==================== scfifo_rr_ctrl
scfifo_rr_ctrl, register map, names as in the netlist:
Scale bar: 20 µm. Other sequential cells in the stronger gray, the rest of the logic in the fainter gray.
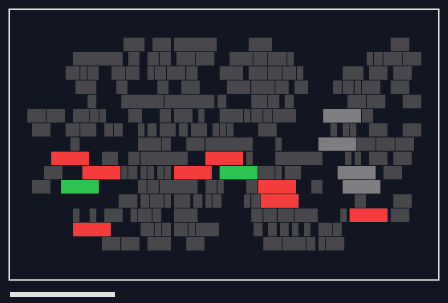

## config.mk

```make
export PLATFORM = sky130hd
export DESIGN_NAME = scfifo_rr_ctrl
export DESIGN_NICKNAME = d
export VERILOG_FILES = /design/src/rtl/scfifo_ctrl_pkg.sv /design/src/rtl/scfifo_rr_ctrl_rr_arbiter.sv /design/src/rtl/scfifo_rr_ctrl.sv
export SDC_FILE = /design/constraint.sdc
export NUM_CORES = 1
export LEC_CHECK = 0
export CAP_MARGIN = 30
export CELL_PAD_IN_SITES_DETAIL_PLACEMENT = 0
export CELL_PAD_IN_SITES_GLOBAL_PLACEMENT = 1
export CORE_ASPECT_RATIO = 0.6
export CORE_MARGIN = 3
export CORE_UTILIZATION = 39
export CTS_BUF_LIST = sky130_fd_sc_hd__clkbuf_16
export DETAILED_ROUTE_END_ITERATION = 6
export GPL_TIMING_DRIVEN = 0
export PLACE_DENSITY_LB_ADDON = 0.1
export REMOVE_ABC_BUFFERS = 1
export SYNTH_ARGS = -nofsm -noshare
export SYNTH_HDL_FRONTEND = slang
export SYNTH_SLANG_ARGS = --single-unit
export TNS_END_PERCENT = 50
```

## constraint.sdc

```tcl
create_clock -name clock -period 10.8 [get_ports clock]
set_input_delay 2.16 -clock clock [delete_from_list [all_inputs] [get_ports clock]]
set_output_delay 2.16 -clock clock [all_outputs]
set_load 0.005 [all_outputs]
```

## src/rtl/scfifo_ctrl_pkg.sv

```systemverilog
// rtl/scfifo_ctrl_pkg.sv - shared types and helpers for the scfifo round-robin controller
package scfifo_ctrl_pkg;

    localparam int NUM_REQ_DEFAULT    = 4;
    localparam int PTR_W              = $clog2(NUM_REQ_DEFAULT);
    localparam int LPM_WIDTHU_DEFAULT = 8;

    typedef logic [LPM_WIDTHU_DEFAULT-1:0] count_t;

    function automatic int ptr_width(input int n);
        return (n > 1) ? $clog2(n) : 1;
    endfunction

    // Index reached by stepping idx positions past ptr on an n-entry ring.
    function automatic int rr_next(input int ptr, input int idx, input int n);
        return (ptr + idx) % n;
    endfunction

endpackage

```

## src/rtl/scfifo_rr_ctrl_rr_arbiter.sv

```systemverilog
// rtl/scfifo_rr_ctrl_rr_arbiter.sv - combinational round-robin picker starting at ptr
module rr_arbiter
    import scfifo_ctrl_pkg::*;
#(
    parameter int N = 4,
    parameter int W = ptr_width(N)
) (
    input  logic [N-1:0] req_i,
    input  logic         enable_i,
    input  logic [W-1:0] ptr_i,
    output logic [N-1:0] grant_o,
    output logic [W-1:0] idx_o,
    output logic         any_o
);

    logic [W-1:0] pos;

    always_comb begin
        grant_o = '0;
        idx_o   = '0;
        any_o   = 1'b0;
        pos     = '0;
        for (int k = 0; k < N; k++) begin
            pos = W'(rr_next(int'(ptr_i), k, N));
            if (enable_i && !any_o && req_i[pos]) begin
                any_o        = 1'b1;
                grant_o[pos] = 1'b1;
                idx_o        = pos;
            end
        end
    end

endmodule

```

## src/rtl/scfifo_rr_ctrl.sv

```systemverilog
// rtl/scfifo_rr_ctrl.sv - round-robin write arbitration, occupancy and read sequencing for one scfifo
module scfifo_rr_ctrl
    import scfifo_ctrl_pkg::*;
#(
    parameter int NUM_REQ      = NUM_REQ_DEFAULT,
    parameter int DATA_W       = 1,
    parameter int lpm_numwords = 128,
    parameter int lpm_widthu   = LPM_WIDTHU_DEFAULT,
    parameter int AF_MARGIN    = 4
) (
    input  logic                      clock,
    input  logic                      reset,
    input  logic [NUM_REQ-1:0]        req,
    input  logic [NUM_REQ*DATA_W-1:0] req_data,
    output logic [NUM_REQ-1:0]        grant,
    output logic                      fifo_wrreq,
    output logic [DATA_W-1:0]         fifo_data,
    output logic                      fifo_sclr,
    output logic                      fifo_rdreq,
    input  logic [DATA_W-1:0]         fifo_q,
    input  logic                      fifo_empty,
    input  logic                      out_ready,
    output logic                      out_valid,
    output logic [DATA_W-1:0]         out_data,
    output logic [lpm_widthu-1:0]     count,
    output logic                      almost_full,
    output logic                      err
);

    typedef logic [lpm_widthu-1:0] cnt_t;

    localparam int   RR_W  = ptr_width(NUM_REQ);
    localparam cnt_t NUMW  = cnt_t'(lpm_numwords);
    localparam cnt_t AF_TH = cnt_t'(lpm_numwords - AF_MARGIN);

    logic [RR_W-1:0]   rr_ptr_q, rr_ptr_d;
    cnt_t              count_q, count_d;
    logic              out_valid_q, out_valid_d;
    logic [DATA_W-1:0] out_data_q, out_data_d;
    logic              almost_full_q, almost_full_d;
    logic              err_q, err_d;

    logic              wr_ok;
    logic              arb_any;
    logic [RR_W-1:0]   arb_idx;

    // Only the registered count gates writes; a same-cycle read never frees a slot.
    assign wr_ok = (count_q < NUMW);

    rr_arbiter #(
        .N (NUM_REQ),
        .W (RR_W)
    ) u_arb (
        .req_i    (req),
        .enable_i (wr_ok & ~reset),
        .ptr_i    (rr_ptr_q),
        .grant_o  (grant),
        .idx_o    (arb_idx),
        .any_o    (arb_any)
    );

    assign fifo_wrreq = arb_any;
    assign fifo_sclr  = reset;
    assign fifo_rdreq = ~reset & out_ready & ~fifo_empty & (count_q != '0);

    always_comb begin
        fifo_data = '0;
        for (int i = 0; i < NUM_REQ; i++) begin
            if (grant[i]) begin
                fifo_data = req_data[i*DATA_W +: DATA_W];
            end
        end
    end

    always_comb begin
        rr_ptr_d = rr_ptr_q;
        if (arb_any) begin
            rr_ptr_d = RR_W'(rr_next(int'(arb_idx), 1, NUM_REQ));
        end
        count_d = count_q;
        case ({fifo_wrreq, fifo_rdreq})
            2'b10:   count_d = count_q + 1'b1;
            2'b01:   count_d = count_q - 1'b1;
            default: count_d = count_q;
        endcase
        out_valid_d   = fifo_rdreq;
        out_data_d    = fifo_rdreq ? fifo_q : out_data_q;
        almost_full_d = (count_d >= AF_TH);
        // A non-empty FIFO with zero tracked words, or a write into a full one, means we lost sync.
        err_d = err_q | ((count_q == '0) & ~fifo_empty) | ((count_q == NUMW) & fifo_wrreq);
    end

    always_ff @(posedge clock) begin
        if (reset) begin
            rr_ptr_q      <= '0;
            count_q       <= '0;
            out_valid_q   <= 1'b0;
            out_data_q    <= '0;
            almost_full_q <= 1'b0;
            err_q         <= 1'b0;
        end else begin
            rr_ptr_q      <= rr_ptr_d;
            count_q       <= count_d;
            out_valid_q   <= out_valid_d;
            out_data_q    <= out_data_d;
            almost_full_q <= almost_full_d;
            err_q         <= err_d;
        end
    end

    assign out_valid   = out_valid_q;
    assign out_data    = out_data_q;
    assign count       = count_q;
    assign almost_full = almost_full_q;
    assign err         = err_q;

endmodule

```

==================== pb_opcode_latch_flat
$ cat config.mk
export PLATFORM = sky130hd
export DESIGN_NAME = pb_opcode_latch_flat
export DESIGN_NICKNAME = d
export VERILOG_FILES = /design/src/rtl/pb_opcode_latch_if.sv /design/src/rtl/pb_opcode_latch.sv /design/src/flat_wrapper.sv
export SDC_FILE = /design/constraint.sdc
export NUM_CORES = 1
export LEC_CHECK = 0
export CORE_MARGIN = 2
export CORE_UTILIZATION = 30
export DETAILED_ROUTE_END_ITERATION = 16
export PLACE_DENSITY_LB_ADDON = 0.3
export SLEW_MARGIN = 20
export SYNTH_ARGS = -nofsm -noshare
export SYNTH_HDL_FRONTEND = slang
export SYNTH_SLANG_ARGS = --single-unit
$ cat constraint.sdc
create_clock -name clk -period 2.2 [get_ports clk]
set_input_delay 0.33 -clock clk [delete_from_list [all_inputs] [get_ports clk]]
set_output_delay 0.33 -clock clk [all_outputs]
set_load 0.005 [all_outputs]
$ cat src/rtl/pb_opcode_latch_if.sv
// Switch-to-ALU bundle: raw board switches in, latched opcode/operand and debounced levels out.
interface pb_opcode_latch_if #(
    parameter int unsigned N_BTN     = 6,
    parameter int unsigned OPERAND_W = 10
);
    logic [N_BTN-1:0]     push_switch;
    logic [OPERAND_W-1:0] dip_switch;
    logic [N_BTN-1:0]     opcode;
    logic [OPERAND_W-1:0] operand;
    logic                 opcode_valid;
    logic [N_BTN-1:0]     btn_level;

    // Board side drives the switches and observes the latched results.
    modport master (
        output push_switch, dip_switch,
        input  opcode, operand, opcode_valid, btn_level
    );

    // The conditioning stage itself.
    modport slave (
        input  push_switch, dip_switch,
        output opcode, operand, opcode_valid, btn_level
    );
endinterface

$ cat src/rtl/pb_opcode_latch.sv
// Synchronise/debounce push switches and latch a one-hot opcode plus DIP operand on each press.
// Optional build macro OPCODE_TOGGLE_EN: re-pressing the latched opcode's button clears it.
module pb_opcode_latch #(
    parameter int unsigned N_BTN           = 6,
    parameter int unsigned OPERAND_W       = 10,
    parameter int unsigned DEBOUNCE_CYCLES = 250000
) (
    input logic               clk,
    input logic               rst_n,
    pb_opcode_latch_if.slave  bus
);
    localparam int unsigned CNT_W = (DEBOUNCE_CYCLES > 2) ? $clog2(DEBOUNCE_CYCLES) : 1;
    localparam logic [CNT_W-1:0] CNT_MAX = CNT_W'(DEBOUNCE_CYCLES - 1);

    logic [N_BTN-1:0]            push_s1_q, push_s1_d, push_s2_q, push_s2_d;
    logic [OPERAND_W-1:0]        dip_s1_q, dip_s1_d, dip_s2_q, dip_s2_d;
    logic [N_BTN-1:0][CNT_W-1:0] cnt_q, cnt_d;
    logic [N_BTN-1:0]            btn_level_q, btn_level_d;
    logic [N_BTN-1:0]            opcode_q, opcode_d;
    logic [OPERAND_W-1:0]        operand_q, operand_d;
    logic                        opcode_valid_q, opcode_valid_d;
    logic [N_BTN-1:0]            press;
    logic [N_BTN-1:0]            win;

    // Synchronisers, per-button debounce counters and the opcode/operand latch.
    always_comb begin
        push_s1_d      = bus.push_switch;
        push_s2_d      = push_s1_q;
        dip_s1_d       = bus.dip_switch;
        dip_s2_d       = dip_s1_q;
        cnt_d          = cnt_q;
        btn_level_d    = btn_level_q;
        opcode_d       = opcode_q;
        operand_d      = operand_q;
        opcode_valid_d = 1'b0;
        press          = '0;
        win            = '0;

        for (int i = 0; i < int'(N_BTN); i++) begin
            if (push_s2_q[i] == btn_level_q[i]) begin
                cnt_d[i] = '0;
            end else if (cnt_q[i] == CNT_MAX) begin
                btn_level_d[i] = push_s2_q[i];
                cnt_d[i]       = '0;
                press[i]       = push_s2_q[i];
            end else begin
                cnt_d[i] = cnt_q[i] + CNT_W'(1);
            end
        end

        // Isolate the lowest set bit so the lowest-index press wins.
        win = press & (~press + N_BTN'(1));

        if (|press) begin
            opcode_valid_d = 1'b1;
            operand_d      = dip_s2_q;
`ifdef OPCODE_TOGGLE_EN
            opcode_d       = (win == opcode_q) ? '0 : win;
`else
            opcode_d       = win;
`endif
        end
    end

    always_ff @(posedge clk or negedge rst_n) begin
        if (!rst_n) begin
            push_s1_q      <= '0;
            push_s2_q      <= '0;
            dip_s1_q       <= '0;
            dip_s2_q       <= '0;
            cnt_q          <= '0;
            btn_level_q    <= '0;
            opcode_q       <= '0;
            operand_q      <= '0;
            opcode_valid_q <= 1'b0;
        end else begin
            push_s1_q      <= push_s1_d;
            push_s2_q      <= push_s2_d;
            dip_s1_q       <= dip_s1_d;
            dip_s2_q       <= dip_s2_d;
            cnt_q          <= cnt_d;
            btn_level_q    <= btn_level_d;
            opcode_q       <= opcode_d;
            operand_q      <= operand_d;
            opcode_valid_q <= opcode_valid_d;
        end
    end

    assign bus.opcode       = opcode_q;
    assign bus.operand      = operand_q;
    assign bus.opcode_valid = opcode_valid_q;
    assign bus.btn_level    = btn_level_q;
endmodule

$ cat src/flat_wrapper.sv
// flat-port wrapper written by rule: the top's interface ports become plain ports
module pb_opcode_latch_flat 
#(
    parameter int unsigned N_BTN           = 6,
    parameter int unsigned OPERAND_W       = 10,
    parameter int unsigned DEBOUNCE_CYCLES = 250000
)
  (clk, rst_n, bus_push_switch, bus_dip_switch, bus_opcode, bus_operand, bus_opcode_valid, bus_btn_level);
  pb_opcode_latch_if #(.N_BTN(N_BTN), .OPERAND_W(OPERAND_W)) bus_i ();
  input logic clk;
  input logic rst_n;
  input wire logic [$bits(bus_i.push_switch)-1:0] bus_push_switch;
  input wire logic [$bits(bus_i.dip_switch)-1:0] bus_dip_switch;
  output wire logic [$bits(bus_i.opcode)-1:0] bus_opcode;
  output wire logic [$bits(bus_i.operand)-1:0] bus_operand;
  output wire logic [$bits(bus_i.opcode_valid)-1:0] bus_opcode_valid;
  output wire logic [$bits(bus_i.btn_level)-1:0] bus_btn_level;
  assign bus_i.push_switch = bus_push_switch;
  assign bus_i.dip_switch = bus_dip_switch;
  assign bus_opcode = bus_i.opcode;
  assign bus_operand = bus_i.operand;
  assign bus_opcode_valid = bus_i.opcode_valid;
  assign bus_btn_level = bus_i.btn_level;
  pb_opcode_latch #(.N_BTN(N_BTN), .OPERAND_W(OPERAND_W), .DEBOUNCE_CYCLES(DEBOUNCE_CYCLES)) u_core (.clk(clk), .rst_n(rst_n), .bus(bus_i));
endmodule

## Gallery

Metal layers overlaid.
Two of the layers only.
(a)
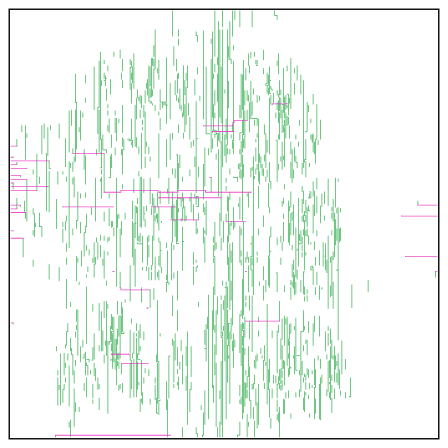
(b)
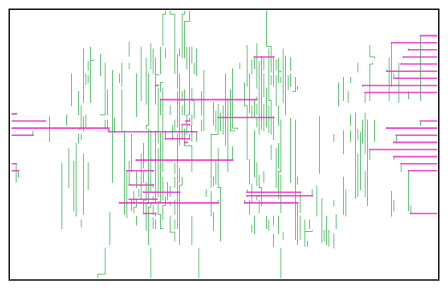
- pb_opcode_latch_flat = (a)
- scfifo_rr_ctrl = (b)
The one with the most wire is (a).

pb_opcode_latch_flat, I/O nets highlighted:
Scale bar: 50 µm.
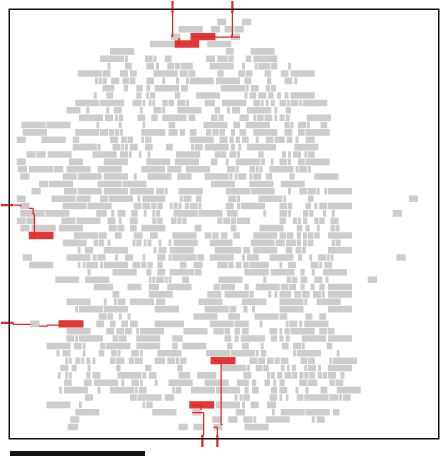
Key: red = bus_push_switch [direction input, edge 2 north, 2 west, 2 south, end cells 6, buffers 6, wire 122 µm]
# IOs: 41
Buffers on Ports: 40

==> flow_summary.toml, pb_opcode_latch_flat <==
# synthesis and place-and-route metrics
[setup_path]
element_type_at_the_critical_path_end = "flip-flop"
worstPathArrival_ns = 2.66
worst_r2r_path_depth = 5

[route]
routed_wl_um = 14300
route.vias.total = 4983
top_signal_layer_used = "met4"

[clock_network]
cts_buffer_depth = 2
post-cts-setup-buffer-count = 2
htreeDepth = 4
clock_sink_count = 163
numCtsBuffers = 17

[die]
floorplan.die.width_um = 158

[placed_design]
dp.cells = 1082
pre_cts_slack_ns = -0.266
post_dp_cell_area_um2 = 8500

[logic_synthesis]
synth-area-yosys_um2 = 7120
post-synth-top-area-fraction_pct = 57.3
synth_area_leader_cell = "sky130_fd_sc_hd__dfrtp_1"
synth_top_cell_by_count = "sky130_fd_sc_hd__dfrtp_1"
mappedNetlistNets = 678

[grt]
grt_antenna_before_repair = 0
grtUsageTotal_pct = 12.7
gr-usage-met3_pct = 2.55
grt_pass1_vias = 5082

[layout]
fill_cells = 2338
sh_comb_area_pct = 32.5
ff_count = 163
mostFrequentLayoutCells = "sky130_fd_sc_hd__dfrtp_1, sky130_fd_sc_hd__nor2_1, sky130_fd_sc_hd__buf_4"

[hold_path]
hold_path_class = "input port to flip-flop"
worstHoldEndpoint = "u_core.push_s1_q[1]"

[power]
p_clk_share_pct = 46.9
totalPowerFinal_mw = 6.25
pwr_density_cell_nw_per_um2 = 680
power.share.sequential_pct = 49.4

[sta]
final.setup.worst_slack_ns = -0.157
finalSetupViolCount = 11

[outcome]
violations = "setup timing"
result_of_the_run = "complete, but fails checks"

[job]
max_cap_viol_count = 0
pb_opcode_latch_flat: worst max-delay path: cells and delay by family, from the launching register on:
| kind | cells | cell delay (ns) |
|---|---|---|
| flip-flops | 1 | 0.37 |
| AND-OR/OR-AND | 1 | 0.29 |
| multiplexers | 1 | 0.33 |
| AND/OR/NAND/NOR | 3 | 1.25 |
pb_opcode_latch_flat: state kept, by name, indices dropped and copies added, names as in the netlist:
signal                   flops
u_core.dip_s1_q             10
u_core.push_s1_q             6
u_core.dip_s2_q             10
u_core.bus.opcode_valid      1
u_core.bus.opcode            6
u_core.push_s2_q             6
u_core.bus.operand          10
u_core.bus.btn_level         6
u_core.cnt_q               108
pb_opcode_latch_flat: logic make-up (layout without fill, tap and decap cells):
| family | Yosys count | count (layout) | share of synthesized area (%) |
|---|---|---|---|
| compound gates | 26 | 26 | 2.51 |
| xor+xnor | 93 | 93 | 11.4 |
| flops | 163 | 163 | 57.3 |
| fa+ha+maj | 6 | 6 | 1.05 |
| simple gates | 319 | 320 | 23.0 |
| mux | 16 | 16 | 2.85 |
| buf+inv | 31 | 174 | 1.88 |
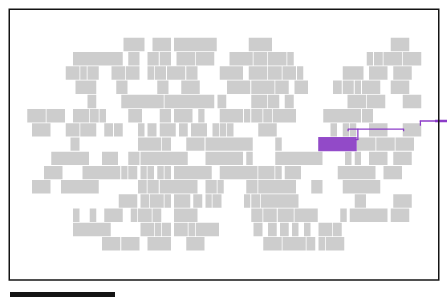
scfifo_rr_ctrl: I/O nets highlighted
Scale bar: 20 µm.
Key: purple = err [direction output, edge east, end cells 1, buffers 1, wire 17.6 µm]
# IOs: 33
Buffers on Ports: 32

About 'register map, names as in the netlist' of scfifo_rr_ctrl:
Key: red = count [placed flops 8]; green = rr_ptr_q [placed flops 2]

==> flow_summary.toml, scfifo_rr_ctrl <==
# synthesis and place-and-route metrics
[sta]
final_hold_slack_ns = 0.475
fmaxAchievable_mhz = 138
final_period_minus_worst_setup_slack_ns = 7.27
report.final.hold_viol_count = 0

[setup_path]
critical_path_required_ns = 8.64
cp_top_family = "buffers and inverters"
path_common_cell = "sky130_fd_sc_hd__clkdlybuf4s50_1"
cell_chain_critical_path = "clkdlybuf4s50_1 -> nor2_1 -> and3b_1 -> a32o_1 -> a221o_1 -> mux2_1 -> mux2i_1 -> o21ai_1 -> clkdlybuf4s50_1"
worst-r2r-setup-slack_ns = 5.90
critPathSlowestCell = "sky130_fd_sc_hd__clkdlybuf4s50_1"

[power]
worst_ir_drop_vdd_v = 0.000109
cellInternalPower_mw = 0.208
totalPowerFinal_mw = 0.338

[logic_synthesis]
synth_top_cell_by_count = "sky130_fd_sc_hd__nor2_1"
post_syn_area_um2 = 1340
yosys_adder_share_pct = 13.6
yosys_warn_count = 0
syn-mean-instance-area_um2 = 8.24
yosys.area_share.aoi_pct = 19.4

[grt]
gr-usage-met3_pct = 6.16
grt_antenna_before_repair = 0
gr-total-overflow = 0
grt_pass1_wl_um = 5980

[outcome]
result_of_the_run = "finished clean"

[hold_path]
timing.hold.worst.start = "err"
holdPathStages = 2

[clock_network]
numCtsBuffers = 3
post-cts-setup-buffer-count = 0
htreeDepth = 1

[route]
detail_route.iter0.violations = 99
top_signal_layer_used = "met4"
routedLengthMet1_um = 1840

[layout]
nNetsFinal = 219
syn2layout_area_growth_pct = 30.4
final-instance-count-excl-fill = 233
sequential_cell_area_um2 = 280
scfifo_rr_ctrl: power groups by stage:
stage	combinational, mW	sequential (mW)	clock [mW]
finish	0.192	0.0780	0.0683
global route	0.215	0.0800	0.0721
CTS	0.192	0.0776	0.0697
detailed placement	0.189	0.0781	0
global placement	0.184	0.0771	0
floorplan	0.125	0.0744	0
scfifo_rr_ctrl: area by class of cell:
type / count / area share, %
Clock buffer: 3 / 4.29
Clock inverter: 1 / 0.214
Inverter: 10 / 2.14
Multi-Input combinational cell: 131 / 56.1
Sequential cell: 14 / 16.0
Timing Repair Buffer: 32 / 18.3
Tap cell: 42 / 3.00
scfifo_rr_ctrl: worst max-delay path by stage:
stage | from | endpoint | slack, ns | cells past startpoint
2_1_floorplan | req[2] | fifo_data | 4.81 | 7
3_3_place_gp | reset | fifo_data | 3.63 | 9
3_5_place_dp | reset | fifo_data | 3.53 | 9
4_1_cts | reset | fifo_data | 3.53 | 9
5_1_grt | reset | fifo_data | 3.30 | 9
6_report | reset | fifo_data | 3.53 | 9
scfifo_rr_ctrl: flip-flops by register name (all words and copies together) (netlist names):
signal	count
count	8
rr_ptr_q	2
out_valid	1
almost_full	1
out_data	1
err	1

==================== codec_config_seq
codec_config_seq, metal 1:
Scale bar: 20 µm. Supply wires on this layer in gray. Cells faint in the background.
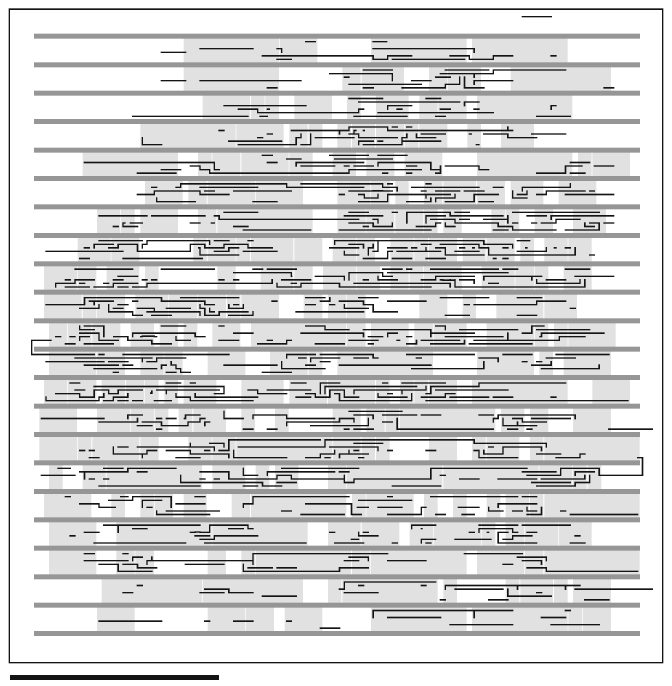

==> src/rtl/codec_config_seq.sv <==
`default_nettype none
// ============================================================================
//  Module   : codec_config_seq
//  Purpose  : Power-up register loader for the WM8731 audio codec. On a start
//             pulse it writes an 11-entry init table over the 2-wire control
//             port. Each word is sent as one 3-byte frame:
//             {DEV_ADDR,W}, {reg[6:0],data[8]}, data[7:0].
//             A NACKed frame is retried up to RETRY_MAX times before error.
//  Ports    : clk          system clock
//             rst_n        asynchronous active-low reset
//             start        one-cycle pulse, accepted only while not busy
//             busy         sequence in progress
//             done         sticky: all words acknowledged
//             error        sticky: retries exhausted on some word
//             cur_index    table index in flight / last attempted
//             i2c_sclk     SCLK, push-pull, idles high
//             i2c_sdat_oe  1 = pull SDAT low, 0 = release
//             i2c_sdat_i   SDAT pad input (asynchronous)
//  Revision : 1.0  initial release
// ============================================================================
module codec_config_seq #(
    parameter int         CLK_HZ    = 50_000_000,
    parameter int         I2C_HZ    = 100_000,
    parameter logic [6:0] DEV_ADDR  = 7'h1A,
    parameter int         RETRY_MAX = 3
) (
    input  logic       clk,
    input  logic       rst_n,
    input  logic       start,
    output logic       busy,
    output logic       done,
    output logic       error,
    output logic [3:0] cur_index,
    output logic       i2c_sclk,
    output logic       i2c_sdat_oe,
    input  logic       i2c_sdat_i
);

    localparam int         DIV        = CLK_HZ / (4 * I2C_HZ);
    localparam int         CNT_W      = (DIV > 1) ? $clog2(DIV) : 1;
    localparam int         RETRY_W    = (RETRY_MAX > 0) ? $clog2(RETRY_MAX + 1) : 1;
    localparam logic [3:0] LAST_INDEX = 4'd10;

    typedef enum logic [2:0] {
        ST_IDLE  = 3'd0,
        ST_START = 3'd1,
        ST_BIT   = 3'd2,
        ST_ACK   = 3'd3,
        ST_STOP  = 3'd4,
        ST_GAP   = 3'd5,
        ST_DONE  = 3'd6,
        ST_FAIL  = 3'd7
    } state_t;

    function automatic logic [15:0] init_word(input logic [3:0] idx);
        case (idx)
            4'd0:    init_word = 16'h1E00;
            4'd1:    init_word = 16'h0017;
            4'd2:    init_word = 16'h0217;
            4'd3:    init_word = 16'h0479;
            4'd4:    init_word = 16'h0679;
            4'd5:    init_word = 16'h0812;
            4'd6:    init_word = 16'h0A00;
            4'd7:    init_word = 16'h0C00;
            4'd8:    init_word = 16'h0E01;
            4'd9:    init_word = 16'h1000;
            4'd10:   init_word = 16'h1201;
            default: init_word = 16'h0000;
        endcase
    endfunction

    state_t             state_q;
    logic [CNT_W-1:0]   tick_cnt_q;
    logic [1:0]         qtr_q;
    logic [2:0]         bit_cnt_q;
    logic [1:0]         byte_cnt_q;
    logic [RETRY_W-1:0] retry_q;
    logic [3:0]         index_q;
    logic               nack_q;
    logic               busy_q;
    logic               done_q;
    logic               error_q;
    logic               sclk_q;
    logic               oe_q;
    logic [1:0]         sync_q;

    logic               w_accept;
    logic               w_tick;
    logic [15:0]        w_word;
    logic [7:0]         w_byte;
    logic               w_cur_bit;

    // Start is honoured only in the non-busy states.
    assign w_accept = start && ((state_q == ST_IDLE) || (state_q == ST_DONE) ||
                                (state_q == ST_FAIL));
    assign w_tick   = (tick_cnt_q == CNT_W'(DIV - 1));
    assign w_word   = init_word(index_q);
    assign w_byte   = (byte_cnt_q == 2'd0) ? {DEV_ADDR, 1'b0} :
                      (byte_cnt_q == 2'd1) ? w_word[15:8] : w_word[7:0];
    assign w_cur_bit = w_byte[3'd7 - bit_cnt_q];

    // Quarter-bit tick generator; realigned on start so the first bus edge
    // lands exactly DIV clocks after the accepted start.
    always_ff @(posedge clk or negedge rst_n) begin
        if (!rst_n) begin
            tick_cnt_q <= '0;
        end else if (w_accept || w_tick) begin
            tick_cnt_q <= '0;
        end else begin
            tick_cnt_q <= tick_cnt_q + CNT_W'(1);
        end
    end

    // Two-flop synchroniser for the open-drain SDAT pad (idles high).
    always_ff @(posedge clk or negedge rst_n) begin
        if (!rst_n) begin
            sync_q <= 2'b11;
        end else begin
            sync_q <= {sync_q[0], i2c_sdat_i};
        end
    end

    // Sequencer. Every bus-visible change happens on a tick; qtr_q walks the
    // four quarters of the current cell and wraps to 0 on entry to each state.
    always_ff @(posedge clk or negedge rst_n) begin
        if (!rst_n) begin
            state_q    <= ST_IDLE;
            qtr_q      <= 2'd0;
            bit_cnt_q  <= 3'd0;
            byte_cnt_q <= 2'd0;
            retry_q    <= '0;
            index_q    <= 4'd0;
            nack_q     <= 1'b0;
            busy_q     <= 1'b0;
            done_q     <= 1'b0;
            error_q    <= 1'b0;
            sclk_q     <= 1'b1;
            oe_q       <= 1'b0;
        end else begin
            case (state_q)
                ST_IDLE, ST_DONE, ST_FAIL: begin
                    if (w_accept) begin
                        state_q    <= ST_START;
                        qtr_q      <= 2'd0;
                        bit_cnt_q  <= 3'd0;
                        byte_cnt_q <= 2'd0;
                        retry_q    <= '0;
                        index_q    <= 4'd0;
                        nack_q     <= 1'b0;
                        busy_q     <= 1'b1;
                        done_q     <= 1'b0;
                        error_q    <= 1'b0;
                    end else begin
                        state_q <= ST_IDLE;
                    end
                end
                default: begin
                    if (w_tick) begin
                        qtr_q <= qtr_q + 2'd1;
                        case (state_q)
                            ST_START: begin
                                // SDAT falls while SCLK is still high.
                                if (qtr_q == 2'd0) begin
                                    oe_q <= 1'b1;
                                end else if (qtr_q == 2'd3) begin
                                    sclk_q     <= 1'b0;
                                    bit_cnt_q  <= 3'd0;
                                    byte_cnt_q <= 2'd0;
                                    state_q    <= ST_BIT;
                                end
                            end
                            ST_BIT: begin
                                case (qtr_q)
                                    2'd0: oe_q   <= ~w_cur_bit;
                                    2'd1: sclk_q <= 1'b1;
                                    2'd3: begin
                                        sclk_q    <= 1'b0;
                                        bit_cnt_q <= bit_cnt_q + 3'd1;
                                        if (bit_cnt_q == 3'd7) begin
                                            state_q <= ST_ACK;
                                        end
                                    end
                                    default: ;
                                endcase
                            end
                            ST_ACK: begin
                                case (qtr_q)
                                    2'd0: oe_q   <= 1'b0;
                                    2'd1: sclk_q <= 1'b1;
                                    2'd2: nack_q <= sync_q[1];
                                    2'd3: begin
                                        sclk_q <= 1'b0;
                                        // A NACK on any byte abandons the frame.
                                        if (nack_q || (byte_cnt_q == 2'd2)) begin
                                            state_q <= ST_STOP;
                                        end else begin
                                            byte_cnt_q <= byte_cnt_q + 2'd1;
                                            state_q    <= ST_BIT;
                                        end
                                    end
                                    default: ;
                                endcase
                            end
                            ST_STOP: begin
                                // SDAT is released while SCLK is high.
                                case (qtr_q)
                                    2'd0: oe_q   <= 1'b1;
                                    2'd1: sclk_q <= 1'b1;
                                    2'd3: begin
                                        oe_q    <= 1'b0;
                                        state_q <= ST_GAP;
                                    end
                                    default: ;
                                endcase
                            end
                            ST_GAP: begin
                                if (qtr_q == 2'd3) begin
                                    if (nack_q) begin
                                        if (retry_q == RETRY_W'(RETRY_MAX)) begin
                                            busy_q  <= 1'b0;
                                            error_q <= 1'b1;
                                            state_q <= ST_FAIL;
                                        end else begin
                                            retry_q <= retry_q + RETRY_W'(1);
                                            nack_q  <= 1'b0;
                                            state_q <= ST_START;
                                        end
                                    end else if (index_q == LAST_INDEX) begin
                                        busy_q  <= 1'b0;
                                        done_q  <= 1'b1;
                                        state_q <= ST_DONE;
                                    end else begin
                                        index_q <= index_q + 4'd1;
                                        retry_q <= '0;
                                        state_q <= ST_START;
                                    end
                                end
                            end
                            default: state_q <= ST_IDLE;
                        endcase
                    end
                end
            endcase
        end
    end

    assign busy        = busy_q;
    assign done        = done_q;
    assign error       = error_q;
    assign cur_index   = index_q;
    assign i2c_sclk    = sclk_q;
    assign i2c_sdat_oe = oe_q;

endmodule
`default_nettype wire

==> config.mk <==
export PLATFORM = sky130hd
export DESIGN_NAME = codec_config_seq
export DESIGN_NICKNAME = d
export VERILOG_FILES = /design/src/rtl/codec_config_seq.sv
export SDC_FILE = /design/constraint.sdc
export NUM_CORES = 1
export LEC_CHECK = 0
export CORE_MARGIN = 2
export CORE_UTILIZATION = 64
export DETAILED_ROUTE_END_ITERATION = 7
export PLACE_DENSITY = 0.87
export SLEW_MARGIN = 20
export SYNTH_ARGS = -nofsm -noshare
export SYNTH_HDL_FRONTEND = slang
export SYNTH_SLANG_ARGS = --single-unit
export TNS_END_PERCENT = 20
==> constraint.sdc <==
create_clock -name clk -period 4.6 [get_ports clk]
set_clock_uncertainty 0.05 [all_clocks]
set_input_delay 0.92 -clock clk [delete_from_list [all_inputs] [get_ports clk]]
set_output_delay 0.92 -clock clk [all_outputs]
set_load 0.01 [all_outputs]
==================== morse_timing_ctrl
### config.mk
export PLATFORM = sky130hd
export DESIGN_NAME = morse_timing_ctrl
export DESIGN_NICKNAME = d
export VERILOG_FILES = /design/src/rtl/morse_pkg.sv /design/src/rtl/countdown_timer.sv /design/src/rtl/morse_timing_ctrl.sv
export SDC_FILE = /design/constraint.sdc
export NUM_CORES = 1
export LEC_CHECK = 0
export CORE_MARGIN = 1.5
export CORE_UTILIZATION = 59
export DETAILED_ROUTE_END_ITERATION = 10
export PLACE_DENSITY = 0.85
export SLEW_MARGIN = 0
export SYNTH_ARGS = -nofsm -noshare
export SYNTH_HDL_FRONTEND = slang
export SYNTH_SLANG_ARGS = --single-unit
### constraint.sdc
create_clock -name clk_100Mhz -period 3.03 [get_ports clk_100Mhz]
set_input_delay 0.303 -clock clk_100Mhz [delete_from_list [all_inputs] [get_ports clk_100Mhz]]
set_output_delay 0.303 -clock clk_100Mhz [all_outputs]
set_load 0.01 [all_outputs]
### src/rtl/morse_pkg.sv
// Shared types for the Morse key timing path: event codes sent downstream
// and the key-timing controller states.
package morse_pkg;

  typedef enum logic [1:0] {
    EVT_DOT    = 2'd0,
    EVT_DASH   = 2'd1,
    EVT_LETTER = 2'd2,
    EVT_WORD   = 2'd3
  } evt_t;

  typedef enum logic [1:0] {
    IDLE  = 2'd0,
    MARK  = 2'd1,
    SPACE = 2'd2
  } state_t;

endpackage

### src/rtl/countdown_timer.sv
// Free-running unit timer: counts TICK_COUNT-1 down to 0 and wraps, so one
// period is exactly TICK_COUNT cycles; time_out flags the zero cycle.
module countdown_timer #(
  parameter int TICK_COUNT = 10_000_000
) (
  input  logic clk_100Mhz,
  input  logic tmr_rst,
  output logic time_out
);

  localparam int CW = (TICK_COUNT > 1) ? $clog2(TICK_COUNT) : 1;
  localparam logic [CW-1:0] RELOAD = CW'(TICK_COUNT - 1);

  logic [CW-1:0] r_count;

  always_ff @(posedge clk_100Mhz) begin
    if (tmr_rst) begin
      r_count <= RELOAD;
    end else if (r_count == '0) begin
      r_count <= RELOAD;
    end else begin
      r_count <= r_count - CW'(1);
    end
  end

  assign time_out = (r_count == '0);

endmodule

### src/rtl/morse_timing_ctrl.sv
// Times key-down/key-up intervals in whole units, classifies marks as DOT or
// DASH, flags letter/word gaps, and hands events downstream over valid/ready.
module morse_timing_ctrl
  import morse_pkg::*;
#(
  parameter int UNIT_TICKS       = 10_000_000,
  parameter int DASH_MIN_UNITS   = 2,
  parameter int LETTER_GAP_UNITS = 2,
  parameter int WORD_GAP_UNITS   = 5
) (
  input  logic clk_100Mhz,
  input  logic reset,
  input  logic key_in,
  input  logic evt_ready,
  output logic evt_valid,
  output evt_t evt_code,
  output logic overrun
);

  localparam int UW = $clog2(WORD_GAP_UNITS + 1);

  state_t        r_state;
  state_t        w_nextState;
  logic          r_keyQ;
  logic [UW-1:0] r_units;
  logic [UW-1:0] w_unitsInc;
  logic          w_rise;
  logic          w_fall;
  logic          w_timeOut;
  logic          w_tick;
  logic          w_tmrRst;
  logic          w_letterHit;
  logic          w_wordHit;
  logic          w_gen;
  evt_t          w_genCode;
  logic          r_evtValid;
  evt_t          r_evtCode;
  logic          r_overrun;

  assign w_rise = key_in & ~r_keyQ;
  assign w_fall = ~key_in & r_keyQ;

  // An edge in the same cycle as a timeout wins; that timeout is discarded.
  assign w_tick   = w_timeOut && (r_state != IDLE) && !w_rise && !w_fall;
  assign w_tmrRst = reset | w_rise | w_fall | (w_timeOut && (r_state != IDLE));

  assign w_unitsInc  = (r_units == UW'(WORD_GAP_UNITS)) ? r_units : r_units + UW'(1);
  assign w_letterHit = w_tick && (r_state == SPACE) && (r_units == UW'(LETTER_GAP_UNITS - 1));
  assign w_wordHit   = w_tick && (r_state == SPACE) && (r_units == UW'(WORD_GAP_UNITS - 1));

  countdown_timer #(
    .TICK_COUNT(UNIT_TICKS)
  ) u_timer (
    .clk_100Mhz(clk_100Mhz),
    .tmr_rst   (w_tmrRst),
    .time_out  (w_timeOut)
  );

  always_ff @(posedge clk_100Mhz) begin
    if (reset) begin
      r_keyQ  <= 1'b0;
      r_units <= '0;
    end else begin
      r_keyQ <= key_in;
      if (w_rise || w_fall) begin
        r_units <= '0;
      end else if (w_tick) begin
        r_units <= w_unitsInc;
      end
    end
  end

  always_ff @(posedge clk_100Mhz) begin
    if (reset) begin
      r_state <= IDLE;
    end else begin
      r_state <= w_nextState;
    end
  end

  always_comb begin
    w_nextState = r_state;
    case (r_state)
      IDLE:    if (w_rise) w_nextState = MARK;
      MARK:    if (w_fall) w_nextState = SPACE;
      SPACE: begin
        if (w_rise) begin
          w_nextState = MARK;
        end else if (w_wordHit) begin
          w_nextState = IDLE;
        end
      end
      default: w_nextState = IDLE;
    endcase
  end

  always_comb begin
    w_gen     = 1'b0;
    w_genCode = EVT_DOT;
    case (r_state)
      MARK: begin
        if (w_fall) begin
          w_gen     = 1'b1;
          w_genCode = (r_units >= UW'(DASH_MIN_UNITS)) ? EVT_DASH : EVT_DOT;
        end
      end
      SPACE: begin
        if (w_letterHit) begin
          w_gen     = 1'b1;
          w_genCode = EVT_LETTER;
        end else if (w_wordHit) begin
          w_gen     = 1'b1;
          w_genCode = EVT_WORD;
        end
      end
      default: begin
        w_gen     = 1'b0;
        w_genCode = EVT_DOT;
      end
    endcase
  end

  // A new event may only overwrite the pending one if it is accepted this cycle.
  always_ff @(posedge clk_100Mhz) begin
    if (reset) begin
      r_evtValid <= 1'b0;
      r_evtCode  <= EVT_DOT;
      r_overrun  <= 1'b0;
    end else if (w_gen) begin
      if (!r_evtValid || evt_ready) begin
        r_evtValid <= 1'b1;
        r_evtCode  <= w_genCode;
      end else begin
        r_overrun <= 1'b1;
      end
    end else if (r_evtValid && evt_ready) begin
      r_evtValid <= 1'b0;
    end
  end

  assign evt_valid = r_evtValid;
  assign evt_code  = r_evtCode;
  assign overrun   = r_overrun;

endmodule

==================== seg_scan_display_flat
File: src/rtl/seg_scan_display_pkg.sv
// Shared constants for the multiplexed 7-segment display driver:
// segment patterns, the conversion FSM state type and the
// power-of-ten limit used for overflow detection.
package seg_disp_pkg;

    // Segment patterns, bit order {g,f,e,d,c,b,a}, 1 = lit
    localparam logic [6:0] SEG_0    = 7'h3F;
    localparam logic [6:0] SEG_1    = 7'h06;
    localparam logic [6:0] SEG_2    = 7'h5B;
    localparam logic [6:0] SEG_3    = 7'h4F;
    localparam logic [6:0] SEG_4    = 7'h66;
    localparam logic [6:0] SEG_5    = 7'h6D;
    localparam logic [6:0] SEG_6    = 7'h7D;
    localparam logic [6:0] SEG_7    = 7'h07;
    localparam logic [6:0] SEG_8    = 7'h7F;
    localparam logic [6:0] SEG_9    = 7'h6F;
    localparam logic [6:0] SEG_DASH = 7'h40;
    localparam logic [6:0] SEG_OFF  = 7'h00;

    typedef enum logic [1:0] {
        ST_IDLE   = 2'd0,
        ST_CONV   = 2'd1,
        ST_COMMIT = 2'd2
    } conv_state_t;

    // Largest value representable with the given number of decimal digits
    function automatic longint unsigned pow10_limit(input int digits);
        longint unsigned p;
        p = 1;
        for (int i = 0; i < digits; i++) begin
            p = p * 10;
        end
        return p - 1;
    endfunction

endpackage

File: src/rtl/seg_scan_display_if.sv
// Request/status bundle of the 7-segment display driver.
// master = the client that requests conversions, slave = the driver.
interface seg_scan_display_if #(
    parameter int DATA_W = 8,
    parameter int DIGITS = 3
);
    logic [DATA_W-1:0] data_in;
    logic              load;
    logic              busy;
    logic              done;
    logic              ovf;
    logic [6:0]        seg;
    logic [DIGITS-1:0] sel;

    modport master (
        output data_in, load,
        input  busy, done, ovf, seg, sel
    );

    modport slave (
        input  data_in, load,
        output busy, done, ovf, seg, sel
    );
endinterface

File: src/rtl/seg_scan_display_seg7_decode.sv
// BCD digit to 7-segment pattern. Codes 10..15 cannot come out of the
// double-dabble engine; they decode to a blank digit.
module seg7_decode
    import seg_disp_pkg::*;
(
    input  logic [3:0] bcd,
    output logic [6:0] seg
);

    // Plain lookup of the digit pattern
    always_comb begin
        seg = SEG_OFF;
        case (bcd)
            4'd0:    seg = SEG_0;
            4'd1:    seg = SEG_1;
            4'd2:    seg = SEG_2;
            4'd3:    seg = SEG_3;
            4'd4:    seg = SEG_4;
            4'd5:    seg = SEG_5;
            4'd6:    seg = SEG_6;
            4'd7:    seg = SEG_7;
            4'd8:    seg = SEG_8;
            4'd9:    seg = SEG_9;
            default: seg = SEG_OFF;
        endcase
    end

endmodule

File: src/rtl/seg_scan_display.sv
// Multi-digit 7-segment scan driver. A load converts data_in to BCD with a
// sequential shift-add-3 engine (DATA_W cycles), commits the digits to a
// shadow register and the scanner time-multiplexes them onto one segment bus.
// Optional build macro: LEADING_ZERO_BLANK_EN blanks zero digits above the
// most significant non-zero digit.
module seg_scan_display
    import seg_disp_pkg::*;
#(
    parameter int DATA_W   = 8,
    parameter int DIGITS   = 3,
    parameter int SCAN_DIV = 50000
) (
    input  logic              sys_clk,
    input  logic              sys_rst_n,
    seg_scan_display_if.slave bus
);

    localparam int              BCD_W     = 4 * DIGITS;
    localparam int              DD_W      = BCD_W + DATA_W;
    localparam longint unsigned OVF_LIMIT = pow10_limit(DIGITS);
    localparam int              CNT_W     = $clog2(DATA_W + 1);
    localparam int              PRE_W     = $clog2(SCAN_DIV);
    localparam int              IDX_W     = (DIGITS > 1) ? $clog2(DIGITS) : 1;

    conv_state_t       state, state_next;
    logic [CNT_W-1:0]  cnt_q;
    logic [DATA_W-1:0] shift_q;
    logic [BCD_W-1:0]  bcd_q;
    logic [BCD_W-1:0]  shadow_q;
    logic              ovf_next_q;
    logic              ovf_q;
    logic              busy;
    logic              done;
    logic              ovf_cmp;
    logic [DD_W-1:0]   dd_shift;

    logic [PRE_W-1:0]  presc_q;
    logic              tick;
    logic [IDX_W-1:0]  idx_q;
    logic [3:0]        cur_nib;
    logic              cur_blank;
    logic [6:0]        dec_seg;
    logic [6:0]        seg_next;
    logic [6:0]        seg_q;
    logic [DIGITS-1:0] sel_q;

    // Nibbles of 5 or more get +3 so the following left shift carries correctly.
    // Upper BCD digits beyond DIGITS are never stored: carries out of the kept
    // nibbles are simply lost, which only matters for overflowed values.
    function automatic logic [BCD_W-1:0] add3_all(input logic [BCD_W-1:0] b);
        logic [BCD_W-1:0] r;
        r = b;
        for (int i = 0; i < DIGITS; i++) begin
            if (r[4*i +: 4] >= 4'd5) begin
                r[4*i +: 4] = r[4*i +: 4] + 4'd3;
            end
        end
        return r;
    endfunction

    assign ovf_cmp  = ({{64{1'b0}}, bus.data_in} > {{DATA_W{1'b0}}, OVF_LIMIT});
    assign dd_shift = {add3_all(bcd_q), shift_q} << 1;

    // FSM state register
    always_ff @(posedge sys_clk or negedge sys_rst_n) begin
        if (!sys_rst_n) begin
            state <= ST_IDLE;
        end else begin
            state <= state_next;
        end
    end

    // FSM next state: loads are accepted only in IDLE
    always_comb begin
        state_next = state;
        case (state)
            ST_IDLE:   if (bus.load) state_next = ST_CONV;
            ST_CONV:   if (cnt_q == CNT_W'(DATA_W - 1)) state_next = ST_COMMIT;
            ST_COMMIT: state_next = ST_IDLE;
            default:   state_next = ST_IDLE;
        endcase
    end

    // FSM outputs
    always_comb begin
        busy = 1'b0;
        done = 1'b0;
        case (state)
            ST_CONV:   busy = 1'b1;
            ST_COMMIT: done = 1'b1;
            default:   ;
        endcase
    end

    // Conversion control: shift counter and overflow flag captured at load
    always_ff @(posedge sys_clk or negedge sys_rst_n) begin
        if (!sys_rst_n) begin
            cnt_q      <= '0;
            ovf_next_q <= 1'b0;
        end else if (state == ST_IDLE && bus.load) begin
            cnt_q      <= '0;
            ovf_next_q <= ovf_cmp;
        end else if (state == ST_CONV) begin
            cnt_q      <= cnt_q + CNT_W'(1);
        end
    end

    // Double-dabble datapath: load clears the BCD part, CONV adjusts and shifts
    always_ff @(posedge sys_clk) begin
        if (state == ST_IDLE && bus.load) begin
            shift_q <= bus.data_in;
            bcd_q   <= '0;
        end else if (state == ST_CONV) begin
            shift_q <= dd_shift[DATA_W-1:0];
            bcd_q   <= dd_shift[DD_W-1:DATA_W];
        end
    end

    // Commit: the display only ever sees complete results
    always_ff @(posedge sys_clk or negedge sys_rst_n) begin
        if (!sys_rst_n) begin
            shadow_q <= '0;
            ovf_q    <= 1'b0;
        end else if (state == ST_COMMIT) begin
            shadow_q <= bcd_q;
            ovf_q    <= ovf_next_q;
        end
    end

    // Scan prescaler, one tick per digit slot
    always_ff @(posedge sys_clk or negedge sys_rst_n) begin
        if (!sys_rst_n) begin
            presc_q <= '0;
        end else if (tick) begin
            presc_q <= '0;
        end else begin
            presc_q <= presc_q + PRE_W'(1);
        end
    end

    assign tick = (presc_q == PRE_W'(SCAN_DIV - 1));

    // Scan index wraps over the populated digits
    always_ff @(posedge sys_clk or negedge sys_rst_n) begin
        if (!sys_rst_n) begin
            idx_q <= '0;
        end else if (tick) begin
            if (idx_q == IDX_W'(DIGITS - 1)) begin
                idx_q <= '0;
            end else begin
                idx_q <= idx_q + IDX_W'(1);
            end
        end
    end

    // Select the nibble of the digit being scanned
    always_comb begin
        cur_nib = 4'd0;
        for (int i = 0; i < DIGITS; i++) begin
            if (idx_q == IDX_W'(i)) begin
                cur_nib = shadow_q[4*i +: 4];
            end
        end
    end

`ifdef LEADING_ZERO_BLANK_EN
    // A digit is blank when it and every digit above it are zero; digit 0 never is
    always_comb begin
        logic above_zero;
        above_zero = 1'b1;
        cur_blank  = 1'b0;
        for (int i = DIGITS - 1; i >= 1; i--) begin
            above_zero = above_zero && (shadow_q[4*i +: 4] == 4'd0);
            if (idx_q == IDX_W'(i)) begin
                cur_blank = above_zero;
            end
        end
    end
`else
    assign cur_blank = 1'b0;
`endif

    seg7_decode u_dec (
        .bcd (cur_nib),
        .seg (dec_seg)
    );

    assign seg_next = ovf_q ? SEG_DASH : (cur_blank ? SEG_OFF : dec_seg);

    // Segment and select registered together on the tick so they never disagree
    always_ff @(posedge sys_clk or negedge sys_rst_n) begin
        if (!sys_rst_n) begin
            seg_q <= SEG_OFF;
            sel_q <= '1;
        end else if (tick) begin
            seg_q <= seg_next;
            sel_q <= ~(DIGITS'(1) << idx_q);
        end
    end

    assign bus.busy = busy;
    assign bus.done = done;
    assign bus.ovf  = ovf_q;
    assign bus.seg  = seg_q;
    assign bus.sel  = sel_q;

endmodule

File: src/flat_wrapper.sv
// flat-port wrapper written by rule: the top's interface ports become plain ports
module seg_scan_display_flat import seg_disp_pkg::*;
#(
    parameter int DATA_W   = 8,
    parameter int DIGITS   = 3,
    parameter int SCAN_DIV = 50000
)
  (sys_clk, sys_rst_n, bus_data_in, bus_load, bus_busy, bus_done, bus_ovf, bus_seg, bus_sel);
  seg_scan_display_if #(.DATA_W(DATA_W), .DIGITS(DIGITS)) bus_i ();
  input  logic sys_clk;
  input  logic sys_rst_n;
  input wire logic [$bits(bus_i.data_in)-1:0] bus_data_in;
  input wire logic [$bits(bus_i.load)-1:0] bus_load;
  output wire logic [$bits(bus_i.busy)-1:0] bus_busy;
  output wire logic [$bits(bus_i.done)-1:0] bus_done;
  output wire logic [$bits(bus_i.ovf)-1:0] bus_ovf;
  output wire logic [$bits(bus_i.seg)-1:0] bus_seg;
  output wire logic [$bits(bus_i.sel)-1:0] bus_sel;
  assign bus_i.data_in = bus_data_in;
  assign bus_i.load = bus_load;
  assign bus_busy = bus_i.busy;
  assign bus_done = bus_i.done;
  assign bus_ovf = bus_i.ovf;
  assign bus_seg = bus_i.seg;
  assign bus_sel = bus_i.sel;
  seg_scan_display #(.DATA_W(DATA_W), .DIGITS(DIGITS), .SCAN_DIV(SCAN_DIV)) u_core (.sys_clk(sys_clk), .sys_rst_n(sys_rst_n), .bus(bus_i));
endmodule
File: config.mk
export PLATFORM = sky130hd
export DESIGN_NAME = seg_scan_display_flat
export DESIGN_NICKNAME = d
export VERILOG_FILES = /design/src/rtl/seg_scan_display_pkg.sv /design/src/rtl/seg_scan_display_if.sv /design/src/rtl/seg_scan_display_seg7_decode.sv /design/src/rtl/seg_scan_display.sv /design/src/flat_wrapper.sv
export SDC_FILE = /design/constraint.sdc
export NUM_CORES = 1
export LEC_CHECK = 0
export ABC_AREA = 1
export CORE_ASPECT_RATIO = 2
export CORE_MARGIN = 2
export CORE_UTILIZATION = 30
export CTS_BUF_LIST = sky130_fd_sc_hd__clkbuf_16
export CTS_CLUSTER_SIZE = 40
export DETAILED_ROUTE_END_ITERATION = 7
export HOLD_SLACK_MARGIN = 0.1
export PLACE_DENSITY = 0.53
export SETUP_SLACK_MARGIN = 0.15
export SLEW_MARGIN = 25
export SYNTH_ARGS = -nofsm -noshare
export SYNTH_HDL_FRONTEND = slang
export SYNTH_HIERARCHICAL = 1
export SYNTH_SLANG_ARGS = --single-unit
File: constraint.sdc
create_clock -name sys_clk -period 2.7 [get_ports sys_clk]
set_clock_uncertainty 0.2 [all_clocks]
set_input_delay 0.405 -clock sys_clk [delete_from_list [all_inputs] [get_ports sys_clk]]
set_output_delay 0.405 -clock sys_clk [all_outputs]
set_load 0.01 [all_outputs]

==> gallery <==
Register map, names as in the netlist.
Scale bar: 20 µm. Other sequential cells in the stronger gray, the rest of the logic in the fainter gray.
picture 1
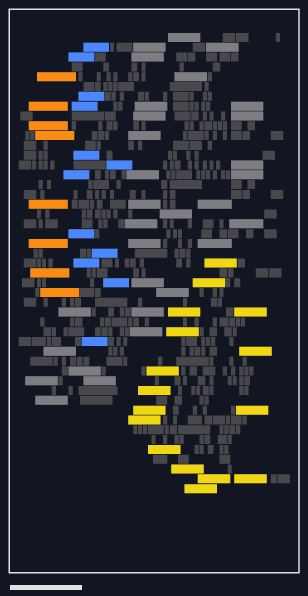
picture 2
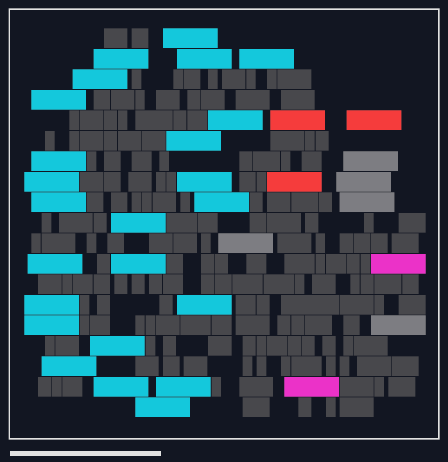
picture 3
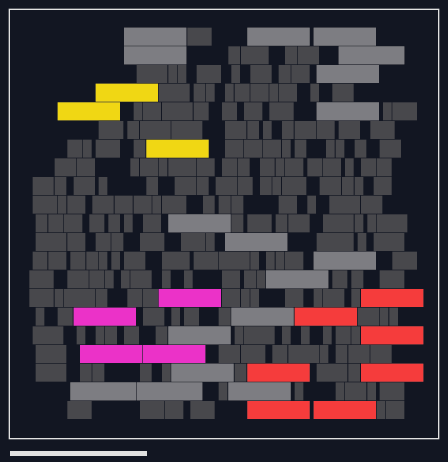
The one with the smallest die is picture 2.
The one with the most cells is picture 1.
codec_config_seq -> picture 3
seg_scan_display_flat -> picture 1
morse_timing_ctrl -> picture 2

Key to picture 2:
Key: magenta = r_state [placed flops 2]; red = r_units [placed flops 3]; cyan = u_timer.r_count [placed flops 24]
Another 5 sequential cells are not colored.

seg_scan_display_flat, I/O nets highlighted:
Scale bar: 20 µm.
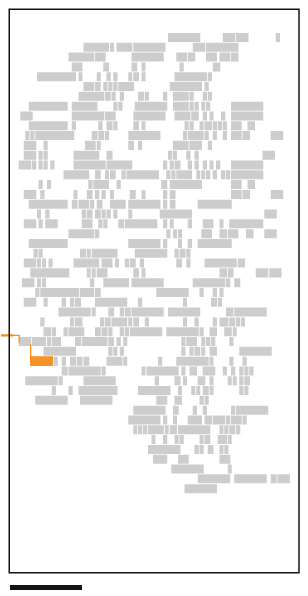
Key: orange = bus_load [direction input, edge west, end cells 1, buffers 1, wire 8.70 µm]
Buffers on Ports: 22
# IOs: 24

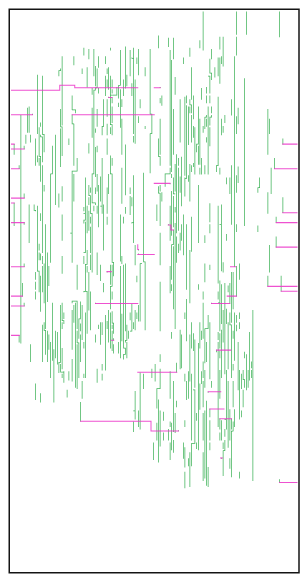
seg_scan_display_flat: metal layers overlaid
Two of the layers only.
Key: green = metal 2 [wire length 3700 µm]; magenta = metal 3 [wire length 228 µm]

==> flow_summary.toml, seg_scan_display_flat <==
# synthesis and place-and-route metrics
[sta]
worst_slew_margin_rel_pct = 59.0
layout_worst_path_cycle_share_pct = 79.8
fmaxAchievable_mhz = 464

[power]
cellInternalPower_mw = 2.46
combinational_share_of_power_pct = 33.4
power_leader = "registers"
totalPowerFinal_mw = 3.85

[clock_network]
numCtsBuffers = 9
clkLatencyLatePin_ns = 0.33
clock_sink_count = 66
cts_root_buf = "sky130_fd_sc_hd__clkbuf_16"
cts_tree = "yes"

[outcome]
result_of_the_run = "finished clean"

[logic_synthesis]
top_logic_kind = "simple AND/OR/NAND/NOR gates"
ys_seq_elements = 66
yosys.area_share.aoi_pct = 9.37
synth_cells = 427
synthFlopType = "sky130_fd_sc_hd__dfrtp_1"
mappedNetlistNets = 452

[layout]
final_layout_top_logic_cell = "sky130_fd_sc_hd__nand2_1"
final-instance-count-excl-fill = 602
syn2layout_area_growth_pct = 18.4
fin_util_pct = 36.3

[route]
detail_route.iter0.violations = 100
viasPerCell = 4.41
route.detailed.wl_per_inst_um = 11.3

[grt]
grtUsageMet1_pct = 11.4

[setup_path]
worstSetupStartpoint = "u_core/idx_q[0]"
worst-r2r-setup-slack_ns = 0.54
cp-start-kind = "flip-flop"

[die]
fp.coreArea_um2 = 11300
rows = 55
floorplan.core_util_pct = 30.7

[placed_design]
pre_cts_slack_ns = 0.466
[seg_scan_display_flat: registers in the layout (all words and copies together), names as in the netlist]
name,flops
u_core/presc_q,16
u_core/bcd_q,12
u_core/shadow_q,12
u_core/shift_q,8
u_core/bus.seg,7
u_core/cnt_q,4
u_core/bus.sel,3
u_core/idx_q,2
u_core/state,2
[seg_scan_display_flat: layout make-up]
cell class | instances | share of cell area (%)
timing repair buffer | 25 | 5.87
clock buffer | 9 | 5.50
inverter | 64 | 5.90
sequential | 66 | 39.9
tap | 142 | 4.34
clock inverter | 7 | 1.31
multi-input combinational | 289 | 37.2
[seg_scan_display_flat: worst max-delay path, cell delays in order (launching register included)]
cell and delay (ns):
sky130_fd_sc_hd__dfrtp_1 0.40, sky130_fd_sc_hd__nor2_1 0.34, sky130_fd_sc_hd__nand2_1 0.11, sky130_fd_sc_hd__nand3_1 0.20, sky130_fd_sc_hd__inv_1 0.13, sky130_fd_sc_hd__ha_1 0.29
sky130_fd_sc_hd__nand2_1 0.08, sky130_fd_sc_hd__nand2_1 0.06, sky130_fd_sc_hd__nand2_1 0.05, sky130_fd_sc_hd__nand2_1 0.05, sky130_fd_sc_hd__inv_1 0.06, sky130_fd_sc_hd__o21ai_2 0.05
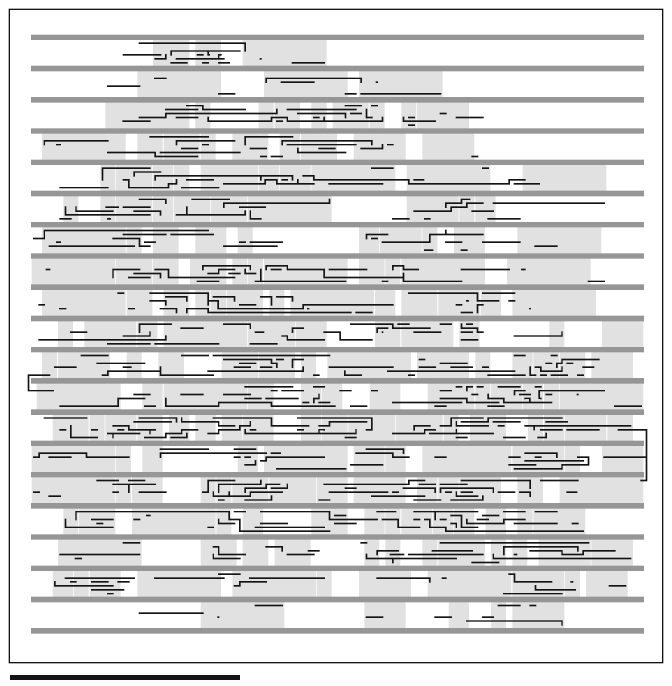
morse_timing_ctrl: metal 1
Scale bar: 20 µm. Supply wires on this layer in gray. Cells faint in the background.
193 nets have wire on it. The layer holds 42% of the routed length.
detailed-route via count: 1357
Global Route met1 Usage: 22.8%
final wirelength: 3190 µm

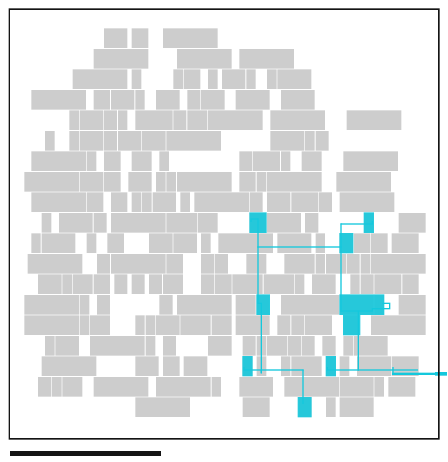
morse_timing_ctrl: I/O nets highlighted
Scale bar: 20 µm.
Key: cyan = reset [direction input, edge east, end cells 10, buffers 1, wire 97.2 µm]

==> flow_summary.toml, morse_timing_ctrl <==
# synthesis and place-and-route metrics
[logic_synthesis]
mappedNetlistNets = 207
ys_seq_elements = 34
synth.top_cells.by_area = "sky130_fd_sc_hd__dfxtp_1, sky130_fd_sc_hd__ha_1, sky130_fd_sc_hd__xor2_1"
synth_top_cell_by_count = "sky130_fd_sc_hd__dfxtp_1"
edf_count = 0
post_syn_area_um2 = 1710

[sta]
final_period_minus_worst_setup_slack_ns = 2.36
report.final.hold_viol_count = 0
worst_slew_margin_rel_pct = 44.3
layout_worst_path_cycle_share_pct = 77.9
fin_skew_ns = 0.0148
final.setup.tns_ns = 0

[layout]
final-instance-count-excl-fill = 232
nNetsFinal = 216
register_share_of_the_cell_area_pct = 36.7
sh_comb_area_pct = 52.2
n_all_buffers = 7
non_clock_buffer_area_share_pct = 3.77
final_layout_size_suffix_gt1_share_pct = 8.96

[outcome]
result_of_the_run = "finished clean"

[setup_path]
cell_chain_critical_path = "inv_1 -> ha_1 -> or4_1 -> or3_4 -> o31ai_4 -> a31oi_1 -> a211oi_2"
cp_top_family = "simple AND/OR/NAND/NOR gates"
critical_path_required_ns = 3.28
worst-r2r-setup-slack_ns = 0.67

[clock_network]
cts_buffer_depth = 2
clkLatencyLatePin_ns = 0.34
numCtsBuffers = 5

[power]
combinational_share_of_power_pct = 8.1
p_clk_share_pct = 34.0
totalPowerFinal_mw = 0.789
worst_ir_drop_vdd_v = 0.000385

[hold_path]
holdPathStages = 1

[job]
stage_log_warnings = 34

[grt]
grt_max_degree = 15
global_route.usage.met2_pct = 40.4
grt_antenna_before_repair = 0

[route]
drt_pass1_iterations = 4
route.detailed.wl_per_inst_um = 13.8
met2WireLength_um = 1680

[placed_design]
dp.cells = 224

[die]
design.portCount = 8
morse_timing_ctrl: flip-flops by register name, indices dropped and copies added, names as in the netlist:
register / cells
evt_code: 2
r_units: 3
u_timer.r_count: 24
r_state: 2
r_keyQ: 1
overrun: 1
evt_valid: 1
morse_timing_ctrl: cell families (layout without fill, tap and decap cells):
logic type	count (synthesis)	count (layout)	share of synthesized area, %
AND-OR/OR-AND	27	27	11.7
XOR/XNOR	18	18	9.24
adder cells (fa/ha/maj)	12	12	8.80
buffers and inverters	15	25	3.30
flip-flops	34	34	39.9
multiplexers	3	3	1.91
AND/OR/NAND/NOR	82	82	25.2
morse_timing_ctrl: worst register-to-register path, cell delays in order, from the launching register on:
cell	delay [ns]
sky130_fd_sc_hd__dfxtp_1	0.41
sky130_fd_sc_hd__inv_1	0.10
sky130_fd_sc_hd__ha_1	0.22
sky130_fd_sc_hd__or4_1	0.50
sky130_fd_sc_hd__or3_4	0.38
sky130_fd_sc_hd__o31ai_4	0.30
sky130_fd_sc_hd__a31oi_1	0.15
sky130_fd_sc_hd__a211oi_2	0.21
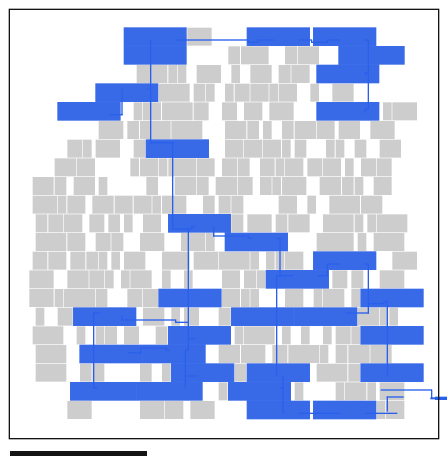
codec_config_seq: I/O nets highlighted
Scale bar: 20 µm.
Key: blue = rst_n [direction input, edge east, end cells 31, buffers 2, wire 220 µm]
# IOs: 13
Buffers on Ports: 12

About 'metal 1' of codec_config_seq:
The layer carries 2150 µm of wire. The longest straight run is 19.3 µm.
final wirelength: 4530 µm
Global Route met1 Usage: 35.7%
detailed-route via count: 1813

==> flow_summary.toml, codec_config_seq <==
# synthesis and place-and-route metrics
[setup_path]
cp_num_cells = 1
critical_path.reg2reg.endpoint = "byte_cnt_q[0]"
cp-start-kind = "flip-flop"

[layout]
register_share_of_the_cell_area_pct = 33.1
combGateArea_um2 = 1270

[route]
remaining_drc_errors = 0
drt_pass1_iterations = 4
viasPerCell = 6.04
routedLengthMet1_um = 2150

[clock_network]
numCtsBuffers = 5
clkLatencyLatePin_ns = 0.34
cts_tree = "yes"

[die]
fp.coreArea_um2 = 3310
floorplan.tapcells = 46

[logic_synthesis]
synthFlopType = "sky130_fd_sc_hd__dfrtp_1"
yosys_adder_share_pct = 9.76
synth_async_sr_flop_share_pct = 100
yosys_warn_count = 0
edf_count = 0

[power]
cellInternalPower_mw = 0.553
power.net_switching_mw = 0.406
powerComb_mw = 0.352

[grt]
grt_antenna_before_repair = 0
gr-total-overflow = 0

[job]
stage_log_warnings = 36

[outcome]
result_of_the_run = "finished clean"
[codec_config_seq: cell usage in the layout, fill, tap and decap left out, types with 3 or more instances in the layout]
cell and n:
sky130_fd_sc_hd__a21oi_1 7, sky130_fd_sc_hd__a31oi_1 6, sky130_fd_sc_hd__and2_1 3, sky130_fd_sc_hd__a21boi_0 3, sky130_fd_sc_hd__o31ai_1 3, sky130_fd_sc_hd__ha_1 17
sky130_fd_sc_hd__clkdlybuf4s50_1 12, sky130_fd_sc_hd__clkbuf_4 5, sky130_fd_sc_hd__or2_2 3, sky130_fd_sc_hd__a211oi_1 4, sky130_fd_sc_hd__nand3_1 13, sky130_fd_sc_hd__mux2i_1 5
sky130_fd_sc_hd__dfrtp_1 28, sky130_fd_sc_hd__nor2_1 23, sky130_fd_sc_hd__nand2b_1 4, sky130_fd_sc_hd__nor3_1 4, sky130_fd_sc_hd__a211o_1 3, sky130_fd_sc_hd__nor3b_1 3
sky130_fd_sc_hd__inv_1 17, sky130_fd_sc_hd__o21ai_0 12, sky130_fd_sc_hd__xnor2_1 5, sky130_fd_sc_hd__dfstp_2 3, sky130_fd_sc_hd__a21o_1 3, sky130_fd_sc_hd__nand2_1 22

==================== mem_arbiter
mem_arbiter, PDN straps and rails:
Pins as bars on the die edge. Tap cells in gray.
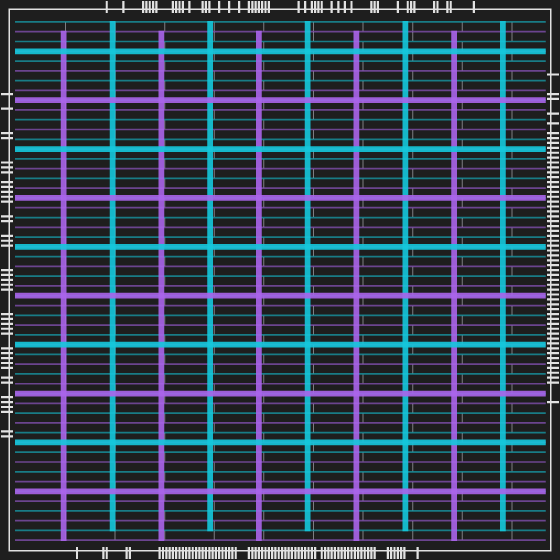

==> src/rtl/mem_arbiter.sv <==
// Byte-wide memory port arbiter between instruction fetch and the load/store buffer.
// Optional `MEM_ARB_IO_EN adds io_full back-pressure for stores into IO space (addr[17:16]==2'b11).
module mem_arbiter #(
    parameter int ADDR_W     = 32,
    parameter int STARVE_MAX = 4
) (
    input  logic              clk,
    input  logic              rst,
    input  logic              flush,
    input  logic              if_req,
    input  logic [ADDR_W-1:0] if_addr,
    output logic              if_done,
    output logic [31:0]       if_data,
    input  logic              ls_req,
    input  logic              ls_we,
    input  logic [1:0]        ls_size,
    input  logic [ADDR_W-1:0] ls_addr,
    input  logic [31:0]       ls_wdata,
    output logic              ls_done,
    output logic [31:0]       ls_rdata,
    input  logic [7:0]        mem_din,
    output logic [ADDR_W-1:0] mem_a,
    output logic [7:0]        mem_dout,
    output logic              mem_wr
`ifdef MEM_ARB_IO_EN
    ,
    input  logic              io_full
`endif
);

    typedef enum logic [1:0] {IDLE, RD, WR, DONE} state_t;

    localparam logic [3:0] SMAX = 4'(STARVE_MAX);

    state_t            state;
    logic [ADDR_W-1:0] addr;
    logic [2:0]        nbytes;
    logic [2:0]        cnt;
    logic              is_if;
    logic [31:0]       wdata;
    logic [31:0]       asm_q;
    logic [31:0]       asm_next;
    logic [3:0]        starve;
    logic [2:0]        ls_n;
    logic [1:0]        rd_idx;
    logic [1:0]        wr_idx;
    logic              grant_ls;
    logic              grant_if;
    logic              io_blk_grant;
    logic              io_blk;

    // A flush on the arbitration edge only removes IF from contention.
    assign grant_ls = ls_req && !(if_req && !flush && starve == SMAX);
    assign grant_if = if_req && !flush && !grant_ls;

    always_comb begin
        case (ls_size)
            2'd0:    ls_n = 3'd1;
            2'd1:    ls_n = 3'd2;
            default: ls_n = 3'd4;
        endcase
    end

`ifdef MEM_ARB_IO_EN
    assign io_blk_grant = ls_we && (ls_addr[17:16] == 2'b11) && io_full;
    assign io_blk       = (addr[17:16] == 2'b11) && io_full;
`else
    assign io_blk_grant = 1'b0;
    assign io_blk       = 1'b0;
`endif

    // Byte issued in cycle k returns one cycle later, so the byte landing now is cnt-1.
    assign rd_idx = cnt[1:0] - 2'd1;
    assign wr_idx = cnt[1:0] + 2'd1;

    always_comb begin
        asm_next = asm_q;
        asm_next[{rd_idx, 3'b000} +: 8] = mem_din;
    end

    always_ff @(posedge clk) begin
        if (rst) begin
            state    <= IDLE;
            addr     <= '0;
            nbytes   <= '0;
            cnt      <= '0;
            is_if    <= 1'b0;
            wdata    <= '0;
            asm_q    <= '0;
            starve   <= '0;
            mem_a    <= '0;
            mem_dout <= '0;
            mem_wr   <= 1'b0;
            if_done  <= 1'b0;
            ls_done  <= 1'b0;
            if_data  <= '0;
            ls_rdata <= '0;
        end else begin
            if_done <= 1'b0;
            ls_done <= 1'b0;
            case (state)
                IDLE: begin
                    cnt   <= '0;
                    asm_q <= '0;
                    if (grant_ls) begin
                        is_if    <= 1'b0;
                        addr     <= ls_addr;
                        mem_a    <= ls_addr;
                        nbytes   <= ls_n;
                        wdata    <= ls_wdata;
                        mem_dout <= ls_wdata[7:0];
                        if (ls_we) begin
                            state  <= WR;
                            mem_wr <= !io_blk_grant;
                        end else begin
                            state <= RD;
                        end
                        if (!if_req)             starve <= '0;
                        else if (starve != SMAX) starve <= starve + 4'd1;
                    end else if (grant_if) begin
                        is_if  <= 1'b1;
                        addr   <= if_addr;
                        mem_a  <= if_addr;
                        nbytes <= 3'd4;
                        state  <= RD;
                        starve <= '0;
                    end
                end
                RD: begin
                    if (flush && is_if) begin
                        state <= IDLE;
                    end else begin
                        cnt <= cnt + 3'd1;
                        if (cnt != 3'd0) asm_q <= asm_next;
                        if (cnt == nbytes) begin
                            state <= DONE;
                            if (is_if) begin
                                if_done <= 1'b1;
                                if_data <= asm_next;
                            end else begin
                                ls_done  <= 1'b1;
                                ls_rdata <= asm_next;
                            end
                        end else if (cnt + 3'd1 < nbytes) begin
                            mem_a <= addr + ADDR_W'(cnt) + ADDR_W'(1);
                        end
                    end
                end
                WR: begin
                    // mem_wr low means this cycle was stalled; the same byte is retried.
                    if (mem_wr) begin
                        if (cnt + 3'd1 == nbytes) begin
                            state   <= DONE;
                            mem_wr  <= 1'b0;
                            ls_done <= 1'b1;
                        end else begin
                            cnt      <= cnt + 3'd1;
                            mem_a    <= addr + ADDR_W'(cnt) + ADDR_W'(1);
                            mem_dout <= wdata[{wr_idx, 3'b000} +: 8];
                            mem_wr   <= !io_blk;
                        end
                    end else begin
                        mem_wr <= !io_blk;
                    end
                end
                default: state <= IDLE;
            endcase
        end
    end

endmodule
==> config.mk <==
export PLATFORM = sky130hd
export DESIGN_NAME = mem_arbiter
export DESIGN_NICKNAME = d
export VERILOG_FILES = /design/src/rtl/mem_arbiter.sv
export SDC_FILE = /design/constraint.sdc
export NUM_CORES = 1
export LEC_CHECK = 0
export CAP_MARGIN = 20
export CORE_MARGIN = 1
export CORE_UTILIZATION = 45
export CTS_BUF_LIST = sky130_fd_sc_hd__clkbuf_4
export CTS_CLUSTER_SIZE = 8
export DETAILED_ROUTE_END_ITERATION = 7
export PLACE_DENSITY = 0.75
export SLEW_MARGIN = 20
export SYNTH_ARGS = -nofsm -noshare
export SYNTH_HDL_FRONTEND = slang
export SYNTH_SLANG_ARGS = --single-unit
export TNS_END_PERCENT = 100
==> constraint.sdc <==
create_clock -name clk -period 3.2 [get_ports clk]
set_clock_uncertainty 0.15 [all_clocks]
set_input_delay 0.48 -clock clk [delete_from_list [all_inputs] [get_ports clk]]
set_output_delay 0.48 -clock clk [all_outputs]
set_load 0.02 [all_outputs]
==================== pipe_hazard_ctrl
**src/rtl/pipe_hazard_ctrl.sv**
```systemverilog
// pipe_hazard_ctrl: stall/flush sequencer for the 5-stage pipeline.
// Inputs: clock, reset (async active-low), load-use operands (ID_EX_MemRead, ID_EX_rt, IF_ID_rs, IF_ID_rt),
// branch_taken redirect, data-memory handshake (dm_req, dm_ready).
// Outputs: stage enables (pc_en, IF_ID_en, ID_EX_en, EX_MEM_en), flushes (IF_ID_flush, ID_EX_flush),
// MEM_WB_bubble, sticky mem_fault, saturating stall_cnt / flush_cnt.
module pipe_hazard_ctrl #(
  parameter int MEM_TIMEOUT = 15,
  parameter int CNT_W = 4,
  parameter int PERF_W = 16
) (
  input  logic              clock,
  input  logic              reset,
  input  logic              ID_EX_MemRead,
  input  logic [4:0]        ID_EX_rt,
  input  logic [4:0]        IF_ID_rs,
  input  logic [4:0]        IF_ID_rt,
  input  logic              branch_taken,
  input  logic              dm_req,
  input  logic              dm_ready,
  output logic              pc_en,
  output logic              IF_ID_en,
  output logic              ID_EX_en,
  output logic              EX_MEM_en,
  output logic              IF_ID_flush,
  output logic              ID_EX_flush,
  output logic              MEM_WB_bubble,
  output logic              mem_fault,
  output logic [PERF_W-1:0] stall_cnt,
  output logic [PERF_W-1:0] flush_cnt
);
  localparam logic [1:0] RUN = 2'd0, MEM_WAIT = 2'd1, FAULT = 2'd2;
  localparam logic [CNT_W-1:0] TMO = CNT_W'(MEM_TIMEOUT);
  logic [1:0] state_q, state_d;
  logic [CNT_W-1:0] wait_cnt_q, wait_cnt_d;
  logic mem_fault_q, mem_fault_d;
  logic [PERF_W-1:0] stall_cnt_q, stall_cnt_d, flush_cnt_q, flush_cnt_d;
  logic lu, mw, frz, br, lus;
  always_comb begin
    lu = ID_EX_MemRead & (ID_EX_rt != 5'd0) & ((ID_EX_rt == IF_ID_rs) | (ID_EX_rt == IF_ID_rt));
    mw = dm_req & ~dm_ready;
    // the MEM_WAIT release cycle falls through to the RUN hazard rules
    frz = (state_q == FAULT) | (state_q == MEM_WAIT ? ~dm_ready : (state_q == RUN) & mw);
    br = ~frz & branch_taken;
    lus = ~frz & ~branch_taken & lu;
    pc_en = reset & ~frz & ~lus;
    IF_ID_en = reset & ~frz & ~lus;
    ID_EX_en = reset & ~frz;
    EX_MEM_en = reset & ~frz;
    IF_ID_flush = reset & br;
    ID_EX_flush = reset & (br | lus);
    MEM_WB_bubble = ~reset | frz;
    state_d = state_q == RUN ? (mw ? MEM_WAIT : RUN) :
              state_q == MEM_WAIT ? (dm_ready ? RUN : (wait_cnt_q == TMO ? FAULT : MEM_WAIT)) :
              state_q == FAULT ? FAULT : RUN;
    wait_cnt_d = state_d == MEM_WAIT ? wait_cnt_q + CNT_W'(1) : '0;
    mem_fault_d = mem_fault_q | (state_d == FAULT);
    stall_cnt_d = (~pc_en & ~&stall_cnt_q) ? stall_cnt_q + PERF_W'(1) : stall_cnt_q;
    flush_cnt_d = (br & ~&flush_cnt_q) ? flush_cnt_q + PERF_W'(1) : flush_cnt_q;
  end
  always_ff @(posedge clock or negedge reset) begin
    if (!reset) begin
      state_q <= RUN;
      wait_cnt_q <= '0;
      mem_fault_q <= 1'b0;
      stall_cnt_q <= '0;
      flush_cnt_q <= '0;
    end else begin
      state_q <= state_d;
      wait_cnt_q <= wait_cnt_d;
      mem_fault_q <= mem_fault_d;
      stall_cnt_q <= stall_cnt_d;
      flush_cnt_q <= flush_cnt_d;
    end
  end
  assign mem_fault = mem_fault_q;
  assign stall_cnt = stall_cnt_q;
  assign flush_cnt = flush_cnt_q;
endmodule

```
**config.mk**
```make
export PLATFORM = sky130hd
export DESIGN_NAME = pipe_hazard_ctrl
export DESIGN_NICKNAME = d
export VERILOG_FILES = /design/src/rtl/pipe_hazard_ctrl.sv
export SDC_FILE = /design/constraint.sdc
export NUM_CORES = 1
export LEC_CHECK = 0
export ABC_AREA = 1
export CAP_MARGIN = 10
export CORE_ASPECT_RATIO = 1.4
export CORE_MARGIN = 5
export CORE_UTILIZATION = 30
export CTS_CLUSTER_SIZE = 28
export DETAILED_ROUTE_END_ITERATION = 8
export MAX_ROUTING_LAYER = met4
export PLACE_DENSITY = 0.6
export SLEW_MARGIN = 20
export SYNTH_ARGS = -nofsm -noshare
export SYNTH_HDL_FRONTEND = slang
export SYNTH_SLANG_ARGS = --single-unit
export TNS_END_PERCENT = 5
```
**constraint.sdc**
```tcl
create_clock -name clock -period 3.7 [get_ports clock]
set_input_delay 0.555 -clock clock [delete_from_list [all_inputs] [get_ports clock]]
set_output_delay 0.555 -clock clock [all_outputs]
set_load 0.02 [all_outputs]
```
==================== usb_rx_decoder
$ cat src/rtl/usb_hub_pkg.sv
// Shared USB hub types: bus line states, receiver FSM states and default
// SYNC / bit-stuffing limits.
package usb_hub_pkg;

  // Encoded as {D+, D-}
  typedef enum logic [1:0] {
    LS_SE0 = 2'b00,
    LS_K   = 2'b01,
    LS_J   = 2'b10,
    LS_SE1 = 2'b11
  } line_state_t;

  typedef enum logic [2:0] {
    ST_IDLE,
    ST_SYNC,
    ST_DATA,
    ST_EOP,
    ST_ABORT
  } rx_state_t;

  localparam int DEF_SYNC_MIN_ZEROS = 3;
  localparam int DEF_STUFF_LIMIT    = 6;

  function automatic line_state_t decode_line(input logic dp, input logic dm);
    return line_state_t'({dp, dm});
  endfunction

  function automatic logic is_jk(input line_state_t ls);
    return (ls == LS_J) || (ls == LS_K);
  endfunction

endpackage

$ cat src/rtl/usb_nrzi_unstuff.sv
// NRZI decoder with bit-stuffing tracker: classifies each J/K tick as a data
// bit, a stuffed zero to drop, or a stuffing violation.
module usb_nrzi_unstuff
  import usb_hub_pkg::*;
#(
  parameter int STUFF_LIMIT = DEF_STUFF_LIMIT
) (
  input  logic        hi_clock,
  input  logic        reset,
  input  logic        bit_tick,
  input  line_state_t line,
  input  logic        track,
  input  logic        preload,
  output logic        bit_val,
  output logic        stuff_bit,
  output logic        stuff_err
);

  localparam int OW = $clog2(STUFF_LIMIT + 1);

  line_state_t   prev_jk;
  logic [OW-1:0] ones_cnt;
  logic          jk;
  logic          at_limit;

  always_comb begin
    jk        = is_jk(line);
    at_limit  = (ones_cnt == OW'(STUFF_LIMIT));
    bit_val   = jk && (line == prev_jk);
    stuff_bit = track && at_limit && jk && !bit_val;
    stuff_err = track && at_limit && bit_val;
  end

  // NOTE: sequential state uses non-blocking assignments so every flop samples
  // pre-edge values regardless of statement order.
  always_ff @(posedge hi_clock or posedge reset) begin
    if (reset) begin
      prev_jk  <= LS_J;
      ones_cnt <= '0;
    end else if (bit_tick) begin
      if (jk)
        prev_jk <= line;
      // The SYNC-terminating one is the first of a potential stuffing run
      if (preload)
        ones_cnt <= OW'(1);
      else if (track && jk) begin
        if (at_limit || !bit_val)
          ones_cnt <= '0;
        else
          ones_cnt <= ones_cnt + OW'(1);
      end
    end
  end

endmodule

$ cat src/rtl/usb_rx_decoder.sv
// USB low/full-speed receive decoder: SYNC detection, byte assembly from the
// unstuffed NRZI stream, EOP checking and abort recovery.
module usb_rx_decoder
  import usb_hub_pkg::*;
#(
  parameter int SYNC_MIN_ZEROS = DEF_SYNC_MIN_ZEROS,
  parameter int STUFF_LIMIT    = DEF_STUFF_LIMIT
) (
  input  logic       hi_clock,
  input  logic       reset,
  input  logic       bit_tick,
  input  logic       host_rx_plus,
  input  logic       host_rx_minus,
  output logic       rx_active,
  output logic       rx_valid,
  output logic [7:0] rx_data,
  output logic       rx_error
);

  localparam int ZW = $clog2(SYNC_MIN_ZEROS + 1);

  rx_state_t   state, state_n;
  line_state_t line;
  logic        bit_val, stuff_bit, stuff_err;
  logic [ZW-1:0] zero_cnt;
  logic [1:0]  se0_cnt;
  logic        j_seen;
  logic [2:0]  bit_cnt;
  logic [6:0]  shift;
  logic        sync_done, data_bit, byte_done, err;
  logic        active_n, valid_n;

  assign line = decode_line(host_rx_plus, host_rx_minus);

  usb_nrzi_unstuff #(.STUFF_LIMIT(STUFF_LIMIT)) u_nrzi (
    .hi_clock  (hi_clock),
    .reset     (reset),
    .bit_tick  (bit_tick),
    .line      (line),
    .track     (state == ST_DATA),
    .preload   (sync_done),
    .bit_val   (bit_val),
    .stuff_bit (stuff_bit),
    .stuff_err (stuff_err)
  );

  always_ff @(posedge hi_clock or posedge reset) begin
    if (reset) state <= ST_IDLE;
    else       state <= state_n;
  end

  // NOTE: every signal driven here gets a default first, so no path can
  // leave one unassigned and infer a latch.
  always_comb begin
    state_n   = state;
    err       = 1'b0;
    sync_done = 1'b0;
    data_bit  = 1'b0;
    if (bit_tick) begin
      if (line == LS_SE1 && state != ST_IDLE) begin
        state_n = ST_ABORT;
        err     = 1'b1;
      end else begin
        case (state)
          ST_IDLE: if (line == LS_K) state_n = ST_SYNC;
          ST_SYNC: begin
            if (line == LS_SE0)
              state_n = ST_IDLE;
            else if (bit_val) begin
              if (zero_cnt >= ZW'(SYNC_MIN_ZEROS)) begin
                state_n   = ST_DATA;
                sync_done = 1'b1;
              end else
                state_n = ST_IDLE;
            end
          end
          ST_DATA: begin
            if (line == LS_SE0)
              state_n = ST_EOP;
            else if (stuff_err) begin
              state_n = ST_ABORT;
              err     = 1'b1;
            end else if (!stuff_bit)
              data_bit = 1'b1;
          end
          ST_EOP: begin
            // A third SE0 or a K inside EOP is a framing error
            if ((line == LS_SE0 && se0_cnt == 2'd2) || line == LS_K) begin
              state_n = ST_ABORT;
              err     = 1'b1;
            end else if (line == LS_J) begin
              state_n = ST_IDLE;
              err     = (bit_cnt != 3'd0);
            end
          end
          ST_ABORT: if (line == LS_J && j_seen) state_n = ST_IDLE;
          default:  state_n = ST_IDLE;
        endcase
      end
    end
  end

  always_comb begin
    byte_done = data_bit && (bit_cnt == 3'd7);
    active_n  = (state_n == ST_DATA) || (state_n == ST_EOP);
    valid_n   = byte_done && !err;
  end

  always_ff @(posedge hi_clock or posedge reset) begin
    if (reset) begin
      zero_cnt  <= '0;
      se0_cnt   <= '0;
      j_seen    <= 1'b0;
      bit_cnt   <= '0;
      shift     <= '0;
      rx_active <= 1'b0;
      rx_valid  <= 1'b0;
      rx_error  <= 1'b0;
      rx_data   <= 8'h00;
    end else begin
      rx_active <= active_n;
      rx_valid  <= valid_n;
      rx_error  <= err;
      if (valid_n)
        rx_data <= {bit_val, shift};
      if (bit_tick) begin
        if (state == ST_IDLE)
          zero_cnt <= '0;
        else if (state == ST_SYNC && is_jk(line) && !bit_val &&
                 zero_cnt < ZW'(SYNC_MIN_ZEROS))
          zero_cnt <= zero_cnt + ZW'(1);
        if (state_n == ST_EOP)
          se0_cnt <= (state == ST_EOP) ? se0_cnt + 2'd1 : 2'd1;
        else
          se0_cnt <= 2'd0;
        j_seen <= (state == ST_ABORT) && (line == LS_J);
        if (data_bit) begin
          bit_cnt <= bit_cnt + 3'd1;
          shift   <= {bit_val, shift[6:1]};
        end else if (state != ST_DATA && state != ST_EOP)
          bit_cnt <= 3'd0;
      end
    end
  end

endmodule
$ cat config.mk
export PLATFORM = sky130hd
export DESIGN_NAME = usb_rx_decoder
export DESIGN_NICKNAME = d
export VERILOG_FILES = /design/src/rtl/usb_hub_pkg.sv /design/src/rtl/usb_nrzi_unstuff.sv /design/src/rtl/usb_rx_decoder.sv
export SDC_FILE = /design/constraint.sdc
export NUM_CORES = 1
export LEC_CHECK = 0
export CORE_ASPECT_RATIO = 0.75
export CORE_MARGIN = 2
export CORE_UTILIZATION = 64
export CTS_BUF_LIST = sky130_fd_sc_hd__clkbuf_8
export DETAILED_ROUTE_END_ITERATION = 10
export GPL_TIMING_DRIVEN = 0
export PLACE_DENSITY = 0.87
export SETUP_SLACK_MARGIN = 0.5
export SLEW_MARGIN = 20
export SYNTH_ARGS = -nofsm -noshare
export SYNTH_HDL_FRONTEND = slang
export SYNTH_HIERARCHICAL = 1
export SYNTH_SLANG_ARGS = --single-unit
$ cat constraint.sdc
create_clock -name hi_clock -period 5 [get_ports hi_clock]
set_input_delay 1.5 -clock hi_clock [delete_from_list [all_inputs] [get_ports hi_clock]]
set_output_delay 1.5 -clock hi_clock [all_outputs]
set_load 0.01 [all_outputs]
==================== pipe_deser
<file path="src/rtl/pipe_pkg.sv">
// Shared encodings and defaults for the serial deserializer.
package pipe_pkg;

  localparam int W_DATA_DEF = 32;

  typedef enum logic [1:0] {
    IDLE   = 2'd0,
    SHIFT  = 2'd1,
    PARITY = 2'd2
  } state_t;

endpackage

</file>
<file path="src/rtl/pipe_fifo2.sv">
// Two-entry FIFO. A push into a full FIFO is accepted when a pop happens
// in the same cycle; the entry leaving frees its slot at the same edge.
module pipe_fifo2 #(
  parameter int W = 33
) (
  input  logic         i_clk,
  input  logic         resetn,
  input  logic         push,
  input  logic [W-1:0] wdata,
  input  logic         pop,
  output logic [W-1:0] rdata,
  output logic         full,
  output logic         empty
);

  logic [1:0][W-1:0] mem;
  logic              wp, rp;
  logic [1:0]        cnt;
  logic              pop_ok, push_ok;

  assign full    = (cnt == 2'd2);
  assign empty   = (cnt == 2'd0);
  assign pop_ok  = pop & ~empty;
  assign push_ok = push & (~full | pop_ok);
  assign rdata   = mem[rp];

  // Storage, pointers and occupancy; simultaneous push/pop keeps occupancy.
  always_ff @(posedge i_clk or negedge resetn) begin
    if (!resetn) begin
      mem <= '0;
      wp  <= 1'b0;
      rp  <= 1'b0;
      cnt <= 2'd0;
    end else begin
      if (push_ok) begin
        mem[wp] <= wdata;
        wp      <= ~wp;
      end
      if (pop_ok) rp <= ~rp;
      case ({push_ok, pop_ok})
        2'b10:   cnt <= cnt + 2'd1;
        2'b01:   cnt <= cnt - 2'd1;
        default: cnt <= cnt;
      endcase
    end
  end

endmodule

</file>
<file path="src/rtl/pipe_deser.sv">
// Serial-to-parallel deserializer: MSB-first frames started by i_sof,
// optional trailing even-parity bit, results queued in a 2-entry FIFO.
module pipe_deser
  import pipe_pkg::*;
#(
  parameter int W_DATA    = W_DATA_DEF,
  parameter bit PARITY_EN = 1'b1
) (
  input  logic              i_clk,
  input  logic              resetn,
  input  logic              i_sen,
  input  logic              i_sbit,
  input  logic              i_sof,
  output logic [W_DATA-1:0] o_data,
  output logic              o_valid,
  input  logic              i_ready,
  output logic              o_perr,
  output logic              o_overrun,
  output logic              o_abort,
  output logic              o_busy
);

  localparam int CW = $clog2(W_DATA + 1);

  state_t            state, state_n;
  logic [W_DATA-1:0] sreg, sreg_n;
  logic [CW-1:0]     cnt, cnt_n;
  logic              done, perr_n, abort_n;
  logic [W_DATA-1:0] word_n;
  logic              pop, full, empty;
  logic [W_DATA:0]   head;

  // Frame state register and shift register.
  always_ff @(posedge i_clk or negedge resetn) begin
    if (!resetn) begin
      state <= IDLE;
      sreg  <= '0;
      cnt   <= '0;
    end else begin
      state <= state_n;
      sreg  <= sreg_n;
      cnt   <= cnt_n;
    end
  end

  // Next-state logic. Bits enter at the LSB and shift left, so the first
  // (sof) bit lands at W_DATA-1 once the frame is complete.
  always_comb begin
    state_n = state;
    sreg_n  = sreg;
    cnt_n   = cnt;
    done    = 1'b0;
    perr_n  = 1'b0;
    word_n  = sreg;
    abort_n = 1'b0;
    if (i_sen) begin
      if (i_sof) begin
        abort_n = (state != IDLE);
        sreg_n  = {{(W_DATA-1){1'b0}}, i_sbit};
        cnt_n   = CW'(1);
        state_n = SHIFT;
      end else begin
        case (state)
          SHIFT: begin
            sreg_n = {sreg[W_DATA-2:0], i_sbit};
            cnt_n  = cnt + CW'(1);
            if (cnt == CW'(W_DATA - 1)) begin
              if (PARITY_EN) begin
                state_n = PARITY;
              end else begin
                state_n = IDLE;
                done    = 1'b1;
                word_n  = sreg_n;
              end
            end
          end
          PARITY: begin
            state_n = IDLE;
            done    = 1'b1;
            word_n  = sreg;
            perr_n  = (^sreg) ^ i_sbit;
          end
          default: state_n = state;
        endcase
      end
    end
  end

  assign pop = o_valid & i_ready;

  pipe_fifo2 #(.W(W_DATA + 1)) u_fifo (
    .i_clk  (i_clk),
    .resetn (resetn),
    .push   (done),
    .wdata  ({perr_n, word_n}),
    .pop    (pop),
    .rdata  (head),
    .full   (full),
    .empty  (empty)
  );

  assign o_valid = ~empty;
  assign o_data  = head[W_DATA-1:0];
  assign o_perr  = head[W_DATA] & o_valid;
  assign o_busy  = (state != IDLE);

  // Event pulses, registered so they line up with the FIFO update.
  always_ff @(posedge i_clk or negedge resetn) begin
    if (!resetn) begin
      o_overrun <= 1'b0;
      o_abort   <= 1'b0;
    end else begin
      o_overrun <= done & full & ~pop;
      o_abort   <= abort_n;
    end
  end

endmodule

</file>
<file path="config.mk">
export PLATFORM = sky130hd
export DESIGN_NAME = pipe_deser
export DESIGN_NICKNAME = d
export VERILOG_FILES = /design/src/rtl/pipe_pkg.sv /design/src/rtl/pipe_fifo2.sv /design/src/rtl/pipe_deser.sv
export SDC_FILE = /design/constraint.sdc
export NUM_CORES = 1
export LEC_CHECK = 0
export CORE_MARGIN = 1
export CORE_UTILIZATION = 55
export DETAILED_ROUTE_END_ITERATION = 8
export DONT_BUFFER_PORTS = 1
export PLACE_DENSITY_LB_ADDON = 0.25
export SLEW_MARGIN = 20
export SYNTH_ARGS = -nofsm -noshare
export SYNTH_HDL_FRONTEND = slang
export SYNTH_SLANG_ARGS = --single-unit
</file>
<file path="constraint.sdc">
create_clock -name i_clk -period 2.25 [get_ports i_clk]
set_input_delay 0.225 -clock i_clk [delete_from_list [all_inputs] [get_ports i_clk]]
set_output_delay 0.225 -clock i_clk [all_outputs]
set_load 0.01 [all_outputs]
</file>
==================== spu_sm_sum_ctrl
**src/rtl/spu_sm_pkg.sv**
```systemverilog
// Shared definitions for the SPU row-summation sequencer: FSM encoding,
// default buffer/length widths and the adder-tree accumulator width.
package spu_sm_pkg;

  localparam int ADDR_W_DEF = 8;
  localparam int LEN_W_DEF  = 9;
  localparam int ACC_W      = 20;

  typedef enum logic [2:0] {
    ST_IDLE,
    ST_FETCH,
    ST_DRAIN,
    ST_CAPT,
    ST_OUT
  } state_t;

endpackage

```
**src/rtl/spu_sm_grp_addr_gen.sv**
```systemverilog
// Group address/count generator: loads base and length, steps one group per
// cycle and flags the last group of the row.
module spu_sm_grp_addr_gen #(
  parameter int ADDR_W = 8,
  parameter int LEN_W  = 9
) (
  input  logic              core_clk,
  input  logic              rst_n,
  input  logic              load,
  input  logic              step,
  input  logic [ADDR_W-1:0] base,
  input  logic [LEN_W-1:0]  len,
  output logic [ADDR_W-1:0] addr,
  output logic              last
);

  logic [LEN_W-1:0] cnt;
  logic [LEN_W-1:0] len_q;

  // Counter is LEN_W wide so a 256-group row still reaches len-1 cleanly;
  // the address simply wraps at 2^ADDR_W.
  always_ff @(posedge core_clk or negedge rst_n) begin
    if (!rst_n) begin
      addr  <= '0;
      cnt   <= '0;
      len_q <= '0;
    end else if (load) begin
      addr  <= base;
      cnt   <= '0;
      len_q <= len;
    end else if (step) begin
      addr <= addr + ADDR_W'(1);
      cnt  <= cnt + LEN_W'(1);
    end
  end

  assign last = (cnt == (len_q - LEN_W'(1)));

endmodule

```
**src/rtl/spu_sm_sum_ctrl.sv**
```systemverilog
// Row-summation sequencer: streams group-buffer reads into an external adder
// tree, captures the accumulated row sum and offers it on a valid/ready port.
module spu_sm_sum_ctrl
  import spu_sm_pkg::*;
#(
  parameter int ADDR_W = ADDR_W_DEF,
  parameter int LEN_W  = LEN_W_DEF
) (
  input  logic              core_clk,
  input  logic              rst_n,
  input  logic              cfg_start,
  input  logic [ADDR_W-1:0] cfg_base,
  input  logic [LEN_W-1:0]  cfg_len,
  input  logic              abort,
  output logic              rd_en,
  output logic [ADDR_W-1:0] rd_addr,
  output logic              at_en,
  input  logic [ACC_W-1:0]  at_sum,
  output logic              busy,
  output logic              sum_valid,
  input  logic              sum_ready,
  output logic [ACC_W-1:0]  sum_data
);

  state_t state;
  logic   gen_load;
  logic   gen_step;
  logic   gen_last;

  assign gen_load = (state == ST_IDLE) && cfg_start && (cfg_len != '0) && !abort;
  assign gen_step = (state == ST_FETCH) && !gen_last && !abort;

  spu_sm_grp_addr_gen #(
    .ADDR_W (ADDR_W),
    .LEN_W  (LEN_W)
  ) u_addr_gen (
    .core_clk (core_clk),
    .rst_n    (rst_n),
    .load     (gen_load),
    .step     (gen_step),
    .base     (cfg_base),
    .len      (cfg_len),
    .addr     (rd_addr),
    .last     (gen_last)
  );

  always_ff @(posedge core_clk or negedge rst_n) begin
    if (!rst_n) begin
      state     <= ST_IDLE;
      rd_en     <= 1'b0;
      at_en     <= 1'b0;
      busy      <= 1'b0;
      sum_valid <= 1'b0;
      sum_data  <= '0;
    end else if (abort) begin
      state     <= ST_IDLE;
      rd_en     <= 1'b0;
      at_en     <= 1'b0;
      busy      <= 1'b0;
      sum_valid <= 1'b0;
    end else begin
      // Read data arrives one cycle after rd_en, so the tree enable trails it.
      at_en <= rd_en;
      case (state)
        ST_IDLE: begin
          if (cfg_start) begin
            busy <= 1'b1;
            if (cfg_len != '0) begin
              state <= ST_FETCH;
              rd_en <= 1'b1;
            end else begin
              state     <= ST_OUT;
              sum_data  <= '0;
              sum_valid <= 1'b1;
            end
          end
        end
        ST_FETCH: begin
          if (gen_last) begin
            state <= ST_DRAIN;
            rd_en <= 1'b0;
          end
        end
        ST_DRAIN: state <= ST_CAPT;
        ST_CAPT: begin
          // at_en is low here, so the tree clears on the same edge we sample it.
          state     <= ST_OUT;
          sum_data  <= at_sum;
          sum_valid <= 1'b1;
        end
        ST_OUT: begin
          if (sum_ready) begin
            state     <= ST_IDLE;
            sum_valid <= 1'b0;
            busy      <= 1'b0;
          end
        end
        default: begin
          state <= ST_IDLE;
          busy  <= 1'b0;
        end
      endcase
    end
  end

endmodule

```
**config.mk**
```make
export PLATFORM = sky130hd
export DESIGN_NAME = spu_sm_sum_ctrl
export DESIGN_NICKNAME = d
export VERILOG_FILES = /design/src/rtl/spu_sm_pkg.sv /design/src/rtl/spu_sm_grp_addr_gen.sv /design/src/rtl/spu_sm_sum_ctrl.sv
export SDC_FILE = /design/constraint.sdc
export NUM_CORES = 1
export LEC_CHECK = 0
export CAP_MARGIN = 5
export CORE_MARGIN = 2
export CORE_UTILIZATION = 35
export DETAILED_ROUTE_END_ITERATION = 8
export MAX_ROUTING_LAYER = met4
export PLACE_DENSITY_LB_ADDON = 0.3
export SLEW_MARGIN = 30
export SYNTH_ARGS = -nofsm -noshare
export SYNTH_HDL_FRONTEND = slang
export SYNTH_HIERARCHICAL = 1
export SYNTH_SLANG_ARGS = --single-unit
```
**constraint.sdc**
```tcl
create_clock -name core_clk -period 2.7 [get_ports core_clk]
set_clock_uncertainty 0.2 [all_clocks]
set_input_delay 0.54 -clock core_clk [delete_from_list [all_inputs] [get_ports core_clk]]
set_output_delay 0.54 -clock core_clk [all_outputs]
set_load 0.01 [all_outputs]
```
usb_rx_decoder, register map, names as in the netlist:
Scale bar: 20 µm. Other sequential cells in the stronger gray, the rest of the logic in the fainter gray.
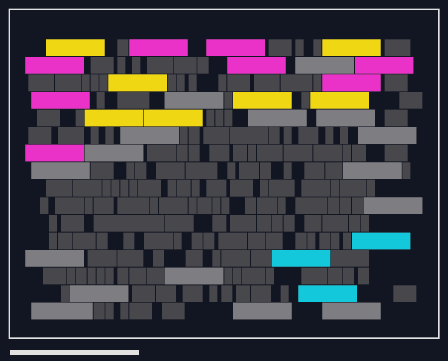
Key: cyan = state [placed flops 3]; yellow = shift [placed flops 7]; magenta = rx_data [placed flops 8]
Another 16 sequential cells are not colored.
Util after Layout: 80.8%
register share of the cell area: 39.3%
Register Area: 852 µm²

==> flow_summary.toml, usb_rx_decoder <==
# synthesis and place-and-route metrics
[logic_synthesis]
synth.top_cells.by_area = "sky130_fd_sc_hd__dfrtp_1, sky130_fd_sc_hd__ha_1, sky130_fd_sc_hd__nand2_1"
yosys_cells = 190
synth_area_leader_cell = "sky130_fd_sc_hd__dfrtp_1"
post-synth-top-area-fraction_pct = 44.3
yosys.stat.seqShare_pct = 45.7
mappedNetlistNets = 206

[setup_path]
cp_num_buf_inv = 2
critical_path.reg2reg.endpoint = "shift[1]"
path_common_cell = "sky130_fd_sc_hd__nand2_1"
crit_type = "input port to flip-flop"
cp_num_cells = 9

[clock_network]
cts_root_buf = "sky130_fd_sc_hd__clkbuf_8"
htreeDepth = 2
clkTransAtPathRegs_ns = 0.07
post-cts-setup-buffer-count = 0
cts_hold_buf = 0
cts_tree = "yes"

[layout]
fin_area_um2 = 2170
n_all_inverters = 20
clkbuf_count = 5
ff_count = 34
sh_comb_area_pct = 41.4
non_clock_buffer_area_share_pct = 8.72

[sta]
fmaxAchievable_mhz = 255
final_period_minus_worst_setup_slack_ns = 3.93
fin_skew_ns = 0.00694
worstMarginPinSlew_ns = 0.693
final.setup.tns_ns = 0

[power]
power.switching_fraction_pct = 25.7
pg_seq_mw = 0.294
worst_ir_drop_vdd_v = 0.000202

[grt]
grt_max_degree = 30
global_route.usage.met2_pct = 43.8
gr-usage-met3_pct = 4.71

[die]
fp.coreArea_um2 = 2680
fp.dieArea_um2 = 3360
rows = 16

[route]
remaining_drc_errors = 0
detail_route.iter0.violations = 117
viasPerCell = 5.89

[hold_path]
holdPathStages = 2

[placed_design]
dpl.hpwl_um = 2620

[outcome]
result_of_the_run = "finished clean"
[usb_rx_decoder: placed cells by master, fill, tap and decap left out, types with 2 or more instances in the layout]
cell,instances
sky130_fd_sc_hd__or3_1,2
sky130_fd_sc_hd__mux2_1,4
sky130_fd_sc_hd__nand3_1,3
sky130_fd_sc_hd__inv_1,19
sky130_fd_sc_hd__mux2i_1,2
sky130_fd_sc_hd__clkbuf_1,2
sky130_fd_sc_hd__buf_2,4
sky130_fd_sc_hd__nor2_1,12
sky130_fd_sc_hd__o221a_2,2
sky130_fd_sc_hd__nor3_4,2
sky130_fd_sc_hd__a21oi_1,8
sky130_fd_sc_hd__nand2_1,33
sky130_fd_sc_hd__ha_1,11
sky130_fd_sc_hd__o21ai_2,2
sky130_fd_sc_hd__o21ai_0,10
sky130_fd_sc_hd__o2bb2ai_1,2
sky130_fd_sc_hd__a22o_1,3
sky130_fd_sc_hd__dfrtp_1,33
sky130_fd_sc_hd__clkbuf_8,5
sky130_fd_sc_hd__clkinv_2,2
sky130_fd_sc_hd__clkdlybuf4s50_1,15
sky130_fd_sc_hd__mux2_2,6
sky130_fd_sc_hd__o31ai_1,2
sky130_fd_sc_hd__nor2b_1,2
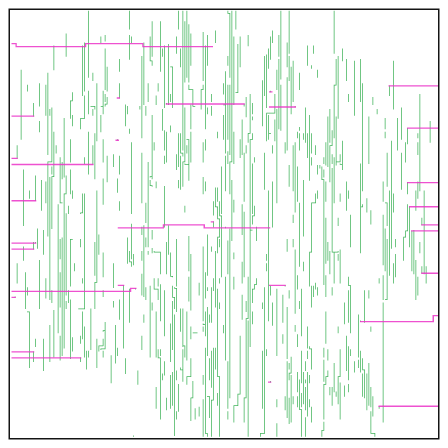
pipe_deser: metal layers overlaid
Two of the layers only.
Key: green = metal 2 [wire length 3880 µm]; magenta = metal 3 [wire length 275 µm]
detailed-route via count: 2616
total global-route track usage: 19.7%
Avg WL per Cell: 17.8 µm

==> flow_summary.toml, pipe_deser <==
# synthesis and place-and-route metrics
[setup_path]
worstSetupStartpoint = "sreg[30]"
critical_path.reg2reg.endpoint = "u_fifo.mem[32]"
critical_path_required_ns = 2.51
critPathCapture = "u_fifo.mem[32]"
cp-start-kind = "flip-flop"
cell_chain_critical_path = "xnor2_1 -> xnor2_1 -> xnor2_1 -> xnor3_1 -> xnor2_1 -> mux2_2"
cp_top_family = "XOR/XNOR gates"

[layout]
register_share_of_the_cell_area_pct = 53.2
logic_gates = 209
mostFrequentLayoutCells = "sky130_fd_sc_hd__dfrtp_1, sky130_fd_sc_hd__mux2_2, sky130_fd_sc_hd__a22o_1"
n_all_buffers = 12
fill_cells = 682
sh_comb_area_pct = 38.1
nNetsFinal = 354
syn2layout_area_growth_pct = 7.68
n_all_inverters = 2

[outcome]
violations = "hold timing"
result_of_the_run = "complete, but fails checks"

[logic_synthesis]
yosys_warn_count = 0
synth_cells = 342
synth_top_cell_by_count = "sky130_fd_sc_hd__dfrtp_1"
common_cells = "sky130_fd_sc_hd__dfrtp_1, sky130_fd_sc_hd__mux2_2, sky130_fd_sc_hd__a22o_1"
post-synth-top-area-fraction_pct = 57.3
yosys.stat.seqShare_pct = 57.3
yosys_cells = 342

[sta]
worst_slew_margin_rel_pct = 74.9
final_hold_slack_ns = -0.456
report.final.hold_viol_count = 112
final.setup.tns_ns = 0

[clock_network]
cts.repair.resized = 0
cts_buffer_depth = 2
post-cts-setup-buffer-count = 0

[hold_path]
hold_path_class = "input port to asynchronous set/reset pin"

[die]
design.portCount = 43
floorplan.tapcells = 108
floorplan.die.width_um = 96.3

[job]
max_cap_viol_count = 0

[power]
worst_ir_drop_vdd_v = 0.000323

[grt]
gr-total-overflow = 0
==> pipe_deser: report_power, final <==
group	switching [mW]	leakage, nW	internal (mW)
clock	0.685	0.0899	0.447
combinational	0.0576	0.949	0.0672
sequential	0.0245	1.55	2.03
==> pipe_deser: flip-flops by register name, indices dropped and copies added, names as in the netlist <==
signal,flops
u_fifo.cnt,2
o_abort,1
cnt,6
u_fifo.mem,66
state,2
u_fifo.wp,1
u_fifo.rp,1
sreg,32
o_overrun,1
==> pipe_deser: through the flow <==
stage / instance area [µm²] / worst slack [ns] / utilization, % / std cells / power, mW
2_1_floorplan: 4890 / 0.456 / - / 342 / 2.19
5_1_grt: 5270 / 0.253 / 60.7 / 459 / 3.45
3_5_place_dp: 5030 / 0.319 / 57.9 / 438 / 2.22
4_1_cts: 5270 / 0.302 / 60.7 / 459 / 3.36
6_report: 5270 / 0.325 / 60.7 / 459 / 3.31
3_3_place_gp: 5030 / 0.368 / 57.9 / 438 / 2.21
==> pipe_deser: routing by layer <==
metal / vias up / global-route usage (%) / wire [µm]
met5: - / 0 / 0
met4: 0 / 9.19 / 146
met3: 11 / 3.55 / 275
met2: 30 / 31.3 / 3880
met1: 1355 / 26.3 / 3880
li1: 1220 / - / -
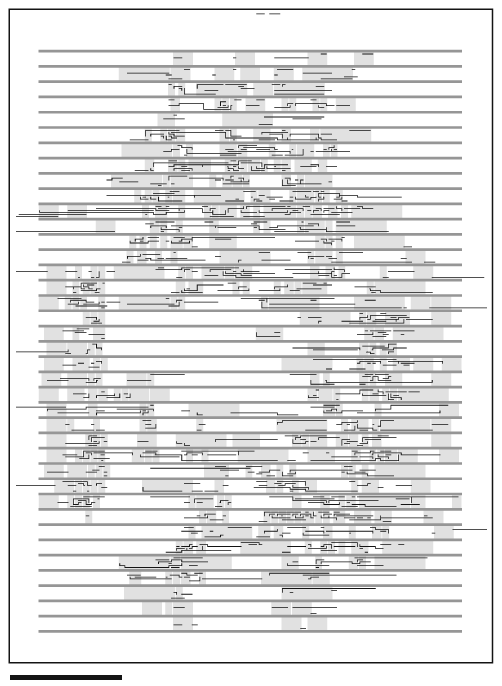
pipe_hazard_ctrl: metal 1
Scale bar: 20 µm. Supply wires on this layer in gray. Cells faint in the background.
365 nets have wire on it. The longest straight run is 24.8 µm.

==> flow_summary.toml, pipe_hazard_ctrl <==
# synthesis and place-and-route metrics
[outcome]
result_of_the_run = "finished clean"

[die]
design.portCount = 61
rows = 38

[layout]
ff_count = 39
final-instance-count-excl-fill = 497
clkbuf_count = 6
syn2layout_area_growth_pct = 31.4
sequential_cell_area_um2 = 976
final_layout_size_suffix_gt1_share_pct = 4.53
nNetsFinal = 422
n_all_inverters = 47
non_clock_buffer_area_share_pct = 19.3
fin_util_pct = 40.7

[power]
worst_ir_drop_vdd_v = 0.000112
clockNetworkPower_mw = 0.268
power.switching_fraction_pct = 22.4
combinational_share_of_power_pct = 6.7
pwr_density_cell_nw_per_um2 = 235

[clock_network]
clkTransAtPathRegs_ns = 0.07
numCtsBuffers = 5
cts.repair.resized = 0
htreeDepth = 2

[setup_path]
worstSetupStartpoint = "dm_ready"
worst_r2r_path_depth = 9
critPathCapture = "pc_en"
cp_top_family = "buffers and inverters"
worstPathArrival_ns = 2.45
worst-r2r-setup-slack_ns = 1.86
worst_flop_to_flop_path_startpoint = "stall_cnt[0]"

[route]
route.vias.total = 2278
top_signal_layer_used = "met4"
drt_pass1_iterations = 6
drtAntennaViolNets = 0

[logic_synthesis]
ys_sh_mux_pct = 0
ys_sh_xor_pct = 8.35
synth_async_sr_flop_share_pct = 100
syn-mean-instance-area_um2 = 7.18
synth_cells = 336
edf_count = 0
top_logic_kind = "simple AND/OR/NAND/NOR gates"
yosys_warn_count = 0
ys_seq_elements = 39

[grt]
grt_max_degree = 40
global_route.usage.met2_pct = 20.9
global_route.peak_usage_layer = "met2"

[sta]
final.setup.tns_ns = 0
final_max_tran_viols = 0
-- pipe_hazard_ctrl: registers in the layout, summed over array words and instances (netlist names) --
name        cells
flush_cnt      16
mem_fault       1
stall_cnt      16
state_q         2
wait_cnt_q      4
-- pipe_hazard_ctrl: Yosys cell counts, types with 3 or more instances --
master | count | area (µm²)
sky130_fd_sc_hd__a21oi_1 | 4 | 20.0
sky130_fd_sc_hd__buf_4 | 4 | 30.0
sky130_fd_sc_hd__dfrtp_1 | 39 | 976
sky130_fd_sc_hd__ha_1 | 3 | 37.5
sky130_fd_sc_hd__inv_1 | 46 | 173
sky130_fd_sc_hd__nand2_1 | 102 | 383
sky130_fd_sc_hd__nand3_1 | 35 | 175
sky130_fd_sc_hd__nand4_1 | 7 | 43.8
sky130_fd_sc_hd__nor2_1 | 35 | 131
sky130_fd_sc_hd__nor3_1 | 11 | 55.1
sky130_fd_sc_hd__o21ai_0 | 4 | 20.0
sky130_fd_sc_hd__o21ai_1 | 5 | 25.0
sky130_fd_sc_hd__xnor2_1 | 7 | 61.3
sky130_fd_sc_hd__xor2_1 | 16 | 140
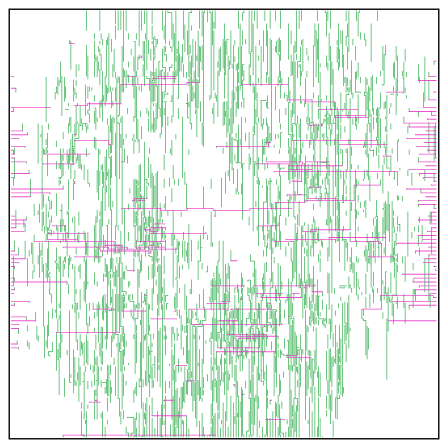
mem_arbiter: metal layers overlaid
Two of the layers only.
Key: green = metal 2 [wire length 12400 µm]; magenta = metal 3 [wire length 1640 µm]

## Picture notes: 'PDN straps and rails' of mem_arbiter
Key: cyan = VDD; purple = VSS
275 tap cells. 10 straps on met5. The core has 53 rows. 10 straps on met4.
Core Region: 21300 µm²
Peak supply drop: 0.000498 V
vertical die size: 150 µm
die width: 150 µm

==> flow_summary.toml, mem_arbiter <==
# synthesis and place-and-route metrics
[logic_synthesis]
synth.cellmix.simpleShare_pct = 20.6
ys_seq_elements = 216
yosys.cell_types.count = 68
synth.top_cells.by_area = "sky130_fd_sc_hd__dfxtp_1, sky130_fd_sc_hd__a211oi_1, sky130_fd_sc_hd__a21oi_1"
common_cells = "sky130_fd_sc_hd__dfxtp_1, sky130_fd_sc_hd__nand2_1, sky130_fd_sc_hd__nor2_1"
top_logic_kind = "simple AND/OR/NAND/NOR gates"
synth_cells = 1134
synthFlopType = "sky130_fd_sc_hd__dfxtp_1"

[route]
viasPerCell = 5.40
route.detailed.wl_per_inst_um = 16.1
drtAntennaViolNets = 0

[outcome]
result_of_the_run = "finished clean"

[layout]
combGateArea_um2 = 5160
fin_util_pct = 61.0
fill_cells = 1914

[grt]
grt_max_degree = 71

[setup_path]
worst_flop_to_flop_path_startpoint = "cnt[1]"

[clock_network]
cts_root_buf = "sky130_fd_sc_hd__clkbuf_4"
cts.repair.resized = 0
clkLatencyLatePin_ns = 0.67

[sta]
grt_setup_unrepaired = "false"

[power]
pwr_density_cell_nw_per_um2 = 833

[job]
stage_log_warnings = 36
mem_arbiter: power groups by stage:
stage	clock network (mW)	logic, mW	registers [mW]
finish	2.26	4.82	3.74
global route	2.47	5.22	3.82
CTS	2.32	4.82	3.74
detailed placement	0	4.80	3.79
global placement	0	4.73	3.78
floorplan	0	2.73	4.10
mem_arbiter: per-layer routing:
layer / vias to the layer above / wire length, µm / GRT usage [%]
met1: 4171 / 12300 / 32.2
met3: 45 / 1640 / 4.00
met2: 309 / 12400 / 37.9
li1: 4472 / - / -
met5: - / 0 / 0
met4: 0 / 574 / 9.09
mem_arbiter: final cells by class:
type,count,share of cell area [%]
multi-input cells,821,39.7
flip-flops and latches,216,33.3
repair buffers,246,18.7
clock buffers,78,4.51
well taps,275,2.65
clock inverters,11,0.559
inverters,19,0.549
diodes,1,0.0193
mem_arbiter: stage by stage:
step / std cells / area (µm²) / setup WS (ns)
2_1_floorplan: 1134 / 9890 / 0.0846
6_report: 1667 / 13000 / 0.334
3_5_place_dp: 1577 / 12300 / 0.320
4_1_cts: 1666 / 13000 / 0.305
3_3_place_gp: 1577 / 12300 / 0.395
5_1_grt: 1667 / 13000 / 0.0799
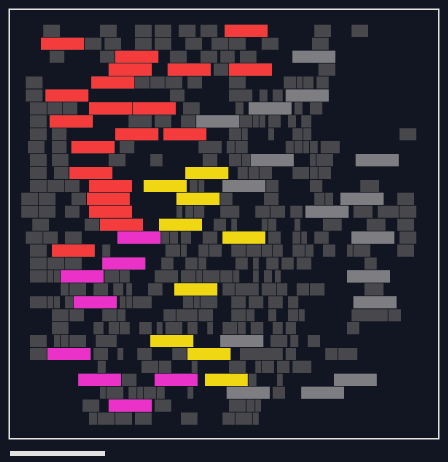
spu_sm_sum_ctrl: register map, names as in the netlist
Scale bar: 20 µm. Other sequential cells in the stronger gray, the rest of the logic in the fainter gray.
Key: red = sum_data [placed flops 20]; magenta = u_addr_gen/addr [placed flops 8]; yellow = u_addr_gen/cnt [placed flops 9]
Another 16 sequential cells are not colored.
Sequential Power: 1.06 mW
Register Area: 1330 µm²
Util after Layout: 51.9%

==> flow_summary.toml, spu_sm_sum_ctrl <==
# synthesis and place-and-route metrics
[placed_design]
post_dp_cell_area_um2 = 3570

[outcome]
result_of_the_run = "finished clean"

[layout]
final_layout_size_suffix_gt1_share_pct = 17.7
fill_cells = 681
nNetsFinal = 389
fin_area_um2 = 3740

[clock_network]
cts_tree = "yes"
clock_sink_count = 53

[setup_path]
crit_type = "flip-flop to flip-flop"
critPathSlowestCell = "sky130_fd_sc_hd__dfrtp_1"
worst-path-max-fanout = 6
worstPathArrival_ns = 2.68

[sta]
final_period_minus_worst_setup_slack_ns = 2.63
worst_slew_margin_rel_pct = 58.2

[power]
pwr_density_cell_nw_per_um2 = 612

[die]
floorplan.core_util_pct = 35.9

[logic_synthesis]
yosys.area_share.aoi_pct = 14.7

[route]
detailroute.wirelength.met3_um = 199

[grt]
grtUsageMet1_pct = 20.8

[hold_path]
timing.hold.worst.start = "sum_data[12]"
-- spu_sm_sum_ctrl: registers in the layout, summed over array words and instances (netlist names) --
register,flops
at_en,1
u_addr_gen/addr,8
rd_en,1
sum_data,20
u_addr_gen/cnt,9
sum_valid,1
busy,1
u_addr_gen/len_q,9
state,3
-- spu_sm_sum_ctrl: metrics by stage --
step	instances	setup WS [ns]	hold slack (ns)	util [%]	setup TNS, ns
floorplan	248	0.0566	0.0444	-	0
global placement	431	0.0236	0.285	49.4	0
detailed placement	431	-0.0000662	0.282	49.4	-0.0000662
CTS	442	0.0171	0.315	51.1	0
global route	444	-0.110	0.334	51.9	-0.676
finish	444	0.0653	0.308	51.9	0
-- spu_sm_sum_ctrl: layout make-up --
class / count / area share, %
well taps: 99 / 3.31
repair buffers: 104 / 25.7
flip-flops and latches: 53 / 35.4
clock inverters: 3 / 0.669
inverters: 3 / 0.301
multi-input cells: 177 / 32.8
clock buffers: 5 / 1.84

==================== seg7_scan_mux
seg7_scan_mux, I/O nets highlighted:
Scale bar: 20 µm.
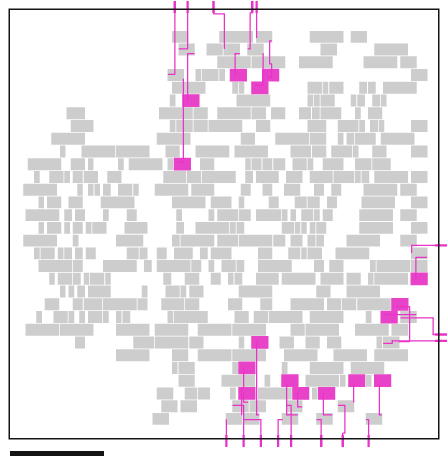

`src/rtl/seg7_scan_mux.sv`:
```
// Multiplexed 7-segment display scanner with double-buffered digit data.
// Loads land in a shadow register and reach the display only at frame boundaries.
module seg7_scan_mux #(
  parameter int unsigned DIGITS         = 4,
  parameter int unsigned REFRESH_DIV    = 50000,
  parameter int unsigned BLANK_CYCLES   = 16,
  parameter int unsigned HEX_EN         = 1,
  parameter int unsigned SEG_ACTIVE_LOW = 0,
  parameter int unsigned AN_ACTIVE_LOW  = 0
) (
  input  logic                  clk,
  input  logic                  rst,
  input  logic                  load,
  input  logic [4*DIGITS-1:0]   value,
  input  logic [DIGITS-1:0]     dp_in,
  input  logic                  lz_en,
  output logic [6:0]            seg,
  output logic                  dp,
  output logic [DIGITS-1:0]     an,
  output logic                  pending,
  output logic                  frame_tick
);

  localparam int unsigned CntMax = (REFRESH_DIV > BLANK_CYCLES) ? REFRESH_DIV : BLANK_CYCLES;
  localparam int unsigned CntW   = (CntMax > 1) ? $clog2(CntMax) : 1;
  localparam int unsigned IdxW   = (DIGITS > 1) ? $clog2(DIGITS) : 1;

  localparam logic [CntW-1:0]   ShowLast  = CntW'(REFRESH_DIV - 1);
  localparam logic [CntW-1:0]   BlankLast = CntW'((BLANK_CYCLES > 0) ? BLANK_CYCLES - 1 : 0);
  localparam logic [IdxW-1:0]   IdxLast   = IdxW'(DIGITS - 1);
  localparam logic [6:0]        SegMask   = (SEG_ACTIVE_LOW != 0) ? 7'h7f : 7'h00;
  localparam logic              DpMask    = (SEG_ACTIVE_LOW != 0);
  localparam logic [DIGITS-1:0] AnMask    = {DIGITS{AN_ACTIVE_LOW != 0}};

  typedef enum logic [0:0] {StShow, StBlank} state_e;

  state_e              state_q;
  logic [CntW-1:0]     cnt_q;
  logic [IdxW-1:0]     idx_q;

  logic [4*DIGITS-1:0] shadow_value_q, active_value_q;
  logic [DIGITS-1:0]   shadow_dp_q, active_dp_q;
  logic                shadow_lz_q, active_lz_q;
  logic                pending_q;

  logic [6:0]          seg_q;
  logic                dp_q;
  logic [DIGITS-1:0]   an_q;
  logic                frame_tick_q;

  function automatic logic [6:0] glyph(input logic [3:0] nib);
    logic [6:0] g;
    unique case (nib)
      4'h0: g = 7'b0111111;
      4'h1: g = 7'b0000110;
      4'h2: g = 7'b1011011;
      4'h3: g = 7'b1001111;
      4'h4: g = 7'b1100110;
      4'h5: g = 7'b1101101;
      4'h6: g = 7'b1111101;
      4'h7: g = 7'b0000111;
      4'h8: g = 7'b1111111;
      4'h9: g = 7'b1101111;
      4'ha: g = 7'b1110111;
      4'hb: g = 7'b1111100;
      4'hc: g = 7'b0111001;
      4'hd: g = 7'b1011110;
      4'he: g = 7'b1111001;
      default: g = 7'b1110001;
    endcase
    if (HEX_EN == 0 && nib >= 4'ha) g = 7'b0000000;
    return g;
  endfunction

  logic end_show, end_blank, advance, boundary;

  always_comb begin
    end_show  = (state_q == StShow) && (cnt_q == ShowLast);
    end_blank = (state_q == StBlank) && (cnt_q == BlankLast);
    advance   = (end_show && (BLANK_CYCLES == 0)) || end_blank;
    boundary  = advance && (idx_q == IdxLast);
  end

  logic [3:0]        cur_nib;
  logic              cur_dp;
  logic              suppress;
  logic              zero_acc;
  logic [DIGITS-1:0] an_lit;
  logic [6:0]        seg_lit;

  // Walk from the most significant digit down so zero_acc means "this and all higher are zero".
  always_comb begin
    cur_nib  = 4'h0;
    cur_dp   = 1'b0;
    suppress = 1'b0;
    zero_acc = 1'b1;
    an_lit   = '0;
    for (int k = int'(DIGITS) - 1; k >= 0; k--) begin
      zero_acc  = zero_acc & (active_value_q[4*k +: 4] == 4'h0);
      an_lit[k] = (idx_q == IdxW'(k));
      if (idx_q == IdxW'(k)) begin
        cur_nib  = active_value_q[4*k +: 4];
        cur_dp   = active_dp_q[k];
        suppress = active_lz_q && (k != 0) && zero_acc;
      end
    end
    seg_lit = suppress ? 7'b0000000 : glyph(cur_nib);
  end

  always_ff @(posedge clk) begin
    if (rst) begin
      state_q        <= StShow;
      cnt_q          <= '0;
      idx_q          <= '0;
      shadow_value_q <= '0;
      shadow_dp_q    <= '0;
      shadow_lz_q    <= 1'b0;
      active_value_q <= '0;
      active_dp_q    <= '0;
      active_lz_q    <= 1'b0;
      pending_q      <= 1'b0;
      seg_q          <= SegMask;
      dp_q           <= DpMask;
      an_q           <= AnMask;
      frame_tick_q   <= 1'b0;
    end else begin
      if (advance) begin
        state_q <= StShow;
        cnt_q   <= '0;
        idx_q   <= (idx_q == IdxLast) ? '0 : idx_q + 1'b1;
      end else if (end_show) begin
        state_q <= StBlank;
        cnt_q   <= '0;
      end else begin
        cnt_q <= cnt_q + 1'b1;
      end

      // Commit sees the pre-load shadow, so a load on the boundary waits one more frame.
      if (boundary) begin
        active_value_q <= shadow_value_q;
        active_dp_q    <= shadow_dp_q;
        active_lz_q    <= shadow_lz_q;
      end
      if (load) begin
        shadow_value_q <= value;
        shadow_dp_q    <= dp_in;
        shadow_lz_q    <= lz_en;
        pending_q      <= 1'b1;
      end else if (boundary) begin
        pending_q <= 1'b0;
      end

      frame_tick_q <= boundary;
      an_q         <= ((state_q == StShow) ? an_lit : '0) ^ AnMask;
      seg_q        <= ((state_q == StShow) ? seg_lit : 7'b0000000) ^ SegMask;
      dp_q         <= ((state_q == StShow) ? cur_dp : 1'b0) ^ DpMask;
    end
  end

  assign seg        = seg_q;
  assign dp         = dp_q;
  assign an         = an_q;
  assign pending    = pending_q;
  assign frame_tick = frame_tick_q;

endmodule

```
`config.mk`:
```
export PLATFORM = sky130hd
export DESIGN_NAME = seg7_scan_mux
export DESIGN_NICKNAME = d
export VERILOG_FILES = /design/src/rtl/seg7_scan_mux.sv
export SDC_FILE = /design/constraint.sdc
export NUM_CORES = 1
export LEC_CHECK = 0
export ABC_AREA = 0
export ABC_CLOCK_PERIOD_IN_PS = 2850
export CORE_MARGIN = 2
export CORE_UTILIZATION = 41
export CTS_CLUSTER_SIZE = 14
export DETAILED_ROUTE_END_ITERATION = 16
export PLACE_DENSITY = 0.66
export SLEW_MARGIN = 20
export SYNTH_ARGS = -nofsm -noshare
export SYNTH_HDL_FRONTEND = slang
export SYNTH_SLANG_ARGS = --single-unit
```
`constraint.sdc`:
```
create_clock -name clk -period 2.85 [get_ports clk]
set_input_delay 0.57 -clock clk [delete_from_list [all_inputs] [get_ports clk]]
set_output_delay 0.57 -clock clk [all_outputs]
set_load 0.005 [all_outputs]
```
==================== ctrl_seq
===== config.mk =====
export PLATFORM = sky130hd
export DESIGN_NAME = ctrl_seq
export DESIGN_NICKNAME = d
export VERILOG_FILES = /design/src/rtl/ctrl_pkg.sv /design/src/rtl/regfile.sv /design/src/rtl/ctrl_seq.sv
export SDC_FILE = /design/constraint.sdc
export NUM_CORES = 1
export LEC_CHECK = 0
export ABC_AREA = 1
export ABC_CLOCK_PERIOD_IN_PS = 1600
export CAP_MARGIN = 20
export CORE_ASPECT_RATIO = 1.4
export CORE_MARGIN = 2
export CORE_UTILIZATION = 35
export DETAILED_ROUTE_END_ITERATION = 12
export PLACE_DENSITY = 0.65
export SYNTH_ARGS = -nofsm -noshare
export SYNTH_HDL_FRONTEND = slang
export SYNTH_SLANG_ARGS = --single-unit

===== constraint.sdc =====
create_clock -name clk -period 1.6 [get_ports clk]
set_input_delay 0.32 -clock clk [delete_from_list [all_inputs] [get_ports clk]]
set_output_delay 0.32 -clock clk [all_outputs]
set_load 0.02 [all_outputs]

===== src/rtl/ctrl_pkg.sv =====
// Shared definitions for the ctrl_seq sequencer: opcodes, FSM states,
// flag bit positions and instruction field layout.
package ctrl_pkg;

    typedef enum logic [3:0] {
        OP_NOP  = 4'b0000,
        OP_ADD  = 4'b0001,
        OP_MUL  = 4'b0010,
        OP_CMP  = 4'b0011,
        OP_RSH  = 4'b0100,
        OP_LSH  = 4'b0101,
        OP_LDI  = 4'b0110,
        OP_JE   = 4'b1001,
        OP_JG   = 4'b1010,
        OP_JL   = 4'b1011,
        OP_HALT = 4'b1111
    } opcode_e;

    typedef enum logic [1:0] {
        S_IDLE  = 2'd0,
        S_FETCH = 2'd1,
        S_EXEC  = 2'd2,
        S_HALT  = 2'd3
    } state_e;

    localparam int CARRY = 0;
    localparam int OVF   = 1;
    localparam int NEG   = 2;
    localparam int ZERO  = 3;

    localparam int OPC_MSB = 11;
    localparam int OPC_LSB = 8;
    localparam int RA_MSB  = 7;
    localparam int RA_LSB  = 6;
    localparam int RB_MSB  = 5;
    localparam int RB_LSB  = 4;
    localparam int IMM_MSB = 3;
    localparam int IMM_LSB = 0;

    localparam int REG_W  = 4;
    localparam int NREGS  = 4;

    function automatic logic loads_flags(input opcode_e op);
        return (op == OP_ADD) || (op == OP_CMP) || (op == OP_JE) ||
               (op == OP_JG)  || (op == OP_JL);
    endfunction

    function automatic logic writes_alu_result(input opcode_e op);
        return (op == OP_ADD) || (op == OP_MUL) || (op == OP_RSH) || (op == OP_LSH);
    endfunction

    // Branch decisions look at the ALU flags produced this cycle.
    function automatic logic jump_taken(input opcode_e op, input logic [3:0] ef);
        case (op)
            OP_JE:   return ef[ZERO];
            OP_JG:   return !ef[ZERO] && !ef[NEG];
            OP_JL:   return ef[NEG];
            default: return 1'b0;
        endcase
    endfunction

endpackage


===== src/rtl/regfile.sv =====
// 4x4-bit register file: two combinational read ports, one clocked write
// port, asynchronous active-low clear.
module regfile
    import ctrl_pkg::*;
(
    input  logic             clk,
    input  logic             rst_n,
    input  logic             we_i,
    input  logic [1:0]       waddr_i,
    input  logic [REG_W-1:0] wdata_i,
    input  logic [1:0]       raddr_a_i,
    input  logic [1:0]       raddr_b_i,
    output logic [REG_W-1:0] rdata_a_o,
    output logic [REG_W-1:0] rdata_b_o
);

    logic [REG_W-1:0] mem_q [NREGS];

    always_ff @(posedge clk or negedge rst_n) begin
        if (!rst_n) begin
            for (int i = 0; i < NREGS; i++) begin
                mem_q[i] <= '0;
            end
        end else if (we_i) begin
            mem_q[waddr_i] <= wdata_i;
        end
    end

    // Reads see the pre-write contents, so ra==rb uses old operand values.
    assign rdata_a_o = mem_q[raddr_a_i];
    assign rdata_b_o = mem_q[raddr_b_i];

endmodule


===== src/rtl/ctrl_seq.sv =====
// Fetch/execute sequencer driving an external ALU from a 4-entry register
// file; one instruction per FETCH+EXEC pair, stops in HALT until reset.
module ctrl_seq
    import ctrl_pkg::*;
(
    input  logic        clk,
    input  logic        rst_n,
    input  logic        start,
    output logic        imem_req,
    output logic [3:0]  imem_addr,
    input  logic        imem_ack,
    input  logic [11:0] imem_rdata,
    output logic [3:0]  alu_opcode,
    output logic [3:0]  alu_op1,
    output logic [3:0]  alu_op2,
    input  logic [3:0]  alu_dout,
    input  logic [3:0]  alu_eflags,
    output logic        busy,
    output logic        halted,
    output logic [3:0]  flags,
    output logic [3:0]  pc
);

    state_e      state_q;
    logic [3:0]  pc_q;
    logic [11:0] ir_q;
    logic [3:0]  flags_q;
    logic        imem_req_q;
    logic        busy_q;
    logic        halted_q;

    opcode_e     op;
    logic [1:0]  ra;
    logic [1:0]  rb;
    logic [3:0]  imm;
    logic        in_exec;
    logic        rf_we;
    logic [3:0]  rf_wdata;
    logic [3:0]  rd_a;
    logic [3:0]  rd_b;

    assign op      = opcode_e'(ir_q[OPC_MSB:OPC_LSB]);
    assign ra      = ir_q[RA_MSB:RA_LSB];
    assign rb      = ir_q[RB_MSB:RB_LSB];
    assign imm     = ir_q[IMM_MSB:IMM_LSB];
    assign in_exec = (state_q == S_EXEC);

    assign rf_we    = in_exec && (writes_alu_result(op) || (op == OP_LDI));
    assign rf_wdata = (op == OP_LDI) ? imm : alu_dout;

    regfile u_regfile (
        .clk       (clk),
        .rst_n     (rst_n),
        .we_i      (rf_we),
        .waddr_i   (ra),
        .wdata_i   (rf_wdata),
        .raddr_a_i (ra),
        .raddr_b_i (rb),
        .rdata_a_o (rd_a),
        .rdata_b_o (rd_b)
    );

    // ALU inputs are held at zero except during the single EXEC cycle.
    assign alu_opcode = in_exec ? ir_q[OPC_MSB:OPC_LSB] : 4'd0;
    assign alu_op1    = in_exec ? rd_a : 4'd0;
    assign alu_op2    = in_exec ? rd_b : 4'd0;

    always_ff @(posedge clk or negedge rst_n) begin
        if (!rst_n) begin
            state_q    <= S_IDLE;
            pc_q       <= '0;
            ir_q       <= '0;
            flags_q    <= '0;
            imem_req_q <= 1'b0;
            busy_q     <= 1'b0;
            halted_q   <= 1'b0;
        end else begin
            case (state_q)
                S_IDLE: begin
                    if (start) begin
                        pc_q       <= '0;
                        state_q    <= S_FETCH;
                        imem_req_q <= 1'b1;
                        busy_q     <= 1'b1;
                    end
                end
                S_FETCH: begin
                    if (imem_ack) begin
                        ir_q       <= imem_rdata;
                        state_q    <= S_EXEC;
                        imem_req_q <= 1'b0;
                    end
                end
                S_EXEC: begin
                    if (loads_flags(op)) begin
                        flags_q <= alu_eflags;
                    end
                    if (op == OP_HALT) begin
                        state_q  <= S_HALT;
                        busy_q   <= 1'b0;
                        halted_q <= 1'b1;
                    end else begin
                        pc_q       <= jump_taken(op, alu_eflags) ? imm : pc_q + 4'd1;
                        state_q    <= S_FETCH;
                        imem_req_q <= 1'b1;
                    end
                end
                S_HALT: begin
                    state_q <= S_HALT;
                end
                default: begin
                    state_q <= S_IDLE;
                end
            endcase
        end
    end

    assign imem_req  = imem_req_q;
    assign imem_addr = pc_q;
    assign busy      = busy_q;
    assign halted    = halted_q;
    assign flags     = flags_q;
    assign pc        = pc_q;

endmodule


==================== pipe_ctrl
--- src/rtl/pipe_ctrl_pkg.sv ---
// Shared types and helpers for the pipeline sequencer: FSM states,
// forwarding selects and the grouped stall/flush bundle.
`ifndef PIPE_CTRL_PKG_SV
`define PIPE_CTRL_PKG_SV

package pipe_ctrl_pkg;

  typedef enum logic {
    RUN     = 1'b0,
    MC_BUSY = 1'b1
  } pc_state_t;

  typedef enum logic [1:0] {
    FWD_NONE = 2'd0,
    FWD_MEM  = 2'd1,
    FWD_WB   = 2'd2
  } fwd_sel_t;

  typedef struct packed {
    logic if_stall;
    logic id_stall;
    logic ex_stall;
    logic mem_stall;
    logic id_flush;
    logic ex_flush;
    logic mem_flush;
  } pipe_ctrl_out_t;

  // x0 is hardwired to zero, so a write to it never produces a hazard.
  function automatic logic rd_hit(input logic       rf_en,
                                  input logic [4:0] rd,
                                  input logic [4:0] rs);
    return rf_en && (rd != 5'd0) && (rd == rs);
  endfunction

endpackage

`endif

--- src/rtl/pipe_ctrl_fwd_unit.sv ---
// Operand forwarding select for one EX source register; the younger
// MEM-stage result takes precedence over WB.
module fwd_unit
  import pipe_ctrl_pkg::*;
(
  input  logic [4:0] rs,
  input  logic [4:0] mem_rd,
  input  logic       mem_rf_en,
  input  logic [4:0] wb_rd,
  input  logic       wb_rf_en,
  output logic [1:0] sel
);

  // Select the freshest in-flight producer of rs.
  always_comb begin
    sel = FWD_NONE;
    if (rd_hit(mem_rf_en, mem_rd, rs)) begin
      sel = FWD_MEM;
    end else if (rd_hit(wb_rf_en, wb_rd, rs)) begin
      sel = FWD_WB;
    end else begin
      sel = FWD_NONE;
    end
  end

endmodule

--- src/rtl/pipe_ctrl.sv ---
// Pipeline sequencer: stall/flush generation, EX forwarding selects,
// multi-cycle EX op sequencing with timeout and a stall-cycle counter.
module pipe_ctrl
  import pipe_ctrl_pkg::*;
#(
  parameter int MC_TIMEOUT = 64,
  parameter int CNT_W      = 32
) (
  input  logic             clk,
  input  logic             arst_n,
  input  logic [4:0]       id_rs1,
  input  logic [4:0]       id_rs2,
  input  logic             id_rs1_used,
  input  logic             id_rs2_used,
  input  logic [4:0]       ex_rs1,
  input  logic [4:0]       ex_rs2,
  input  logic [4:0]       ex_rd,
  input  logic             ex_rf_en,
  input  logic             ex_is_load,
  input  logic             ex_br_taken,
  input  logic             ex_mc_start,
  input  logic             mc_done,
  input  logic [4:0]       mem_rd,
  input  logic [4:0]       wb_rd,
  input  logic             mem_rf_en,
  input  logic             wb_rf_en,
  input  logic             mem_stall_req,
  output logic             if_stall,
  output logic             id_stall,
  output logic             ex_stall,
  output logic             mem_stall,
  output logic             id_flush,
  output logic             ex_flush,
  output logic             mem_flush,
  output logic [1:0]       fwd_a_sel,
  output logic [1:0]       fwd_b_sel,
  output logic             mc_busy,
  output logic             mc_abort,
  output logic             mc_err,
  output logic [CNT_W-1:0] stall_cnt
);

  localparam int TO_W = $clog2(MC_TIMEOUT) + 1;
  localparam logic [TO_W-1:0] TO_LAST = TO_W'(MC_TIMEOUT - 1);
  localparam logic [TO_W-1:0] TO_MAX  = {TO_W{1'b1}};
  localparam logic [CNT_W-1:0] CNT_MAX = {CNT_W{1'b1}};

  pc_state_t      state_r;
  logic [TO_W-1:0] to_cnt_r;
  logic [CNT_W-1:0] stall_cnt_r;
  logic            mc_err_r;

  logic            load_use_s;
  logic            mc_start_s;
  logic            timeout_s;
  logic            mc_hold_s;
  pipe_ctrl_out_t  ctl_s;

  // Hazard and multi-cycle conditions derived from state and current inputs.
  always_comb begin
    load_use_s = ex_is_load &&
                 ((id_rs1_used && rd_hit(ex_rf_en, ex_rd, id_rs1)) ||
                  (id_rs2_used && rd_hit(ex_rf_en, ex_rd, id_rs2)));
    // A taken branch squashes the multi-cycle op, so it must not start.
    mc_start_s = (state_r == RUN) && ex_mc_start && !mc_done && !ex_br_taken;
    timeout_s  = (state_r == MC_BUSY) && !mc_done && (to_cnt_r == TO_LAST);
    mc_hold_s  = ((state_r == MC_BUSY) && !mc_done && !timeout_s) || mc_start_s;
  end

  // Prioritised stall/flush decode; memory back-pressure dominates everything.
  always_comb begin
    ctl_s = 7'b0000000;
    if (mem_stall_req) begin
      ctl_s.if_stall  = 1'b1;
      ctl_s.id_stall  = 1'b1;
      ctl_s.ex_stall  = 1'b1;
      ctl_s.mem_stall = 1'b1;
    end else if (mc_hold_s) begin
      ctl_s.if_stall  = 1'b1;
      ctl_s.id_stall  = 1'b1;
      ctl_s.ex_stall  = 1'b1;
      ctl_s.mem_flush = 1'b1;
    end else if (ex_br_taken) begin
      ctl_s.id_flush  = 1'b1;
      ctl_s.ex_flush  = 1'b1;
    end else if (load_use_s) begin
      ctl_s.if_stall  = 1'b1;
      ctl_s.id_stall  = 1'b1;
      ctl_s.ex_flush  = 1'b1;
    end else begin
      ctl_s = 7'b0000000;
    end
  end

  // Multi-cycle FSM, timeout counter and sticky error; frozen under mem stall.
  always_ff @(posedge clk or negedge arst_n) begin
    if (!arst_n) begin
      state_r  <= RUN;
      to_cnt_r <= '0;
      mc_err_r <= 1'b0;
    end else if (!mem_stall_req) begin
      case (state_r)
        RUN: begin
          if (mc_start_s) begin
            state_r  <= MC_BUSY;
            to_cnt_r <= TO_W'(1);
          end else begin
            state_r  <= RUN;
          end
        end
        MC_BUSY: begin
          if (mc_done) begin
            state_r  <= RUN;
            to_cnt_r <= '0;
          end else if (timeout_s) begin
            state_r  <= RUN;
            to_cnt_r <= '0;
            mc_err_r <= 1'b1;
          end else if (to_cnt_r != TO_MAX) begin
            to_cnt_r <= to_cnt_r + TO_W'(1);
          end else begin
            to_cnt_r <= to_cnt_r;
          end
        end
        default: begin
          state_r  <= RUN;
          to_cnt_r <= '0;
        end
      endcase
    end else begin
      state_r  <= state_r;
      to_cnt_r <= to_cnt_r;
    end
  end

  // Saturating count of front-end stall cycles.
  always_ff @(posedge clk or negedge arst_n) begin
    if (!arst_n) begin
      stall_cnt_r <= '0;
    end else if (ctl_s.if_stall && (stall_cnt_r != CNT_MAX)) begin
      stall_cnt_r <= stall_cnt_r + CNT_W'(1);
    end else begin
      stall_cnt_r <= stall_cnt_r;
    end
  end

  fwd_unit u_fwd_a (
    .rs        (ex_rs1),
    .mem_rd    (mem_rd),
    .mem_rf_en (mem_rf_en),
    .wb_rd     (wb_rd),
    .wb_rf_en  (wb_rf_en),
    .sel       (fwd_a_sel)
  );

  fwd_unit u_fwd_b (
    .rs        (ex_rs2),
    .mem_rd    (mem_rd),
    .mem_rf_en (mem_rf_en),
    .wb_rd     (wb_rd),
    .wb_rf_en  (wb_rf_en),
    .sel       (fwd_b_sel)
  );

  assign if_stall  = ctl_s.if_stall;
  assign id_stall  = ctl_s.id_stall;
  assign ex_stall  = ctl_s.ex_stall;
  assign mem_stall = ctl_s.mem_stall;
  assign id_flush  = ctl_s.id_flush;
  assign ex_flush  = ctl_s.ex_flush;
  assign mem_flush = ctl_s.mem_flush;
  assign mc_busy   = (state_r == MC_BUSY);
  // Abort coincides with the stall release of the timeout cycle.
  assign mc_abort  = timeout_s && !mem_stall_req;
  assign mc_err    = mc_err_r;
  assign stall_cnt = stall_cnt_r;

endmodule
--- config.mk ---
export PLATFORM = sky130hd
export DESIGN_NAME = pipe_ctrl
export DESIGN_NICKNAME = d
export VERILOG_FILES = /design/src/rtl/pipe_ctrl_pkg.sv /design/src/rtl/pipe_ctrl_fwd_unit.sv /design/src/rtl/pipe_ctrl.sv
export SDC_FILE = /design/constraint.sdc
export NUM_CORES = 1
export LEC_CHECK = 0
export ABC_AREA = 1
export CAP_MARGIN = 25
export CORE_MARGIN = 4
export CORE_UTILIZATION = 50
export CTS_BUF_LIST = sky130_fd_sc_hd__clkbuf_2
export DETAILED_ROUTE_END_ITERATION = 8
export GPL_TIMING_DRIVEN = 1
export PLACE_DENSITY = 0.8
export SYNTH_ARGS = -nofsm -noshare
export SYNTH_HDL_FRONTEND = slang
export SYNTH_SLANG_ARGS = --single-unit
--- constraint.sdc ---
create_clock -name clk -period 2.53 [get_ports clk]
set_input_delay 0.506 -clock clk [delete_from_list [all_inputs] [get_ports clk]]
set_output_delay 0.506 -clock clk [all_outputs]
set_load 0.02 [all_outputs]
pipe_ctrl, I/O nets highlighted:
Scale bar: 20 µm.
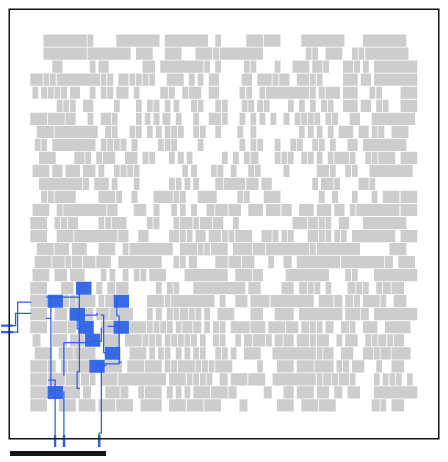
Key: blue = ex_rs2 [direction input, edge 3 south, 2 west, end cells 10, buffers 7, wire 161 µm]

==> flow_summary.toml, pipe_ctrl <==
# synthesis and place-and-route metrics
[clock_network]
numCtsBuffers = 5

[logic_synthesis]
synthFlopType = "sky130_fd_sc_hd__dfrtp_1"
synth_top_cell_by_count = "sky130_fd_sc_hd__nand2_1"
post_syn_area_um2 = 3310
synth.top_cells.by_area = "sky130_fd_sc_hd__dfrtp_1, sky130_fd_sc_hd__nand2_1, sky130_fd_sc_hd__nor2_1"
mappedNetlistNets = 566
synth_area_leader_cell = "sky130_fd_sc_hd__dfrtp_1"
yosys_adder_share_pct = 0.756

[layout]
cell_group_occupying_the_most_layout_area = "logic gates"
sh_comb_area_pct = 45.4
final-instance-count-excl-fill = 714
nNetsFinal = 685
fin_util_pct = 72.0
final_layout_top_logic_cell = "sky130_fd_sc_hd__nand2_1"
final_layout_size_suffix_gt1_share_pct = 12.7

[sta]
final_period_minus_worst_setup_slack_ns = 2.48
fmaxAchievable_mhz = 403

[outcome]
result_of_the_run = "finished clean"

[setup_path]
worstSetupStartpoint = "to_cnt_r[0]"

[job]
max_cap_viol_count = 0

[power]
clockNetworkPower_mw = 0.389
power.share.sequential_pct = 43.5
power.switching_fraction_pct = 34.8
pg_seq_mw = 0.781

[route]
routedLengthMet1_um = 4480
drtAntennaViolNets = 0
remaining_drc_errors = 0
route.detailed.wl_per_inst_um = 14.5

[grt]
grt_max_degree = 42
global_route.usage.met2_pct = 45.5
gr-total-overflow = 0

[placed_design]
buffers_on_ports = 92

[die]
fp.coreArea_um2 = 6390
[pipe_ctrl: registers in the layout (all words and copies together), names as in the netlist]
signal and cells:
to_cnt_r 7, stall_cnt 32, mc_err 1, mc_busy 1
[pipe_ctrl: metrics by stage]
stage               power, mW  setup TNS, ns  setup slack [ns]
floorplan                1.09              0             0.288
global placement         1.38          -2.25            -0.348
detailed placement       1.40          -2.71            -0.382
CTS                      1.79              0           0.00422
global route             1.89         -0.254           -0.0787
finish                   1.80              0            0.0506
[pipe_ctrl: critical path: stages (launching register included)]
cell                      delay, ns
sky130_fd_sc_hd__dfrtp_1       0.41
sky130_fd_sc_hd__ha_2          0.21
sky130_fd_sc_hd__nand2_2       0.08
sky130_fd_sc_hd__nor2_4        0.14
sky130_fd_sc_hd__nand3_2       0.10
sky130_fd_sc_hd__nand2_2       0.09
sky130_fd_sc_hd__nand2_2       0.06
sky130_fd_sc_hd__nor2_4        0.12
sky130_fd_sc_hd__buf_6         0.13
sky130_fd_sc_hd__nand2_4       0.04
sky130_fd_sc_hd__inv_2         0.06
sky130_fd_sc_hd__buf_6         0.12
[pipe_ctrl: what timing repair did]
item                       CTS  global route
buffers inserted             1             3
resized                     39            26
setup endpoints to repair   11            11
pin swaps                    1             3
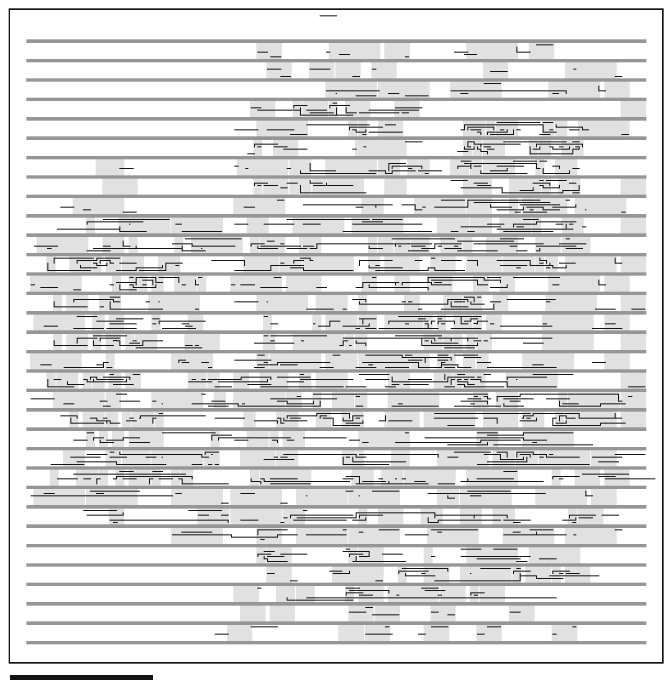
seg7_scan_mux: metal 1
Scale bar: 20 µm. Supply wires on this layer in gray. Cells faint in the background.
The layer holds 45% of the routed length. The longest straight run is 35.0 µm. The wires run mostly horizontal. The layer carries 2660 µm of wire.
Global Route met1 Usage: 18.0%
detailed-route via count: 2295
final wirelength: 5910 µm

## Picture notes: 'I/O nets highlighted' of seg7_scan_mux
Key: magenta = value [direction input, edge 8 south, 5 north, 3 east, end cells 16, buffers 16, wire 267 µm]

==> flow_summary.toml, seg7_scan_mux <==
# synthesis and place-and-route metrics
[outcome]
result_of_the_run = "finished clean"

[sta]
fin_skew_ns = 0.0104
layout_worst_path_cycle_share_pct = 88.2
worstMarginPinSlew_ns = 0.848
final_max_tran_viols = 0

[clock_network]
clkLatencyLatePin_ns = 0.35
clock_sink_count = 75
cts.repair.resized = 0
htreeDepth = 3

[logic_synthesis]
ys_sh_xor_pct = 4.19
common_cells = "sky130_fd_sc_hd__dfxtp_1, sky130_fd_sc_hd__nor2_1, sky130_fd_sc_hd__mux2i_1"
synth-area-yosys_um2 = 3130
synth_cells = 317
edf_count = 0
synth_top_cell_by_count = "sky130_fd_sc_hd__dfxtp_1"
synth_async_sr_flop_share_pct = 0
yosys_cells = 317
synthFlopType = "sky130_fd_sc_hd__dfxtp_1"
yosys_adder_share_pct = 4.79
yosys.cell_types.count = 47

[hold_path]
hold_path_class = "flip-flop to flip-flop"

[layout]
final-clk-cell-share_pct = 5.06
cell_group_occupying_the_most_layout_area = "logic gates"
logic_gates = 220
largest_registers = "active_value_q x16, cnt_q x16, shadow_value_q x16"
n_all_buffers = 40
register_share_of_the_cell_area_pct = 40.2
ff_count = 75
final-instance-count-excl-fill = 456
sequential_cell_area_um2 = 1500

[route]
viasPerCell = 5.03

[setup_path]
crit_type = "flip-flop to flip-flop"
worst-path-max-fanout = 12

[die]
die_h_um = 91.4
fp.dieArea_um2 = 8360

[grt]
grt_pass1_wl_um = 10300

[placed_design]
pre_cts_slack_ns = 0.354

[power]
worst_ir_drop_vdd_v = 0.000298
pwr_density_cell_nw_per_um2 = 526
## seg7_scan_mux: final timing paths
kind	cells past startpoint	start	end	slack, ns
setup / recovery	8	idx_q[0]	seg[6]	0.34
hold / removal	1	cnt_q[0]	cnt_q[0]	0.45
setup reg to reg	8	idx_q[0]	seg[6]	0.34
hold reg to reg	1	cnt_q[0]	cnt_q[0]	0.45
## seg7_scan_mux: worst max-delay path: stages, from the launching register on
cell	delay [ns]
sky130_fd_sc_hd__dfxtp_1	0.40
sky130_fd_sc_hd__inv_1	0.08
sky130_fd_sc_hd__ha_1	0.32
sky130_fd_sc_hd__nand3b_1	0.20
sky130_fd_sc_hd__a31oi_1	0.50
sky130_fd_sc_hd__inv_1	0.20
sky130_fd_sc_hd__ha_1	0.26
sky130_fd_sc_hd__mux2_2	0.26
sky130_fd_sc_hd__a221oi_1	0.22
## seg7_scan_mux: report_power, final
part           switching, mW  leakage, nW  total (mW)  internal, mW
registers             0.0147        0.612        1.09          1.07
clock network          0.429       0.0947       0.767         0.338
logic                 0.0453        0.756       0.109        0.0639
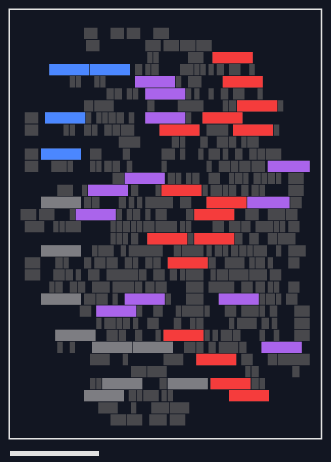
ctrl_seq: register map, names as in the netlist
Scale bar: 20 µm. Other sequential cells in the stronger gray, the rest of the logic in the fainter gray.
Key: purple = ir_q [placed flops 12]; red = u_regfile.mem_q [placed flops 16]; blue = imem_addr [placed flops 4, where north-west]
Another 9 sequential cells are not colored.
Sequential Power: 1.80 mW
Util after Layout: 53.5%
register share of the cell area: 32.8%

==> flow_summary.toml, ctrl_seq <==
# synthesis and place-and-route metrics
[sta]
final.setup.tns_ns = -1.83
final.setup.worst_slack_ns = -0.185
finalSetupViolCount = 12
worstMarginPinSlew_ns = 0.284

[logic_synthesis]
ys_seq_elements = 41
yosys_adder_share_pct = 0.586

[layout]
combGateArea_um2 = 988
fill_cells = 567
final-instance-count-excl-fill = 427
antenna_cells = 0
final-clk-cell-share_pct = 2.75

[clock_network]
clkLatencyLatePin_ns = 0.29
post-cts-setup-buffer-count = 3

[grt]
grtUsageTotal_pct = 17.9
gr-total-overflow = 0
grt_antenna_before_repair = 0

[power]
worst_ir_drop_vdd_v = 0.000744

[placed_design]
dpl.hpwl_um = 4270

[outcome]
violations = "setup timing"
result_of_the_run = "complete, but fails checks"

[die]
fp.coreArea_um2 = 5860
ctrl_seq: state kept, by name, summed over array words and instances, names as in the netlist:
register,cells
busy,1
flags,4
halted,1
imem_addr,4
imem_req,1
ir_q,12
state_q,2
u_regfile.mem_q,16
ctrl_seq: path summary, 6_finish.rpt:
| check | start | end | depth (start not counted) | slack, ns |
|---|---|---|---|---|
| worst max-delay path | state_q[0] | alu_op2[2] | 5 | -0.19 |
| min in group asynchronous | rst_n | ir_q[7] | 3 | 0.53 |
| max in group asynchronous | rst_n | ir_q[5] | 3 | 0.84 |
| worst min-delay path | halted | halted | 2 | 0.47 |
| worst max register to register | state_q[0] | imem_addr[1] | 7 | 0.06 |
| worst min register to register | halted | halted | 2 | 0.47 |
ctrl_seq: cells in the mapped netlist, drive strengths merged, types with 2 or more instances:
master	number	share of area, %
o22ai	8	2.3
nor2	33	7.6
a21oi	27	6.3
nand4	2	1.3
nand2	54	9.5
o21ai	33	8.4
buf	7	2.1
dfrtp	41	48
nand3	21	5.2
inv	41	7.2

==> gallery <==
Congestion heat map.
panel A
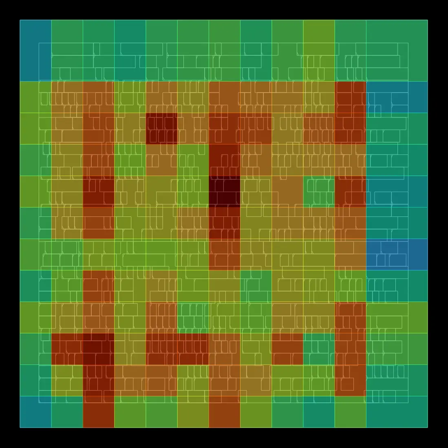
panel B
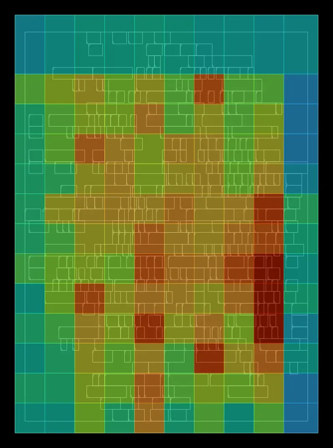
panel C
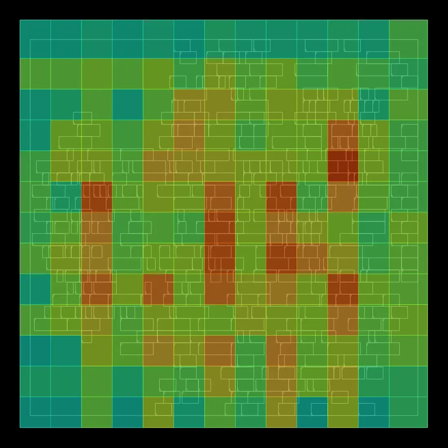
pipe_ctrl is panel A.
seg7_scan_mux is panel C.
ctrl_seq is panel B.
- lowest track usage: panel C
- highest utilization: panel A


==================== p2s_parity_tx
p2s_parity_tx, congestion heat map:
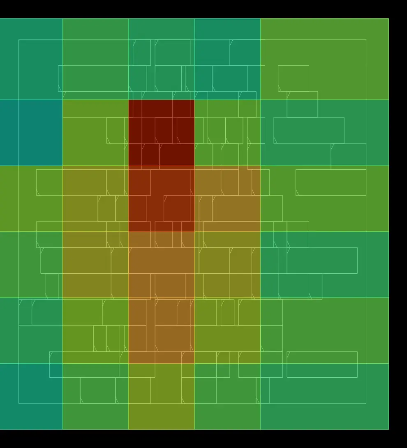

<file path="config.mk">
export PLATFORM = sky130hd
export DESIGN_NAME = p2s_parity_tx
export DESIGN_NICKNAME = d
export VERILOG_FILES = /design/src/rtl/p2s_pkg.sv /design/src/rtl/p2s_parity_tx_parity_gen.sv /design/src/rtl/p2s_parity_tx.sv
export SDC_FILE = /design/constraint.sdc
export NUM_CORES = 1
export LEC_CHECK = 0
export ABC_CLOCK_PERIOD_IN_PS = 3150
export CAP_MARGIN = 20
export CORE_AREA = 2 2 39 41
export DETAILED_ROUTE_END_ITERATION = 6
export DIE_AREA = 0 0 41 43
export PLACE_DENSITY = 0.79
export SLEW_MARGIN = 0
export SYNTH_ARGS = -nofsm -noshare
export SYNTH_HDL_FRONTEND = slang
export SYNTH_HIERARCHICAL = 1
export SYNTH_SLANG_ARGS = --single-unit
</file>
<file path="constraint.sdc">
create_clock -name clk -period 3.15 [get_ports clk]
set_clock_uncertainty 0.15 [all_clocks]
set_input_delay 0.63 -clock clk [delete_from_list [all_inputs] [get_ports clk]]
set_output_delay 0.63 -clock clk [all_outputs]
set_load 0.05 [all_outputs]
</file>
<file path="src/rtl/p2s_pkg.sv">
// Shared definitions for the parallel-to-serial transmitter and the downstream parity checker.
package p2s_pkg;

    // Serialiser state encodings; 2'd3 is unused and treated as illegal.
    localparam logic [1:0] P2S_IDLE  = 2'd0;
    localparam logic [1:0] P2S_SHIFT = 2'd1;
    localparam logic [1:0] P2S_PAR   = 2'd2;

    // Parity modes: even parity bit = ^word, odd parity bit = ~^word.
    localparam logic PAR_EVEN = 1'b0;
    localparam logic PAR_ODD  = 1'b1;

endpackage

</file>
<file path="src/rtl/p2s_parity_tx_parity_gen.sv">
// Combinational reduction of a word to a single parity bit.
module parity_gen
    import p2s_pkg::*;
#(
    parameter int WIDTH = 4,
    parameter int ODD   = 0
) (
    input  logic [WIDTH-1:0] word,
    output logic             par
);

    // Odd mode inverts the XOR reduction so the word plus parity holds an odd number of ones.
    assign par = (ODD == int'(PAR_ODD)) ? ~^word : ^word;

endmodule

</file>
<file path="src/rtl/p2s_parity_tx.sv">
// Serialiser: accepts a parallel word over valid/ready, emits it one bit per clock,
// optionally followed by a parity symbol. A word offered during the last symbol
// starts the next frame with no gap.
//
// state     | meaning
// P2S_IDLE  | no frame in flight, ready for a word
// P2S_SHIFT | data symbol number cnt is on sout
// P2S_PAR   | parity symbol is on sout (always the last symbol)
module p2s_parity_tx #(
    parameter int WIDTH     = 4,
    parameter int MSB_FIRST = 0,
    parameter int PAR_EN    = 1,
    parameter int PAR_ODD   = 0
) (
    input  logic             clk,
    input  logic             rst,
    input  logic [WIDTH-1:0] din,
    input  logic             din_valid,
    output logic             din_ready,
    output logic             sout,
    output logic             sout_valid,
    output logic             sout_last,
    output logic             busy
);
    import p2s_pkg::*;

    localparam int             CW           = $clog2(WIDTH + 2);
    localparam logic [CW-1:0]  CNT_DATA_END = CW'(WIDTH);

    logic [1:0]       state;
    logic [CW-1:0]    cnt;
    logic [WIDTH-1:0] shift_reg;
    logic [WIDTH-1:0] word_q;
    logic             par_bit;
    logic             accept;
    logic             first_bit;
    logic             next_bit;
    logic [WIDTH-1:0] din_shifted;
    logic [WIDTH-1:0] reg_shifted;

    // Parity is taken from the held copy of the word, so din changes mid-frame cannot leak in.
    parity_gen #(
        .WIDTH (WIDTH),
        .ODD   (PAR_ODD)
    ) u_parity_gen (
        .word (word_q),
        .par  (par_bit)
    );

    assign din_ready = ~rst & ((state == P2S_IDLE) | sout_last);
    assign busy      = (state != P2S_IDLE);
    assign accept    = din_valid & din_ready;

    // The first bit goes straight from din to sout; the shift register keeps the rest.
    assign first_bit   = (MSB_FIRST != 0) ? din[WIDTH-1] : din[0];
    assign next_bit    = (MSB_FIRST != 0) ? shift_reg[WIDTH-1] : shift_reg[0];
    assign din_shifted = (MSB_FIRST != 0) ? (din << 1) : (din >> 1);
    assign reg_shifted = (MSB_FIRST != 0) ? (shift_reg << 1) : (shift_reg >> 1);

    // Frame sequencing: state, symbol counter, shift register and registered serial outputs.
    always_ff @(posedge clk) begin
        if (rst) begin
            state      <= P2S_IDLE;
            cnt        <= '0;
            shift_reg  <= '0;
            word_q     <= '0;
            sout       <= 1'b0;
            sout_valid <= 1'b0;
            sout_last  <= 1'b0;
        end else if (accept) begin
            state      <= P2S_SHIFT;
            cnt        <= CW'(1);
            word_q     <= din;
            shift_reg  <= din_shifted;
            sout       <= first_bit;
            sout_valid <= 1'b1;
            sout_last  <= 1'b0;
        end else begin
            case (state)
                P2S_SHIFT: begin
                    if (cnt != CNT_DATA_END) begin
                        sout      <= next_bit;
                        shift_reg <= reg_shifted;
                        cnt       <= cnt + CW'(1);
                        sout_last <= (PAR_EN == 0) && ((cnt + CW'(1)) == CNT_DATA_END);
                    end else if (PAR_EN != 0) begin
                        state     <= P2S_PAR;
                        sout      <= par_bit;
                        sout_last <= 1'b1;
                        cnt       <= cnt + CW'(1);
                    end else begin
                        state      <= P2S_IDLE;
                        cnt        <= '0;
                        sout       <= 1'b0;
                        sout_valid <= 1'b0;
                        sout_last  <= 1'b0;
                    end
                end
                default: begin
                    // Idle, end of parity symbol without a new word, or illegal encoding.
                    state      <= P2S_IDLE;
                    cnt        <= '0;
                    sout       <= 1'b0;
                    sout_valid <= 1'b0;
                    sout_last  <= 1'b0;
                end
            endcase
        end
    end

endmodule

</file>
==================== assoc_cache_lru_wb
--- src/rtl/assoc_cache_lru_wb.sv ---
// Fully associative write-back cache, one word per line, true-LRU replacement.
// CPU side uses a valid/ready request with a one-cycle response strobe; the
// RAM side uses req/ack. Misses write back a dirty victim, idle one cycle,
// then fill. Writes allocate on miss.
module assoc_cache_lru_wb #(
    parameter int ADDR_W = 5,
    parameter int DATA_W = 8,
    parameter int WAYS   = 4,
    parameter int STAT_W = 16
) (
    input  logic                           clock,
    input  logic                           reset,
    input  logic                           req_valid,
    output logic                           req_ready,
    input  logic                           req_wren,
    input  logic [ADDR_W-1:0]              req_addr,
    input  logic [DATA_W-1:0]              req_data,
    output logic                           rsp_valid,
    output logic [DATA_W-1:0]              rsp_data,
    output logic                           rsp_hit,
    output logic                           mem_req,
    output logic                           mem_we,
    output logic [ADDR_W-1:0]              mem_addr,
    output logic [DATA_W-1:0]              mem_wdata,
    input  logic                           mem_ack,
    input  logic [DATA_W-1:0]              mem_rdata,
    output logic [WAYS-1:0]                valid_vec,
    output logic [WAYS-1:0]                dirty_vec,
    output logic [WAYS*$clog2(WAYS)-1:0]   age_vec,
    output logic [STAT_W-1:0]              hit_cnt,
    output logic [STAT_W-1:0]              miss_cnt
);

    localparam int AGE_W = $clog2(WAYS);

    typedef enum logic [2:0] {IDLE, LOOKUP, WB, GAP, FILL, RESP} state_t;

    state_t              state, state_nxt;
    logic [ADDR_W-1:0]   tag_mem  [WAYS];
    logic [DATA_W-1:0]   data_mem [WAYS];
    logic [AGE_W-1:0]    age      [WAYS];
    logic                wren_q;
    logic [ADDR_W-1:0]   addr_q;
    logic [DATA_W-1:0]   data_q;
    logic [AGE_W-1:0]    way_q;
    logic [DATA_W-1:0]   rsp_data_q;
    logic                rsp_hit_q;
    logic                hit;
    logic                have_invalid;
    logic [AGE_W-1:0]    hit_way;
    logic [AGE_W-1:0]    victim_way;

    // Tag match and victim selection for the latched address.
    always_comb begin
        hit          = 1'b0;
        hit_way      = '0;
        have_invalid = 1'b0;
        victim_way   = '0;
        for (int i = 0; i < WAYS; i++) begin
            if (valid_vec[i] && tag_mem[i] == addr_q) begin
                hit     = 1'b1;
                hit_way = AGE_W'(i);
            end
        end
        // Scan downwards so the lowest-index invalid way is the one kept.
        for (int i = WAYS - 1; i >= 0; i--) begin
            if (!valid_vec[i]) begin
                have_invalid = 1'b1;
                victim_way   = AGE_W'(i);
            end
        end
        if (!have_invalid) begin
            for (int i = 0; i < WAYS; i++) begin
                if (age[i] == AGE_W'(WAYS - 1)) victim_way = AGE_W'(i);
            end
        end
    end

    // Next-state and port drive; memory-side outputs are decoded from state so
    // an asynchronous reset drops mem_req at once.
    always_comb begin
        // NOTE: every output gets a default first so no path leaves a latch.
        state_nxt = state;
        req_ready = 1'b0;
        rsp_valid = 1'b0;
        rsp_data  = '0;
        rsp_hit   = 1'b0;
        mem_req   = 1'b0;
        mem_we    = 1'b0;
        mem_addr  = '0;
        mem_wdata = '0;
        case (state)
            IDLE: begin
                req_ready = 1'b1;
                if (req_valid) state_nxt = LOOKUP;
            end
            LOOKUP: begin
                if (hit)                                          state_nxt = RESP;
                else if (valid_vec[victim_way] && dirty_vec[victim_way]) state_nxt = WB;
                else                                              state_nxt = FILL;
            end
            WB: begin
                mem_req   = 1'b1;
                mem_we    = 1'b1;
                mem_addr  = tag_mem[way_q];
                mem_wdata = data_mem[way_q];
                if (mem_ack) state_nxt = GAP;
            end
            GAP: state_nxt = FILL;
            FILL: begin
                mem_req  = 1'b1;
                mem_addr = addr_q;
                if (mem_ack) state_nxt = RESP;
            end
            RESP: begin
                rsp_valid = 1'b1;
                rsp_data  = rsp_data_q;
                rsp_hit   = rsp_hit_q;
                state_nxt = IDLE;
            end
            default: state_nxt = IDLE;
        endcase
    end

    // FSM state, request latch, line status, LRU ages and counters.
    always_ff @(posedge clock or negedge reset) begin
        if (!reset) begin
            // NOTE: sequential state uses <= so every flop samples pre-edge values.
            state      <= IDLE;
            wren_q     <= 1'b0;
            addr_q     <= '0;
            data_q     <= '0;
            way_q      <= '0;
            rsp_data_q <= '0;
            rsp_hit_q  <= 1'b0;
            valid_vec  <= '0;
            dirty_vec  <= '0;
            hit_cnt    <= '0;
            miss_cnt   <= '0;
            for (int i = 0; i < WAYS; i++) age[i] <= AGE_W'(i);
        end else begin
            state <= state_nxt;
            case (state)
                IDLE: begin
                    if (req_valid) begin
                        wren_q <= req_wren;
                        addr_q <= req_addr;
                        data_q <= req_data;
                    end
                end
                LOOKUP: begin
                    rsp_hit_q <= hit;
                    if (hit) begin
                        way_q      <= hit_way;
                        rsp_data_q <= wren_q ? data_q : data_mem[hit_way];
                        if (wren_q) dirty_vec[hit_way] <= 1'b1;
                    end else begin
                        way_q <= victim_way;
                    end
                end
                FILL: begin
                    if (mem_ack) begin
                        valid_vec[way_q] <= 1'b1;
                        dirty_vec[way_q] <= wren_q;
                        rsp_data_q       <= wren_q ? data_q : mem_rdata;
                    end
                end
                RESP: begin
                    for (int i = 0; i < WAYS; i++) begin
                        if (AGE_W'(i) == way_q)      age[i] <= '0;
                        else if (age[i] < age[way_q]) age[i] <= age[i] + 1'b1;
                    end
                    if (rsp_hit_q) begin
                        if (hit_cnt != '1) hit_cnt <= hit_cnt + 1'b1;
                    end else begin
                        if (miss_cnt != '1) miss_cnt <= miss_cnt + 1'b1;
                    end
                end
                default: ;
            endcase
        end
    end

    // Tag and data arrays: written on a write hit or on fill completion.
    // NOTE: the arrays carry no reset; valid_vec alone says which lines mean anything.
    always_ff @(posedge clock) begin
        if (state == LOOKUP && hit && wren_q) data_mem[hit_way] <= data_q;
        if (state == FILL && mem_ack) begin
            tag_mem[way_q]  <= addr_q;
            data_mem[way_q] <= wren_q ? data_q : mem_rdata;
        end
    end

    // Flatten the per-way ages onto the status port.
    always_comb begin
        age_vec = '0;
        for (int i = 0; i < WAYS; i++) age_vec[i*AGE_W +: AGE_W] = age[i];
    end

endmodule

--- config.mk ---
export PLATFORM = sky130hd
export DESIGN_NAME = assoc_cache_lru_wb
export DESIGN_NICKNAME = d
export VERILOG_FILES = /design/src/rtl/assoc_cache_lru_wb.sv
export SDC_FILE = /design/constraint.sdc
export NUM_CORES = 1
export LEC_CHECK = 0
export CAP_MARGIN = 20
export CORE_MARGIN = 5
export CORE_UTILIZATION = 38
export DETAILED_ROUTE_END_ITERATION = 8
export GPL_TIMING_DRIVEN = 0
export SLEW_MARGIN = 20
export SYNTH_ARGS = -nofsm -noshare
export SYNTH_HDL_FRONTEND = slang
export SYNTH_SLANG_ARGS = --single-unit
--- constraint.sdc ---
create_clock -name clock -period 8 [get_ports clock]
set_input_delay 1.6 -clock clock [delete_from_list [all_inputs] [get_ports clock]]
set_output_delay 1.6 -clock clock [all_outputs]
set_load 0.005 [all_outputs]
==================== cpu_clk_ctrl
==> src/rtl/cpu_clk_ctrl.sv <==
// cpu_clk_ctrl: run/halt/step clock-enable scheduler with selectable tick rate,
// debounced single-step button and processor halt trap.
module cpu_clk_ctrl #(
    parameter int DEBOUNCE_CYC = 500000,
    parameter int CNT_W = 26
) (
    input  logic       clkIn,
    input  logic       rstN,
    input  logic [2:0] rate_sel,
    input  logic       run_en,
    input  logic       step_btn,
    input  logic       halt_req,
    output logic       tick,
    output logic       clkOut,
    output logic       running,
    output logic       trapped
);
    localparam int DW = $clog2(DEBOUNCE_CYC + 1);
    typedef enum logic [1:0] {HALTED, RUNNING, TRAPPED} state_t;
    state_t state, state_n;
    logic [2:0] rate_q;
    logic [CNT_W-1:0] count, count_n, period;
    logic sync1, sync2, deb, deb_d;
    logic [DW-1:0] deb_cnt;
    logic step_req, rate_chg, wrap, tick_n, deb_done;
    always_comb begin
        period = rate_q == 3'd1 ? CNT_W'(25000000) :
                 rate_q == 3'd2 ? CNT_W'(12500000) :
                 rate_q == 3'd3 ? CNT_W'(5000) :
                 rate_q == 3'd4 ? CNT_W'(2500) :
                 rate_q == 3'd5 ? CNT_W'(2) : CNT_W'(50000000);
    end
    assign step_req = deb & ~deb_d;
    assign rate_chg = rate_sel != rate_q;
    assign wrap     = count == period - CNT_W'(1);
    assign deb_done = sync2 != deb && deb_cnt == DW'(DEBOUNCE_CYC - 1);
    always_comb begin
        state_n = state;
        case (state)
            HALTED:  state_n = run_en ? RUNNING : HALTED;
            RUNNING: state_n = halt_req ? TRAPPED : (run_en ? RUNNING : HALTED);
            TRAPPED: state_n = run_en ? TRAPPED : HALTED;
            default: state_n = HALTED;
        endcase
    end
    // A tick due this cycle is issued even if the state is about to leave RUNNING.
    always_comb begin
        tick_n  = (state == RUNNING && wrap && !rate_chg) || (step_req && state != RUNNING);
        count_n = (rate_chg || state != RUNNING || state_n != RUNNING || wrap) ? '0 : count + CNT_W'(1);
    end
    always_ff @(posedge clkIn) begin
        if (!rstN) begin
            state   <= HALTED;
            count   <= '0;
            rate_q  <= rate_sel;
            tick    <= 1'b0;
            clkOut  <= 1'b0;
            running <= 1'b0;
            trapped <= 1'b0;
            sync1   <= 1'b0;
            sync2   <= 1'b0;
            deb     <= 1'b0;
            deb_d   <= 1'b0;
            deb_cnt <= '0;
        end else begin
            state   <= state_n;
            count   <= count_n;
            rate_q  <= rate_sel;
            tick    <= tick_n;
            clkOut  <= clkOut ^ tick_n;
            running <= state_n == RUNNING;
            trapped <= state_n == TRAPPED;
            sync1   <= step_btn;
            sync2   <= sync1;
            deb     <= deb_done ? sync2 : deb;
            deb_d   <= deb;
            deb_cnt <= (sync2 == deb || deb_done) ? '0 : deb_cnt + DW'(1);
        end
    end
endmodule

==> config.mk <==
export PLATFORM = sky130hd
export DESIGN_NAME = cpu_clk_ctrl
export DESIGN_NICKNAME = d
export VERILOG_FILES = /design/src/rtl/cpu_clk_ctrl.sv
export SDC_FILE = /design/constraint.sdc
export NUM_CORES = 1
export LEC_CHECK = 0
export CAP_MARGIN = 10
export CORE_MARGIN = 2
export CORE_UTILIZATION = 35
export DETAILED_ROUTE_END_ITERATION = 6
export GPL_TIMING_DRIVEN = 1
export REMOVE_ABC_BUFFERS = 1
export SYNTH_ARGS = -nofsm -noshare
export SYNTH_HDL_FRONTEND = slang
export SYNTH_SLANG_ARGS = --single-unit
==> constraint.sdc <==
create_clock -name clkIn -period 7.49 [get_ports clkIn]
set_input_delay 2.247 -clock clkIn [delete_from_list [all_inputs] [get_ports clkIn]]
set_output_delay 2.247 -clock clkIn [all_outputs]
set_load 0.01 [all_outputs]
==================== secret_decoder
## config.mk

```make
export PLATFORM = sky130hd
export DESIGN_NAME = secret_decoder
export DESIGN_NICKNAME = d
export VERILOG_FILES = /design/src/rtl/secret_decoder.sv
export SDC_FILE = /design/constraint.sdc
export NUM_CORES = 1
export LEC_CHECK = 0
export CORE_ASPECT_RATIO = 0.7
export CORE_MARGIN = 2
export CORE_UTILIZATION = 35
export DETAILED_ROUTE_END_ITERATION = 6
export MAX_ROUTING_LAYER = met4
export RECOVER_POWER = 100
export SYNTH_ARGS = -nofsm -noshare
export SYNTH_HDL_FRONTEND = slang
export SYNTH_SLANG_ARGS = --single-unit
```

## constraint.sdc

```tcl
create_clock -name clk -period 3.8 [get_ports clk]
set_input_delay 0.76 -clock clk [delete_from_list [all_inputs] [get_ports clk]]
set_output_delay 0.76 -clock clk [all_outputs]
set_load 0.01 [all_outputs]
```

## src/rtl/secret_decoder.sv

```systemverilog
// secret_decoder: recovers one 16-bit hidden chunk per 4x4 block of a 64x64 image pair.
// Optional build macro SECRET_DEC_ERR_CHECK_EN enables the sticky err flag.
//
// state  | meaning
// IDLE   | waiting for start, address parked at (0,0)
// FIND   | scan reference block for base value and second position P2
// DECODE | accumulate base-3 digits from the 14 carrier slots
// EMIT   | word_valid held high until word_ready
// NEXT   | step to the next block origin, or finish after block 255
// DONE   | one-cycle decode_done pulse
module secret_decoder (
  input  logic        clk,
  input  logic        rst,
  input  logic        start,
  output logic [5:0]  row,
  output logic [5:0]  col,
  input  logic [23:0] ref_pix,
  input  logic [23:0] enc_pix,
  output logic        word_valid,
  input  logic        word_ready,
  output logic [15:0] word_data,
  output logic [7:0]  word_idx,
  output logic        decode_done,
  output logic        err
);

  typedef enum logic [2:0] {IDLE, FIND, DECODE, EMIT, NEXT, DONE} state_t;

  state_t      state;
  logic [3:0]  pos;
  logic [3:0]  p2;
  logic [7:0]  base;
  logic [22:0] acc;
  logic [22:0] weight;

  logic [7:0]  ref_gray;
  logic [7:0]  enc_gray;
  logic [7:0]  diff;
  logic [3:0]  pos_inc;
  logic [7:0]  idx_inc;
  logic        is_slot;
  logic [1:0]  digit;
  logic [22:0] term;
  logic [22:0] acc_next;
  logic        unused_pix;

  assign ref_gray   = ref_pix[15:8];
  assign enc_gray   = enc_pix[15:8];
  assign diff       = enc_gray - ref_gray;
  assign pos_inc    = pos + 4'd1;
  assign idx_inc    = word_idx + 8'd1;
  assign is_slot    = (pos != 4'd0) && (pos != p2);
  assign unused_pix = ^{ref_pix[23:16], ref_pix[7:0], enc_pix[23:16], enc_pix[7:0]};

  // Only +1 / -1 mod 256 carry a digit; anything else reads as 0.
  always_comb begin
    digit = 2'd0;
    case (diff)
      8'h01:   digit = 2'd1;
      8'hFF:   digit = 2'd2;
      default: digit = 2'd0;
    endcase
  end

  always_comb begin
    term = '0;
    if (is_slot) begin
      case (digit)
        2'd1:    term = weight;
        2'd2:    term = {weight[21:0], 1'b0};
        default: term = '0;
      endcase
    end
  end

  assign acc_next = acc + term;

  always_ff @(posedge clk or posedge rst) begin
    if (rst) begin
      state       <= IDLE;
      row         <= '0;
      col         <= '0;
      pos         <= '0;
      p2          <= '0;
      base        <= '0;
      acc         <= '0;
      weight      <= 23'd1;
      word_valid  <= 1'b0;
      word_data   <= '0;
      word_idx    <= '0;
      decode_done <= 1'b0;
    end else begin
      case (state)
        IDLE: begin
          if (start) begin
            state    <= FIND;
            row      <= '0;
            col      <= '0;
            pos      <= '0;
            word_idx <= '0;
            acc      <= '0;
            weight   <= 23'd1;
          end
        end

        FIND: begin
          if (pos == 4'd0) base <= ref_gray;
          if ((pos != 4'd0 && ref_gray != base) || pos == 4'd15) begin
            // A fully uniform block falls back to P2 at raster index 1.
            p2    <= (pos != 4'd0 && ref_gray != base) ? pos : 4'd1;
            state <= DECODE;
            pos   <= '0;
            row   <= {word_idx[7:4], 2'b00};
            col   <= {word_idx[3:0], 2'b00};
          end else begin
            pos <= pos_inc;
            row <= {word_idx[7:4], pos_inc[3:2]};
            col <= {word_idx[3:0], pos_inc[1:0]};
          end
        end

        DECODE: begin
          if (is_slot) begin
            acc    <= acc_next;
            weight <= weight + {weight[21:0], 1'b0};
          end
          if (pos == 4'd15) begin
            state      <= EMIT;
            word_valid <= 1'b1;
            word_data  <= acc_next[15:0];
          end else begin
            pos <= pos_inc;
            row <= {word_idx[7:4], pos_inc[3:2]};
            col <= {word_idx[3:0], pos_inc[1:0]};
          end
        end

        EMIT: begin
          if (word_ready) begin
            word_valid <= 1'b0;
            state      <= NEXT;
          end
        end

        NEXT: begin
          if (word_idx == 8'd255) begin
            state       <= DONE;
            decode_done <= 1'b1;
          end else begin
            state    <= FIND;
            word_idx <= idx_inc;
            row      <= {idx_inc[7:4], 2'b00};
            col      <= {idx_inc[3:0], 2'b00};
            pos      <= '0;
            acc      <= '0;
            weight   <= 23'd1;
          end
        end

        DONE: begin
          decode_done <= 1'b0;
          row         <= '0;
          col         <= '0;
          state       <= IDLE;
        end

        default: state <= IDLE;
      endcase
    end
  end

`ifdef SECRET_DEC_ERR_CHECK_EN
  logic slot_bad;
  logic acc_ovf;

  assign slot_bad = (state == DECODE) && is_slot && (diff != 8'h00) && (digit == 2'd0);
  assign acc_ovf  = (state == DECODE) && (pos == 4'd15) && (|acc_next[22:16]);

  always_ff @(posedge clk or posedge rst) begin
    if (rst)                       err <= 1'b0;
    else if (state == IDLE && start) err <= 1'b0;
    else if (slot_bad || acc_ovf)  err <= 1'b1;
  end
`else
  assign err = 1'b0;
`endif

endmodule

```

==================== packet_buffer_reader
$ cat src/rtl/packet_buffer_reader.sv
// packet_buffer_reader
//   Streams a (start address, length) window out of the packet-buffer BRAM.
//   One read per cycle goes to the BRAM driver. Returning bytes land in a small
//   FIFO. A credit check bounds reads in flight plus bytes buffered, so that a
//   stalled consumer never overflows the FIFO.
// Ports
//   clk, reset          clock, synchronous active-low reset
//   start/start_addr/len  command strobe (taken only when idle), first address, byte count
//   busy, done          command active, one-cycle completion pulse
//   ram_read_*          read strobe/address out, data-valid strobe/data back from the driver
//   out_valid/out_data/out_last/out_ready  byte stream with final-byte flag and backpressure
module packet_buffer_reader #(
  parameter int RAM_SIZE     = 4096,
  parameter int READ_LATENCY = 2,
  parameter int FIFO_DEPTH   = 4,
  localparam int AW = $clog2(RAM_SIZE)
) (
  input  logic          clk,
  input  logic          reset,
  input  logic          start,
  input  logic [AW-1:0] start_addr,
  input  logic [AW:0]   len,
  output logic          busy,
  output logic          done,
  output logic          ram_read_req,
  output logic [AW-1:0] ram_read_addr,
  input  logic          ram_read_ready,
  input  logic [7:0]    ram_read_data,
  output logic          out_valid,
  output logic [7:0]    out_data,
  output logic          out_last,
  input  logic          out_ready
);

  localparam int PW = (FIFO_DEPTH > 1) ? $clog2(FIFO_DEPTH) : 1;
  localparam int CW = $clog2(FIFO_DEPTH + 1);
  localparam logic [CW:0]   CREDITS   = (CW+1)'(FIFO_DEPTH);
  localparam logic [AW-1:0] ADDR_LAST = AW'(RAM_SIZE - 1);
  localparam logic [AW:0]   ONE       = (AW+1)'(1);

  // A FIFO shallower than READ_LATENCY+1 still works, but cannot sustain
  // one byte per cycle. This block only marks that configuration in the hierarchy.
  if (FIFO_DEPTH < READ_LATENCY + 1) begin : g_fifo_below_full_rate
  end

  typedef enum logic [1:0] {IDLE, ISSUE, DRAIN} state_t;
  state_t state, state_next;

  logic [AW-1:0] addr;
  logic [AW:0]   remaining, emitted, len_q;
  logic [CW-1:0] inflight, fifo_count;
  logic [7:0]    fifo_mem [FIFO_DEPTH];
  logic [PW-1:0] wr_ptr, rd_ptr;
  logic          issue, push, pop, last_pop, accept, zero_cmd;

  assign out_valid = (fifo_count != '0);
  assign out_data  = fifo_mem[rd_ptr];
  assign out_last  = out_valid && (emitted == len_q - ONE);

  always_comb begin
    // Returns are only believed while a read is outstanding. This drops
    // stragglers from reads issued before a reset.
    push     = ram_read_ready && (inflight != '0);
    pop      = out_valid && out_ready;
    last_pop = pop && out_last;
    accept   = (state == IDLE) && start && (len != '0);
    zero_cmd = (state == IDLE) && start && (len == '0);
    // A byte leaving the FIFO on this edge returns its credit immediately.
    // Without this, a bubble appears every FIFO_DEPTH reads at full rate.
    issue    = (state == ISSUE) && (remaining != '0) &&
               (({1'b0, inflight} + {1'b0, fifo_count}) < (CREDITS + {{CW{1'b0}}, pop}));
    state_next = state;
    case (state)
      IDLE:    if (accept) state_next = ISSUE;
      ISSUE:   if (issue && remaining == ONE) state_next = DRAIN;
      DRAIN:   if (last_pop) state_next = IDLE;
      default: state_next = IDLE;
    endcase
  end

  always_ff @(posedge clk) begin
    if (!reset) state <= IDLE;
    else        state <= state_next;
  end

  always_ff @(posedge clk) begin
    if (!reset) begin
      busy          <= 1'b0;
      done          <= 1'b0;
      ram_read_req  <= 1'b0;
      ram_read_addr <= '0;
      addr          <= '0;
      remaining     <= '0;
      emitted       <= '0;
      len_q         <= '0;
      inflight      <= '0;
      fifo_count    <= '0;
      wr_ptr        <= '0;
      rd_ptr        <= '0;
      for (int i = 0; i < FIFO_DEPTH; i++) fifo_mem[i] <= '0;
    end else begin
      done         <= zero_cmd || last_pop;
      ram_read_req <= issue;
      if (accept) begin
        addr      <= start_addr;
        remaining <= len;
        len_q     <= len;
        emitted   <= '0;
        busy      <= 1'b1;
      end
      if (last_pop) busy <= 1'b0;
      if (issue) begin
        ram_read_addr <= addr;
        addr          <= (addr == ADDR_LAST) ? '0 : addr + 1'b1;
        remaining     <= remaining - ONE;
      end
      if (pop) emitted <= emitted + ONE;
      case ({issue, push})
        2'b10:   inflight <= inflight + 1'b1;
        2'b01:   inflight <= inflight - 1'b1;
        default: ;
      endcase
      if (push) begin
        fifo_mem[wr_ptr] <= ram_read_data;
        wr_ptr           <= wr_ptr + 1'b1;
      end
      if (pop) rd_ptr <= rd_ptr + 1'b1;
      case ({push, pop})
        2'b10:   fifo_count <= fifo_count + 1'b1;
        2'b01:   fifo_count <= fifo_count - 1'b1;
        default: ;
      endcase
    end
  end

endmodule

$ cat config.mk
export PLATFORM = sky130hd
export DESIGN_NAME = packet_buffer_reader
export DESIGN_NICKNAME = d
export VERILOG_FILES = /design/src/rtl/packet_buffer_reader.sv
export SDC_FILE = /design/constraint.sdc
export NUM_CORES = 1
export LEC_CHECK = 0
export ABC_AREA = 1
export CORE_UTILIZATION = 30
export CTS_CLUSTER_SIZE = 40
export DETAILED_ROUTE_END_ITERATION = 8
export MAX_ROUTING_LAYER = met4
export SYNTH_ARGS = -nofsm -noshare
export SYNTH_HDL_FRONTEND = slang
export SYNTH_SLANG_ARGS = --single-unit
$ cat constraint.sdc
create_clock -name clk -period 3.3 [get_ports clk]
set_input_delay 0.33 -clock clk [delete_from_list [all_inputs] [get_ports clk]]
set_output_delay 0.33 -clock clk [all_outputs]
set_load 0.05 [all_outputs]
cpu_clk_ctrl, register map, names as in the netlist:
Scale bar: 20 µm. Other sequential cells in the stronger gray, the rest of the logic in the fainter gray.
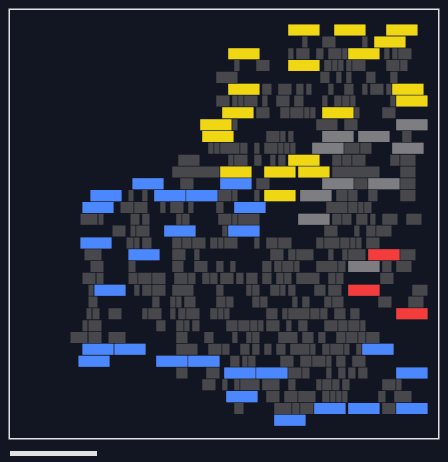
Key: yellow = deb_cnt [placed flops 19]; red = rate_q [placed flops 3]; blue = count [placed flops 26]
Register Area: 1160 µm²
Sequential Power: 0.318 mW
Util after Layout: 40.1%
register share of the cell area: 33.4%

==> flow_summary.toml, cpu_clk_ctrl <==
# synthesis and place-and-route metrics
[outcome]
result_of_the_run = "finished clean"

[placed_design]
gpl.final_weighted_congestion = 0.911
dpl.hpwl_um = 4700

[die]
fp.coreArea_um2 = 8680

[grt]
global_route.peak_usage_layer = "met1"
grt_pass1_vias = 2342

[route]
route.vias.total = 2592
met2WireLength_um = 2730
drtAntennaViolNets = 0
detail_route.iter0.violations = 166

[sta]
fmaxAchievable_mhz = 244
report.final.hold_viol_count = 0

[clock_network]
clkTransAtPathRegs_ns = 0.08
numCtsBuffers = 9

[logic_synthesis]
synth.top_cells.by_area = "sky130_fd_sc_hd__dfxtp_1, sky130_fd_sc_hd__xor2_1, sky130_fd_sc_hd__nor2_1"
ys_sh_xor_pct = 13.2
synth.cellmix.simpleShare_pct = 30.0
synth_async_sr_flop_share_pct = 0

[power]
power_leader = "clock"
cellLeakagePower_nw = 1.11

[layout]
fill_cells = 892
register_with_the_most_flip_flops = "count"
antenna_cells = 0

[setup_path]
worstPathArrival_ns = 4.33
worst-path-max-fanout = 21
cpPeakStageDelay_ns = 0.79
cpu_clk_ctrl: layout by cell type (no fill, tap or decap), drive strengths merged, types with 4 or more instances in the layout:
cell type | netlist | routed
o21ai | 15 | 15
ha | 4 | 4
a21oi | 12 | 12
clkdlybuf4s50 | 0 | 11
nor2b | 6 | 6
nor3 | 9 | 9
nand4 | 12 | 12
inv | 13 | 14
xor2 | 30 | 30
nand3 | 28 | 28
clkbuf | 8 | 9
dfxtp | 58 | 58
nor2 | 65 | 65
and3 | 5 | 5
nand2 | 27 | 27
and2 | 7 | 7
xnor2 | 17 | 17
cpu_clk_ctrl: worst paths after layout:
check / start / endpoint / slack [ns] / cells past startpoint
setup / recovery: rate_q[2] / count[14] / 3.39 / 12
hold / removal: sync1 / sync2 / 0.43 / 1
setup reg to reg: rate_q[2] / count[14] / 3.39 / 12
hold reg to reg: sync1 / sync2 / 0.43 / 1
cpu_clk_ctrl: layout make-up:
cell class	instances	area share (%)
Clock buffer	9	3.56
Clock inverter	7	2.91
Inverter	13	1.40
Multi-Input combinational cell	287	51.5
Sequential cell	58	33.4
Tap cell	108	3.88
Timing Repair Buffer	12	3.38
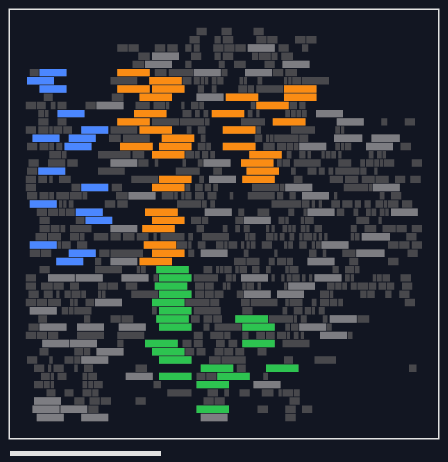
assoc_cache_lru_wb: register map, names as in the netlist
Scale bar: 50 µm. Other sequential cells in the stronger gray, the rest of the logic in the fainter gray.
Key: orange = data_mem [placed flops 32]; green = tag_mem [placed flops 20, where south]; blue = miss_cnt [placed flops 16]
Another 60 sequential cells are not colored.
Register Area: 3470 µm²
Sequential Power: 1.00 mW
register share of the cell area: 40.6%
Util after Layout: 49.7%

==> flow_summary.toml, assoc_cache_lru_wb <==
# synthesis and place-and-route metrics
[clock_network]
clock_sink_count = 128
clkLatencyLatePin_ns = 0.42
clkTransAtPathRegs_ns = 0.06

[layout]
logic_gates = 379
final_layout_top_logic_cell = "sky130_fd_sc_hd__clkdlybuf4s50_1"

[outcome]
result_of_the_run = "finished clean"

[setup_path]
critical_path_required_ns = 6.40
worst_r2r_path_depth = 8

[sta]
worst_slew_margin_rel_pct = 27.0
report.final.hold_viol_count = 0

[grt]
grtUsageTotal_pct = 18.4

[logic_synthesis]
yosys_adder_share_pct = 1.90
ys_seq_elements = 128
syn-mean-instance-area_um2 = 11.9
yosys.stat.seqShare_pct = 52.6

[placed_design]
pre_cts_slack_ns = 3.68
==> assoc_cache_lru_wb: synth_stat cells (11+ instances only) <==
cell type,instances,area [µm²]
sky130_fd_sc_hd__edfxtp_1,52,1560
sky130_fd_sc_hd__dfrtp_1,72,1800
sky130_fd_sc_hd__clkbuf_1,11,41.3
sky130_fd_sc_hd__nand2_1,41,154
sky130_fd_sc_hd__a21oi_1,14,70.1
sky130_fd_sc_hd__nand3_1,23,115
sky130_fd_sc_hd__mux2_2,12,135
sky130_fd_sc_hd__inv_1,17,63.8
sky130_fd_sc_hd__o21ai_0,19,95.1
sky130_fd_sc_hd__mux4_2,15,338
sky130_fd_sc_hd__nor2_1,23,86.3
sky130_fd_sc_hd__xor2_1,14,123
sky130_fd_sc_hd__mux2_1,13,146
sky130_fd_sc_hd__xnor2_1,36,315
sky130_fd_sc_hd__and2_1,20,125
sky130_fd_sc_hd__nor3_1,11,55.1
sky130_fd_sc_hd__buf_2,13,65.1
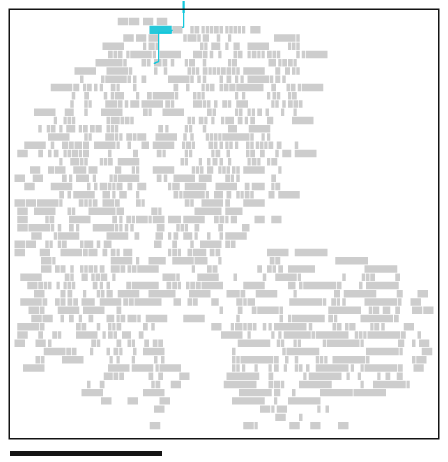
packet_buffer_reader: I/O nets highlighted
Scale bar: 50 µm.
Key: cyan = busy [direction output, edge north, end cells 1, buffers 1, wire 22.8 µm]
# IOs: 63
Buffers on Ports: 62

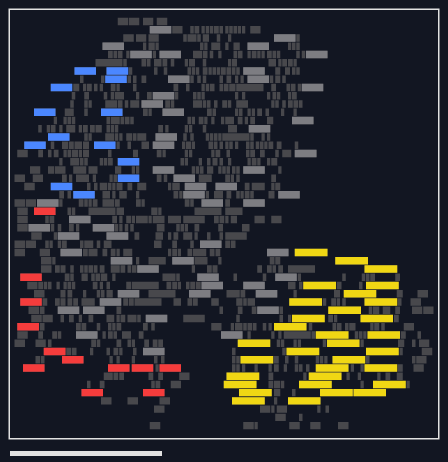
packet_buffer_reader: register map, names as in the netlist
Scale bar: 50 µm. Other sequential cells in the stronger gray, the rest of the logic in the fainter gray.
Key: blue = remaining [placed flops 13]; yellow = fifo_mem [placed flops 32, where south-east]; red = ram_read_addr [placed flops 12, where south-west]

==> flow_summary.toml, packet_buffer_reader <==
# synthesis and place-and-route metrics
[outcome]
result_of_the_run = "finished clean"

[logic_synthesis]
yosys.cell_types.count = 40
top_logic_kind = "simple AND/OR/NAND/NOR gates"
post_syn_area_um2 = 5810
yosys_warn_count = 0
ys_seq_elements = 112

[route]
met2WireLength_um = 6640
detail_route.iter0.violations = 302
route.detailed.wl_per_inst_um = 12.7
viasPerCell = 4.60
drtAntennaViolNets = 0

[power]
totalPowerFinal_mw = 4.97

[clock_network]
clock_sink_count = 112
cts_tree = "yes"
htreeDepth = 3

[grt]
gr-usage-met3_pct = 2.62

[die]
floorplan.core_util_pct = 30.9
die_h_um = 141

[layout]
n_all_inverters = 109
n_all_buffers = 71

[setup_path]
worst_r2r_path_depth = 15
worstPathArrival_ns = 2.75
worst-path-max-fanout = 3

[job]
stage_log_warnings = 27
max_cap_viol_count = 0

[sta]
final_max_tran_viols = 0
packet_buffer_reader: report_power, final:
group,switching (mW),leakage [nW],internal (mW)
Combinational,1.29,1.77,0.662
Sequential,0.194,0.987,1.64
Clock,0.597,0.154,0.589
packet_buffer_reader: sequential cells by signal, indices dropped and copies added, names as in the netlist, named ones only:
register       cells
addr              12
busy               1
done               1
emitted           13
fifo_count         3
fifo_mem          32
inflight           3
len_q             13
ram_read_addr     12
ram_read_req       1
rd_ptr             2
remaining         13
state              2
wr_ptr             2
packet_buffer_reader: stage by stage:
stage               instances  setup slack (ns)
global route             1129            0.0156
global placement         1113             0.592
detailed placement       1113             0.585
floorplan                 805             0.495
CTS                      1129             0.181
finish                   1129             0.218
packet_buffer_reader: cell families after synthesis:
kind of cell	Yosys count
adder cells (fa/ha/maj)	13
buffers and inverters	132
flip-flops	112
AND/OR/NAND/NOR	371
AND-OR/OR-AND	154
XOR/XNOR	23
packet_buffer_reader: worst max path at each step:
stage	from	end	depth (start not counted)
after floorplan	fifo_count[1]	inflight[2]	16
after CTS	len_q[0]	out_last	11
after global placement	len_q[0]	out_last	11
after detailed placement	len_q[0]	out_last	11
after global routing	len_q[0]	out_last	11
final	len_q[0]	out_last	11
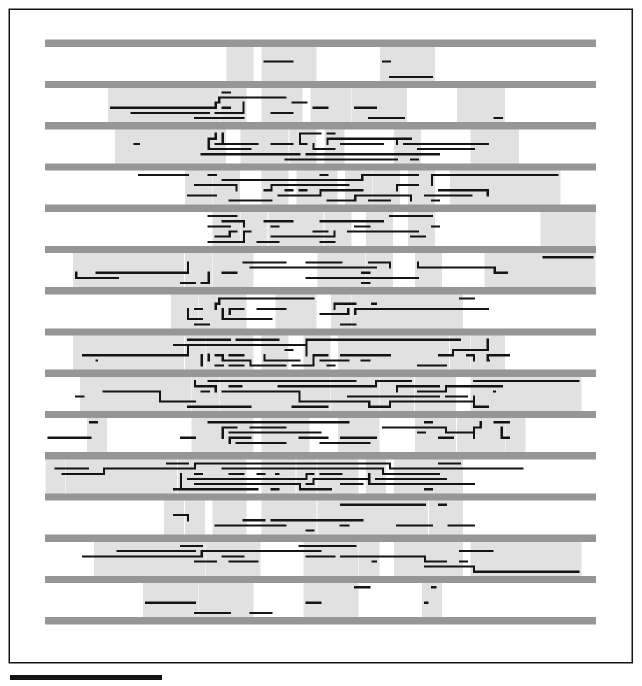
p2s_parity_tx: metal 1
Scale bar: 10 µm. Supply wires on this layer in gray. Cells faint in the background.
The longest straight run is 12.9 µm. The wires run mostly horizontal. The layer holds 46% of the routed length.

Notes on 'congestion heat map' of p2s_parity_tx above:
global routing's busiest layer: met2
Global Route met1 Usage: 27.7%

==> flow_summary.toml, p2s_parity_tx <==
# synthesis and place-and-route metrics
[power]
p_clk_share_pct = 30.0
worst_ir_drop_vdd_v = 0.000238

[die]
fp.coreArea_um2 = 1380

[clock_network]
clkTransAtPathRegs_ns = 0.10

[route]
drt_pass1_iterations = 4

[logic_synthesis]
post-synth-top-area-fraction_pct = 45.7
synth_async_sr_flop_share_pct = 0
yosys.cell_types.count = 27
synth_cells = 73
synth_top_cell_by_count = "sky130_fd_sc_hd__dfxtp_1"

[outcome]
result_of_the_run = "finished clean"

[layout]
fin_area_um2 = 816
nNetsFinal = 98

[job]
max_cap_viol_count = 0

[sta]
final.setup.tns_ns = 0

[grt]
grt_pass1_wl_um = 2300
==> p2s_parity_tx: final cells by class <==
type                       count  area [µm²]  area share (%)
multi-input combinational     55         345            42.3
tap                           16        20.0            2.45
clock buffer                   3        22.5            2.76
sequential                    15         300            36.8
clock inverter                 1        5.00           0.613
inverter                       2        7.51           0.920
timing repair buffer          12         115            14.1
==> p2s_parity_tx: layout by cell type (no fill, tap or decap), drive strengths merged, types with 2 or more instances in the layout <==
master / n
o21ai: 6
and3: 2
buf: 2
clkbuf: 3
nor2: 4
nand2: 7
nor3: 2
ha: 2
xnor2: 3
nand3: 6
dfxtp: 15
and2b: 2
a311oi: 2
a21oi: 7
inv: 2
clkdlybuf4s50: 10
==> p2s_parity_tx: power groups by stage <==
stage | clock network (mW) | logic [mW] | registers, mW
floorplan | 0 | 0.0358 | 0.212
finish | 0.115 | 0.0632 | 0.204
detailed placement | 0 | 0.0629 | 0.208
CTS | 0.114 | 0.0631 | 0.204
global placement | 0 | 0.0619 | 0.208
global route | 0.123 | 0.0689 | 0.205
==> p2s_parity_tx: tightest hold or removal path, delay by kind of cell, from the launching register on <==
kind / cells / cell delay [ns]
DFF: 1 / 0.32
and+or+nand+nor: 2 / 0.10
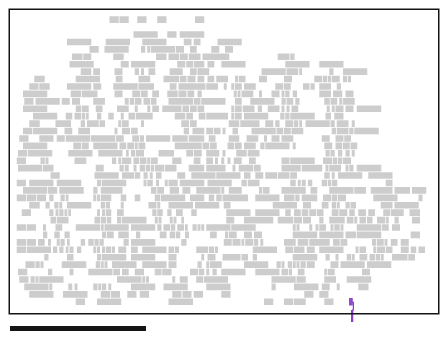
secret_decoder: I/O nets highlighted
Scale bar: 50 µm.
Key: purple = err [direction output, edge south, end cells 1, buffers 0, wire 4.50 µm]

==> flow_summary.toml, secret_decoder <==
# synthesis and place-and-route metrics
[power]
p_clk_share_pct = 23.5
power.share.sequential_pct = 36.2

[logic_synthesis]
synth-area-yosys_um2 = 5720
synth_top_cell_by_count = "sky130_fd_sc_hd__dfrtp_1"
syn-mean-instance-area_um2 = 9.37
post-synth-top-area-fraction_pct = 38.5

[setup_path]
element_type_at_the_critical_path_end = "flip-flop"
worst-path-max-fanout = 4

[route]
remaining_drc_errors = 0
detail_route.iter0.violations = 309

[clock_network]
clock_sink_count = 89
cts_buffer_depth = 2
cts_root_buf = "sky130_fd_sc_hd__clkbuf_16"

[sta]
final.setup.worst_slack_ns = -0.790
finalSetupViolCount = 28
final_max_tran_viols = 36
fin_skew_ns = 0.00968

[hold_path]
worstHoldEndpoint = "row[4]"

[job]
max_cap_viol_count = 1

[outcome]
result_of_the_run = "complete, but fails checks"
violations = "capacitance limit, slew limit, setup timing"

[grt]
grt_max_degree = 36
## secret_decoder: flip-flops by register name (all words and copies together) (netlist names), 3 cells and up
name       count
base           8
weight        16
state          3
word_data     16
pos            4
word_idx       8
col            6
p2             4
row            6
acc           16
## secret_decoder: through the flow
| stage | cells | TNS, ns | setup WS (ns) | utilization [%] |
|---|---|---|---|---|
| after global placement | 931 | -41.20 | -1.67 | 43.6 |
| final | 960 | -14.70 | -0.790 | 48.9 |
| after floorplan | 611 | -13.92 | -0.838 | - |
| after CTS | 950 | -16.77 | -0.819 | 46.5 |
| after detailed placement | 931 | -44.85 | -1.80 | 43.6 |
| after global routing | 960 | -19.71 | -0.956 | 48.9 |
## secret_decoder: final cells by class
type                    count  area (µm²)  area share, %
clock inverters             6        75.1          0.951
multi-input cells         479        3840           48.6
flip-flops and latches     89        2230           28.2
inverters                  21        95.1           1.21
repair buffers            131        1150           14.6
well taps                 225         282           3.57
clock buffers               9         225           2.85
## secret_decoder: per-layer routing
metal	share of wire, %	vias up
met1	50	2433
met5	0	-
met4	0.89	0
met2	44	112
li1	-	2430
met3	4.4	11

==================== bitty_fetch_unit
**src/rtl/bitty_fetch_unit.sv**
```systemverilog
// ============================================================================
// Module   : bitty_fetch_unit
// Purpose  : Instruction fetch sequencer for the bitty core. It reads memory at
//            pc, latches the word, issues it with a run pulse and waits for done.
// Options  : BITTY_FETCH_WATCHDOG_EN builds the WAIT-state watchdog.
// Revision : 1.0 - initial release
// ============================================================================
`default_nettype none

module bitty_fetch_unit #(
  parameter int ADDR_W      = 8,
  parameter int LAST_ADDR   = 2**ADDR_W - 1,
  parameter int WDOG_CYCLES = 64
) (
  input  logic              clk,
  input  logic              rst,
  input  logic              start,
  output logic [ADDR_W-1:0] mem_addr,
  output logic              mem_rd,
  input  logic [15:0]       mem_rdata,
  output logic [15:0]       instr,
  output logic              run,
  input  logic              done,
  output logic [ADDR_W-1:0] pc,
  output logic              busy,
  output logic              halted,
  output logic              wdog_err
);

  localparam logic [2:0] S_IDLE  = 3'd0;
  localparam logic [2:0] S_REQ   = 3'd1;
  localparam logic [2:0] S_LATCH = 3'd2;
  localparam logic [2:0] S_ISSUE = 3'd3;
  localparam logic [2:0] S_WAIT  = 3'd4;
  localparam logic [2:0] S_HALT  = 3'd5;

  localparam logic [ADDR_W-1:0] LAST_PC   = ADDR_W'(LAST_ADDR);
  localparam logic [15:0]       HALT_WORD = 16'hFFFF;

  logic [2:0]        r_state;
  logic [2:0]        w_next;
  logic [ADDR_W-1:0] r_pc;
  logic [15:0]       r_instr;
  logic              w_wdog_trip;
  logic              w_launch;

  // A start is only honoured when the unit is not busy.
  assign w_launch = start && ((r_state == S_IDLE) || (r_state == S_HALT));

  always_ff @(posedge clk or posedge rst) begin
    if (rst) begin
      r_state <= S_IDLE;
    end else begin
      r_state <= w_next;
    end
  end

  always_comb begin
    w_next = r_state;
    case (r_state)
      S_IDLE:  if (start) w_next = S_REQ;
      S_REQ:   w_next = S_LATCH;
      S_LATCH: w_next = (mem_rdata == HALT_WORD) ? S_HALT : S_ISSUE;
      S_ISSUE: w_next = S_WAIT;
      S_WAIT: begin
        if (done) begin
          w_next = (r_pc == LAST_PC) ? S_HALT : S_REQ;
        end else if (w_wdog_trip) begin
          w_next = S_HALT;
        end
      end
      S_HALT:  if (start) w_next = S_REQ;
      default: w_next = S_IDLE;
    endcase
  end

  always_comb begin
    mem_rd = 1'b0;
    run    = 1'b0;
    busy   = 1'b0;
    halted = 1'b0;
    case (r_state)
      S_REQ:   begin mem_rd = 1'b1; busy = 1'b1; end
      S_LATCH: busy = 1'b1;
      S_ISSUE: begin run = 1'b1; busy = 1'b1; end
      S_WAIT:  busy = 1'b1;
      S_HALT:  halted = 1'b1;
      default: ;
    endcase
  end

  always_ff @(posedge clk or posedge rst) begin
    if (rst) begin
      r_pc    <= '0;
      r_instr <= '0;
    end else begin
      if (w_launch) begin
        r_pc <= '0;
      end else if ((r_state == S_WAIT) && done && (r_pc != LAST_PC)) begin
        r_pc <= r_pc + ADDR_W'(1);
      end
      // The halt word is latched too, so instr shows what stopped the program.
      if (r_state == S_LATCH) begin
        r_instr <= mem_rdata;
      end
    end
  end

`ifdef BITTY_FETCH_WATCHDOG_EN
  localparam int                WDOG_W    = $clog2(WDOG_CYCLES + 1);
  localparam logic [WDOG_W-1:0] WDOG_LAST = WDOG_W'(WDOG_CYCLES - 1);

  logic [WDOG_W-1:0] r_wdog_cnt;
  logic              r_wdog_err;

  // Trips on the WDOG_CYCLES-th WAIT cycle without done; done wins a tie.
  assign w_wdog_trip = (r_state == S_WAIT) && !done && (r_wdog_cnt == WDOG_LAST);

  always_ff @(posedge clk or posedge rst) begin
    if (rst) begin
      r_wdog_cnt <= '0;
      r_wdog_err <= 1'b0;
    end else begin
      if (r_state == S_ISSUE) begin
        r_wdog_cnt <= '0;
      end else if ((r_state == S_WAIT) && !done) begin
        r_wdog_cnt <= r_wdog_cnt + WDOG_W'(1);
      end
      if (w_wdog_trip) begin
        r_wdog_err <= 1'b1;
      end else if ((r_state == S_HALT) && start) begin
        r_wdog_err <= 1'b0;
      end
    end
  end

  assign wdog_err = r_wdog_err;
`else
  assign w_wdog_trip = 1'b0;
  // No watchdog: the flag is a constant 0 (WDOG_CYCLES is never negative).
  assign wdog_err    = (WDOG_CYCLES < 0);
`endif

  assign mem_addr = r_pc;
  assign pc       = r_pc;
  assign instr    = r_instr;

endmodule

`default_nettype wire

```
**config.mk**
```make
export PLATFORM = sky130hd
export DESIGN_NAME = bitty_fetch_unit
export DESIGN_NICKNAME = d
export VERILOG_FILES = /design/src/rtl/bitty_fetch_unit.sv
export SDC_FILE = /design/constraint.sdc
export NUM_CORES = 1
export LEC_CHECK = 0
export CELL_PAD_IN_SITES_DETAIL_PLACEMENT = 0
export CELL_PAD_IN_SITES_GLOBAL_PLACEMENT = 1
export CORE_UTILIZATION = 34
export CTS_CLUSTER_SIZE = 20
export DETAILED_ROUTE_END_ITERATION = 10
export GPL_TIMING_DRIVEN = 0
export PLACE_DENSITY = 0.81
export SETUP_SLACK_MARGIN = 0.05
export SYNTH_ARGS = -nofsm -noshare
export SYNTH_HDL_FRONTEND = slang
export SYNTH_SLANG_ARGS = --single-unit
```
**constraint.sdc**
```tcl
create_clock -name clk -period 3.7 [get_ports clk]
set_clock_uncertainty 0.2 [all_clocks]
set_input_delay 0.74 -clock clk [delete_from_list [all_inputs] [get_ports clk]]
set_output_delay 0.74 -clock clk [all_outputs]
set_load 0.02 [all_outputs]
```
==================== spi_bus_bridge
`src/rtl/spi_bus_bridge.sv`:
```
// spi_bus_bridge
//   Command sequencer between the spi_slave byte shifter and the 8-bit system
//   memory bus. Runs in the system clock domain and synchronizes the SCLK-domain
//   byte-done strobe. Decodes a 3/4-byte host protocol into single bus reads or
//   writes on the 16-bit address space and returns read data through spi_tx.
//
//   Host protocol:
//     WRITE : 8'b10xx_xxxx, addr_hi, addr_lo, data
//     READ  : 8'b11xx_xxxx, addr_hi, addr_lo, <byte that shifts out read data>
//     other : remaining bytes are ignored until the next CS edge
//
//   Optional feature macro: SPI_BRIDGE_BURST_EN
//     defined   -> address auto-increments after every ack; writes continue
//                  with further data bytes, reads re-issue at the next address
//     undefined -> one transaction per command, then back to command decode
//
//   Ports:
//     clk, reset        system clock (>= 8x SCLK), synchronous active-high reset
//     spi_cs_n          raw chip select (asynchronous)
//     spi_done, spi_rx  spi_slave byte-complete flag and received byte
//     spi_tx            byte the spi_slave shifts out during the next SPI byte
//     bus_addr, bus_wr_data, bus_we, bus_req   bus request side
//     bus_rd_data, bus_ack                     bus completion side
//     busy              high while a bus request is outstanding
//     overrun           sticky: a byte arrived while waiting on the bus

module spi_bus_bridge #(
  parameter int SYNC_STAGES = 2
) (
  input  logic        clk,
  input  logic        reset,
  input  logic        spi_cs_n,
  input  logic        spi_done,
  input  logic [7:0]  spi_rx,
  output logic [7:0]  spi_tx,
  output logic [15:0] bus_addr,
  output logic [7:0]  bus_wr_data,
  input  logic [7:0]  bus_rd_data,
  output logic        bus_we,
  output logic        bus_req,
  input  logic        bus_ack,
  output logic        busy,
  output logic        overrun
);

  typedef enum logic [2:0] {
    ST_CMD      = 3'd0,
    ST_ADDR_HI  = 3'd1,
    ST_ADDR_LO  = 3'd2,
    ST_DATA     = 3'd3,
    ST_BUS_WAIT = 3'd4,
    ST_DISCARD  = 3'd5
  } state_e;

  state_e                 state_q, state_d;
  logic [SYNC_STAGES-1:0] cs_sync_q, cs_sync_d;
  logic [SYNC_STAGES:0]   done_sync_q, done_sync_d;
  logic                   cs_prev_q, done_prev_q;
  logic [7:0]             rx_q, rx_d;
  logic                   is_read_q, is_read_d;
  logic                   cs_evt_q, cs_evt_d;
  logic [15:0]            bus_addr_q, bus_addr_d;
  logic [7:0]             bus_wr_data_q, bus_wr_data_d;
  logic                   bus_we_q, bus_we_d;
  logic                   bus_req_q, bus_req_d;
  logic [7:0]             spi_tx_q, spi_tx_d;
  logic                   overrun_q, overrun_d;

  logic cs_s, done_s, bstb, cs_fall, cs_rise;

  // done gets one more stage than CS so a CS deassertion always wins over the
  // spurious done rise it provokes in the shifter.
  assign cs_s    = cs_sync_q[SYNC_STAGES-1];
  assign done_s  = done_sync_q[SYNC_STAGES];
  assign bstb    = done_s & ~done_prev_q & ~cs_s;
  assign cs_fall = ~cs_s & cs_prev_q;
  assign cs_rise = cs_s & ~cs_prev_q;

  assign spi_tx      = spi_tx_q;
  assign bus_addr    = bus_addr_q;
  assign bus_wr_data = bus_wr_data_q;
  assign bus_we      = bus_we_q;
  assign bus_req     = bus_req_q;
  assign busy        = bus_req_q;
  assign overrun     = overrun_q;

  // Synchronizer shift chains.
  always_comb begin
    cs_sync_d[0]   = spi_cs_n;
    done_sync_d[0] = spi_done;
    for (int i = 1; i < SYNC_STAGES; i++) begin
      cs_sync_d[i] = cs_sync_q[i-1];
    end
    for (int i = 1; i <= SYNC_STAGES; i++) begin
      done_sync_d[i] = done_sync_q[i-1];
    end
  end

  // Command decode, bus handshake and CS edge handling.
  always_comb begin
    state_d       = state_q;
    rx_d          = rx_q;
    is_read_d     = is_read_q;
    cs_evt_d      = cs_evt_q;
    bus_addr_d    = bus_addr_q;
    bus_wr_data_d = bus_wr_data_q;
    bus_we_d      = bus_we_q;
    bus_req_d     = bus_req_q;
    spi_tx_d      = spi_tx_q;
    overrun_d     = overrun_q;

    // rx_d carries the byte in its strobe cycle so decode needs no extra cycle.
    if (bstb) begin
      rx_d = spi_rx;
    end else begin
      rx_d = rx_q;
    end

    case (state_q)
      ST_CMD: begin
        if (bstb) begin
          if (rx_d[7:6] == 2'b10) begin
            is_read_d = 1'b0;
            state_d   = ST_ADDR_HI;
          end else if (rx_d[7:6] == 2'b11) begin
            is_read_d = 1'b1;
            state_d   = ST_ADDR_HI;
          end else begin
            state_d   = ST_DISCARD;
          end
        end
      end
      ST_ADDR_HI: begin
        if (bstb) begin
          bus_addr_d[15:8] = rx_d;
          state_d          = ST_ADDR_LO;
        end
      end
      ST_ADDR_LO: begin
        if (bstb) begin
          bus_addr_d[7:0] = rx_d;
          if (is_read_q) begin
            bus_req_d = 1'b1;
            bus_we_d  = 1'b0;
            cs_evt_d  = 1'b0;
            state_d   = ST_BUS_WAIT;
          end else begin
            state_d   = ST_DATA;
          end
        end
      end
      ST_DATA: begin
        if (bstb) begin
          bus_wr_data_d = rx_d;
          bus_req_d     = 1'b1;
          bus_we_d      = 1'b1;
          cs_evt_d      = 1'b0;
          state_d       = ST_BUS_WAIT;
        end
      end
      ST_BUS_WAIT: begin
        // Bytes cannot be accepted while the bus is busy; they are dropped.
        if (bstb) begin
          overrun_d = 1'b1;
        end
        // Remember any CS edge so the request can finish before we leave.
        if (cs_fall | cs_rise) begin
          cs_evt_d = 1'b1;
        end
        if (bus_ack && bus_req_q) begin
          bus_req_d = 1'b0;
          if (is_read_q) begin
            spi_tx_d = bus_rd_data;
          end
          if (cs_s | cs_evt_q | cs_fall | cs_rise) begin
            state_d = ST_CMD;
          end else begin
`ifdef SPI_BRIDGE_BURST_EN
            bus_addr_d = bus_addr_q + 16'd1;
            if (is_read_q) begin
              bus_req_d = 1'b1;
              state_d   = ST_BUS_WAIT;
            end else begin
              state_d   = ST_DATA;
            end
`else
            state_d = ST_CMD;
`endif
          end
        end
      end
      ST_DISCARD: begin
        state_d = ST_DISCARD;
      end
      default: begin
        state_d = ST_CMD;
      end
    endcase

    if (cs_fall) begin
      overrun_d = 1'b0;
    end
    // An outstanding request is never withdrawn; BUS_WAIT exits on its ack.
    if ((cs_fall | cs_rise) && (state_q != ST_BUS_WAIT)) begin
      state_d = ST_CMD;
    end
  end

  // State and output registers.
  always_ff @(posedge clk) begin
    if (reset) begin
      state_q       <= ST_CMD;
      cs_sync_q     <= {SYNC_STAGES{1'b1}};
      done_sync_q   <= {(SYNC_STAGES+1){1'b0}};
      cs_prev_q     <= 1'b1;
      done_prev_q   <= 1'b0;
      rx_q          <= 8'h00;
      is_read_q     <= 1'b0;
      cs_evt_q      <= 1'b0;
      bus_addr_q    <= 16'h0000;
      bus_wr_data_q <= 8'h00;
      bus_we_q      <= 1'b0;
      bus_req_q     <= 1'b0;
      spi_tx_q      <= 8'h00;
      overrun_q     <= 1'b0;
    end else begin
      state_q       <= state_d;
      cs_sync_q     <= cs_sync_d;
      done_sync_q   <= done_sync_d;
      cs_prev_q     <= cs_s;
      done_prev_q   <= done_s;
      rx_q          <= rx_d;
      is_read_q     <= is_read_d;
      cs_evt_q      <= cs_evt_d;
      bus_addr_q    <= bus_addr_d;
      bus_wr_data_q <= bus_wr_data_d;
      bus_we_q      <= bus_we_d;
      bus_req_q     <= bus_req_d;
      spi_tx_q      <= spi_tx_d;
      overrun_q     <= overrun_d;
    end
  end

endmodule

```
`config.mk`:
```
export PLATFORM = sky130hd
export DESIGN_NAME = spi_bus_bridge
export DESIGN_NICKNAME = d
export VERILOG_FILES = /design/src/rtl/spi_bus_bridge.sv
export SDC_FILE = /design/constraint.sdc
export NUM_CORES = 1
export LEC_CHECK = 0
export ABC_AREA = 1
export CORE_UTILIZATION = 40
export DETAILED_ROUTE_END_ITERATION = 16
export GPL_TIMING_DRIVEN = 1
export PLACE_DENSITY = 0.74
export SLEW_MARGIN = 10
export SYNTH_ARGS = -nofsm -noshare
export SYNTH_HDL_FRONTEND = slang
export SYNTH_SLANG_ARGS = --single-unit
```
`constraint.sdc`:
```
create_clock -name clk -period 1.5 [get_ports clk]
set_input_delay 0.225 -clock clk [delete_from_list [all_inputs] [get_ports clk]]
set_output_delay 0.225 -clock clk [all_outputs]
set_load 0.05 [all_outputs]
```
==================== irq_latch_arbiter
===== src/rtl/irq_pkg.sv =====
// Shared definitions for the interrupt latch/arbiter: source count, index
// width, presentation FSM states and a one-hot helper.
package irq_pkg;

    localparam int IRQ_N = 8;
    localparam int IRQ_W = 3;

    typedef enum logic {
        IRQ_IDLE,
        IRQ_PRESENT
    } irq_state_t;

    // One-hot vector with only bit idx set.
    function automatic logic [IRQ_N-1:0] irq_onehot(input logic [IRQ_W-1:0] idx);
        logic [IRQ_N-1:0] v;
        v      = '0;
        v[idx] = 1'b1;
        return v;
    endfunction

endpackage


===== src/rtl/irq_latch_arbiter_penc.sv =====
// 8-to-3 priority encoder: bin is the index of the highest set bit of data,
// empty flags an all-zero input (bin is then 0).
module priorityEncoder8to3 (
    input  logic [7:0] data,
    output logic [2:0] bin,
    output logic       empty
);

    // Scan upwards so the highest set bit is the last one written.
    always_comb begin
        // NOTE: every combinational output gets a default first so no path
        // leaves it unassigned, which would otherwise infer a latch.
        bin   = '0;
        empty = 1'b1;
        for (int i = 0; i < 8; i++) begin
            if (data[i]) begin
                bin   = 3'(i);
                empty = 1'b0;
            end
        end
    end

endmodule


===== src/rtl/irq_latch_arbiter.sv =====
// Edge-latching interrupt arbiter. Rising edges on req are latched into a
// pending register; the highest-priority enabled pending source is
// presented on out_idx with a valid/ready handshake, one grant per cycle.
// Lost edges (a rise while still pending) set sticky overrun flags.
// Optional per-source enable mask: define IRQ_MASK_EN.
module irq_latch_arbiter
    import irq_pkg::*;
(
    input  logic             clk,
    input  logic             rst_n,
`ifdef IRQ_MASK_EN
    input  logic [IRQ_N-1:0] mask,
`endif
    input  logic [IRQ_N-1:0] req,
    output logic             out_valid,
    input  logic             out_ready,
    output logic [IRQ_W-1:0] out_idx,
    output logic [IRQ_N-1:0] overrun,
    input  logic             clr_overrun
);

    logic [IRQ_N-1:0] r_req_q;
    logic [IRQ_N-1:0] r_pending;
    logic [IRQ_N-1:0] r_overrun;
    logic [IRQ_W-1:0] r_out_idx;
    irq_state_t       r_state;

    logic [IRQ_N-1:0] w_enable;
    logic [IRQ_N-1:0] w_rise;
    logic             w_handshake;
    logic [IRQ_N-1:0] w_grant_clr;
    logic [IRQ_N-1:0] w_eligible;
    logic [IRQ_N-1:0] w_pending_next;
    logic [IRQ_N-1:0] w_overrun_set;
    logic [IRQ_N-1:0] w_overrun_next;
    logic [IRQ_N-1:0] w_enc_data;
    logic [IRQ_W-1:0] w_enc_bin;
    logic             w_enc_empty;
    irq_state_t       w_state_next;
    logic [IRQ_W-1:0] w_out_idx_next;

`ifdef IRQ_MASK_EN
    assign w_enable = mask;
`else
    assign w_enable = '1;
`endif

    assign out_valid   = (r_state == IRQ_PRESENT);
    assign out_idx     = r_out_idx;
    assign overrun     = r_overrun;

    assign w_rise      = req & ~r_req_q;
    assign w_handshake = out_valid && out_ready;
    assign w_grant_clr = w_handshake ? irq_onehot(r_out_idx) : '0;
    assign w_eligible  = r_pending & w_enable;

    // A rise in the same cycle as its own clear re-pends the source and is
    // not an overrun, because the earlier edge has just been consumed.
    assign w_pending_next = (r_pending & ~w_grant_clr) | w_rise;
    assign w_overrun_set  = w_rise & r_pending & ~w_grant_clr;
    assign w_overrun_next = (clr_overrun ? '0 : r_overrun) | w_overrun_set;

    // The granted bit is masked out so a handshake can load the next winner
    // on the same edge; in IDLE the clear vector is zero.
    assign w_enc_data = w_eligible & ~w_grant_clr;

    priorityEncoder8to3 u_penc (
        .data  (w_enc_data),
        .bin   (w_enc_bin),
        .empty (w_enc_empty)
    );

    // Next-state and next-index selection for the presentation FSM.
    always_comb begin
        w_state_next   = r_state;
        w_out_idx_next = r_out_idx;
        case (r_state)
            IRQ_IDLE: begin
                if (!w_enc_empty) begin
                    w_state_next   = IRQ_PRESENT;
                    w_out_idx_next = w_enc_bin;
                end
            end
            IRQ_PRESENT: begin
                // Without a handshake the presented index is held, even if
                // a higher-priority source or a mask change arrives.
                if (w_handshake) begin
                    if (!w_enc_empty) begin
                        w_out_idx_next = w_enc_bin;
                    end else begin
                        w_state_next = IRQ_IDLE;
                    end
                end
            end
            default: w_state_next = IRQ_IDLE;
        endcase
    end

    // FSM state and presented index registers.
    always_ff @(posedge clk) begin
        // NOTE: sequential state uses non-blocking assignments so every
        // register samples pre-edge values regardless of statement order.
        if (!rst_n) begin
            r_state   <= IRQ_IDLE;
            r_out_idx <= '0;
        end else begin
            r_state   <= w_state_next;
            r_out_idx <= w_out_idx_next;
        end
    end

    // Edge detector, pending and sticky overrun registers.
    always_ff @(posedge clk) begin
        if (!rst_n) begin
            // req_q tracks req during reset so a line already high when
            // reset releases is not mistaken for a new edge.
            r_req_q   <= req;
            r_pending <= '0;
            r_overrun <= '0;
        end else begin
            r_req_q   <= req;
            r_pending <= w_pending_next;
            r_overrun <= w_overrun_next;
        end
    end

endmodule


===== config.mk =====
export PLATFORM = sky130hd
export DESIGN_NAME = irq_latch_arbiter
export DESIGN_NICKNAME = d
export VERILOG_FILES = /design/src/rtl/irq_pkg.sv /design/src/rtl/irq_latch_arbiter_penc.sv /design/src/rtl/irq_latch_arbiter.sv
export SDC_FILE = /design/constraint.sdc
export NUM_CORES = 1
export LEC_CHECK = 0
export CORE_MARGIN = 5
export CORE_UTILIZATION = 41
export CTS_CLUSTER_SIZE = 40
export DETAILED_ROUTE_END_ITERATION = 10
export PLACE_DENSITY = 0.71
export SLEW_MARGIN = 20
export SYNTH_ARGS = -nofsm -noshare
export SYNTH_HDL_FRONTEND = slang
export SYNTH_SLANG_ARGS = --single-unit

===== constraint.sdc =====
create_clock -name clk -period 1.7 [get_ports clk]
set_clock_uncertainty 0.2 [all_clocks]
set_input_delay 0.34 -clock clk [delete_from_list [all_inputs] [get_ports clk]]
set_output_delay 0.34 -clock clk [all_outputs]
set_load 0.05 [all_outputs]

==================== qos_channel_selector
### src/rtl/qos_channel_selector.sv
// -----------------------------------------------------------------------------
// qos_channel_selector
//
// Picks one of four transport-stream input channels according to a
// configurable priority list and per-channel health. It fails over
// automatically when the active channel degrades, and it locks out further
// automatic switches for a hold-off period after every automatic switch.
// Manual override forces a specific channel. A free-running error window
// strobes a clear to every channel's error counter.
//
// Parameters
//   ERR_THRESH      error count at or above which a channel is unhealthy
//   HOLDOFF_CYCLES  post-switch lockout length in clk cycles (>= 1)
//
// Ports
//   clk, rst                      clock, synchronous active-high reset
//   fallback_enable               allow automatic failover / revert
//   manual_enable, manual_channel manual override and its channel
//   channel_priority              rank list, [1:0] highest .. [7:6] lowest
//   reset_timer                   error window length, 0 disables
//   valid_config                  register block configuration is valid
//   signal_present                per-channel carrier detect
//   error_count_ch0..ch3          per-channel error counters
//   active_channel                selected channel
//   channel_valid                 selected channel is healthy
//   switch_pulse                  one-cycle strobe on any active_channel change
//   holdoff_active                lockout in progress
//   error_clear                   per-channel error counter clear strobe
//   no_signal                     no healthy channel available
//
// Every output is registered, so each one responds one cycle after its inputs.
// -----------------------------------------------------------------------------
module qos_channel_selector #(
  parameter logic [7:0]  ERR_THRESH     = 8'd16,
  parameter int unsigned HOLDOFF_CYCLES = 1024
) (
  input  logic        clk,
  input  logic        rst,
  input  logic        fallback_enable,
  input  logic        manual_enable,
  input  logic [1:0]  manual_channel,
  input  logic [7:0]  channel_priority,
  input  logic [19:0] reset_timer,
  input  logic        valid_config,
  input  logic [3:0]  signal_present,
  input  logic [7:0]  error_count_ch0,
  input  logic [7:0]  error_count_ch1,
  input  logic [7:0]  error_count_ch2,
  input  logic [7:0]  error_count_ch3,
  output logic [1:0]  active_channel,
  output logic        channel_valid,
  output logic        switch_pulse,
  output logic        holdoff_active,
  output logic [3:0]  error_clear,
  output logic        no_signal
);

  localparam int unsigned HoldW = (HOLDOFF_CYCLES > 1) ? $clog2(HOLDOFF_CYCLES) : 1;
  localparam logic [HoldW-1:0] HoldLast = HoldW'(HOLDOFF_CYCLES - 1);

  localparam logic [2:0] StWaitCfg = 3'd0;
  localparam logic [2:0] StManual  = 3'd1;
  localparam logic [2:0] StAutoRun = 3'd2;
  localparam logic [2:0] StHoldoff = 3'd3;
  localparam logic [2:0] StNoSig   = 3'd4;

  // ---------------------------------------------------------------------------
  // Channel health and best-channel selection
  // ---------------------------------------------------------------------------
  logic [7:0] err_cnt [4];
  logic [3:0] healthy;
  logic [1:0] best;
  logic       best_valid;

  assign err_cnt[0] = error_count_ch0;
  assign err_cnt[1] = error_count_ch1;
  assign err_cnt[2] = error_count_ch2;
  assign err_cnt[3] = error_count_ch3;

  always_comb begin
    for (int i = 0; i < 4; i++) begin
      healthy[i] = signal_present[i] && (err_cnt[i] < ERR_THRESH);
    end
  end

  // Scan from lowest rank up so the highest-ranked healthy entry wins. Duplicate
  // entries resolve to the same channel, and unlisted channels never appear.
  always_comb begin
    best       = 2'd0;
    best_valid = 1'b0;
    for (int r = 3; r >= 0; r--) begin
      if (healthy[channel_priority[2*r +: 2]]) begin
        best       = channel_priority[2*r +: 2];
        best_valid = 1'b1;
      end
    end
  end

  // ---------------------------------------------------------------------------
  // Selection FSM
  // ---------------------------------------------------------------------------
  logic [2:0]       state_q, state_d;
  logic [1:0]       active_q, active_d;
  logic [HoldW-1:0] hold_cnt_q, hold_cnt_d;

  always_comb begin
    state_d    = state_q;
    active_d   = active_q;
    hold_cnt_d = hold_cnt_q;

    if (!valid_config) begin
      state_d  = StWaitCfg;
      active_d = 2'd0;
    end else if ((state_q != StWaitCfg) && manual_enable) begin
      // Manual override wins over every running state, including hold-off.
      state_d  = StManual;
      active_d = manual_channel;
    end else begin
      case (state_q)
        StWaitCfg: begin
          if (manual_enable) begin
            state_d  = StManual;
            active_d = manual_channel;
          end else if (best_valid) begin
            state_d  = StAutoRun;
            active_d = best;
          end else begin
            state_d  = StNoSig;
            active_d = channel_priority[1:0];
          end
        end

        StManual: begin
          // manual_enable is low here; keep the last manual channel.
          state_d = StAutoRun;
        end

        StAutoRun: begin
          if (healthy == 4'b0000) begin
            state_d = StNoSig;
          end else if (fallback_enable && best_valid && (best != active_q)) begin
            state_d    = StHoldoff;
            active_d   = best;
            hold_cnt_d = '0;
          end
        end

        StHoldoff: begin
          if (hold_cnt_q == HoldLast) begin
            state_d = StAutoRun;
          end else begin
            hold_cnt_d = hold_cnt_q + HoldW'(1);
          end
        end

        StNoSig: begin
          if (fallback_enable) begin
            if (best_valid) begin
              state_d    = StHoldoff;
              active_d   = best;
              hold_cnt_d = '0;
            end
          end else if (healthy[active_q]) begin
            state_d = StAutoRun;
          end
        end

        default: begin
          state_d  = StWaitCfg;
          active_d = 2'd0;
        end
      endcase
    end
  end

  // ---------------------------------------------------------------------------
  // Error window counter
  // ---------------------------------------------------------------------------
  logic [19:0] win_q, win_d;
  logic        win_fire;

  // Use >= rather than == so that lowering reset_timer below the current count
  // fires on the next cycle instead of wrapping the full 20-bit range.
  always_comb begin
    win_fire = (reset_timer != 20'd0) && (win_q >= (reset_timer - 20'd1));
    if (reset_timer == 20'd0) begin
      win_d = 20'd0;
    end else if (win_fire) begin
      win_d = 20'd0;
    end else begin
      win_d = win_q + 20'd1;
    end
  end

  // ---------------------------------------------------------------------------
  // Registered outputs
  // ---------------------------------------------------------------------------
  logic       switch_pulse_d;
  logic       channel_valid_d;
  logic       holdoff_active_d;
  logic       no_signal_d;
  logic [3:0] error_clear_d;

  logic       switch_pulse_q;
  logic       channel_valid_q;
  logic       holdoff_active_q;
  logic       no_signal_q;
  logic [3:0] error_clear_q;

  always_comb begin
    switch_pulse_d   = (active_d != active_q);
    channel_valid_d  = (state_d != StWaitCfg) && healthy[active_d];
    holdoff_active_d = (state_d == StHoldoff);
    no_signal_d      = (state_d == StNoSig);
    error_clear_d    = win_fire ? 4'b1111 : 4'b0000;
  end

  always_ff @(posedge clk) begin
    if (rst) begin
      state_q          <= StWaitCfg;
      active_q         <= 2'd0;
      hold_cnt_q       <= '0;
      win_q            <= 20'd0;
      switch_pulse_q   <= 1'b0;
      channel_valid_q  <= 1'b0;
      holdoff_active_q <= 1'b0;
      no_signal_q      <= 1'b0;
      error_clear_q    <= 4'b0000;
    end else begin
      state_q          <= state_d;
      active_q         <= active_d;
      hold_cnt_q       <= hold_cnt_d;
      win_q            <= win_d;
      switch_pulse_q   <= switch_pulse_d;
      channel_valid_q  <= channel_valid_d;
      holdoff_active_q <= holdoff_active_d;
      no_signal_q      <= no_signal_d;
      error_clear_q    <= error_clear_d;
    end
  end

  assign active_channel = active_q;
  assign channel_valid  = channel_valid_q;
  assign switch_pulse   = switch_pulse_q;
  assign holdoff_active = holdoff_active_q;
  assign no_signal      = no_signal_q;
  assign error_clear    = error_clear_q;

endmodule

### config.mk
export PLATFORM = sky130hd
export DESIGN_NAME = qos_channel_selector
export DESIGN_NICKNAME = d
export VERILOG_FILES = /design/src/rtl/qos_channel_selector.sv
export SDC_FILE = /design/constraint.sdc
export NUM_CORES = 1
export LEC_CHECK = 0
export CORE_ASPECT_RATIO = 1.4
export CORE_MARGIN = 8
export CORE_UTILIZATION = 45
export DETAILED_ROUTE_END_ITERATION = 8
export PLACE_DENSITY = 0.77
export SLEW_MARGIN = 20
export SYNTH_ARGS = -nofsm -noshare
export SYNTH_HDL_FRONTEND = slang
export SYNTH_SLANG_ARGS = --single-unit
### constraint.sdc
create_clock -name clk -period 3.7 [get_ports clk]
set_input_delay 0.74 -clock clk [delete_from_list [all_inputs] [get_ports clk]]
set_output_delay 0.74 -clock clk [all_outputs]
set_load 0.02 [all_outputs]

==> gallery <==
Register map, names as in the netlist.
shot_01.png
Scale bar: 20 µm. Other sequential cells in the stronger gray, the rest of the logic in the fainter gray.
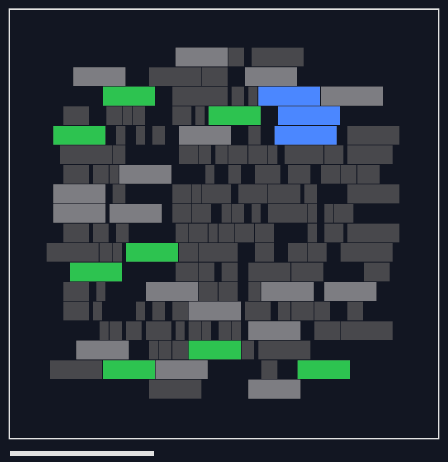
shot_02.png
Scale bar: 20 µm. Other sequential cells in the stronger gray, the rest of the logic in the fainter gray.
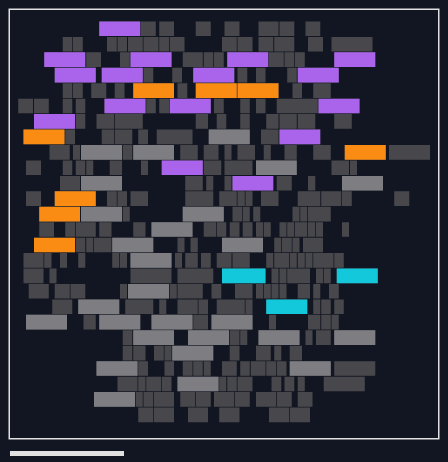
shot_03.png
Scale bar: 20 µm. Other cells in gray.
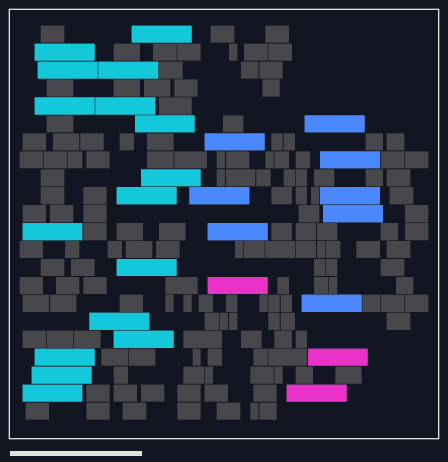
shot_04.png
Scale bar: 20 µm. Other sequential cells in the stronger gray, the rest of the logic in the fainter gray.
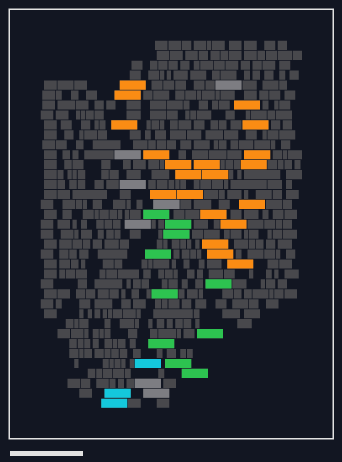
- qos_channel_selector = shot_04.png
- bitty_fetch_unit = shot_03.png
- spi_bus_bridge = shot_02.png
- irq_latch_arbiter = shot_01.png

Key to shot_01.png:
Key: blue = out_idx [placed flops 3]; green = overrun [placed flops 8]
Another 17 sequential cells are not colored.

irq_latch_arbiter, metal layers overlaid:
Two of the layers only.
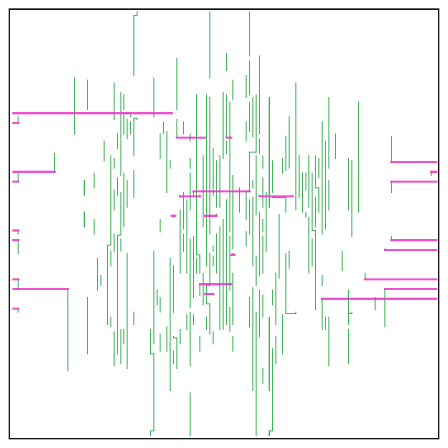
Key: green = metal 2 [wire length 1110 µm]; magenta = metal 3 [wire length 126 µm]

==> flow_summary.toml, irq_latch_arbiter <==
# synthesis and place-and-route metrics
[route]
detailroute.wirelength.met3_um = 126
detail_route.iter0.violations = 29
routedLengthMet1_um = 1020
top_signal_layer_used = "met4"
route.vias.total = 907

[layout]
mostFrequentLayoutCells = "sky130_fd_sc_hd__dfxtp_1, sky130_fd_sc_hd__a21oi_1, sky130_fd_sc_hd__nor2_1, sky130_fd_sc_hd__buf_4, sky130_fd_sc_hd__buf_12"
clkbuf_count = 3
nNetsFinal = 158
combGateArea_um2 = 475
n_all_buffers = 37
fill_cells = 196
final_layout_size_suffix_gt1_share_pct = 29.7

[logic_synthesis]
syn-mean-instance-area_um2 = 9.60
yosys_adder_share_pct = 0
ys_seq_elements = 28
ys_sh_xor_pct = 0
mappedNetlistNets = 117
synth.top_cells.by_area = "sky130_fd_sc_hd__dfxtp_1, sky130_fd_sc_hd__a21oi_1, sky130_fd_sc_hd__nand2b_1"
post_syn_area_um2 = 1010

[clock_network]
cts_buffer_depth = 2
clock_sink_count = 28

[die]
fp.coreArea_um2 = 2410
die_h_um = 59.6

[setup_path]
worst_flop_to_flop_path_startpoint = "out_idx[2]"
cp_num_buf_inv = 0
cp-start-kind = "flip-flop"
critical_path.reg2reg.endpoint = "out_idx[0]"
worstPathArrival_ns = 1.85

[power]
worst_ir_drop_vdd_v = 0.000620
power.net_switching_mw = 0.405
totalPowerFinal_mw = 1.38

[sta]
finalSetupViolCount = 4
grt_setup_unrepaired = "true"
final_max_tran_viols = 0
final.setup.worst_slack_ns = -0.105
fmaxAchievable_mhz = 554

[grt]
gr-usage-met3_pct = 3.49
grtUsageMet1_pct = 16.6
grt_pass1_wl_um = 3860

[hold_path]
timing.hold.worst.start = "req[5]"

[outcome]
result_of_the_run = "complete, but fails checks"
violations = "setup timing"

[job]
max_cap_viol_count = 0

[placed_design]
dpl.hpwl_um = 1760
irq_latch_arbiter: what timing repair did:
| item | CTS | global route |
|---|---|---|
| hold buffers | 0 | 0 |
| gates resized | 3 | 4 |
| setup endpoints to repair | 4 | 4 |
| setup buffers | 2 | 0 |
| pin swaps | 7 | 1 |
irq_latch_arbiter: Yosys cell counts, types with 2 or more instances:
cell,count
sky130_fd_sc_hd__o21a_1,2
sky130_fd_sc_hd__dfxtp_1,28
sky130_fd_sc_hd__and4_4,2
sky130_fd_sc_hd__a21oi_1,15
sky130_fd_sc_hd__o21ai_1,5
sky130_fd_sc_hd__o31ai_2,2
sky130_fd_sc_hd__nand2b_1,10
sky130_fd_sc_hd__nor2_1,14
sky130_fd_sc_hd__nand2_1,5
sky130_fd_sc_hd__nor2b_1,2
sky130_fd_sc_hd__inv_1,3
irq_latch_arbiter: through the flow:
step	instance area, µm²	worst slack [ns]	utilization, %
final	1580	-0.105	65.7
after global routing	1580	-0.147	65.7
after CTS	1550	-0.106	64.5
after detailed placement	1500	-0.545	62.4
after global placement	1500	-0.433	62.4
after floorplan	1030	-0.0568	-
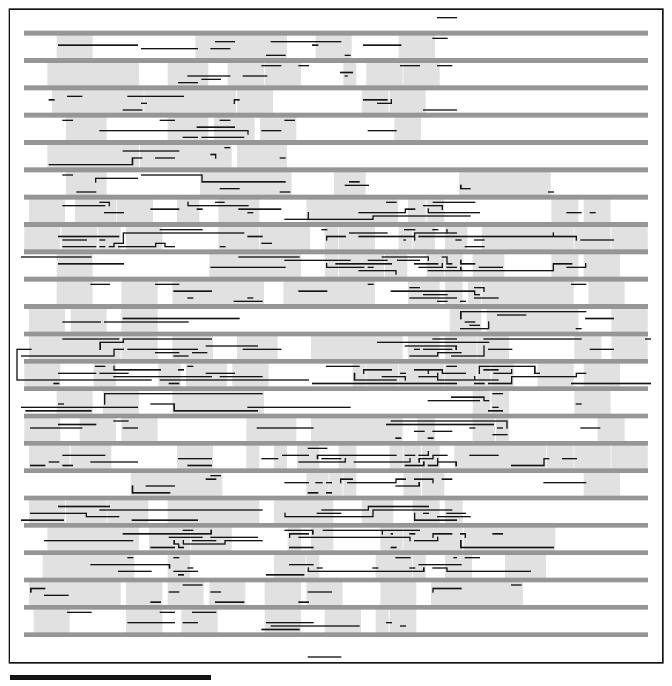
bitty_fetch_unit: metal 1
Scale bar: 20 µm. Supply wires on this layer in gray. Cells faint in the background.
The wires run mostly horizontal. The longest straight run is 16.1 µm.
Global Route met1 Usage: 17.6%
final wirelength: 2860 µm

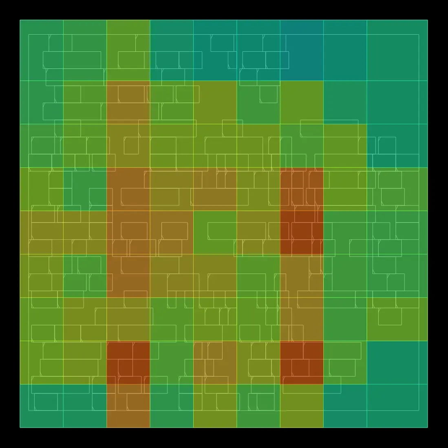
bitty_fetch_unit: congestion heat map
met2 routing resource usage after global routing: 27.1%
total global-route track usage: 15.5%

==> flow_summary.toml, bitty_fetch_unit <==
# synthesis and place-and-route metrics
[outcome]
result_of_the_run = "finished clean"

[clock_network]
cts_hold_buf = 0
post-cts-setup-buffer-count = 0
cts_root_buf = "sky130_fd_sc_hd__clkbuf_8"

[layout]
antenna_cells = 0
register_share_of_the_cell_area_pct = 33.8

[setup_path]
cp_num_cells = 4
worst_flop_to_flop_path_startpoint = "r_state[1]"
worstSetupStartpoint = "r_state[0]"
crit_type = "flip-flop to output port"
critical_path.reg2reg.endpoint = "instr[9]"

[sta]
report.final.hold_viol_count = 0
final_period_minus_worst_setup_slack_ns = 2.68
final_hold_slack_ns = 0.299

[route]
route.vias.total = 1079
detail_route.iter0.violations = 22

[logic_synthesis]
post-synth-top-area-fraction_pct = 50.3
ys_sh_xor_pct = 3.91
synth-area-yosys_um2 = 1340

[hold_path]
holdPathStages = 1

[job]
stage_log_warnings = 26
-- bitty_fetch_unit: metal layers --
layer | GRT usage, % | up-vias | routed length (µm)
met2 | 27.1 | 38 | 1440
met1 | 17.6 | 514 | 1180
met3 | 4.05 | 5 | 193
met5 | 0 | - | 0
li1 | - | 522 | -
met4 | 6.67 | 0 | 48
-- bitty_fetch_unit: power by group --
part	leakage [nW]	internal, mW	switching (mW)
combinational	0.476	0.414	0.390
sequential	0.337	0.411	0.0688
clock	0.0228	0.0771	0.0894
total	0.836	0.902	0.548
-- bitty_fetch_unit: registers in the layout, indices dropped and copies added (netlist names) --
| name | cells |
|---|---|
| instr | 16 |
| mem_addr | 8 |
| r_state | 3 |
-- bitty_fetch_unit: metrics by stage --
stage | setup WS, ns | cell area, µm² | instances | util, % | power (mW)
after floorplan | 1.80 | 1340 | 116 | - | 0.950
after global placement | 1.32 | 1950 | 219 | 52.6 | 1.28
after detailed placement | 1.27 | 1950 | 219 | 52.6 | 1.30
after CTS | 1.02 | 2000 | 223 | 53.8 | 1.47
after global routing | 0.928 | 2000 | 223 | 53.8 | 1.55
final | 1.02 | 2000 | 223 | 53.8 | 1.45
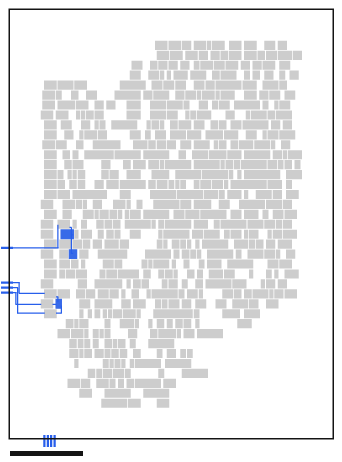
qos_channel_selector: I/O nets highlighted
Scale bar: 20 µm.
Key: blue = error_count_ch2 [direction input, edge 4 south, 4 west, end cells 3, buffers 4, wire 72.7 µm]

==> flow_summary.toml, qos_channel_selector <==
# synthesis and place-and-route metrics
[placed_design]
gpl.final_weighted_congestion = 0.992

[clock_network]
cts_buffer_depth = 2
cts_tree = "yes"
clkLatencyLatePin_ns = 0.30

[route]
detailroute.wirelength.met3_um = 578
drtAntennaViolNets = 0
viasPerCell = 5.88
routed_wl_um = 10300
route.detailed.wl_per_inst_um = 16.7

[layout]
fill_cells = 625
non_clock_buffer_area_share_pct = 21.8
cell_group_occupying_the_most_layout_area = "logic gates"
logic_gates = 352
syn2layout_area_growth_pct = 42.1
clkbuf_count = 6
ff_count = 40

[sta]
final.setup.worst_slack_ns = -0.223
final_period_minus_worst_setup_slack_ns = 3.92
worstMarginPinSlew_ns = 0.698
finalSetupViolCount = 20
fin_skew_ns = 0.00693

[logic_synthesis]
synth-area-yosys_um2 = 3290
top_logic_kind = "simple AND/OR/NAND/NOR gates"
mappedNetlistNets = 510
synth_area_leader_cell = "sky130_fd_sc_hd__dfxtp_1"
post-synth-top-area-fraction_pct = 24.4

[die]
floorplan.tapcells = 97
fp.dieArea_um2 = 10300

[outcome]
violations = "setup timing"
result_of_the_run = "complete, but fails checks"

[grt]
grt_pass1_wl_um = 16800

[setup_path]
worst-path-max-fanout = 5
element_type_at_the_critical_path_end = "flip-flop"

[power]
totalPowerFinal_mw = 1.09
## qos_channel_selector: stage by stage
| step | setup slack (ns) | hold WS, ns | util, % | cells | instance area (µm²) |
|---|---|---|---|---|---|
| 2_1_floorplan | 0.00347 | 0.437 | - | 416 | 3330 |
| 5_1_grt | -0.361 | 0.522 | 64.7 | 616 | 4670 |
| 3_3_place_gp | -0.611 | 0.464 | 59.1 | 597 | 4270 |
| 6_report | -0.223 | 0.494 | 64.7 | 616 | 4670 |
| 3_5_place_dp | -0.809 | 0.473 | 59.1 | 597 | 4270 |
| 4_1_cts | -0.0999 | 0.491 | 64.4 | 616 | 4650 |
## qos_channel_selector: power by group
group / internal [mW] / switching [mW] / total [mW]
Sequential: 0.438 / 0.0112 / 0.449
Combinational: 0.143 / 0.121 / 0.263
Clock: 0.221 / 0.161 / 0.382
## qos_channel_selector: final timing paths
path                        from             to  slack (ns)  depth (start not counted)
setup reg to reg        win_q[0]       win_q[1]        1.07                         13
hold / removal     hold_cnt_q[1]  hold_cnt_q[1]        0.49                          2
setup / recovery  reset_timer[3]       win_q[1]       -0.22                         19
hold reg to reg    hold_cnt_q[1]  hold_cnt_q[1]        0.49                          2
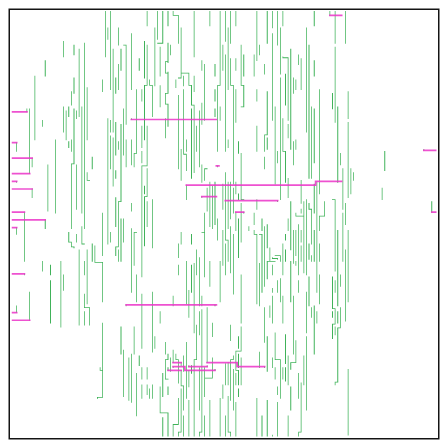
spi_bus_bridge: metal layers overlaid
Two of the layers only.
Key: green = metal 2 [wire length 2330 µm]; magenta = metal 3 [wire length 131 µm]
total global-route track usage: 17.6%
Avg WL per Cell: 12.3 µm
detailed-route via count: 1809
final wirelength: 4600 µm

==> flow_summary.toml, spi_bus_bridge <==
# synthesis and place-and-route metrics
[layout]
antenna_cells = 0
n_all_buffers = 65
combGateArea_um2 = 890
register_share_of_the_cell_area_pct = 38.3
sh_comb_area_pct = 31.4
final-instance-count-excl-fill = 373
final-clk-cell-share_pct = 3.10
cell_group_occupying_the_most_layout_area = "registers"
logic_gates = 158

[grt]
grt_pass1_wl_um = 7540

[setup_path]
critical_path_required_ns = 1.74
crit_type = "flip-flop to flip-flop"
cp_top_family = "simple AND/OR/NAND/NOR gates"
worst-r2r-setup-slack_ns = 0.13
worstPathArrival_ns = 1.61
worst_r2r_path_depth = 4

[sta]
grt_setup_unrepaired = "false"
final_hold_slack_ns = 0.421
worstMarginPinSlew_ns = 0.401

[logic_synthesis]
synth.cellmix.simpleShare_pct = 20.5
mappedNetlistNets = 264
post-synth-top-area-fraction_pct = 50.2
top_logic_kind = "simple AND/OR/NAND/NOR gates"
yosys_cells = 242
synth_area_leader_cell = "sky130_fd_sc_hd__dfxtp_1"
ys_seq_elements = 54

[placed_design]
dpl.hpwl_um = 3420

[die]
floorplan.die.width_um = 75.4
fp.dieArea_um2 = 5680

[outcome]
result_of_the_run = "finished clean"

[clock_network]
htreeDepth = 2
cts.repair.resized = 0

[route]
remaining_drc_errors = 0

[hold_path]
hold_path_class = "flip-flop to flip-flop"
[spi_bus_bridge: synthesized netlist by cell type, types with 5 or more instances]
cell,instances
sky130_fd_sc_hd__dfxtp_1,54
sky130_fd_sc_hd__a21oi_1,32
sky130_fd_sc_hd__nand2_1,28
sky130_fd_sc_hd__o21ai_0,20
sky130_fd_sc_hd__nor2_1,19
sky130_fd_sc_hd__o21ai_2,13
sky130_fd_sc_hd__nand3_1,12
sky130_fd_sc_hd__inv_1,11
sky130_fd_sc_hd__or2_2,9
sky130_fd_sc_hd__inv_2,6
sky130_fd_sc_hd__a21oi_2,5
sky130_fd_sc_hd__buf_6,5
[spi_bus_bridge: where the power goes]
| group | internal [mW] | leakage, nW | switching, mW |
|---|---|---|---|
| Clock | 0.329 | 0.0483 | 0.463 |
| Combinational | 0.0747 | 0.687 | 0.0585 |
| Sequential | 1.44 | 0.437 | 0.00689 |
[spi_bus_bridge: worst min-delay path, stage by stage, from the launching register on]
cell	delay, ns
sky130_fd_sc_hd__dfxtp_1	0.31
sky130_fd_sc_hd__inv_1	0.04
sky130_fd_sc_hd__nor2_1	0.03

==================== outfifo_serial_tx
outfifo_serial_tx, register map, names as in the netlist:
Scale bar: 10 µm. Other sequential cells in the stronger gray, the rest of the logic in the fainter gray.
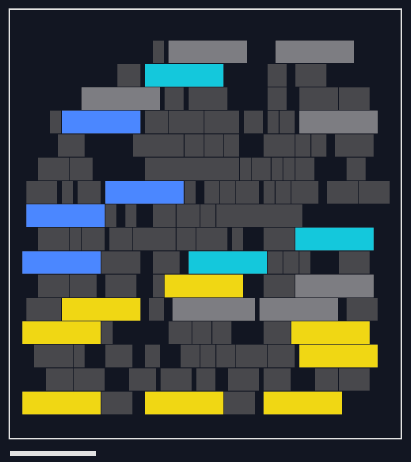

## config.mk

```make
export PLATFORM = sky130hd
export DESIGN_NAME = outfifo_serial_tx
export DESIGN_NICKNAME = d
export VERILOG_FILES = /design/src/rtl/outfifo_serial_tx.sv
export SDC_FILE = /design/constraint.sdc
export NUM_CORES = 1
export LEC_CHECK = 0
export CORE_ASPECT_RATIO = 1.1
export CORE_MARGIN = 1
export CORE_UTILIZATION = 55
export DETAILED_ROUTE_END_ITERATION = 6
export HOLD_SLACK_MARGIN = 0.06
export PLACE_DENSITY_LB_ADDON = 0.25
export SLEW_MARGIN = 10
export SYNTH_ARGS = -nofsm -noshare
export SYNTH_HDL_FRONTEND = slang
export SYNTH_SLANG_ARGS = --single-unit
```

## constraint.sdc

```tcl
create_clock -name inClock -period 2.32 [get_ports inClock]
set_input_delay 0.232 -clock inClock [delete_from_list [all_inputs] [get_ports inClock]]
set_output_delay 0.232 -clock inClock [all_outputs]
set_load 0.02 [all_outputs]
```

## src/rtl/outfifo_serial_tx.sv

```systemverilog
// Drains the output FIFO and shifts each word onto one pad line with UART-style
// framing: a start bit (0), DATA_W data bits LSB first, then a stop bit (1).
module outfifo_serial_tx #(
    parameter int unsigned DATA_W     = 4,
    parameter int unsigned BIT_CYCLES = 4,
    parameter int unsigned CNT_W      = 8
) (
    input  logic              inClock,
    input  logic              inReset,
    input  logic              inTxEnable,
    input  logic              inFifoEmpty,
    input  logic [DATA_W-1:0] inFifoData,
    output logic              outFifoReadEnable,
    output logic              outSerial,
    output logic              outBusy,
    output logic [CNT_W-1:0]  outFrameCount
);

    localparam int unsigned CYC_W = (BIT_CYCLES > 1) ? $clog2(BIT_CYCLES) : 1;
    localparam int unsigned BIT_W = (DATA_W > 1) ? $clog2(DATA_W) : 1;
    localparam logic [CYC_W-1:0] CYC_LAST = CYC_W'(BIT_CYCLES - 1);
    localparam logic [BIT_W-1:0] BIT_LAST = BIT_W'(DATA_W - 1);

    typedef enum logic [2:0] {
        S_IDLE,
        S_POP,
        S_LOAD,
        S_START,
        S_DATA,
        S_STOP
    } state_e;

    state_e             state_q, state_d;
    logic [CYC_W-1:0]   cyc_q, cyc_d;
    logic [BIT_W-1:0]   bit_q, bit_d;
    logic [DATA_W-1:0]  shift_q, shift_d;
    logic               serial_q, serial_d;
    logic               ren_q, ren_d;
    logic               busy_q, busy_d;
    logic [CNT_W-1:0]   cnt_q, cnt_d;
    logic               go_c;
    logic               bit_end_c;

    assign go_c      = inTxEnable && !inFifoEmpty;
    assign bit_end_c = (cyc_q == CYC_LAST);

    // Next-state logic; outputs are decoded from the next state so every pin comes straight off a flop.
    always_comb begin
        state_d = state_q;
        cyc_d   = cyc_q;
        bit_d   = bit_q;
        shift_d = shift_q;
        cnt_d   = cnt_q;

        case (state_q)
            S_IDLE: begin
                cyc_d = '0;
                if (go_c) state_d = S_POP;
            end
            S_POP: begin
                state_d = S_LOAD;
            end
            S_LOAD: begin
                shift_d = inFifoData;
                cyc_d   = '0;
                state_d = S_START;
            end
            S_START: begin
                if (bit_end_c) begin
                    cyc_d   = '0;
                    bit_d   = '0;
                    state_d = S_DATA;
                end else begin
                    cyc_d = cyc_q + 1'b1;
                end
            end
            S_DATA: begin
                if (bit_end_c) begin
                    cyc_d   = '0;
                    shift_d = shift_q >> 1;
                    if (bit_q == BIT_LAST) begin
                        state_d = S_STOP;
                    end else begin
                        bit_d = bit_q + 1'b1;
                    end
                end else begin
                    cyc_d = cyc_q + 1'b1;
                end
            end
            S_STOP: begin
                if (bit_end_c) begin
                    cyc_d   = '0;
                    cnt_d   = cnt_q + 1'b1;
                    state_d = go_c ? S_POP : S_IDLE;
                end else begin
                    cyc_d = cyc_q + 1'b1;
                end
            end
            default: begin
                state_d = S_IDLE;
            end
        endcase

        ren_d  = (state_d == S_POP);
        busy_d = (state_d != S_IDLE);
        case (state_d)
            S_START: serial_d = 1'b0;
            S_DATA:  serial_d = shift_d[0];
            default: serial_d = 1'b1;
        endcase
    end

    // State and output registers; reset drops any frame in flight.
    always_ff @(posedge inClock or negedge inReset) begin
        if (!inReset) begin
            state_q  <= S_IDLE;
            cyc_q    <= '0;
            bit_q    <= '0;
            shift_q  <= '0;
            serial_q <= 1'b1;
            ren_q    <= 1'b0;
            busy_q   <= 1'b0;
            cnt_q    <= '0;
        end else begin
            state_q  <= state_d;
            cyc_q    <= cyc_d;
            bit_q    <= bit_d;
            shift_q  <= shift_d;
            serial_q <= serial_d;
            ren_q    <= ren_d;
            busy_q   <= busy_d;
            cnt_q    <= cnt_d;
        end
    end

    assign outFifoReadEnable = ren_q;
    assign outSerial         = serial_q;
    assign outBusy           = busy_q;
    assign outFrameCount     = cnt_q;

endmodule

```

==================== hu_audiodec_dma64_rd_unpack
===== src/rtl/hu_audiodec_dma_pkg.sv =====
// Shared types and constants for the audio-decoder DMA read front-end.
// Covers the control-request message layout and the read FSM encoding.
package hu_audiodec_dma_pkg;

    localparam int DMA_W = 64;
    localparam int WORD_W = 32;
    localparam logic [2:0] DMA_SIZE_64 = 3'b011;

    typedef enum logic [1:0] {
        ST_IDLE,
        ST_REQ,
        ST_XFER,
        ST_FIN
    } state_t;

    typedef struct packed {
        logic [2:0]  size;
        logic [31:0] length;
        logic [31:0] index;
    } dma_ctrl_msg_t;

    // Two 32-bit words per 64-bit beat; nwords never reaches 2^32-1, so the add cannot wrap.
    function automatic logic [31:0] beat_count(input logic [31:0] nwords);
        return (nwords + 32'd1) >> 1;
    endfunction

endpackage


===== src/rtl/hu_audiodec_beat_splitter.sv =====
// One-beat holding register that presents a 64-bit DMA beat as two 32-bit words.
// Low half goes out first; a new beat is taken the same cycle the buffer frees.
module hu_audiodec_beat_splitter
    import hu_audiodec_dma_pkg::*;
#(
    parameter int DMA_W  = hu_audiodec_dma_pkg::DMA_W,
    parameter int WORD_W = hu_audiodec_dma_pkg::WORD_W
) (
    input  logic              clk,
    input  logic              rst,
    input  logic              enable,
    input  logic              is_last,
    input  logic              chnl_valid,
    output logic              chnl_ready,
    input  logic [DMA_W-1:0]  chnl_data,
    output logic              out_valid,
    input  logic              out_ready,
    output logic [WORD_W-1:0] out_data
);

    logic [DMA_W-1:0] hold_data;
    logic             hold_valid;
    logic             half;
    logic             word_fire;
    logic             hold_free;
    logic             beat_fire;

    // The final word frees the buffer even from the low half, dropping the unused high half.
    assign word_fire  = hold_valid && out_ready;
    assign hold_free  = word_fire && (half || is_last);
    assign chnl_ready = enable && (!hold_valid || (hold_free && !is_last));
    assign beat_fire  = chnl_valid && chnl_ready;

    assign out_valid = hold_valid;
    assign out_data  = half ? hold_data[DMA_W-1:WORD_W] : hold_data[WORD_W-1:0];

    // NOTE: non-blocking assignments keep every register updating from pre-edge values.
    always_ff @(posedge clk or negedge rst) begin
        if (!rst) begin
            // NOTE: the data register is reset too, so out_data reads zero after reset.
            hold_data  <= '0;
            hold_valid <= 1'b0;
            half       <= 1'b0;
        end else if (beat_fire) begin
            hold_data  <= chnl_data;
            hold_valid <= 1'b1;
            half       <= 1'b0;
        end else if (hold_free) begin
            hold_valid <= 1'b0;
            half       <= 1'b0;
        end else if (word_fire) begin
            half <= 1'b1;
        end
    end

endmodule


===== src/rtl/hu_audiodec_dma64_rd_unpack.sv =====
// DMA read front-end: issues one read request, then streams the returned beats
// as 32-bit words with last-word marking and a completion pulse.
module hu_audiodec_dma64_rd_unpack
    import hu_audiodec_dma_pkg::*;
#(
    parameter int         DMA_W    = hu_audiodec_dma_pkg::DMA_W,
    parameter int         WORD_W   = hu_audiodec_dma_pkg::WORD_W,
    parameter logic [2:0] DMA_SIZE = hu_audiodec_dma_pkg::DMA_SIZE_64
) (
    input  logic              clk,
    input  logic              rst,
    input  logic              start,
    input  logic [31:0]       cfg_index,
    input  logic [31:0]       cfg_nwords,
    output logic              busy,
    output logic              done,
    output logic              dma_read_ctrl_valid,
    input  logic              dma_read_ctrl_ready,
    output logic [31:0]       dma_read_ctrl_data_index,
    output logic [31:0]       dma_read_ctrl_data_length,
    output logic [2:0]        dma_read_ctrl_data_size,
    input  logic              dma_read_chnl_valid,
    output logic              dma_read_chnl_ready,
    input  logic [DMA_W-1:0]  dma_read_chnl_data,
    output logic              out_valid,
    input  logic              out_ready,
    output logic [WORD_W-1:0] out_data,
    output logic              out_last
);

    state_t        state;
    state_t        next_state;
    dma_ctrl_msg_t ctrl_q;
    logic [31:0]   words_left;
    logic          is_last;
    logic          word_fire;
    logic          load_cfg;

    assign is_last   = (words_left == 32'd1);
    assign word_fire = out_valid && out_ready;
    assign load_cfg  = (state == ST_IDLE) && start && (cfg_nwords != 32'd0);

    // NOTE: next_state gets its default first so no path through the case infers a latch.
    always_comb begin
        next_state = state;
        case (state)
            ST_IDLE: if (start) next_state = (cfg_nwords == 32'd0) ? ST_FIN : ST_REQ;
            ST_REQ:  if (dma_read_ctrl_ready) next_state = ST_XFER;
            ST_XFER: if (word_fire && is_last) next_state = ST_FIN;
            ST_FIN:  next_state = ST_IDLE;
            default: next_state = ST_IDLE;
        endcase
    end

    always_ff @(posedge clk or negedge rst) begin
        if (!rst) begin
            state <= ST_IDLE;
        end else begin
            state <= next_state;
        end
    end

    always_ff @(posedge clk or negedge rst) begin
        if (!rst) begin
            ctrl_q     <= '{size: DMA_SIZE, length: '0, index: '0};
            words_left <= '0;
        end else if (load_cfg) begin
            ctrl_q     <= '{size: DMA_SIZE, length: beat_count(cfg_nwords), index: cfg_index};
            words_left <= cfg_nwords;
        end else if (word_fire) begin
            words_left <= words_left - 32'd1;
        end
    end

    assign busy                      = (state != ST_IDLE);
    assign done                      = (state == ST_FIN);
    assign dma_read_ctrl_valid       = (state == ST_REQ);
    assign dma_read_ctrl_data_index  = ctrl_q.index;
    assign dma_read_ctrl_data_length = ctrl_q.length;
    assign dma_read_ctrl_data_size   = ctrl_q.size;
    assign out_last                  = out_valid && is_last;

    hu_audiodec_beat_splitter #(
        .DMA_W  (DMA_W),
        .WORD_W (WORD_W)
    ) u_splitter (
        .clk        (clk),
        .rst        (rst),
        .enable     (state == ST_XFER),
        .is_last    (is_last),
        .chnl_valid (dma_read_chnl_valid),
        .chnl_ready (dma_read_chnl_ready),
        .chnl_data  (dma_read_chnl_data),
        .out_valid  (out_valid),
        .out_ready  (out_ready),
        .out_data   (out_data)
    );

endmodule


===== config.mk =====
export PLATFORM = sky130hd
export DESIGN_NAME = hu_audiodec_dma64_rd_unpack
export DESIGN_NICKNAME = d
export VERILOG_FILES = /design/src/rtl/hu_audiodec_dma_pkg.sv /design/src/rtl/hu_audiodec_beat_splitter.sv /design/src/rtl/hu_audiodec_dma64_rd_unpack.sv
export SDC_FILE = /design/constraint.sdc
export NUM_CORES = 1
export LEC_CHECK = 0
export ABC_CLOCK_PERIOD_IN_PS = 8050
export CAP_MARGIN = 10
export CORE_ASPECT_RATIO = 0.8
export CORE_MARGIN = 2
export CORE_UTILIZATION = 51
export DETAILED_ROUTE_END_ITERATION = 10
export HOLD_SLACK_MARGIN = 0.15
export PLACE_DENSITY = 0.9
export SYNTH_ARGS = -nofsm -noshare
export SYNTH_HDL_FRONTEND = slang
export SYNTH_SLANG_ARGS = --single-unit

===== constraint.sdc =====
create_clock -name clk -period 8.05 [get_ports clk]
set_clock_uncertainty 0.15 [all_clocks]
set_input_delay 1.2075 -clock clk [delete_from_list [all_inputs] [get_ports clk]]
set_output_delay 1.2075 -clock clk [all_outputs]
set_load 0.02 [all_outputs]


==> screenshots <==
I/O nets highlighted.
image #1
Scale bar: 10 µm.
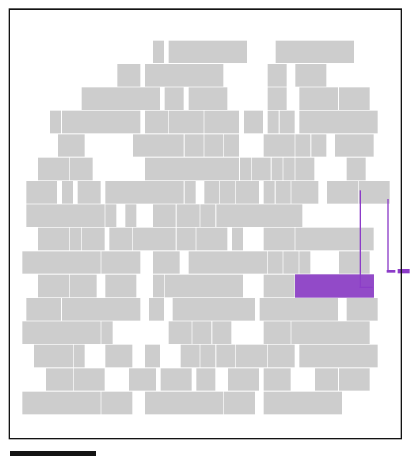
image #2
Scale bar: 50 µm.
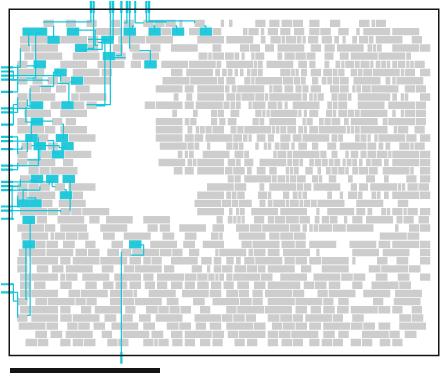
Of these, most cells: image #2
- outfifo_serial_tx = image #1
- hu_audiodec_dma64_rd_unpack = image #2

outfifo_serial_tx, metal layers overlaid:
Two of the layers only.
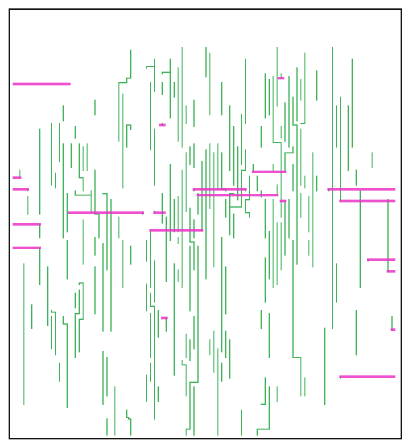
Key: green = metal 2 [wire length 996 µm]; magenta = metal 3 [wire length 74.1 µm]
final wirelength: 2060 µm
total global-route track usage: 22.4%

Notes on 'register map, names as in the netlist' of outfifo_serial_tx above:
Key: yellow = outFrameCount [placed flops 8]; cyan = state_q [placed flops 3]; blue = shift_q [placed flops 4, where west]
Sequential Power: 0.624 mW
register share of the cell area: 39.9%
Util after Layout: 74.3%
Register Area: 552 µm²

==> flow_summary.toml, outfifo_serial_tx <==
# synthesis and place-and-route metrics
[outcome]
result_of_the_run = "finished clean"

[clock_network]
cts_root_buf = "sky130_fd_sc_hd__clkbuf_4"
cts_buffer_depth = 2
numCtsBuffers = 3

[die]
floorplan.core_util_pct = 61.2
fp.coreArea_um2 = 1860

[logic_synthesis]
ys_seq_elements = 22
synth_async_sr_flop_share_pct = 100
yosys_cells = 103
synth-area-yosys_um2 = 1140
common_cells = "sky130_fd_sc_hd__dfrtp_1, sky130_fd_sc_hd__nand2_1, sky130_fd_sc_hd__xnor2_1"
synth_cells = 103

[hold_path]
hold_path_class = "input port to asynchronous set/reset pin"

[sta]
finalSetupViolCount = 0
worstMarginPinSlew_ns = 0.578
final_max_tran_viols = 0
fmaxAchievable_mhz = 582
final.setup.tns_ns = 0

[setup_path]
critPathSlowestCell = "sky130_fd_sc_hd__dfrtp_1"
worstPathArrival_ns = 1.93
element_type_at_the_critical_path_end = "flip-flop"

[grt]
grt_pass1_wl_um = 3680

[job]
stage_log_warnings = 27

[route]
route.detailed.wl_per_inst_um = 13.8
routedLengthMet1_um = 938
drt_pass1_iterations = 4

[placed_design]
dp.cells = 145

[layout]
final_layout_top_logic_cell = "sky130_fd_sc_hd__dfrtp_1"
largest_reg_flops = 8

[power]
power.switching_fraction_pct = 35.5
power.net_switching_mw = 0.486
## outfifo_serial_tx: kinds of logic (layout without fill, tap and decap cells)
family          after synthesis  in the layout  synth area share (%)
flops                        22             22                  48.4
mux                           5              5                  4.72
simple gates                 36             36                  18.9
compound gates               20             20                  13.8
fa+ha+maj                     4              4                  4.39
buf+inv                       9             28                  4.39
xor+xnor                      7              7                  5.38
## outfifo_serial_tx: area by class of cell
class	instances	area [µm²]
clock inverter	1	30.0
clock buffer	3	22.5
sequential	22	552
inverter	5	18.8
fill	131	479
tap	27	33.8
multi-input combinational	72	538
timing repair buffer	19	188
## outfifo_serial_tx: worst paths after layout
path                                  startpoint                to  slack (ns)  cells past startpoint
worst max-delay path                  state_q[1]          bit_q[1]        0.60                      4
worst min-delay path                     inReset  outFrameCount[5]        0.25                      2
worst max register to register        state_q[1]          bit_q[1]        0.60                      4
worst min register to register  outFrameCount[7]  outFrameCount[7]        0.48                      1
max in group asynchronous                inReset         outSerial        1.80                      2
min in group inClock            outFrameCount[7]  outFrameCount[7]        0.48                      1
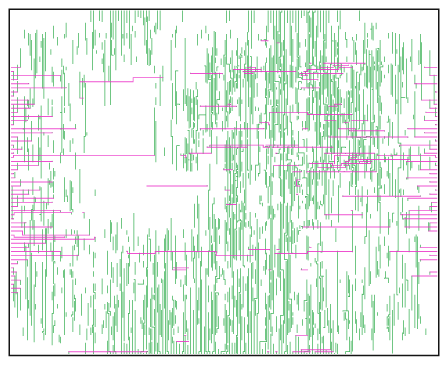
hu_audiodec_dma64_rd_unpack: metal layers overlaid
Two of the layers only.
Key: magenta = metal 3 [wire length 1420 µm]; green = metal 2 [wire length 9470 µm]

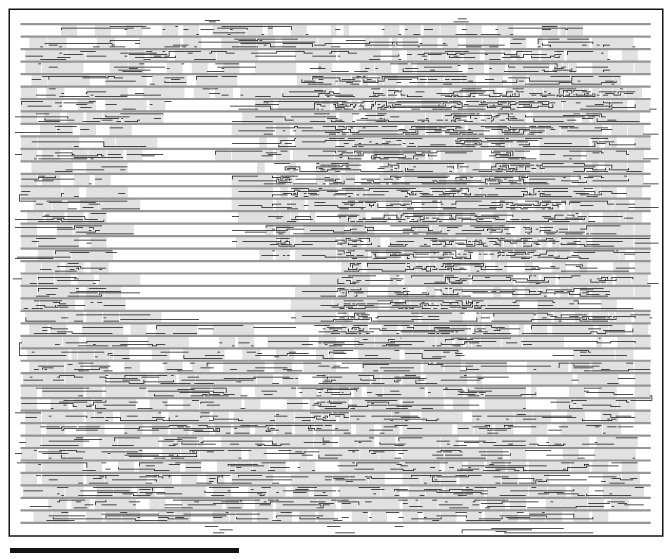
hu_audiodec_dma64_rd_unpack: metal 1
Scale bar: 50 µm. Supply wires on this layer in gray. Cells faint in the background.
The layer carries 8390 µm of wire. The wires run mostly horizontal. The layer holds 43% of the routed length. 918 nets have wire on it.
Global Route met1 Usage: 32.3%
detailed-route via count: 6091
final wirelength: 19700 µm

==> flow_summary.toml, hu_audiodec_dma64_rd_unpack <==
# synthesis and place-and-route metrics
[hold_path]
timing.hold.worst.start = "dma_read_ctrl_data_length[9]"
worstHoldEndpoint = "dma_read_ctrl_data_length[9]"

[die]
floorplan.tapcells = 189
floorplan.die.width_um = 142
fp.dieArea_um2 = 16300

[logic_synthesis]
yosys.stat.seqShare_pct = 52.3
ys_sh_xor_pct = 6.06
yosys.cell_types.count = 42
post-synth-top-area-fraction_pct = 52.3

[setup_path]
cp_num_cells = 5
element_type_at_the_critical_path_end = "output port"
worst-r2r-setup-slack_ns = 4.93
critical_path.reg2reg.endpoint = "u_splitter.hold_data[33]"

[sta]
final_period_minus_worst_setup_slack_ns = 4.62
layout_worst_path_cycle_share_pct = 57.4

[clock_network]
htreeDepth = 4
cts_buffer_depth = 2

[placed_design]
gpl.final_weighted_congestion = 0.871
buffers_on_ports = 234

[power]
power.share.sequential_pct = 34.7
powerComb_mw = 1.97

[layout]
final_layout_top_logic_cell = "sky130_fd_sc_hd__clkdlybuf4s50_1"
combGateArea_um2 = 3520
fin_area_um2 = 10800

[outcome]
result_of_the_run = "finished clean"
hu_audiodec_dma64_rd_unpack: state kept, by name (all words and copies together) (netlist names):
register	flops
dma_read_ctrl_data_index	32
u_splitter.half	1
state	2
words_left	32
u_splitter.out_valid	1
dma_read_ctrl_data_length	31
u_splitter.hold_data	64
hu_audiodec_dma64_rd_unpack: metrics by stage:
step / hold slack, ns / worst slack (ns) / power [mW] / utilization [%] / instances
global placement: 0.311 / 3.91 / 3.39 / 68.5 / 1073
CTS: 0.334 / 3.44 / 4.29 / 72.4 / 1104
floorplan: 0.325 / 4.68 / 2.60 / - / 686
global route: 0.356 / 3.34 / 4.50 / 72.4 / 1104
finish: 0.330 / 3.43 / 4.26 / 72.4 / 1104
detailed placement: 0.320 / 3.84 / 3.46 / 68.5 / 1073
hu_audiodec_dma64_rd_unpack: layer usage:
layer  wire, µm  part of all wire [%]  vias to the layer above  track usage [%]
met5          0                     0                        -                0
li1           -                     -                     2850                -
met1       8390                    43                     2964             32.3
met4        417                   2.1                        0             9.13
met2       9470                    48                      246             40.4
met3       1420                   7.2                       31             6.61


==> layout pictures side by side <==
Metal 1.
Plate I
Scale bar: 20 µm. Supply wires on this layer in gray. Cells faint in the background.
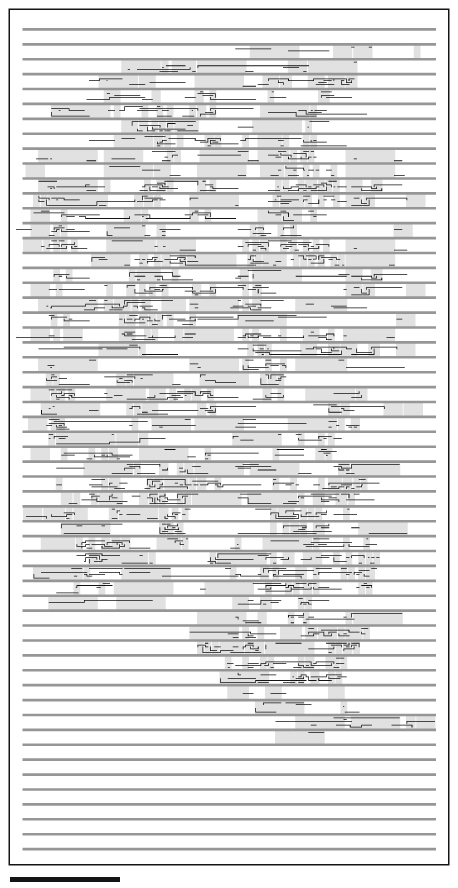
Plate II
Scale bar: 50 µm. Supply wires on this layer in gray. Cells faint in the background.
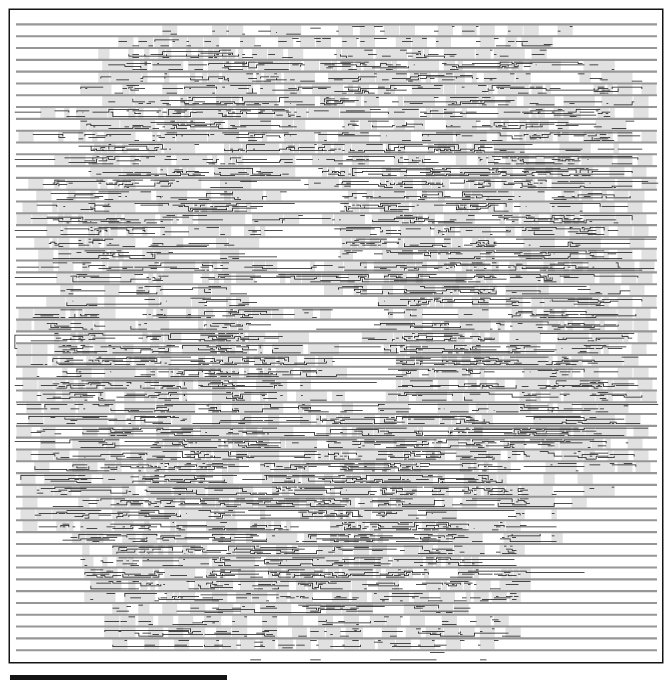
Plate III
Scale bar: 50 µm. Supply wires on this layer in gray. Cells faint in the background.
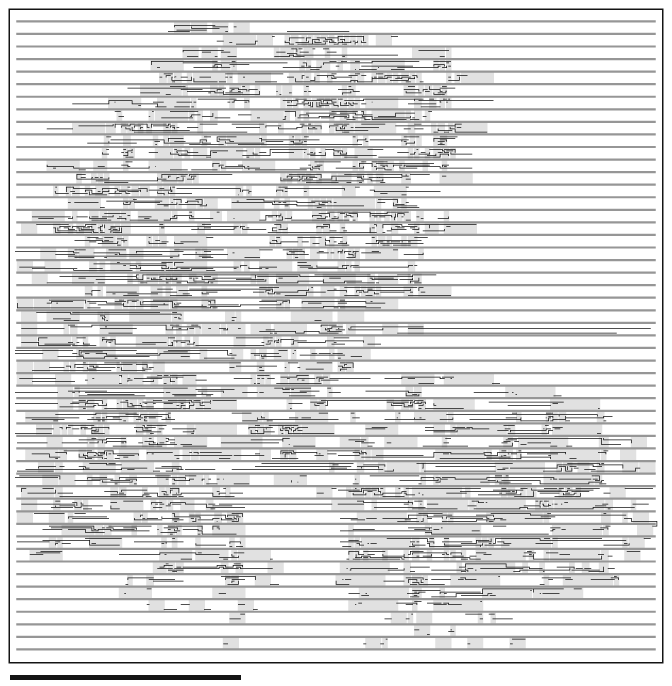
Plate IV
Scale bar: 50 µm. Supply wires on this layer in gray. Cells faint in the background.
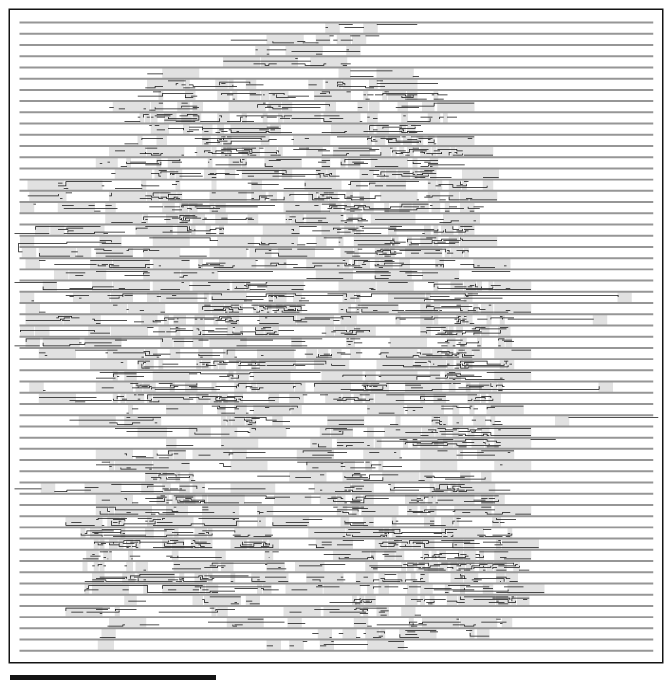
Plate V
Scale bar: 50 µm. Supply wires on this layer in gray. Cells faint in the background.
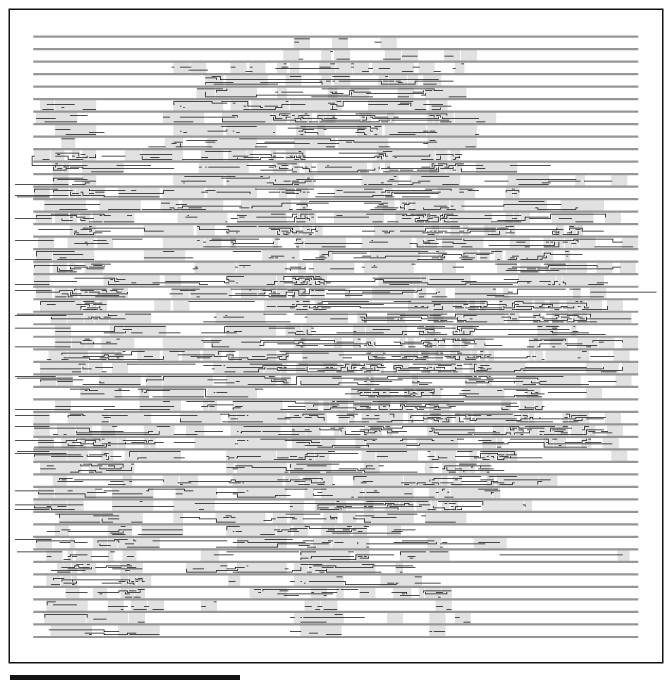
Plate VI
Scale bar: 20 µm. Supply wires on this layer in gray. Cells faint in the background.
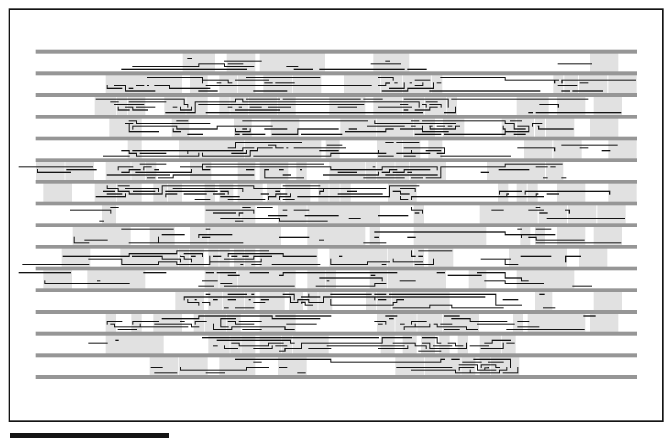
Plate IV: pb_opcode_latch_flat
Plate VI: scfifo_rr_ctrl
Plate V: assoc_cache_lru_wb
Plate III: packet_buffer_reader
Plate II: mem_arbiter
Plate I: seg_scan_display_flat
- smallest die: Plate VI

Key to Plate IV:
753 nets have wire on it. The wires run mostly horizontal. The longest straight run is 40.5 µm. The layer holds 49% of the routed length. The layer carries 6970 µm of wire.


## Gallery

Metal layers overlaid.
Two of the layers only.
picture 1
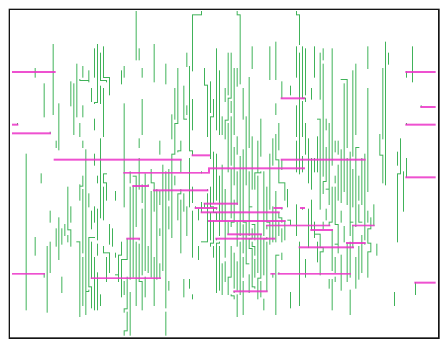
picture 2
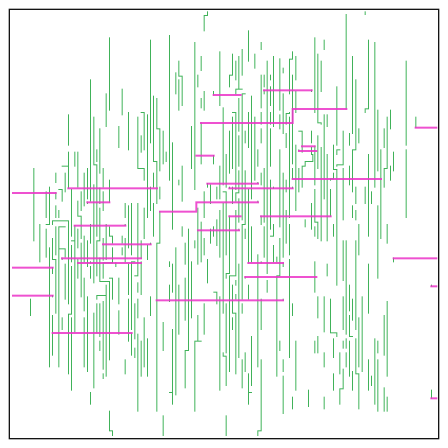
picture 3
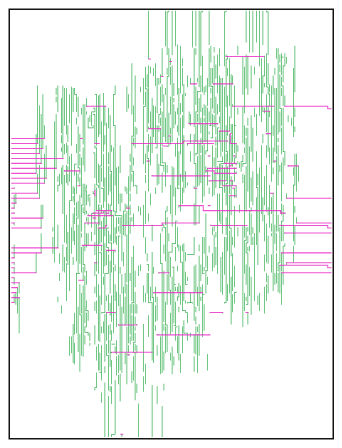
picture 4
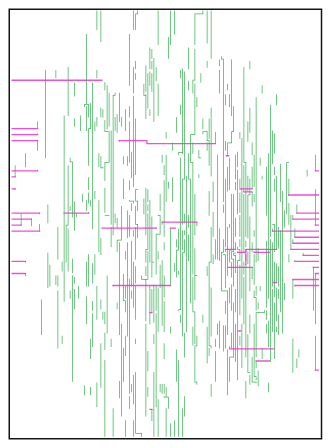
Picture 2 is codec_config_seq.
Picture 4 is ctrl_seq.
Picture 1 is usb_rx_decoder.
Picture 3 is qos_channel_selector.
- least wire: picture 1

Power is estimated from default activity; no workload was simulated.
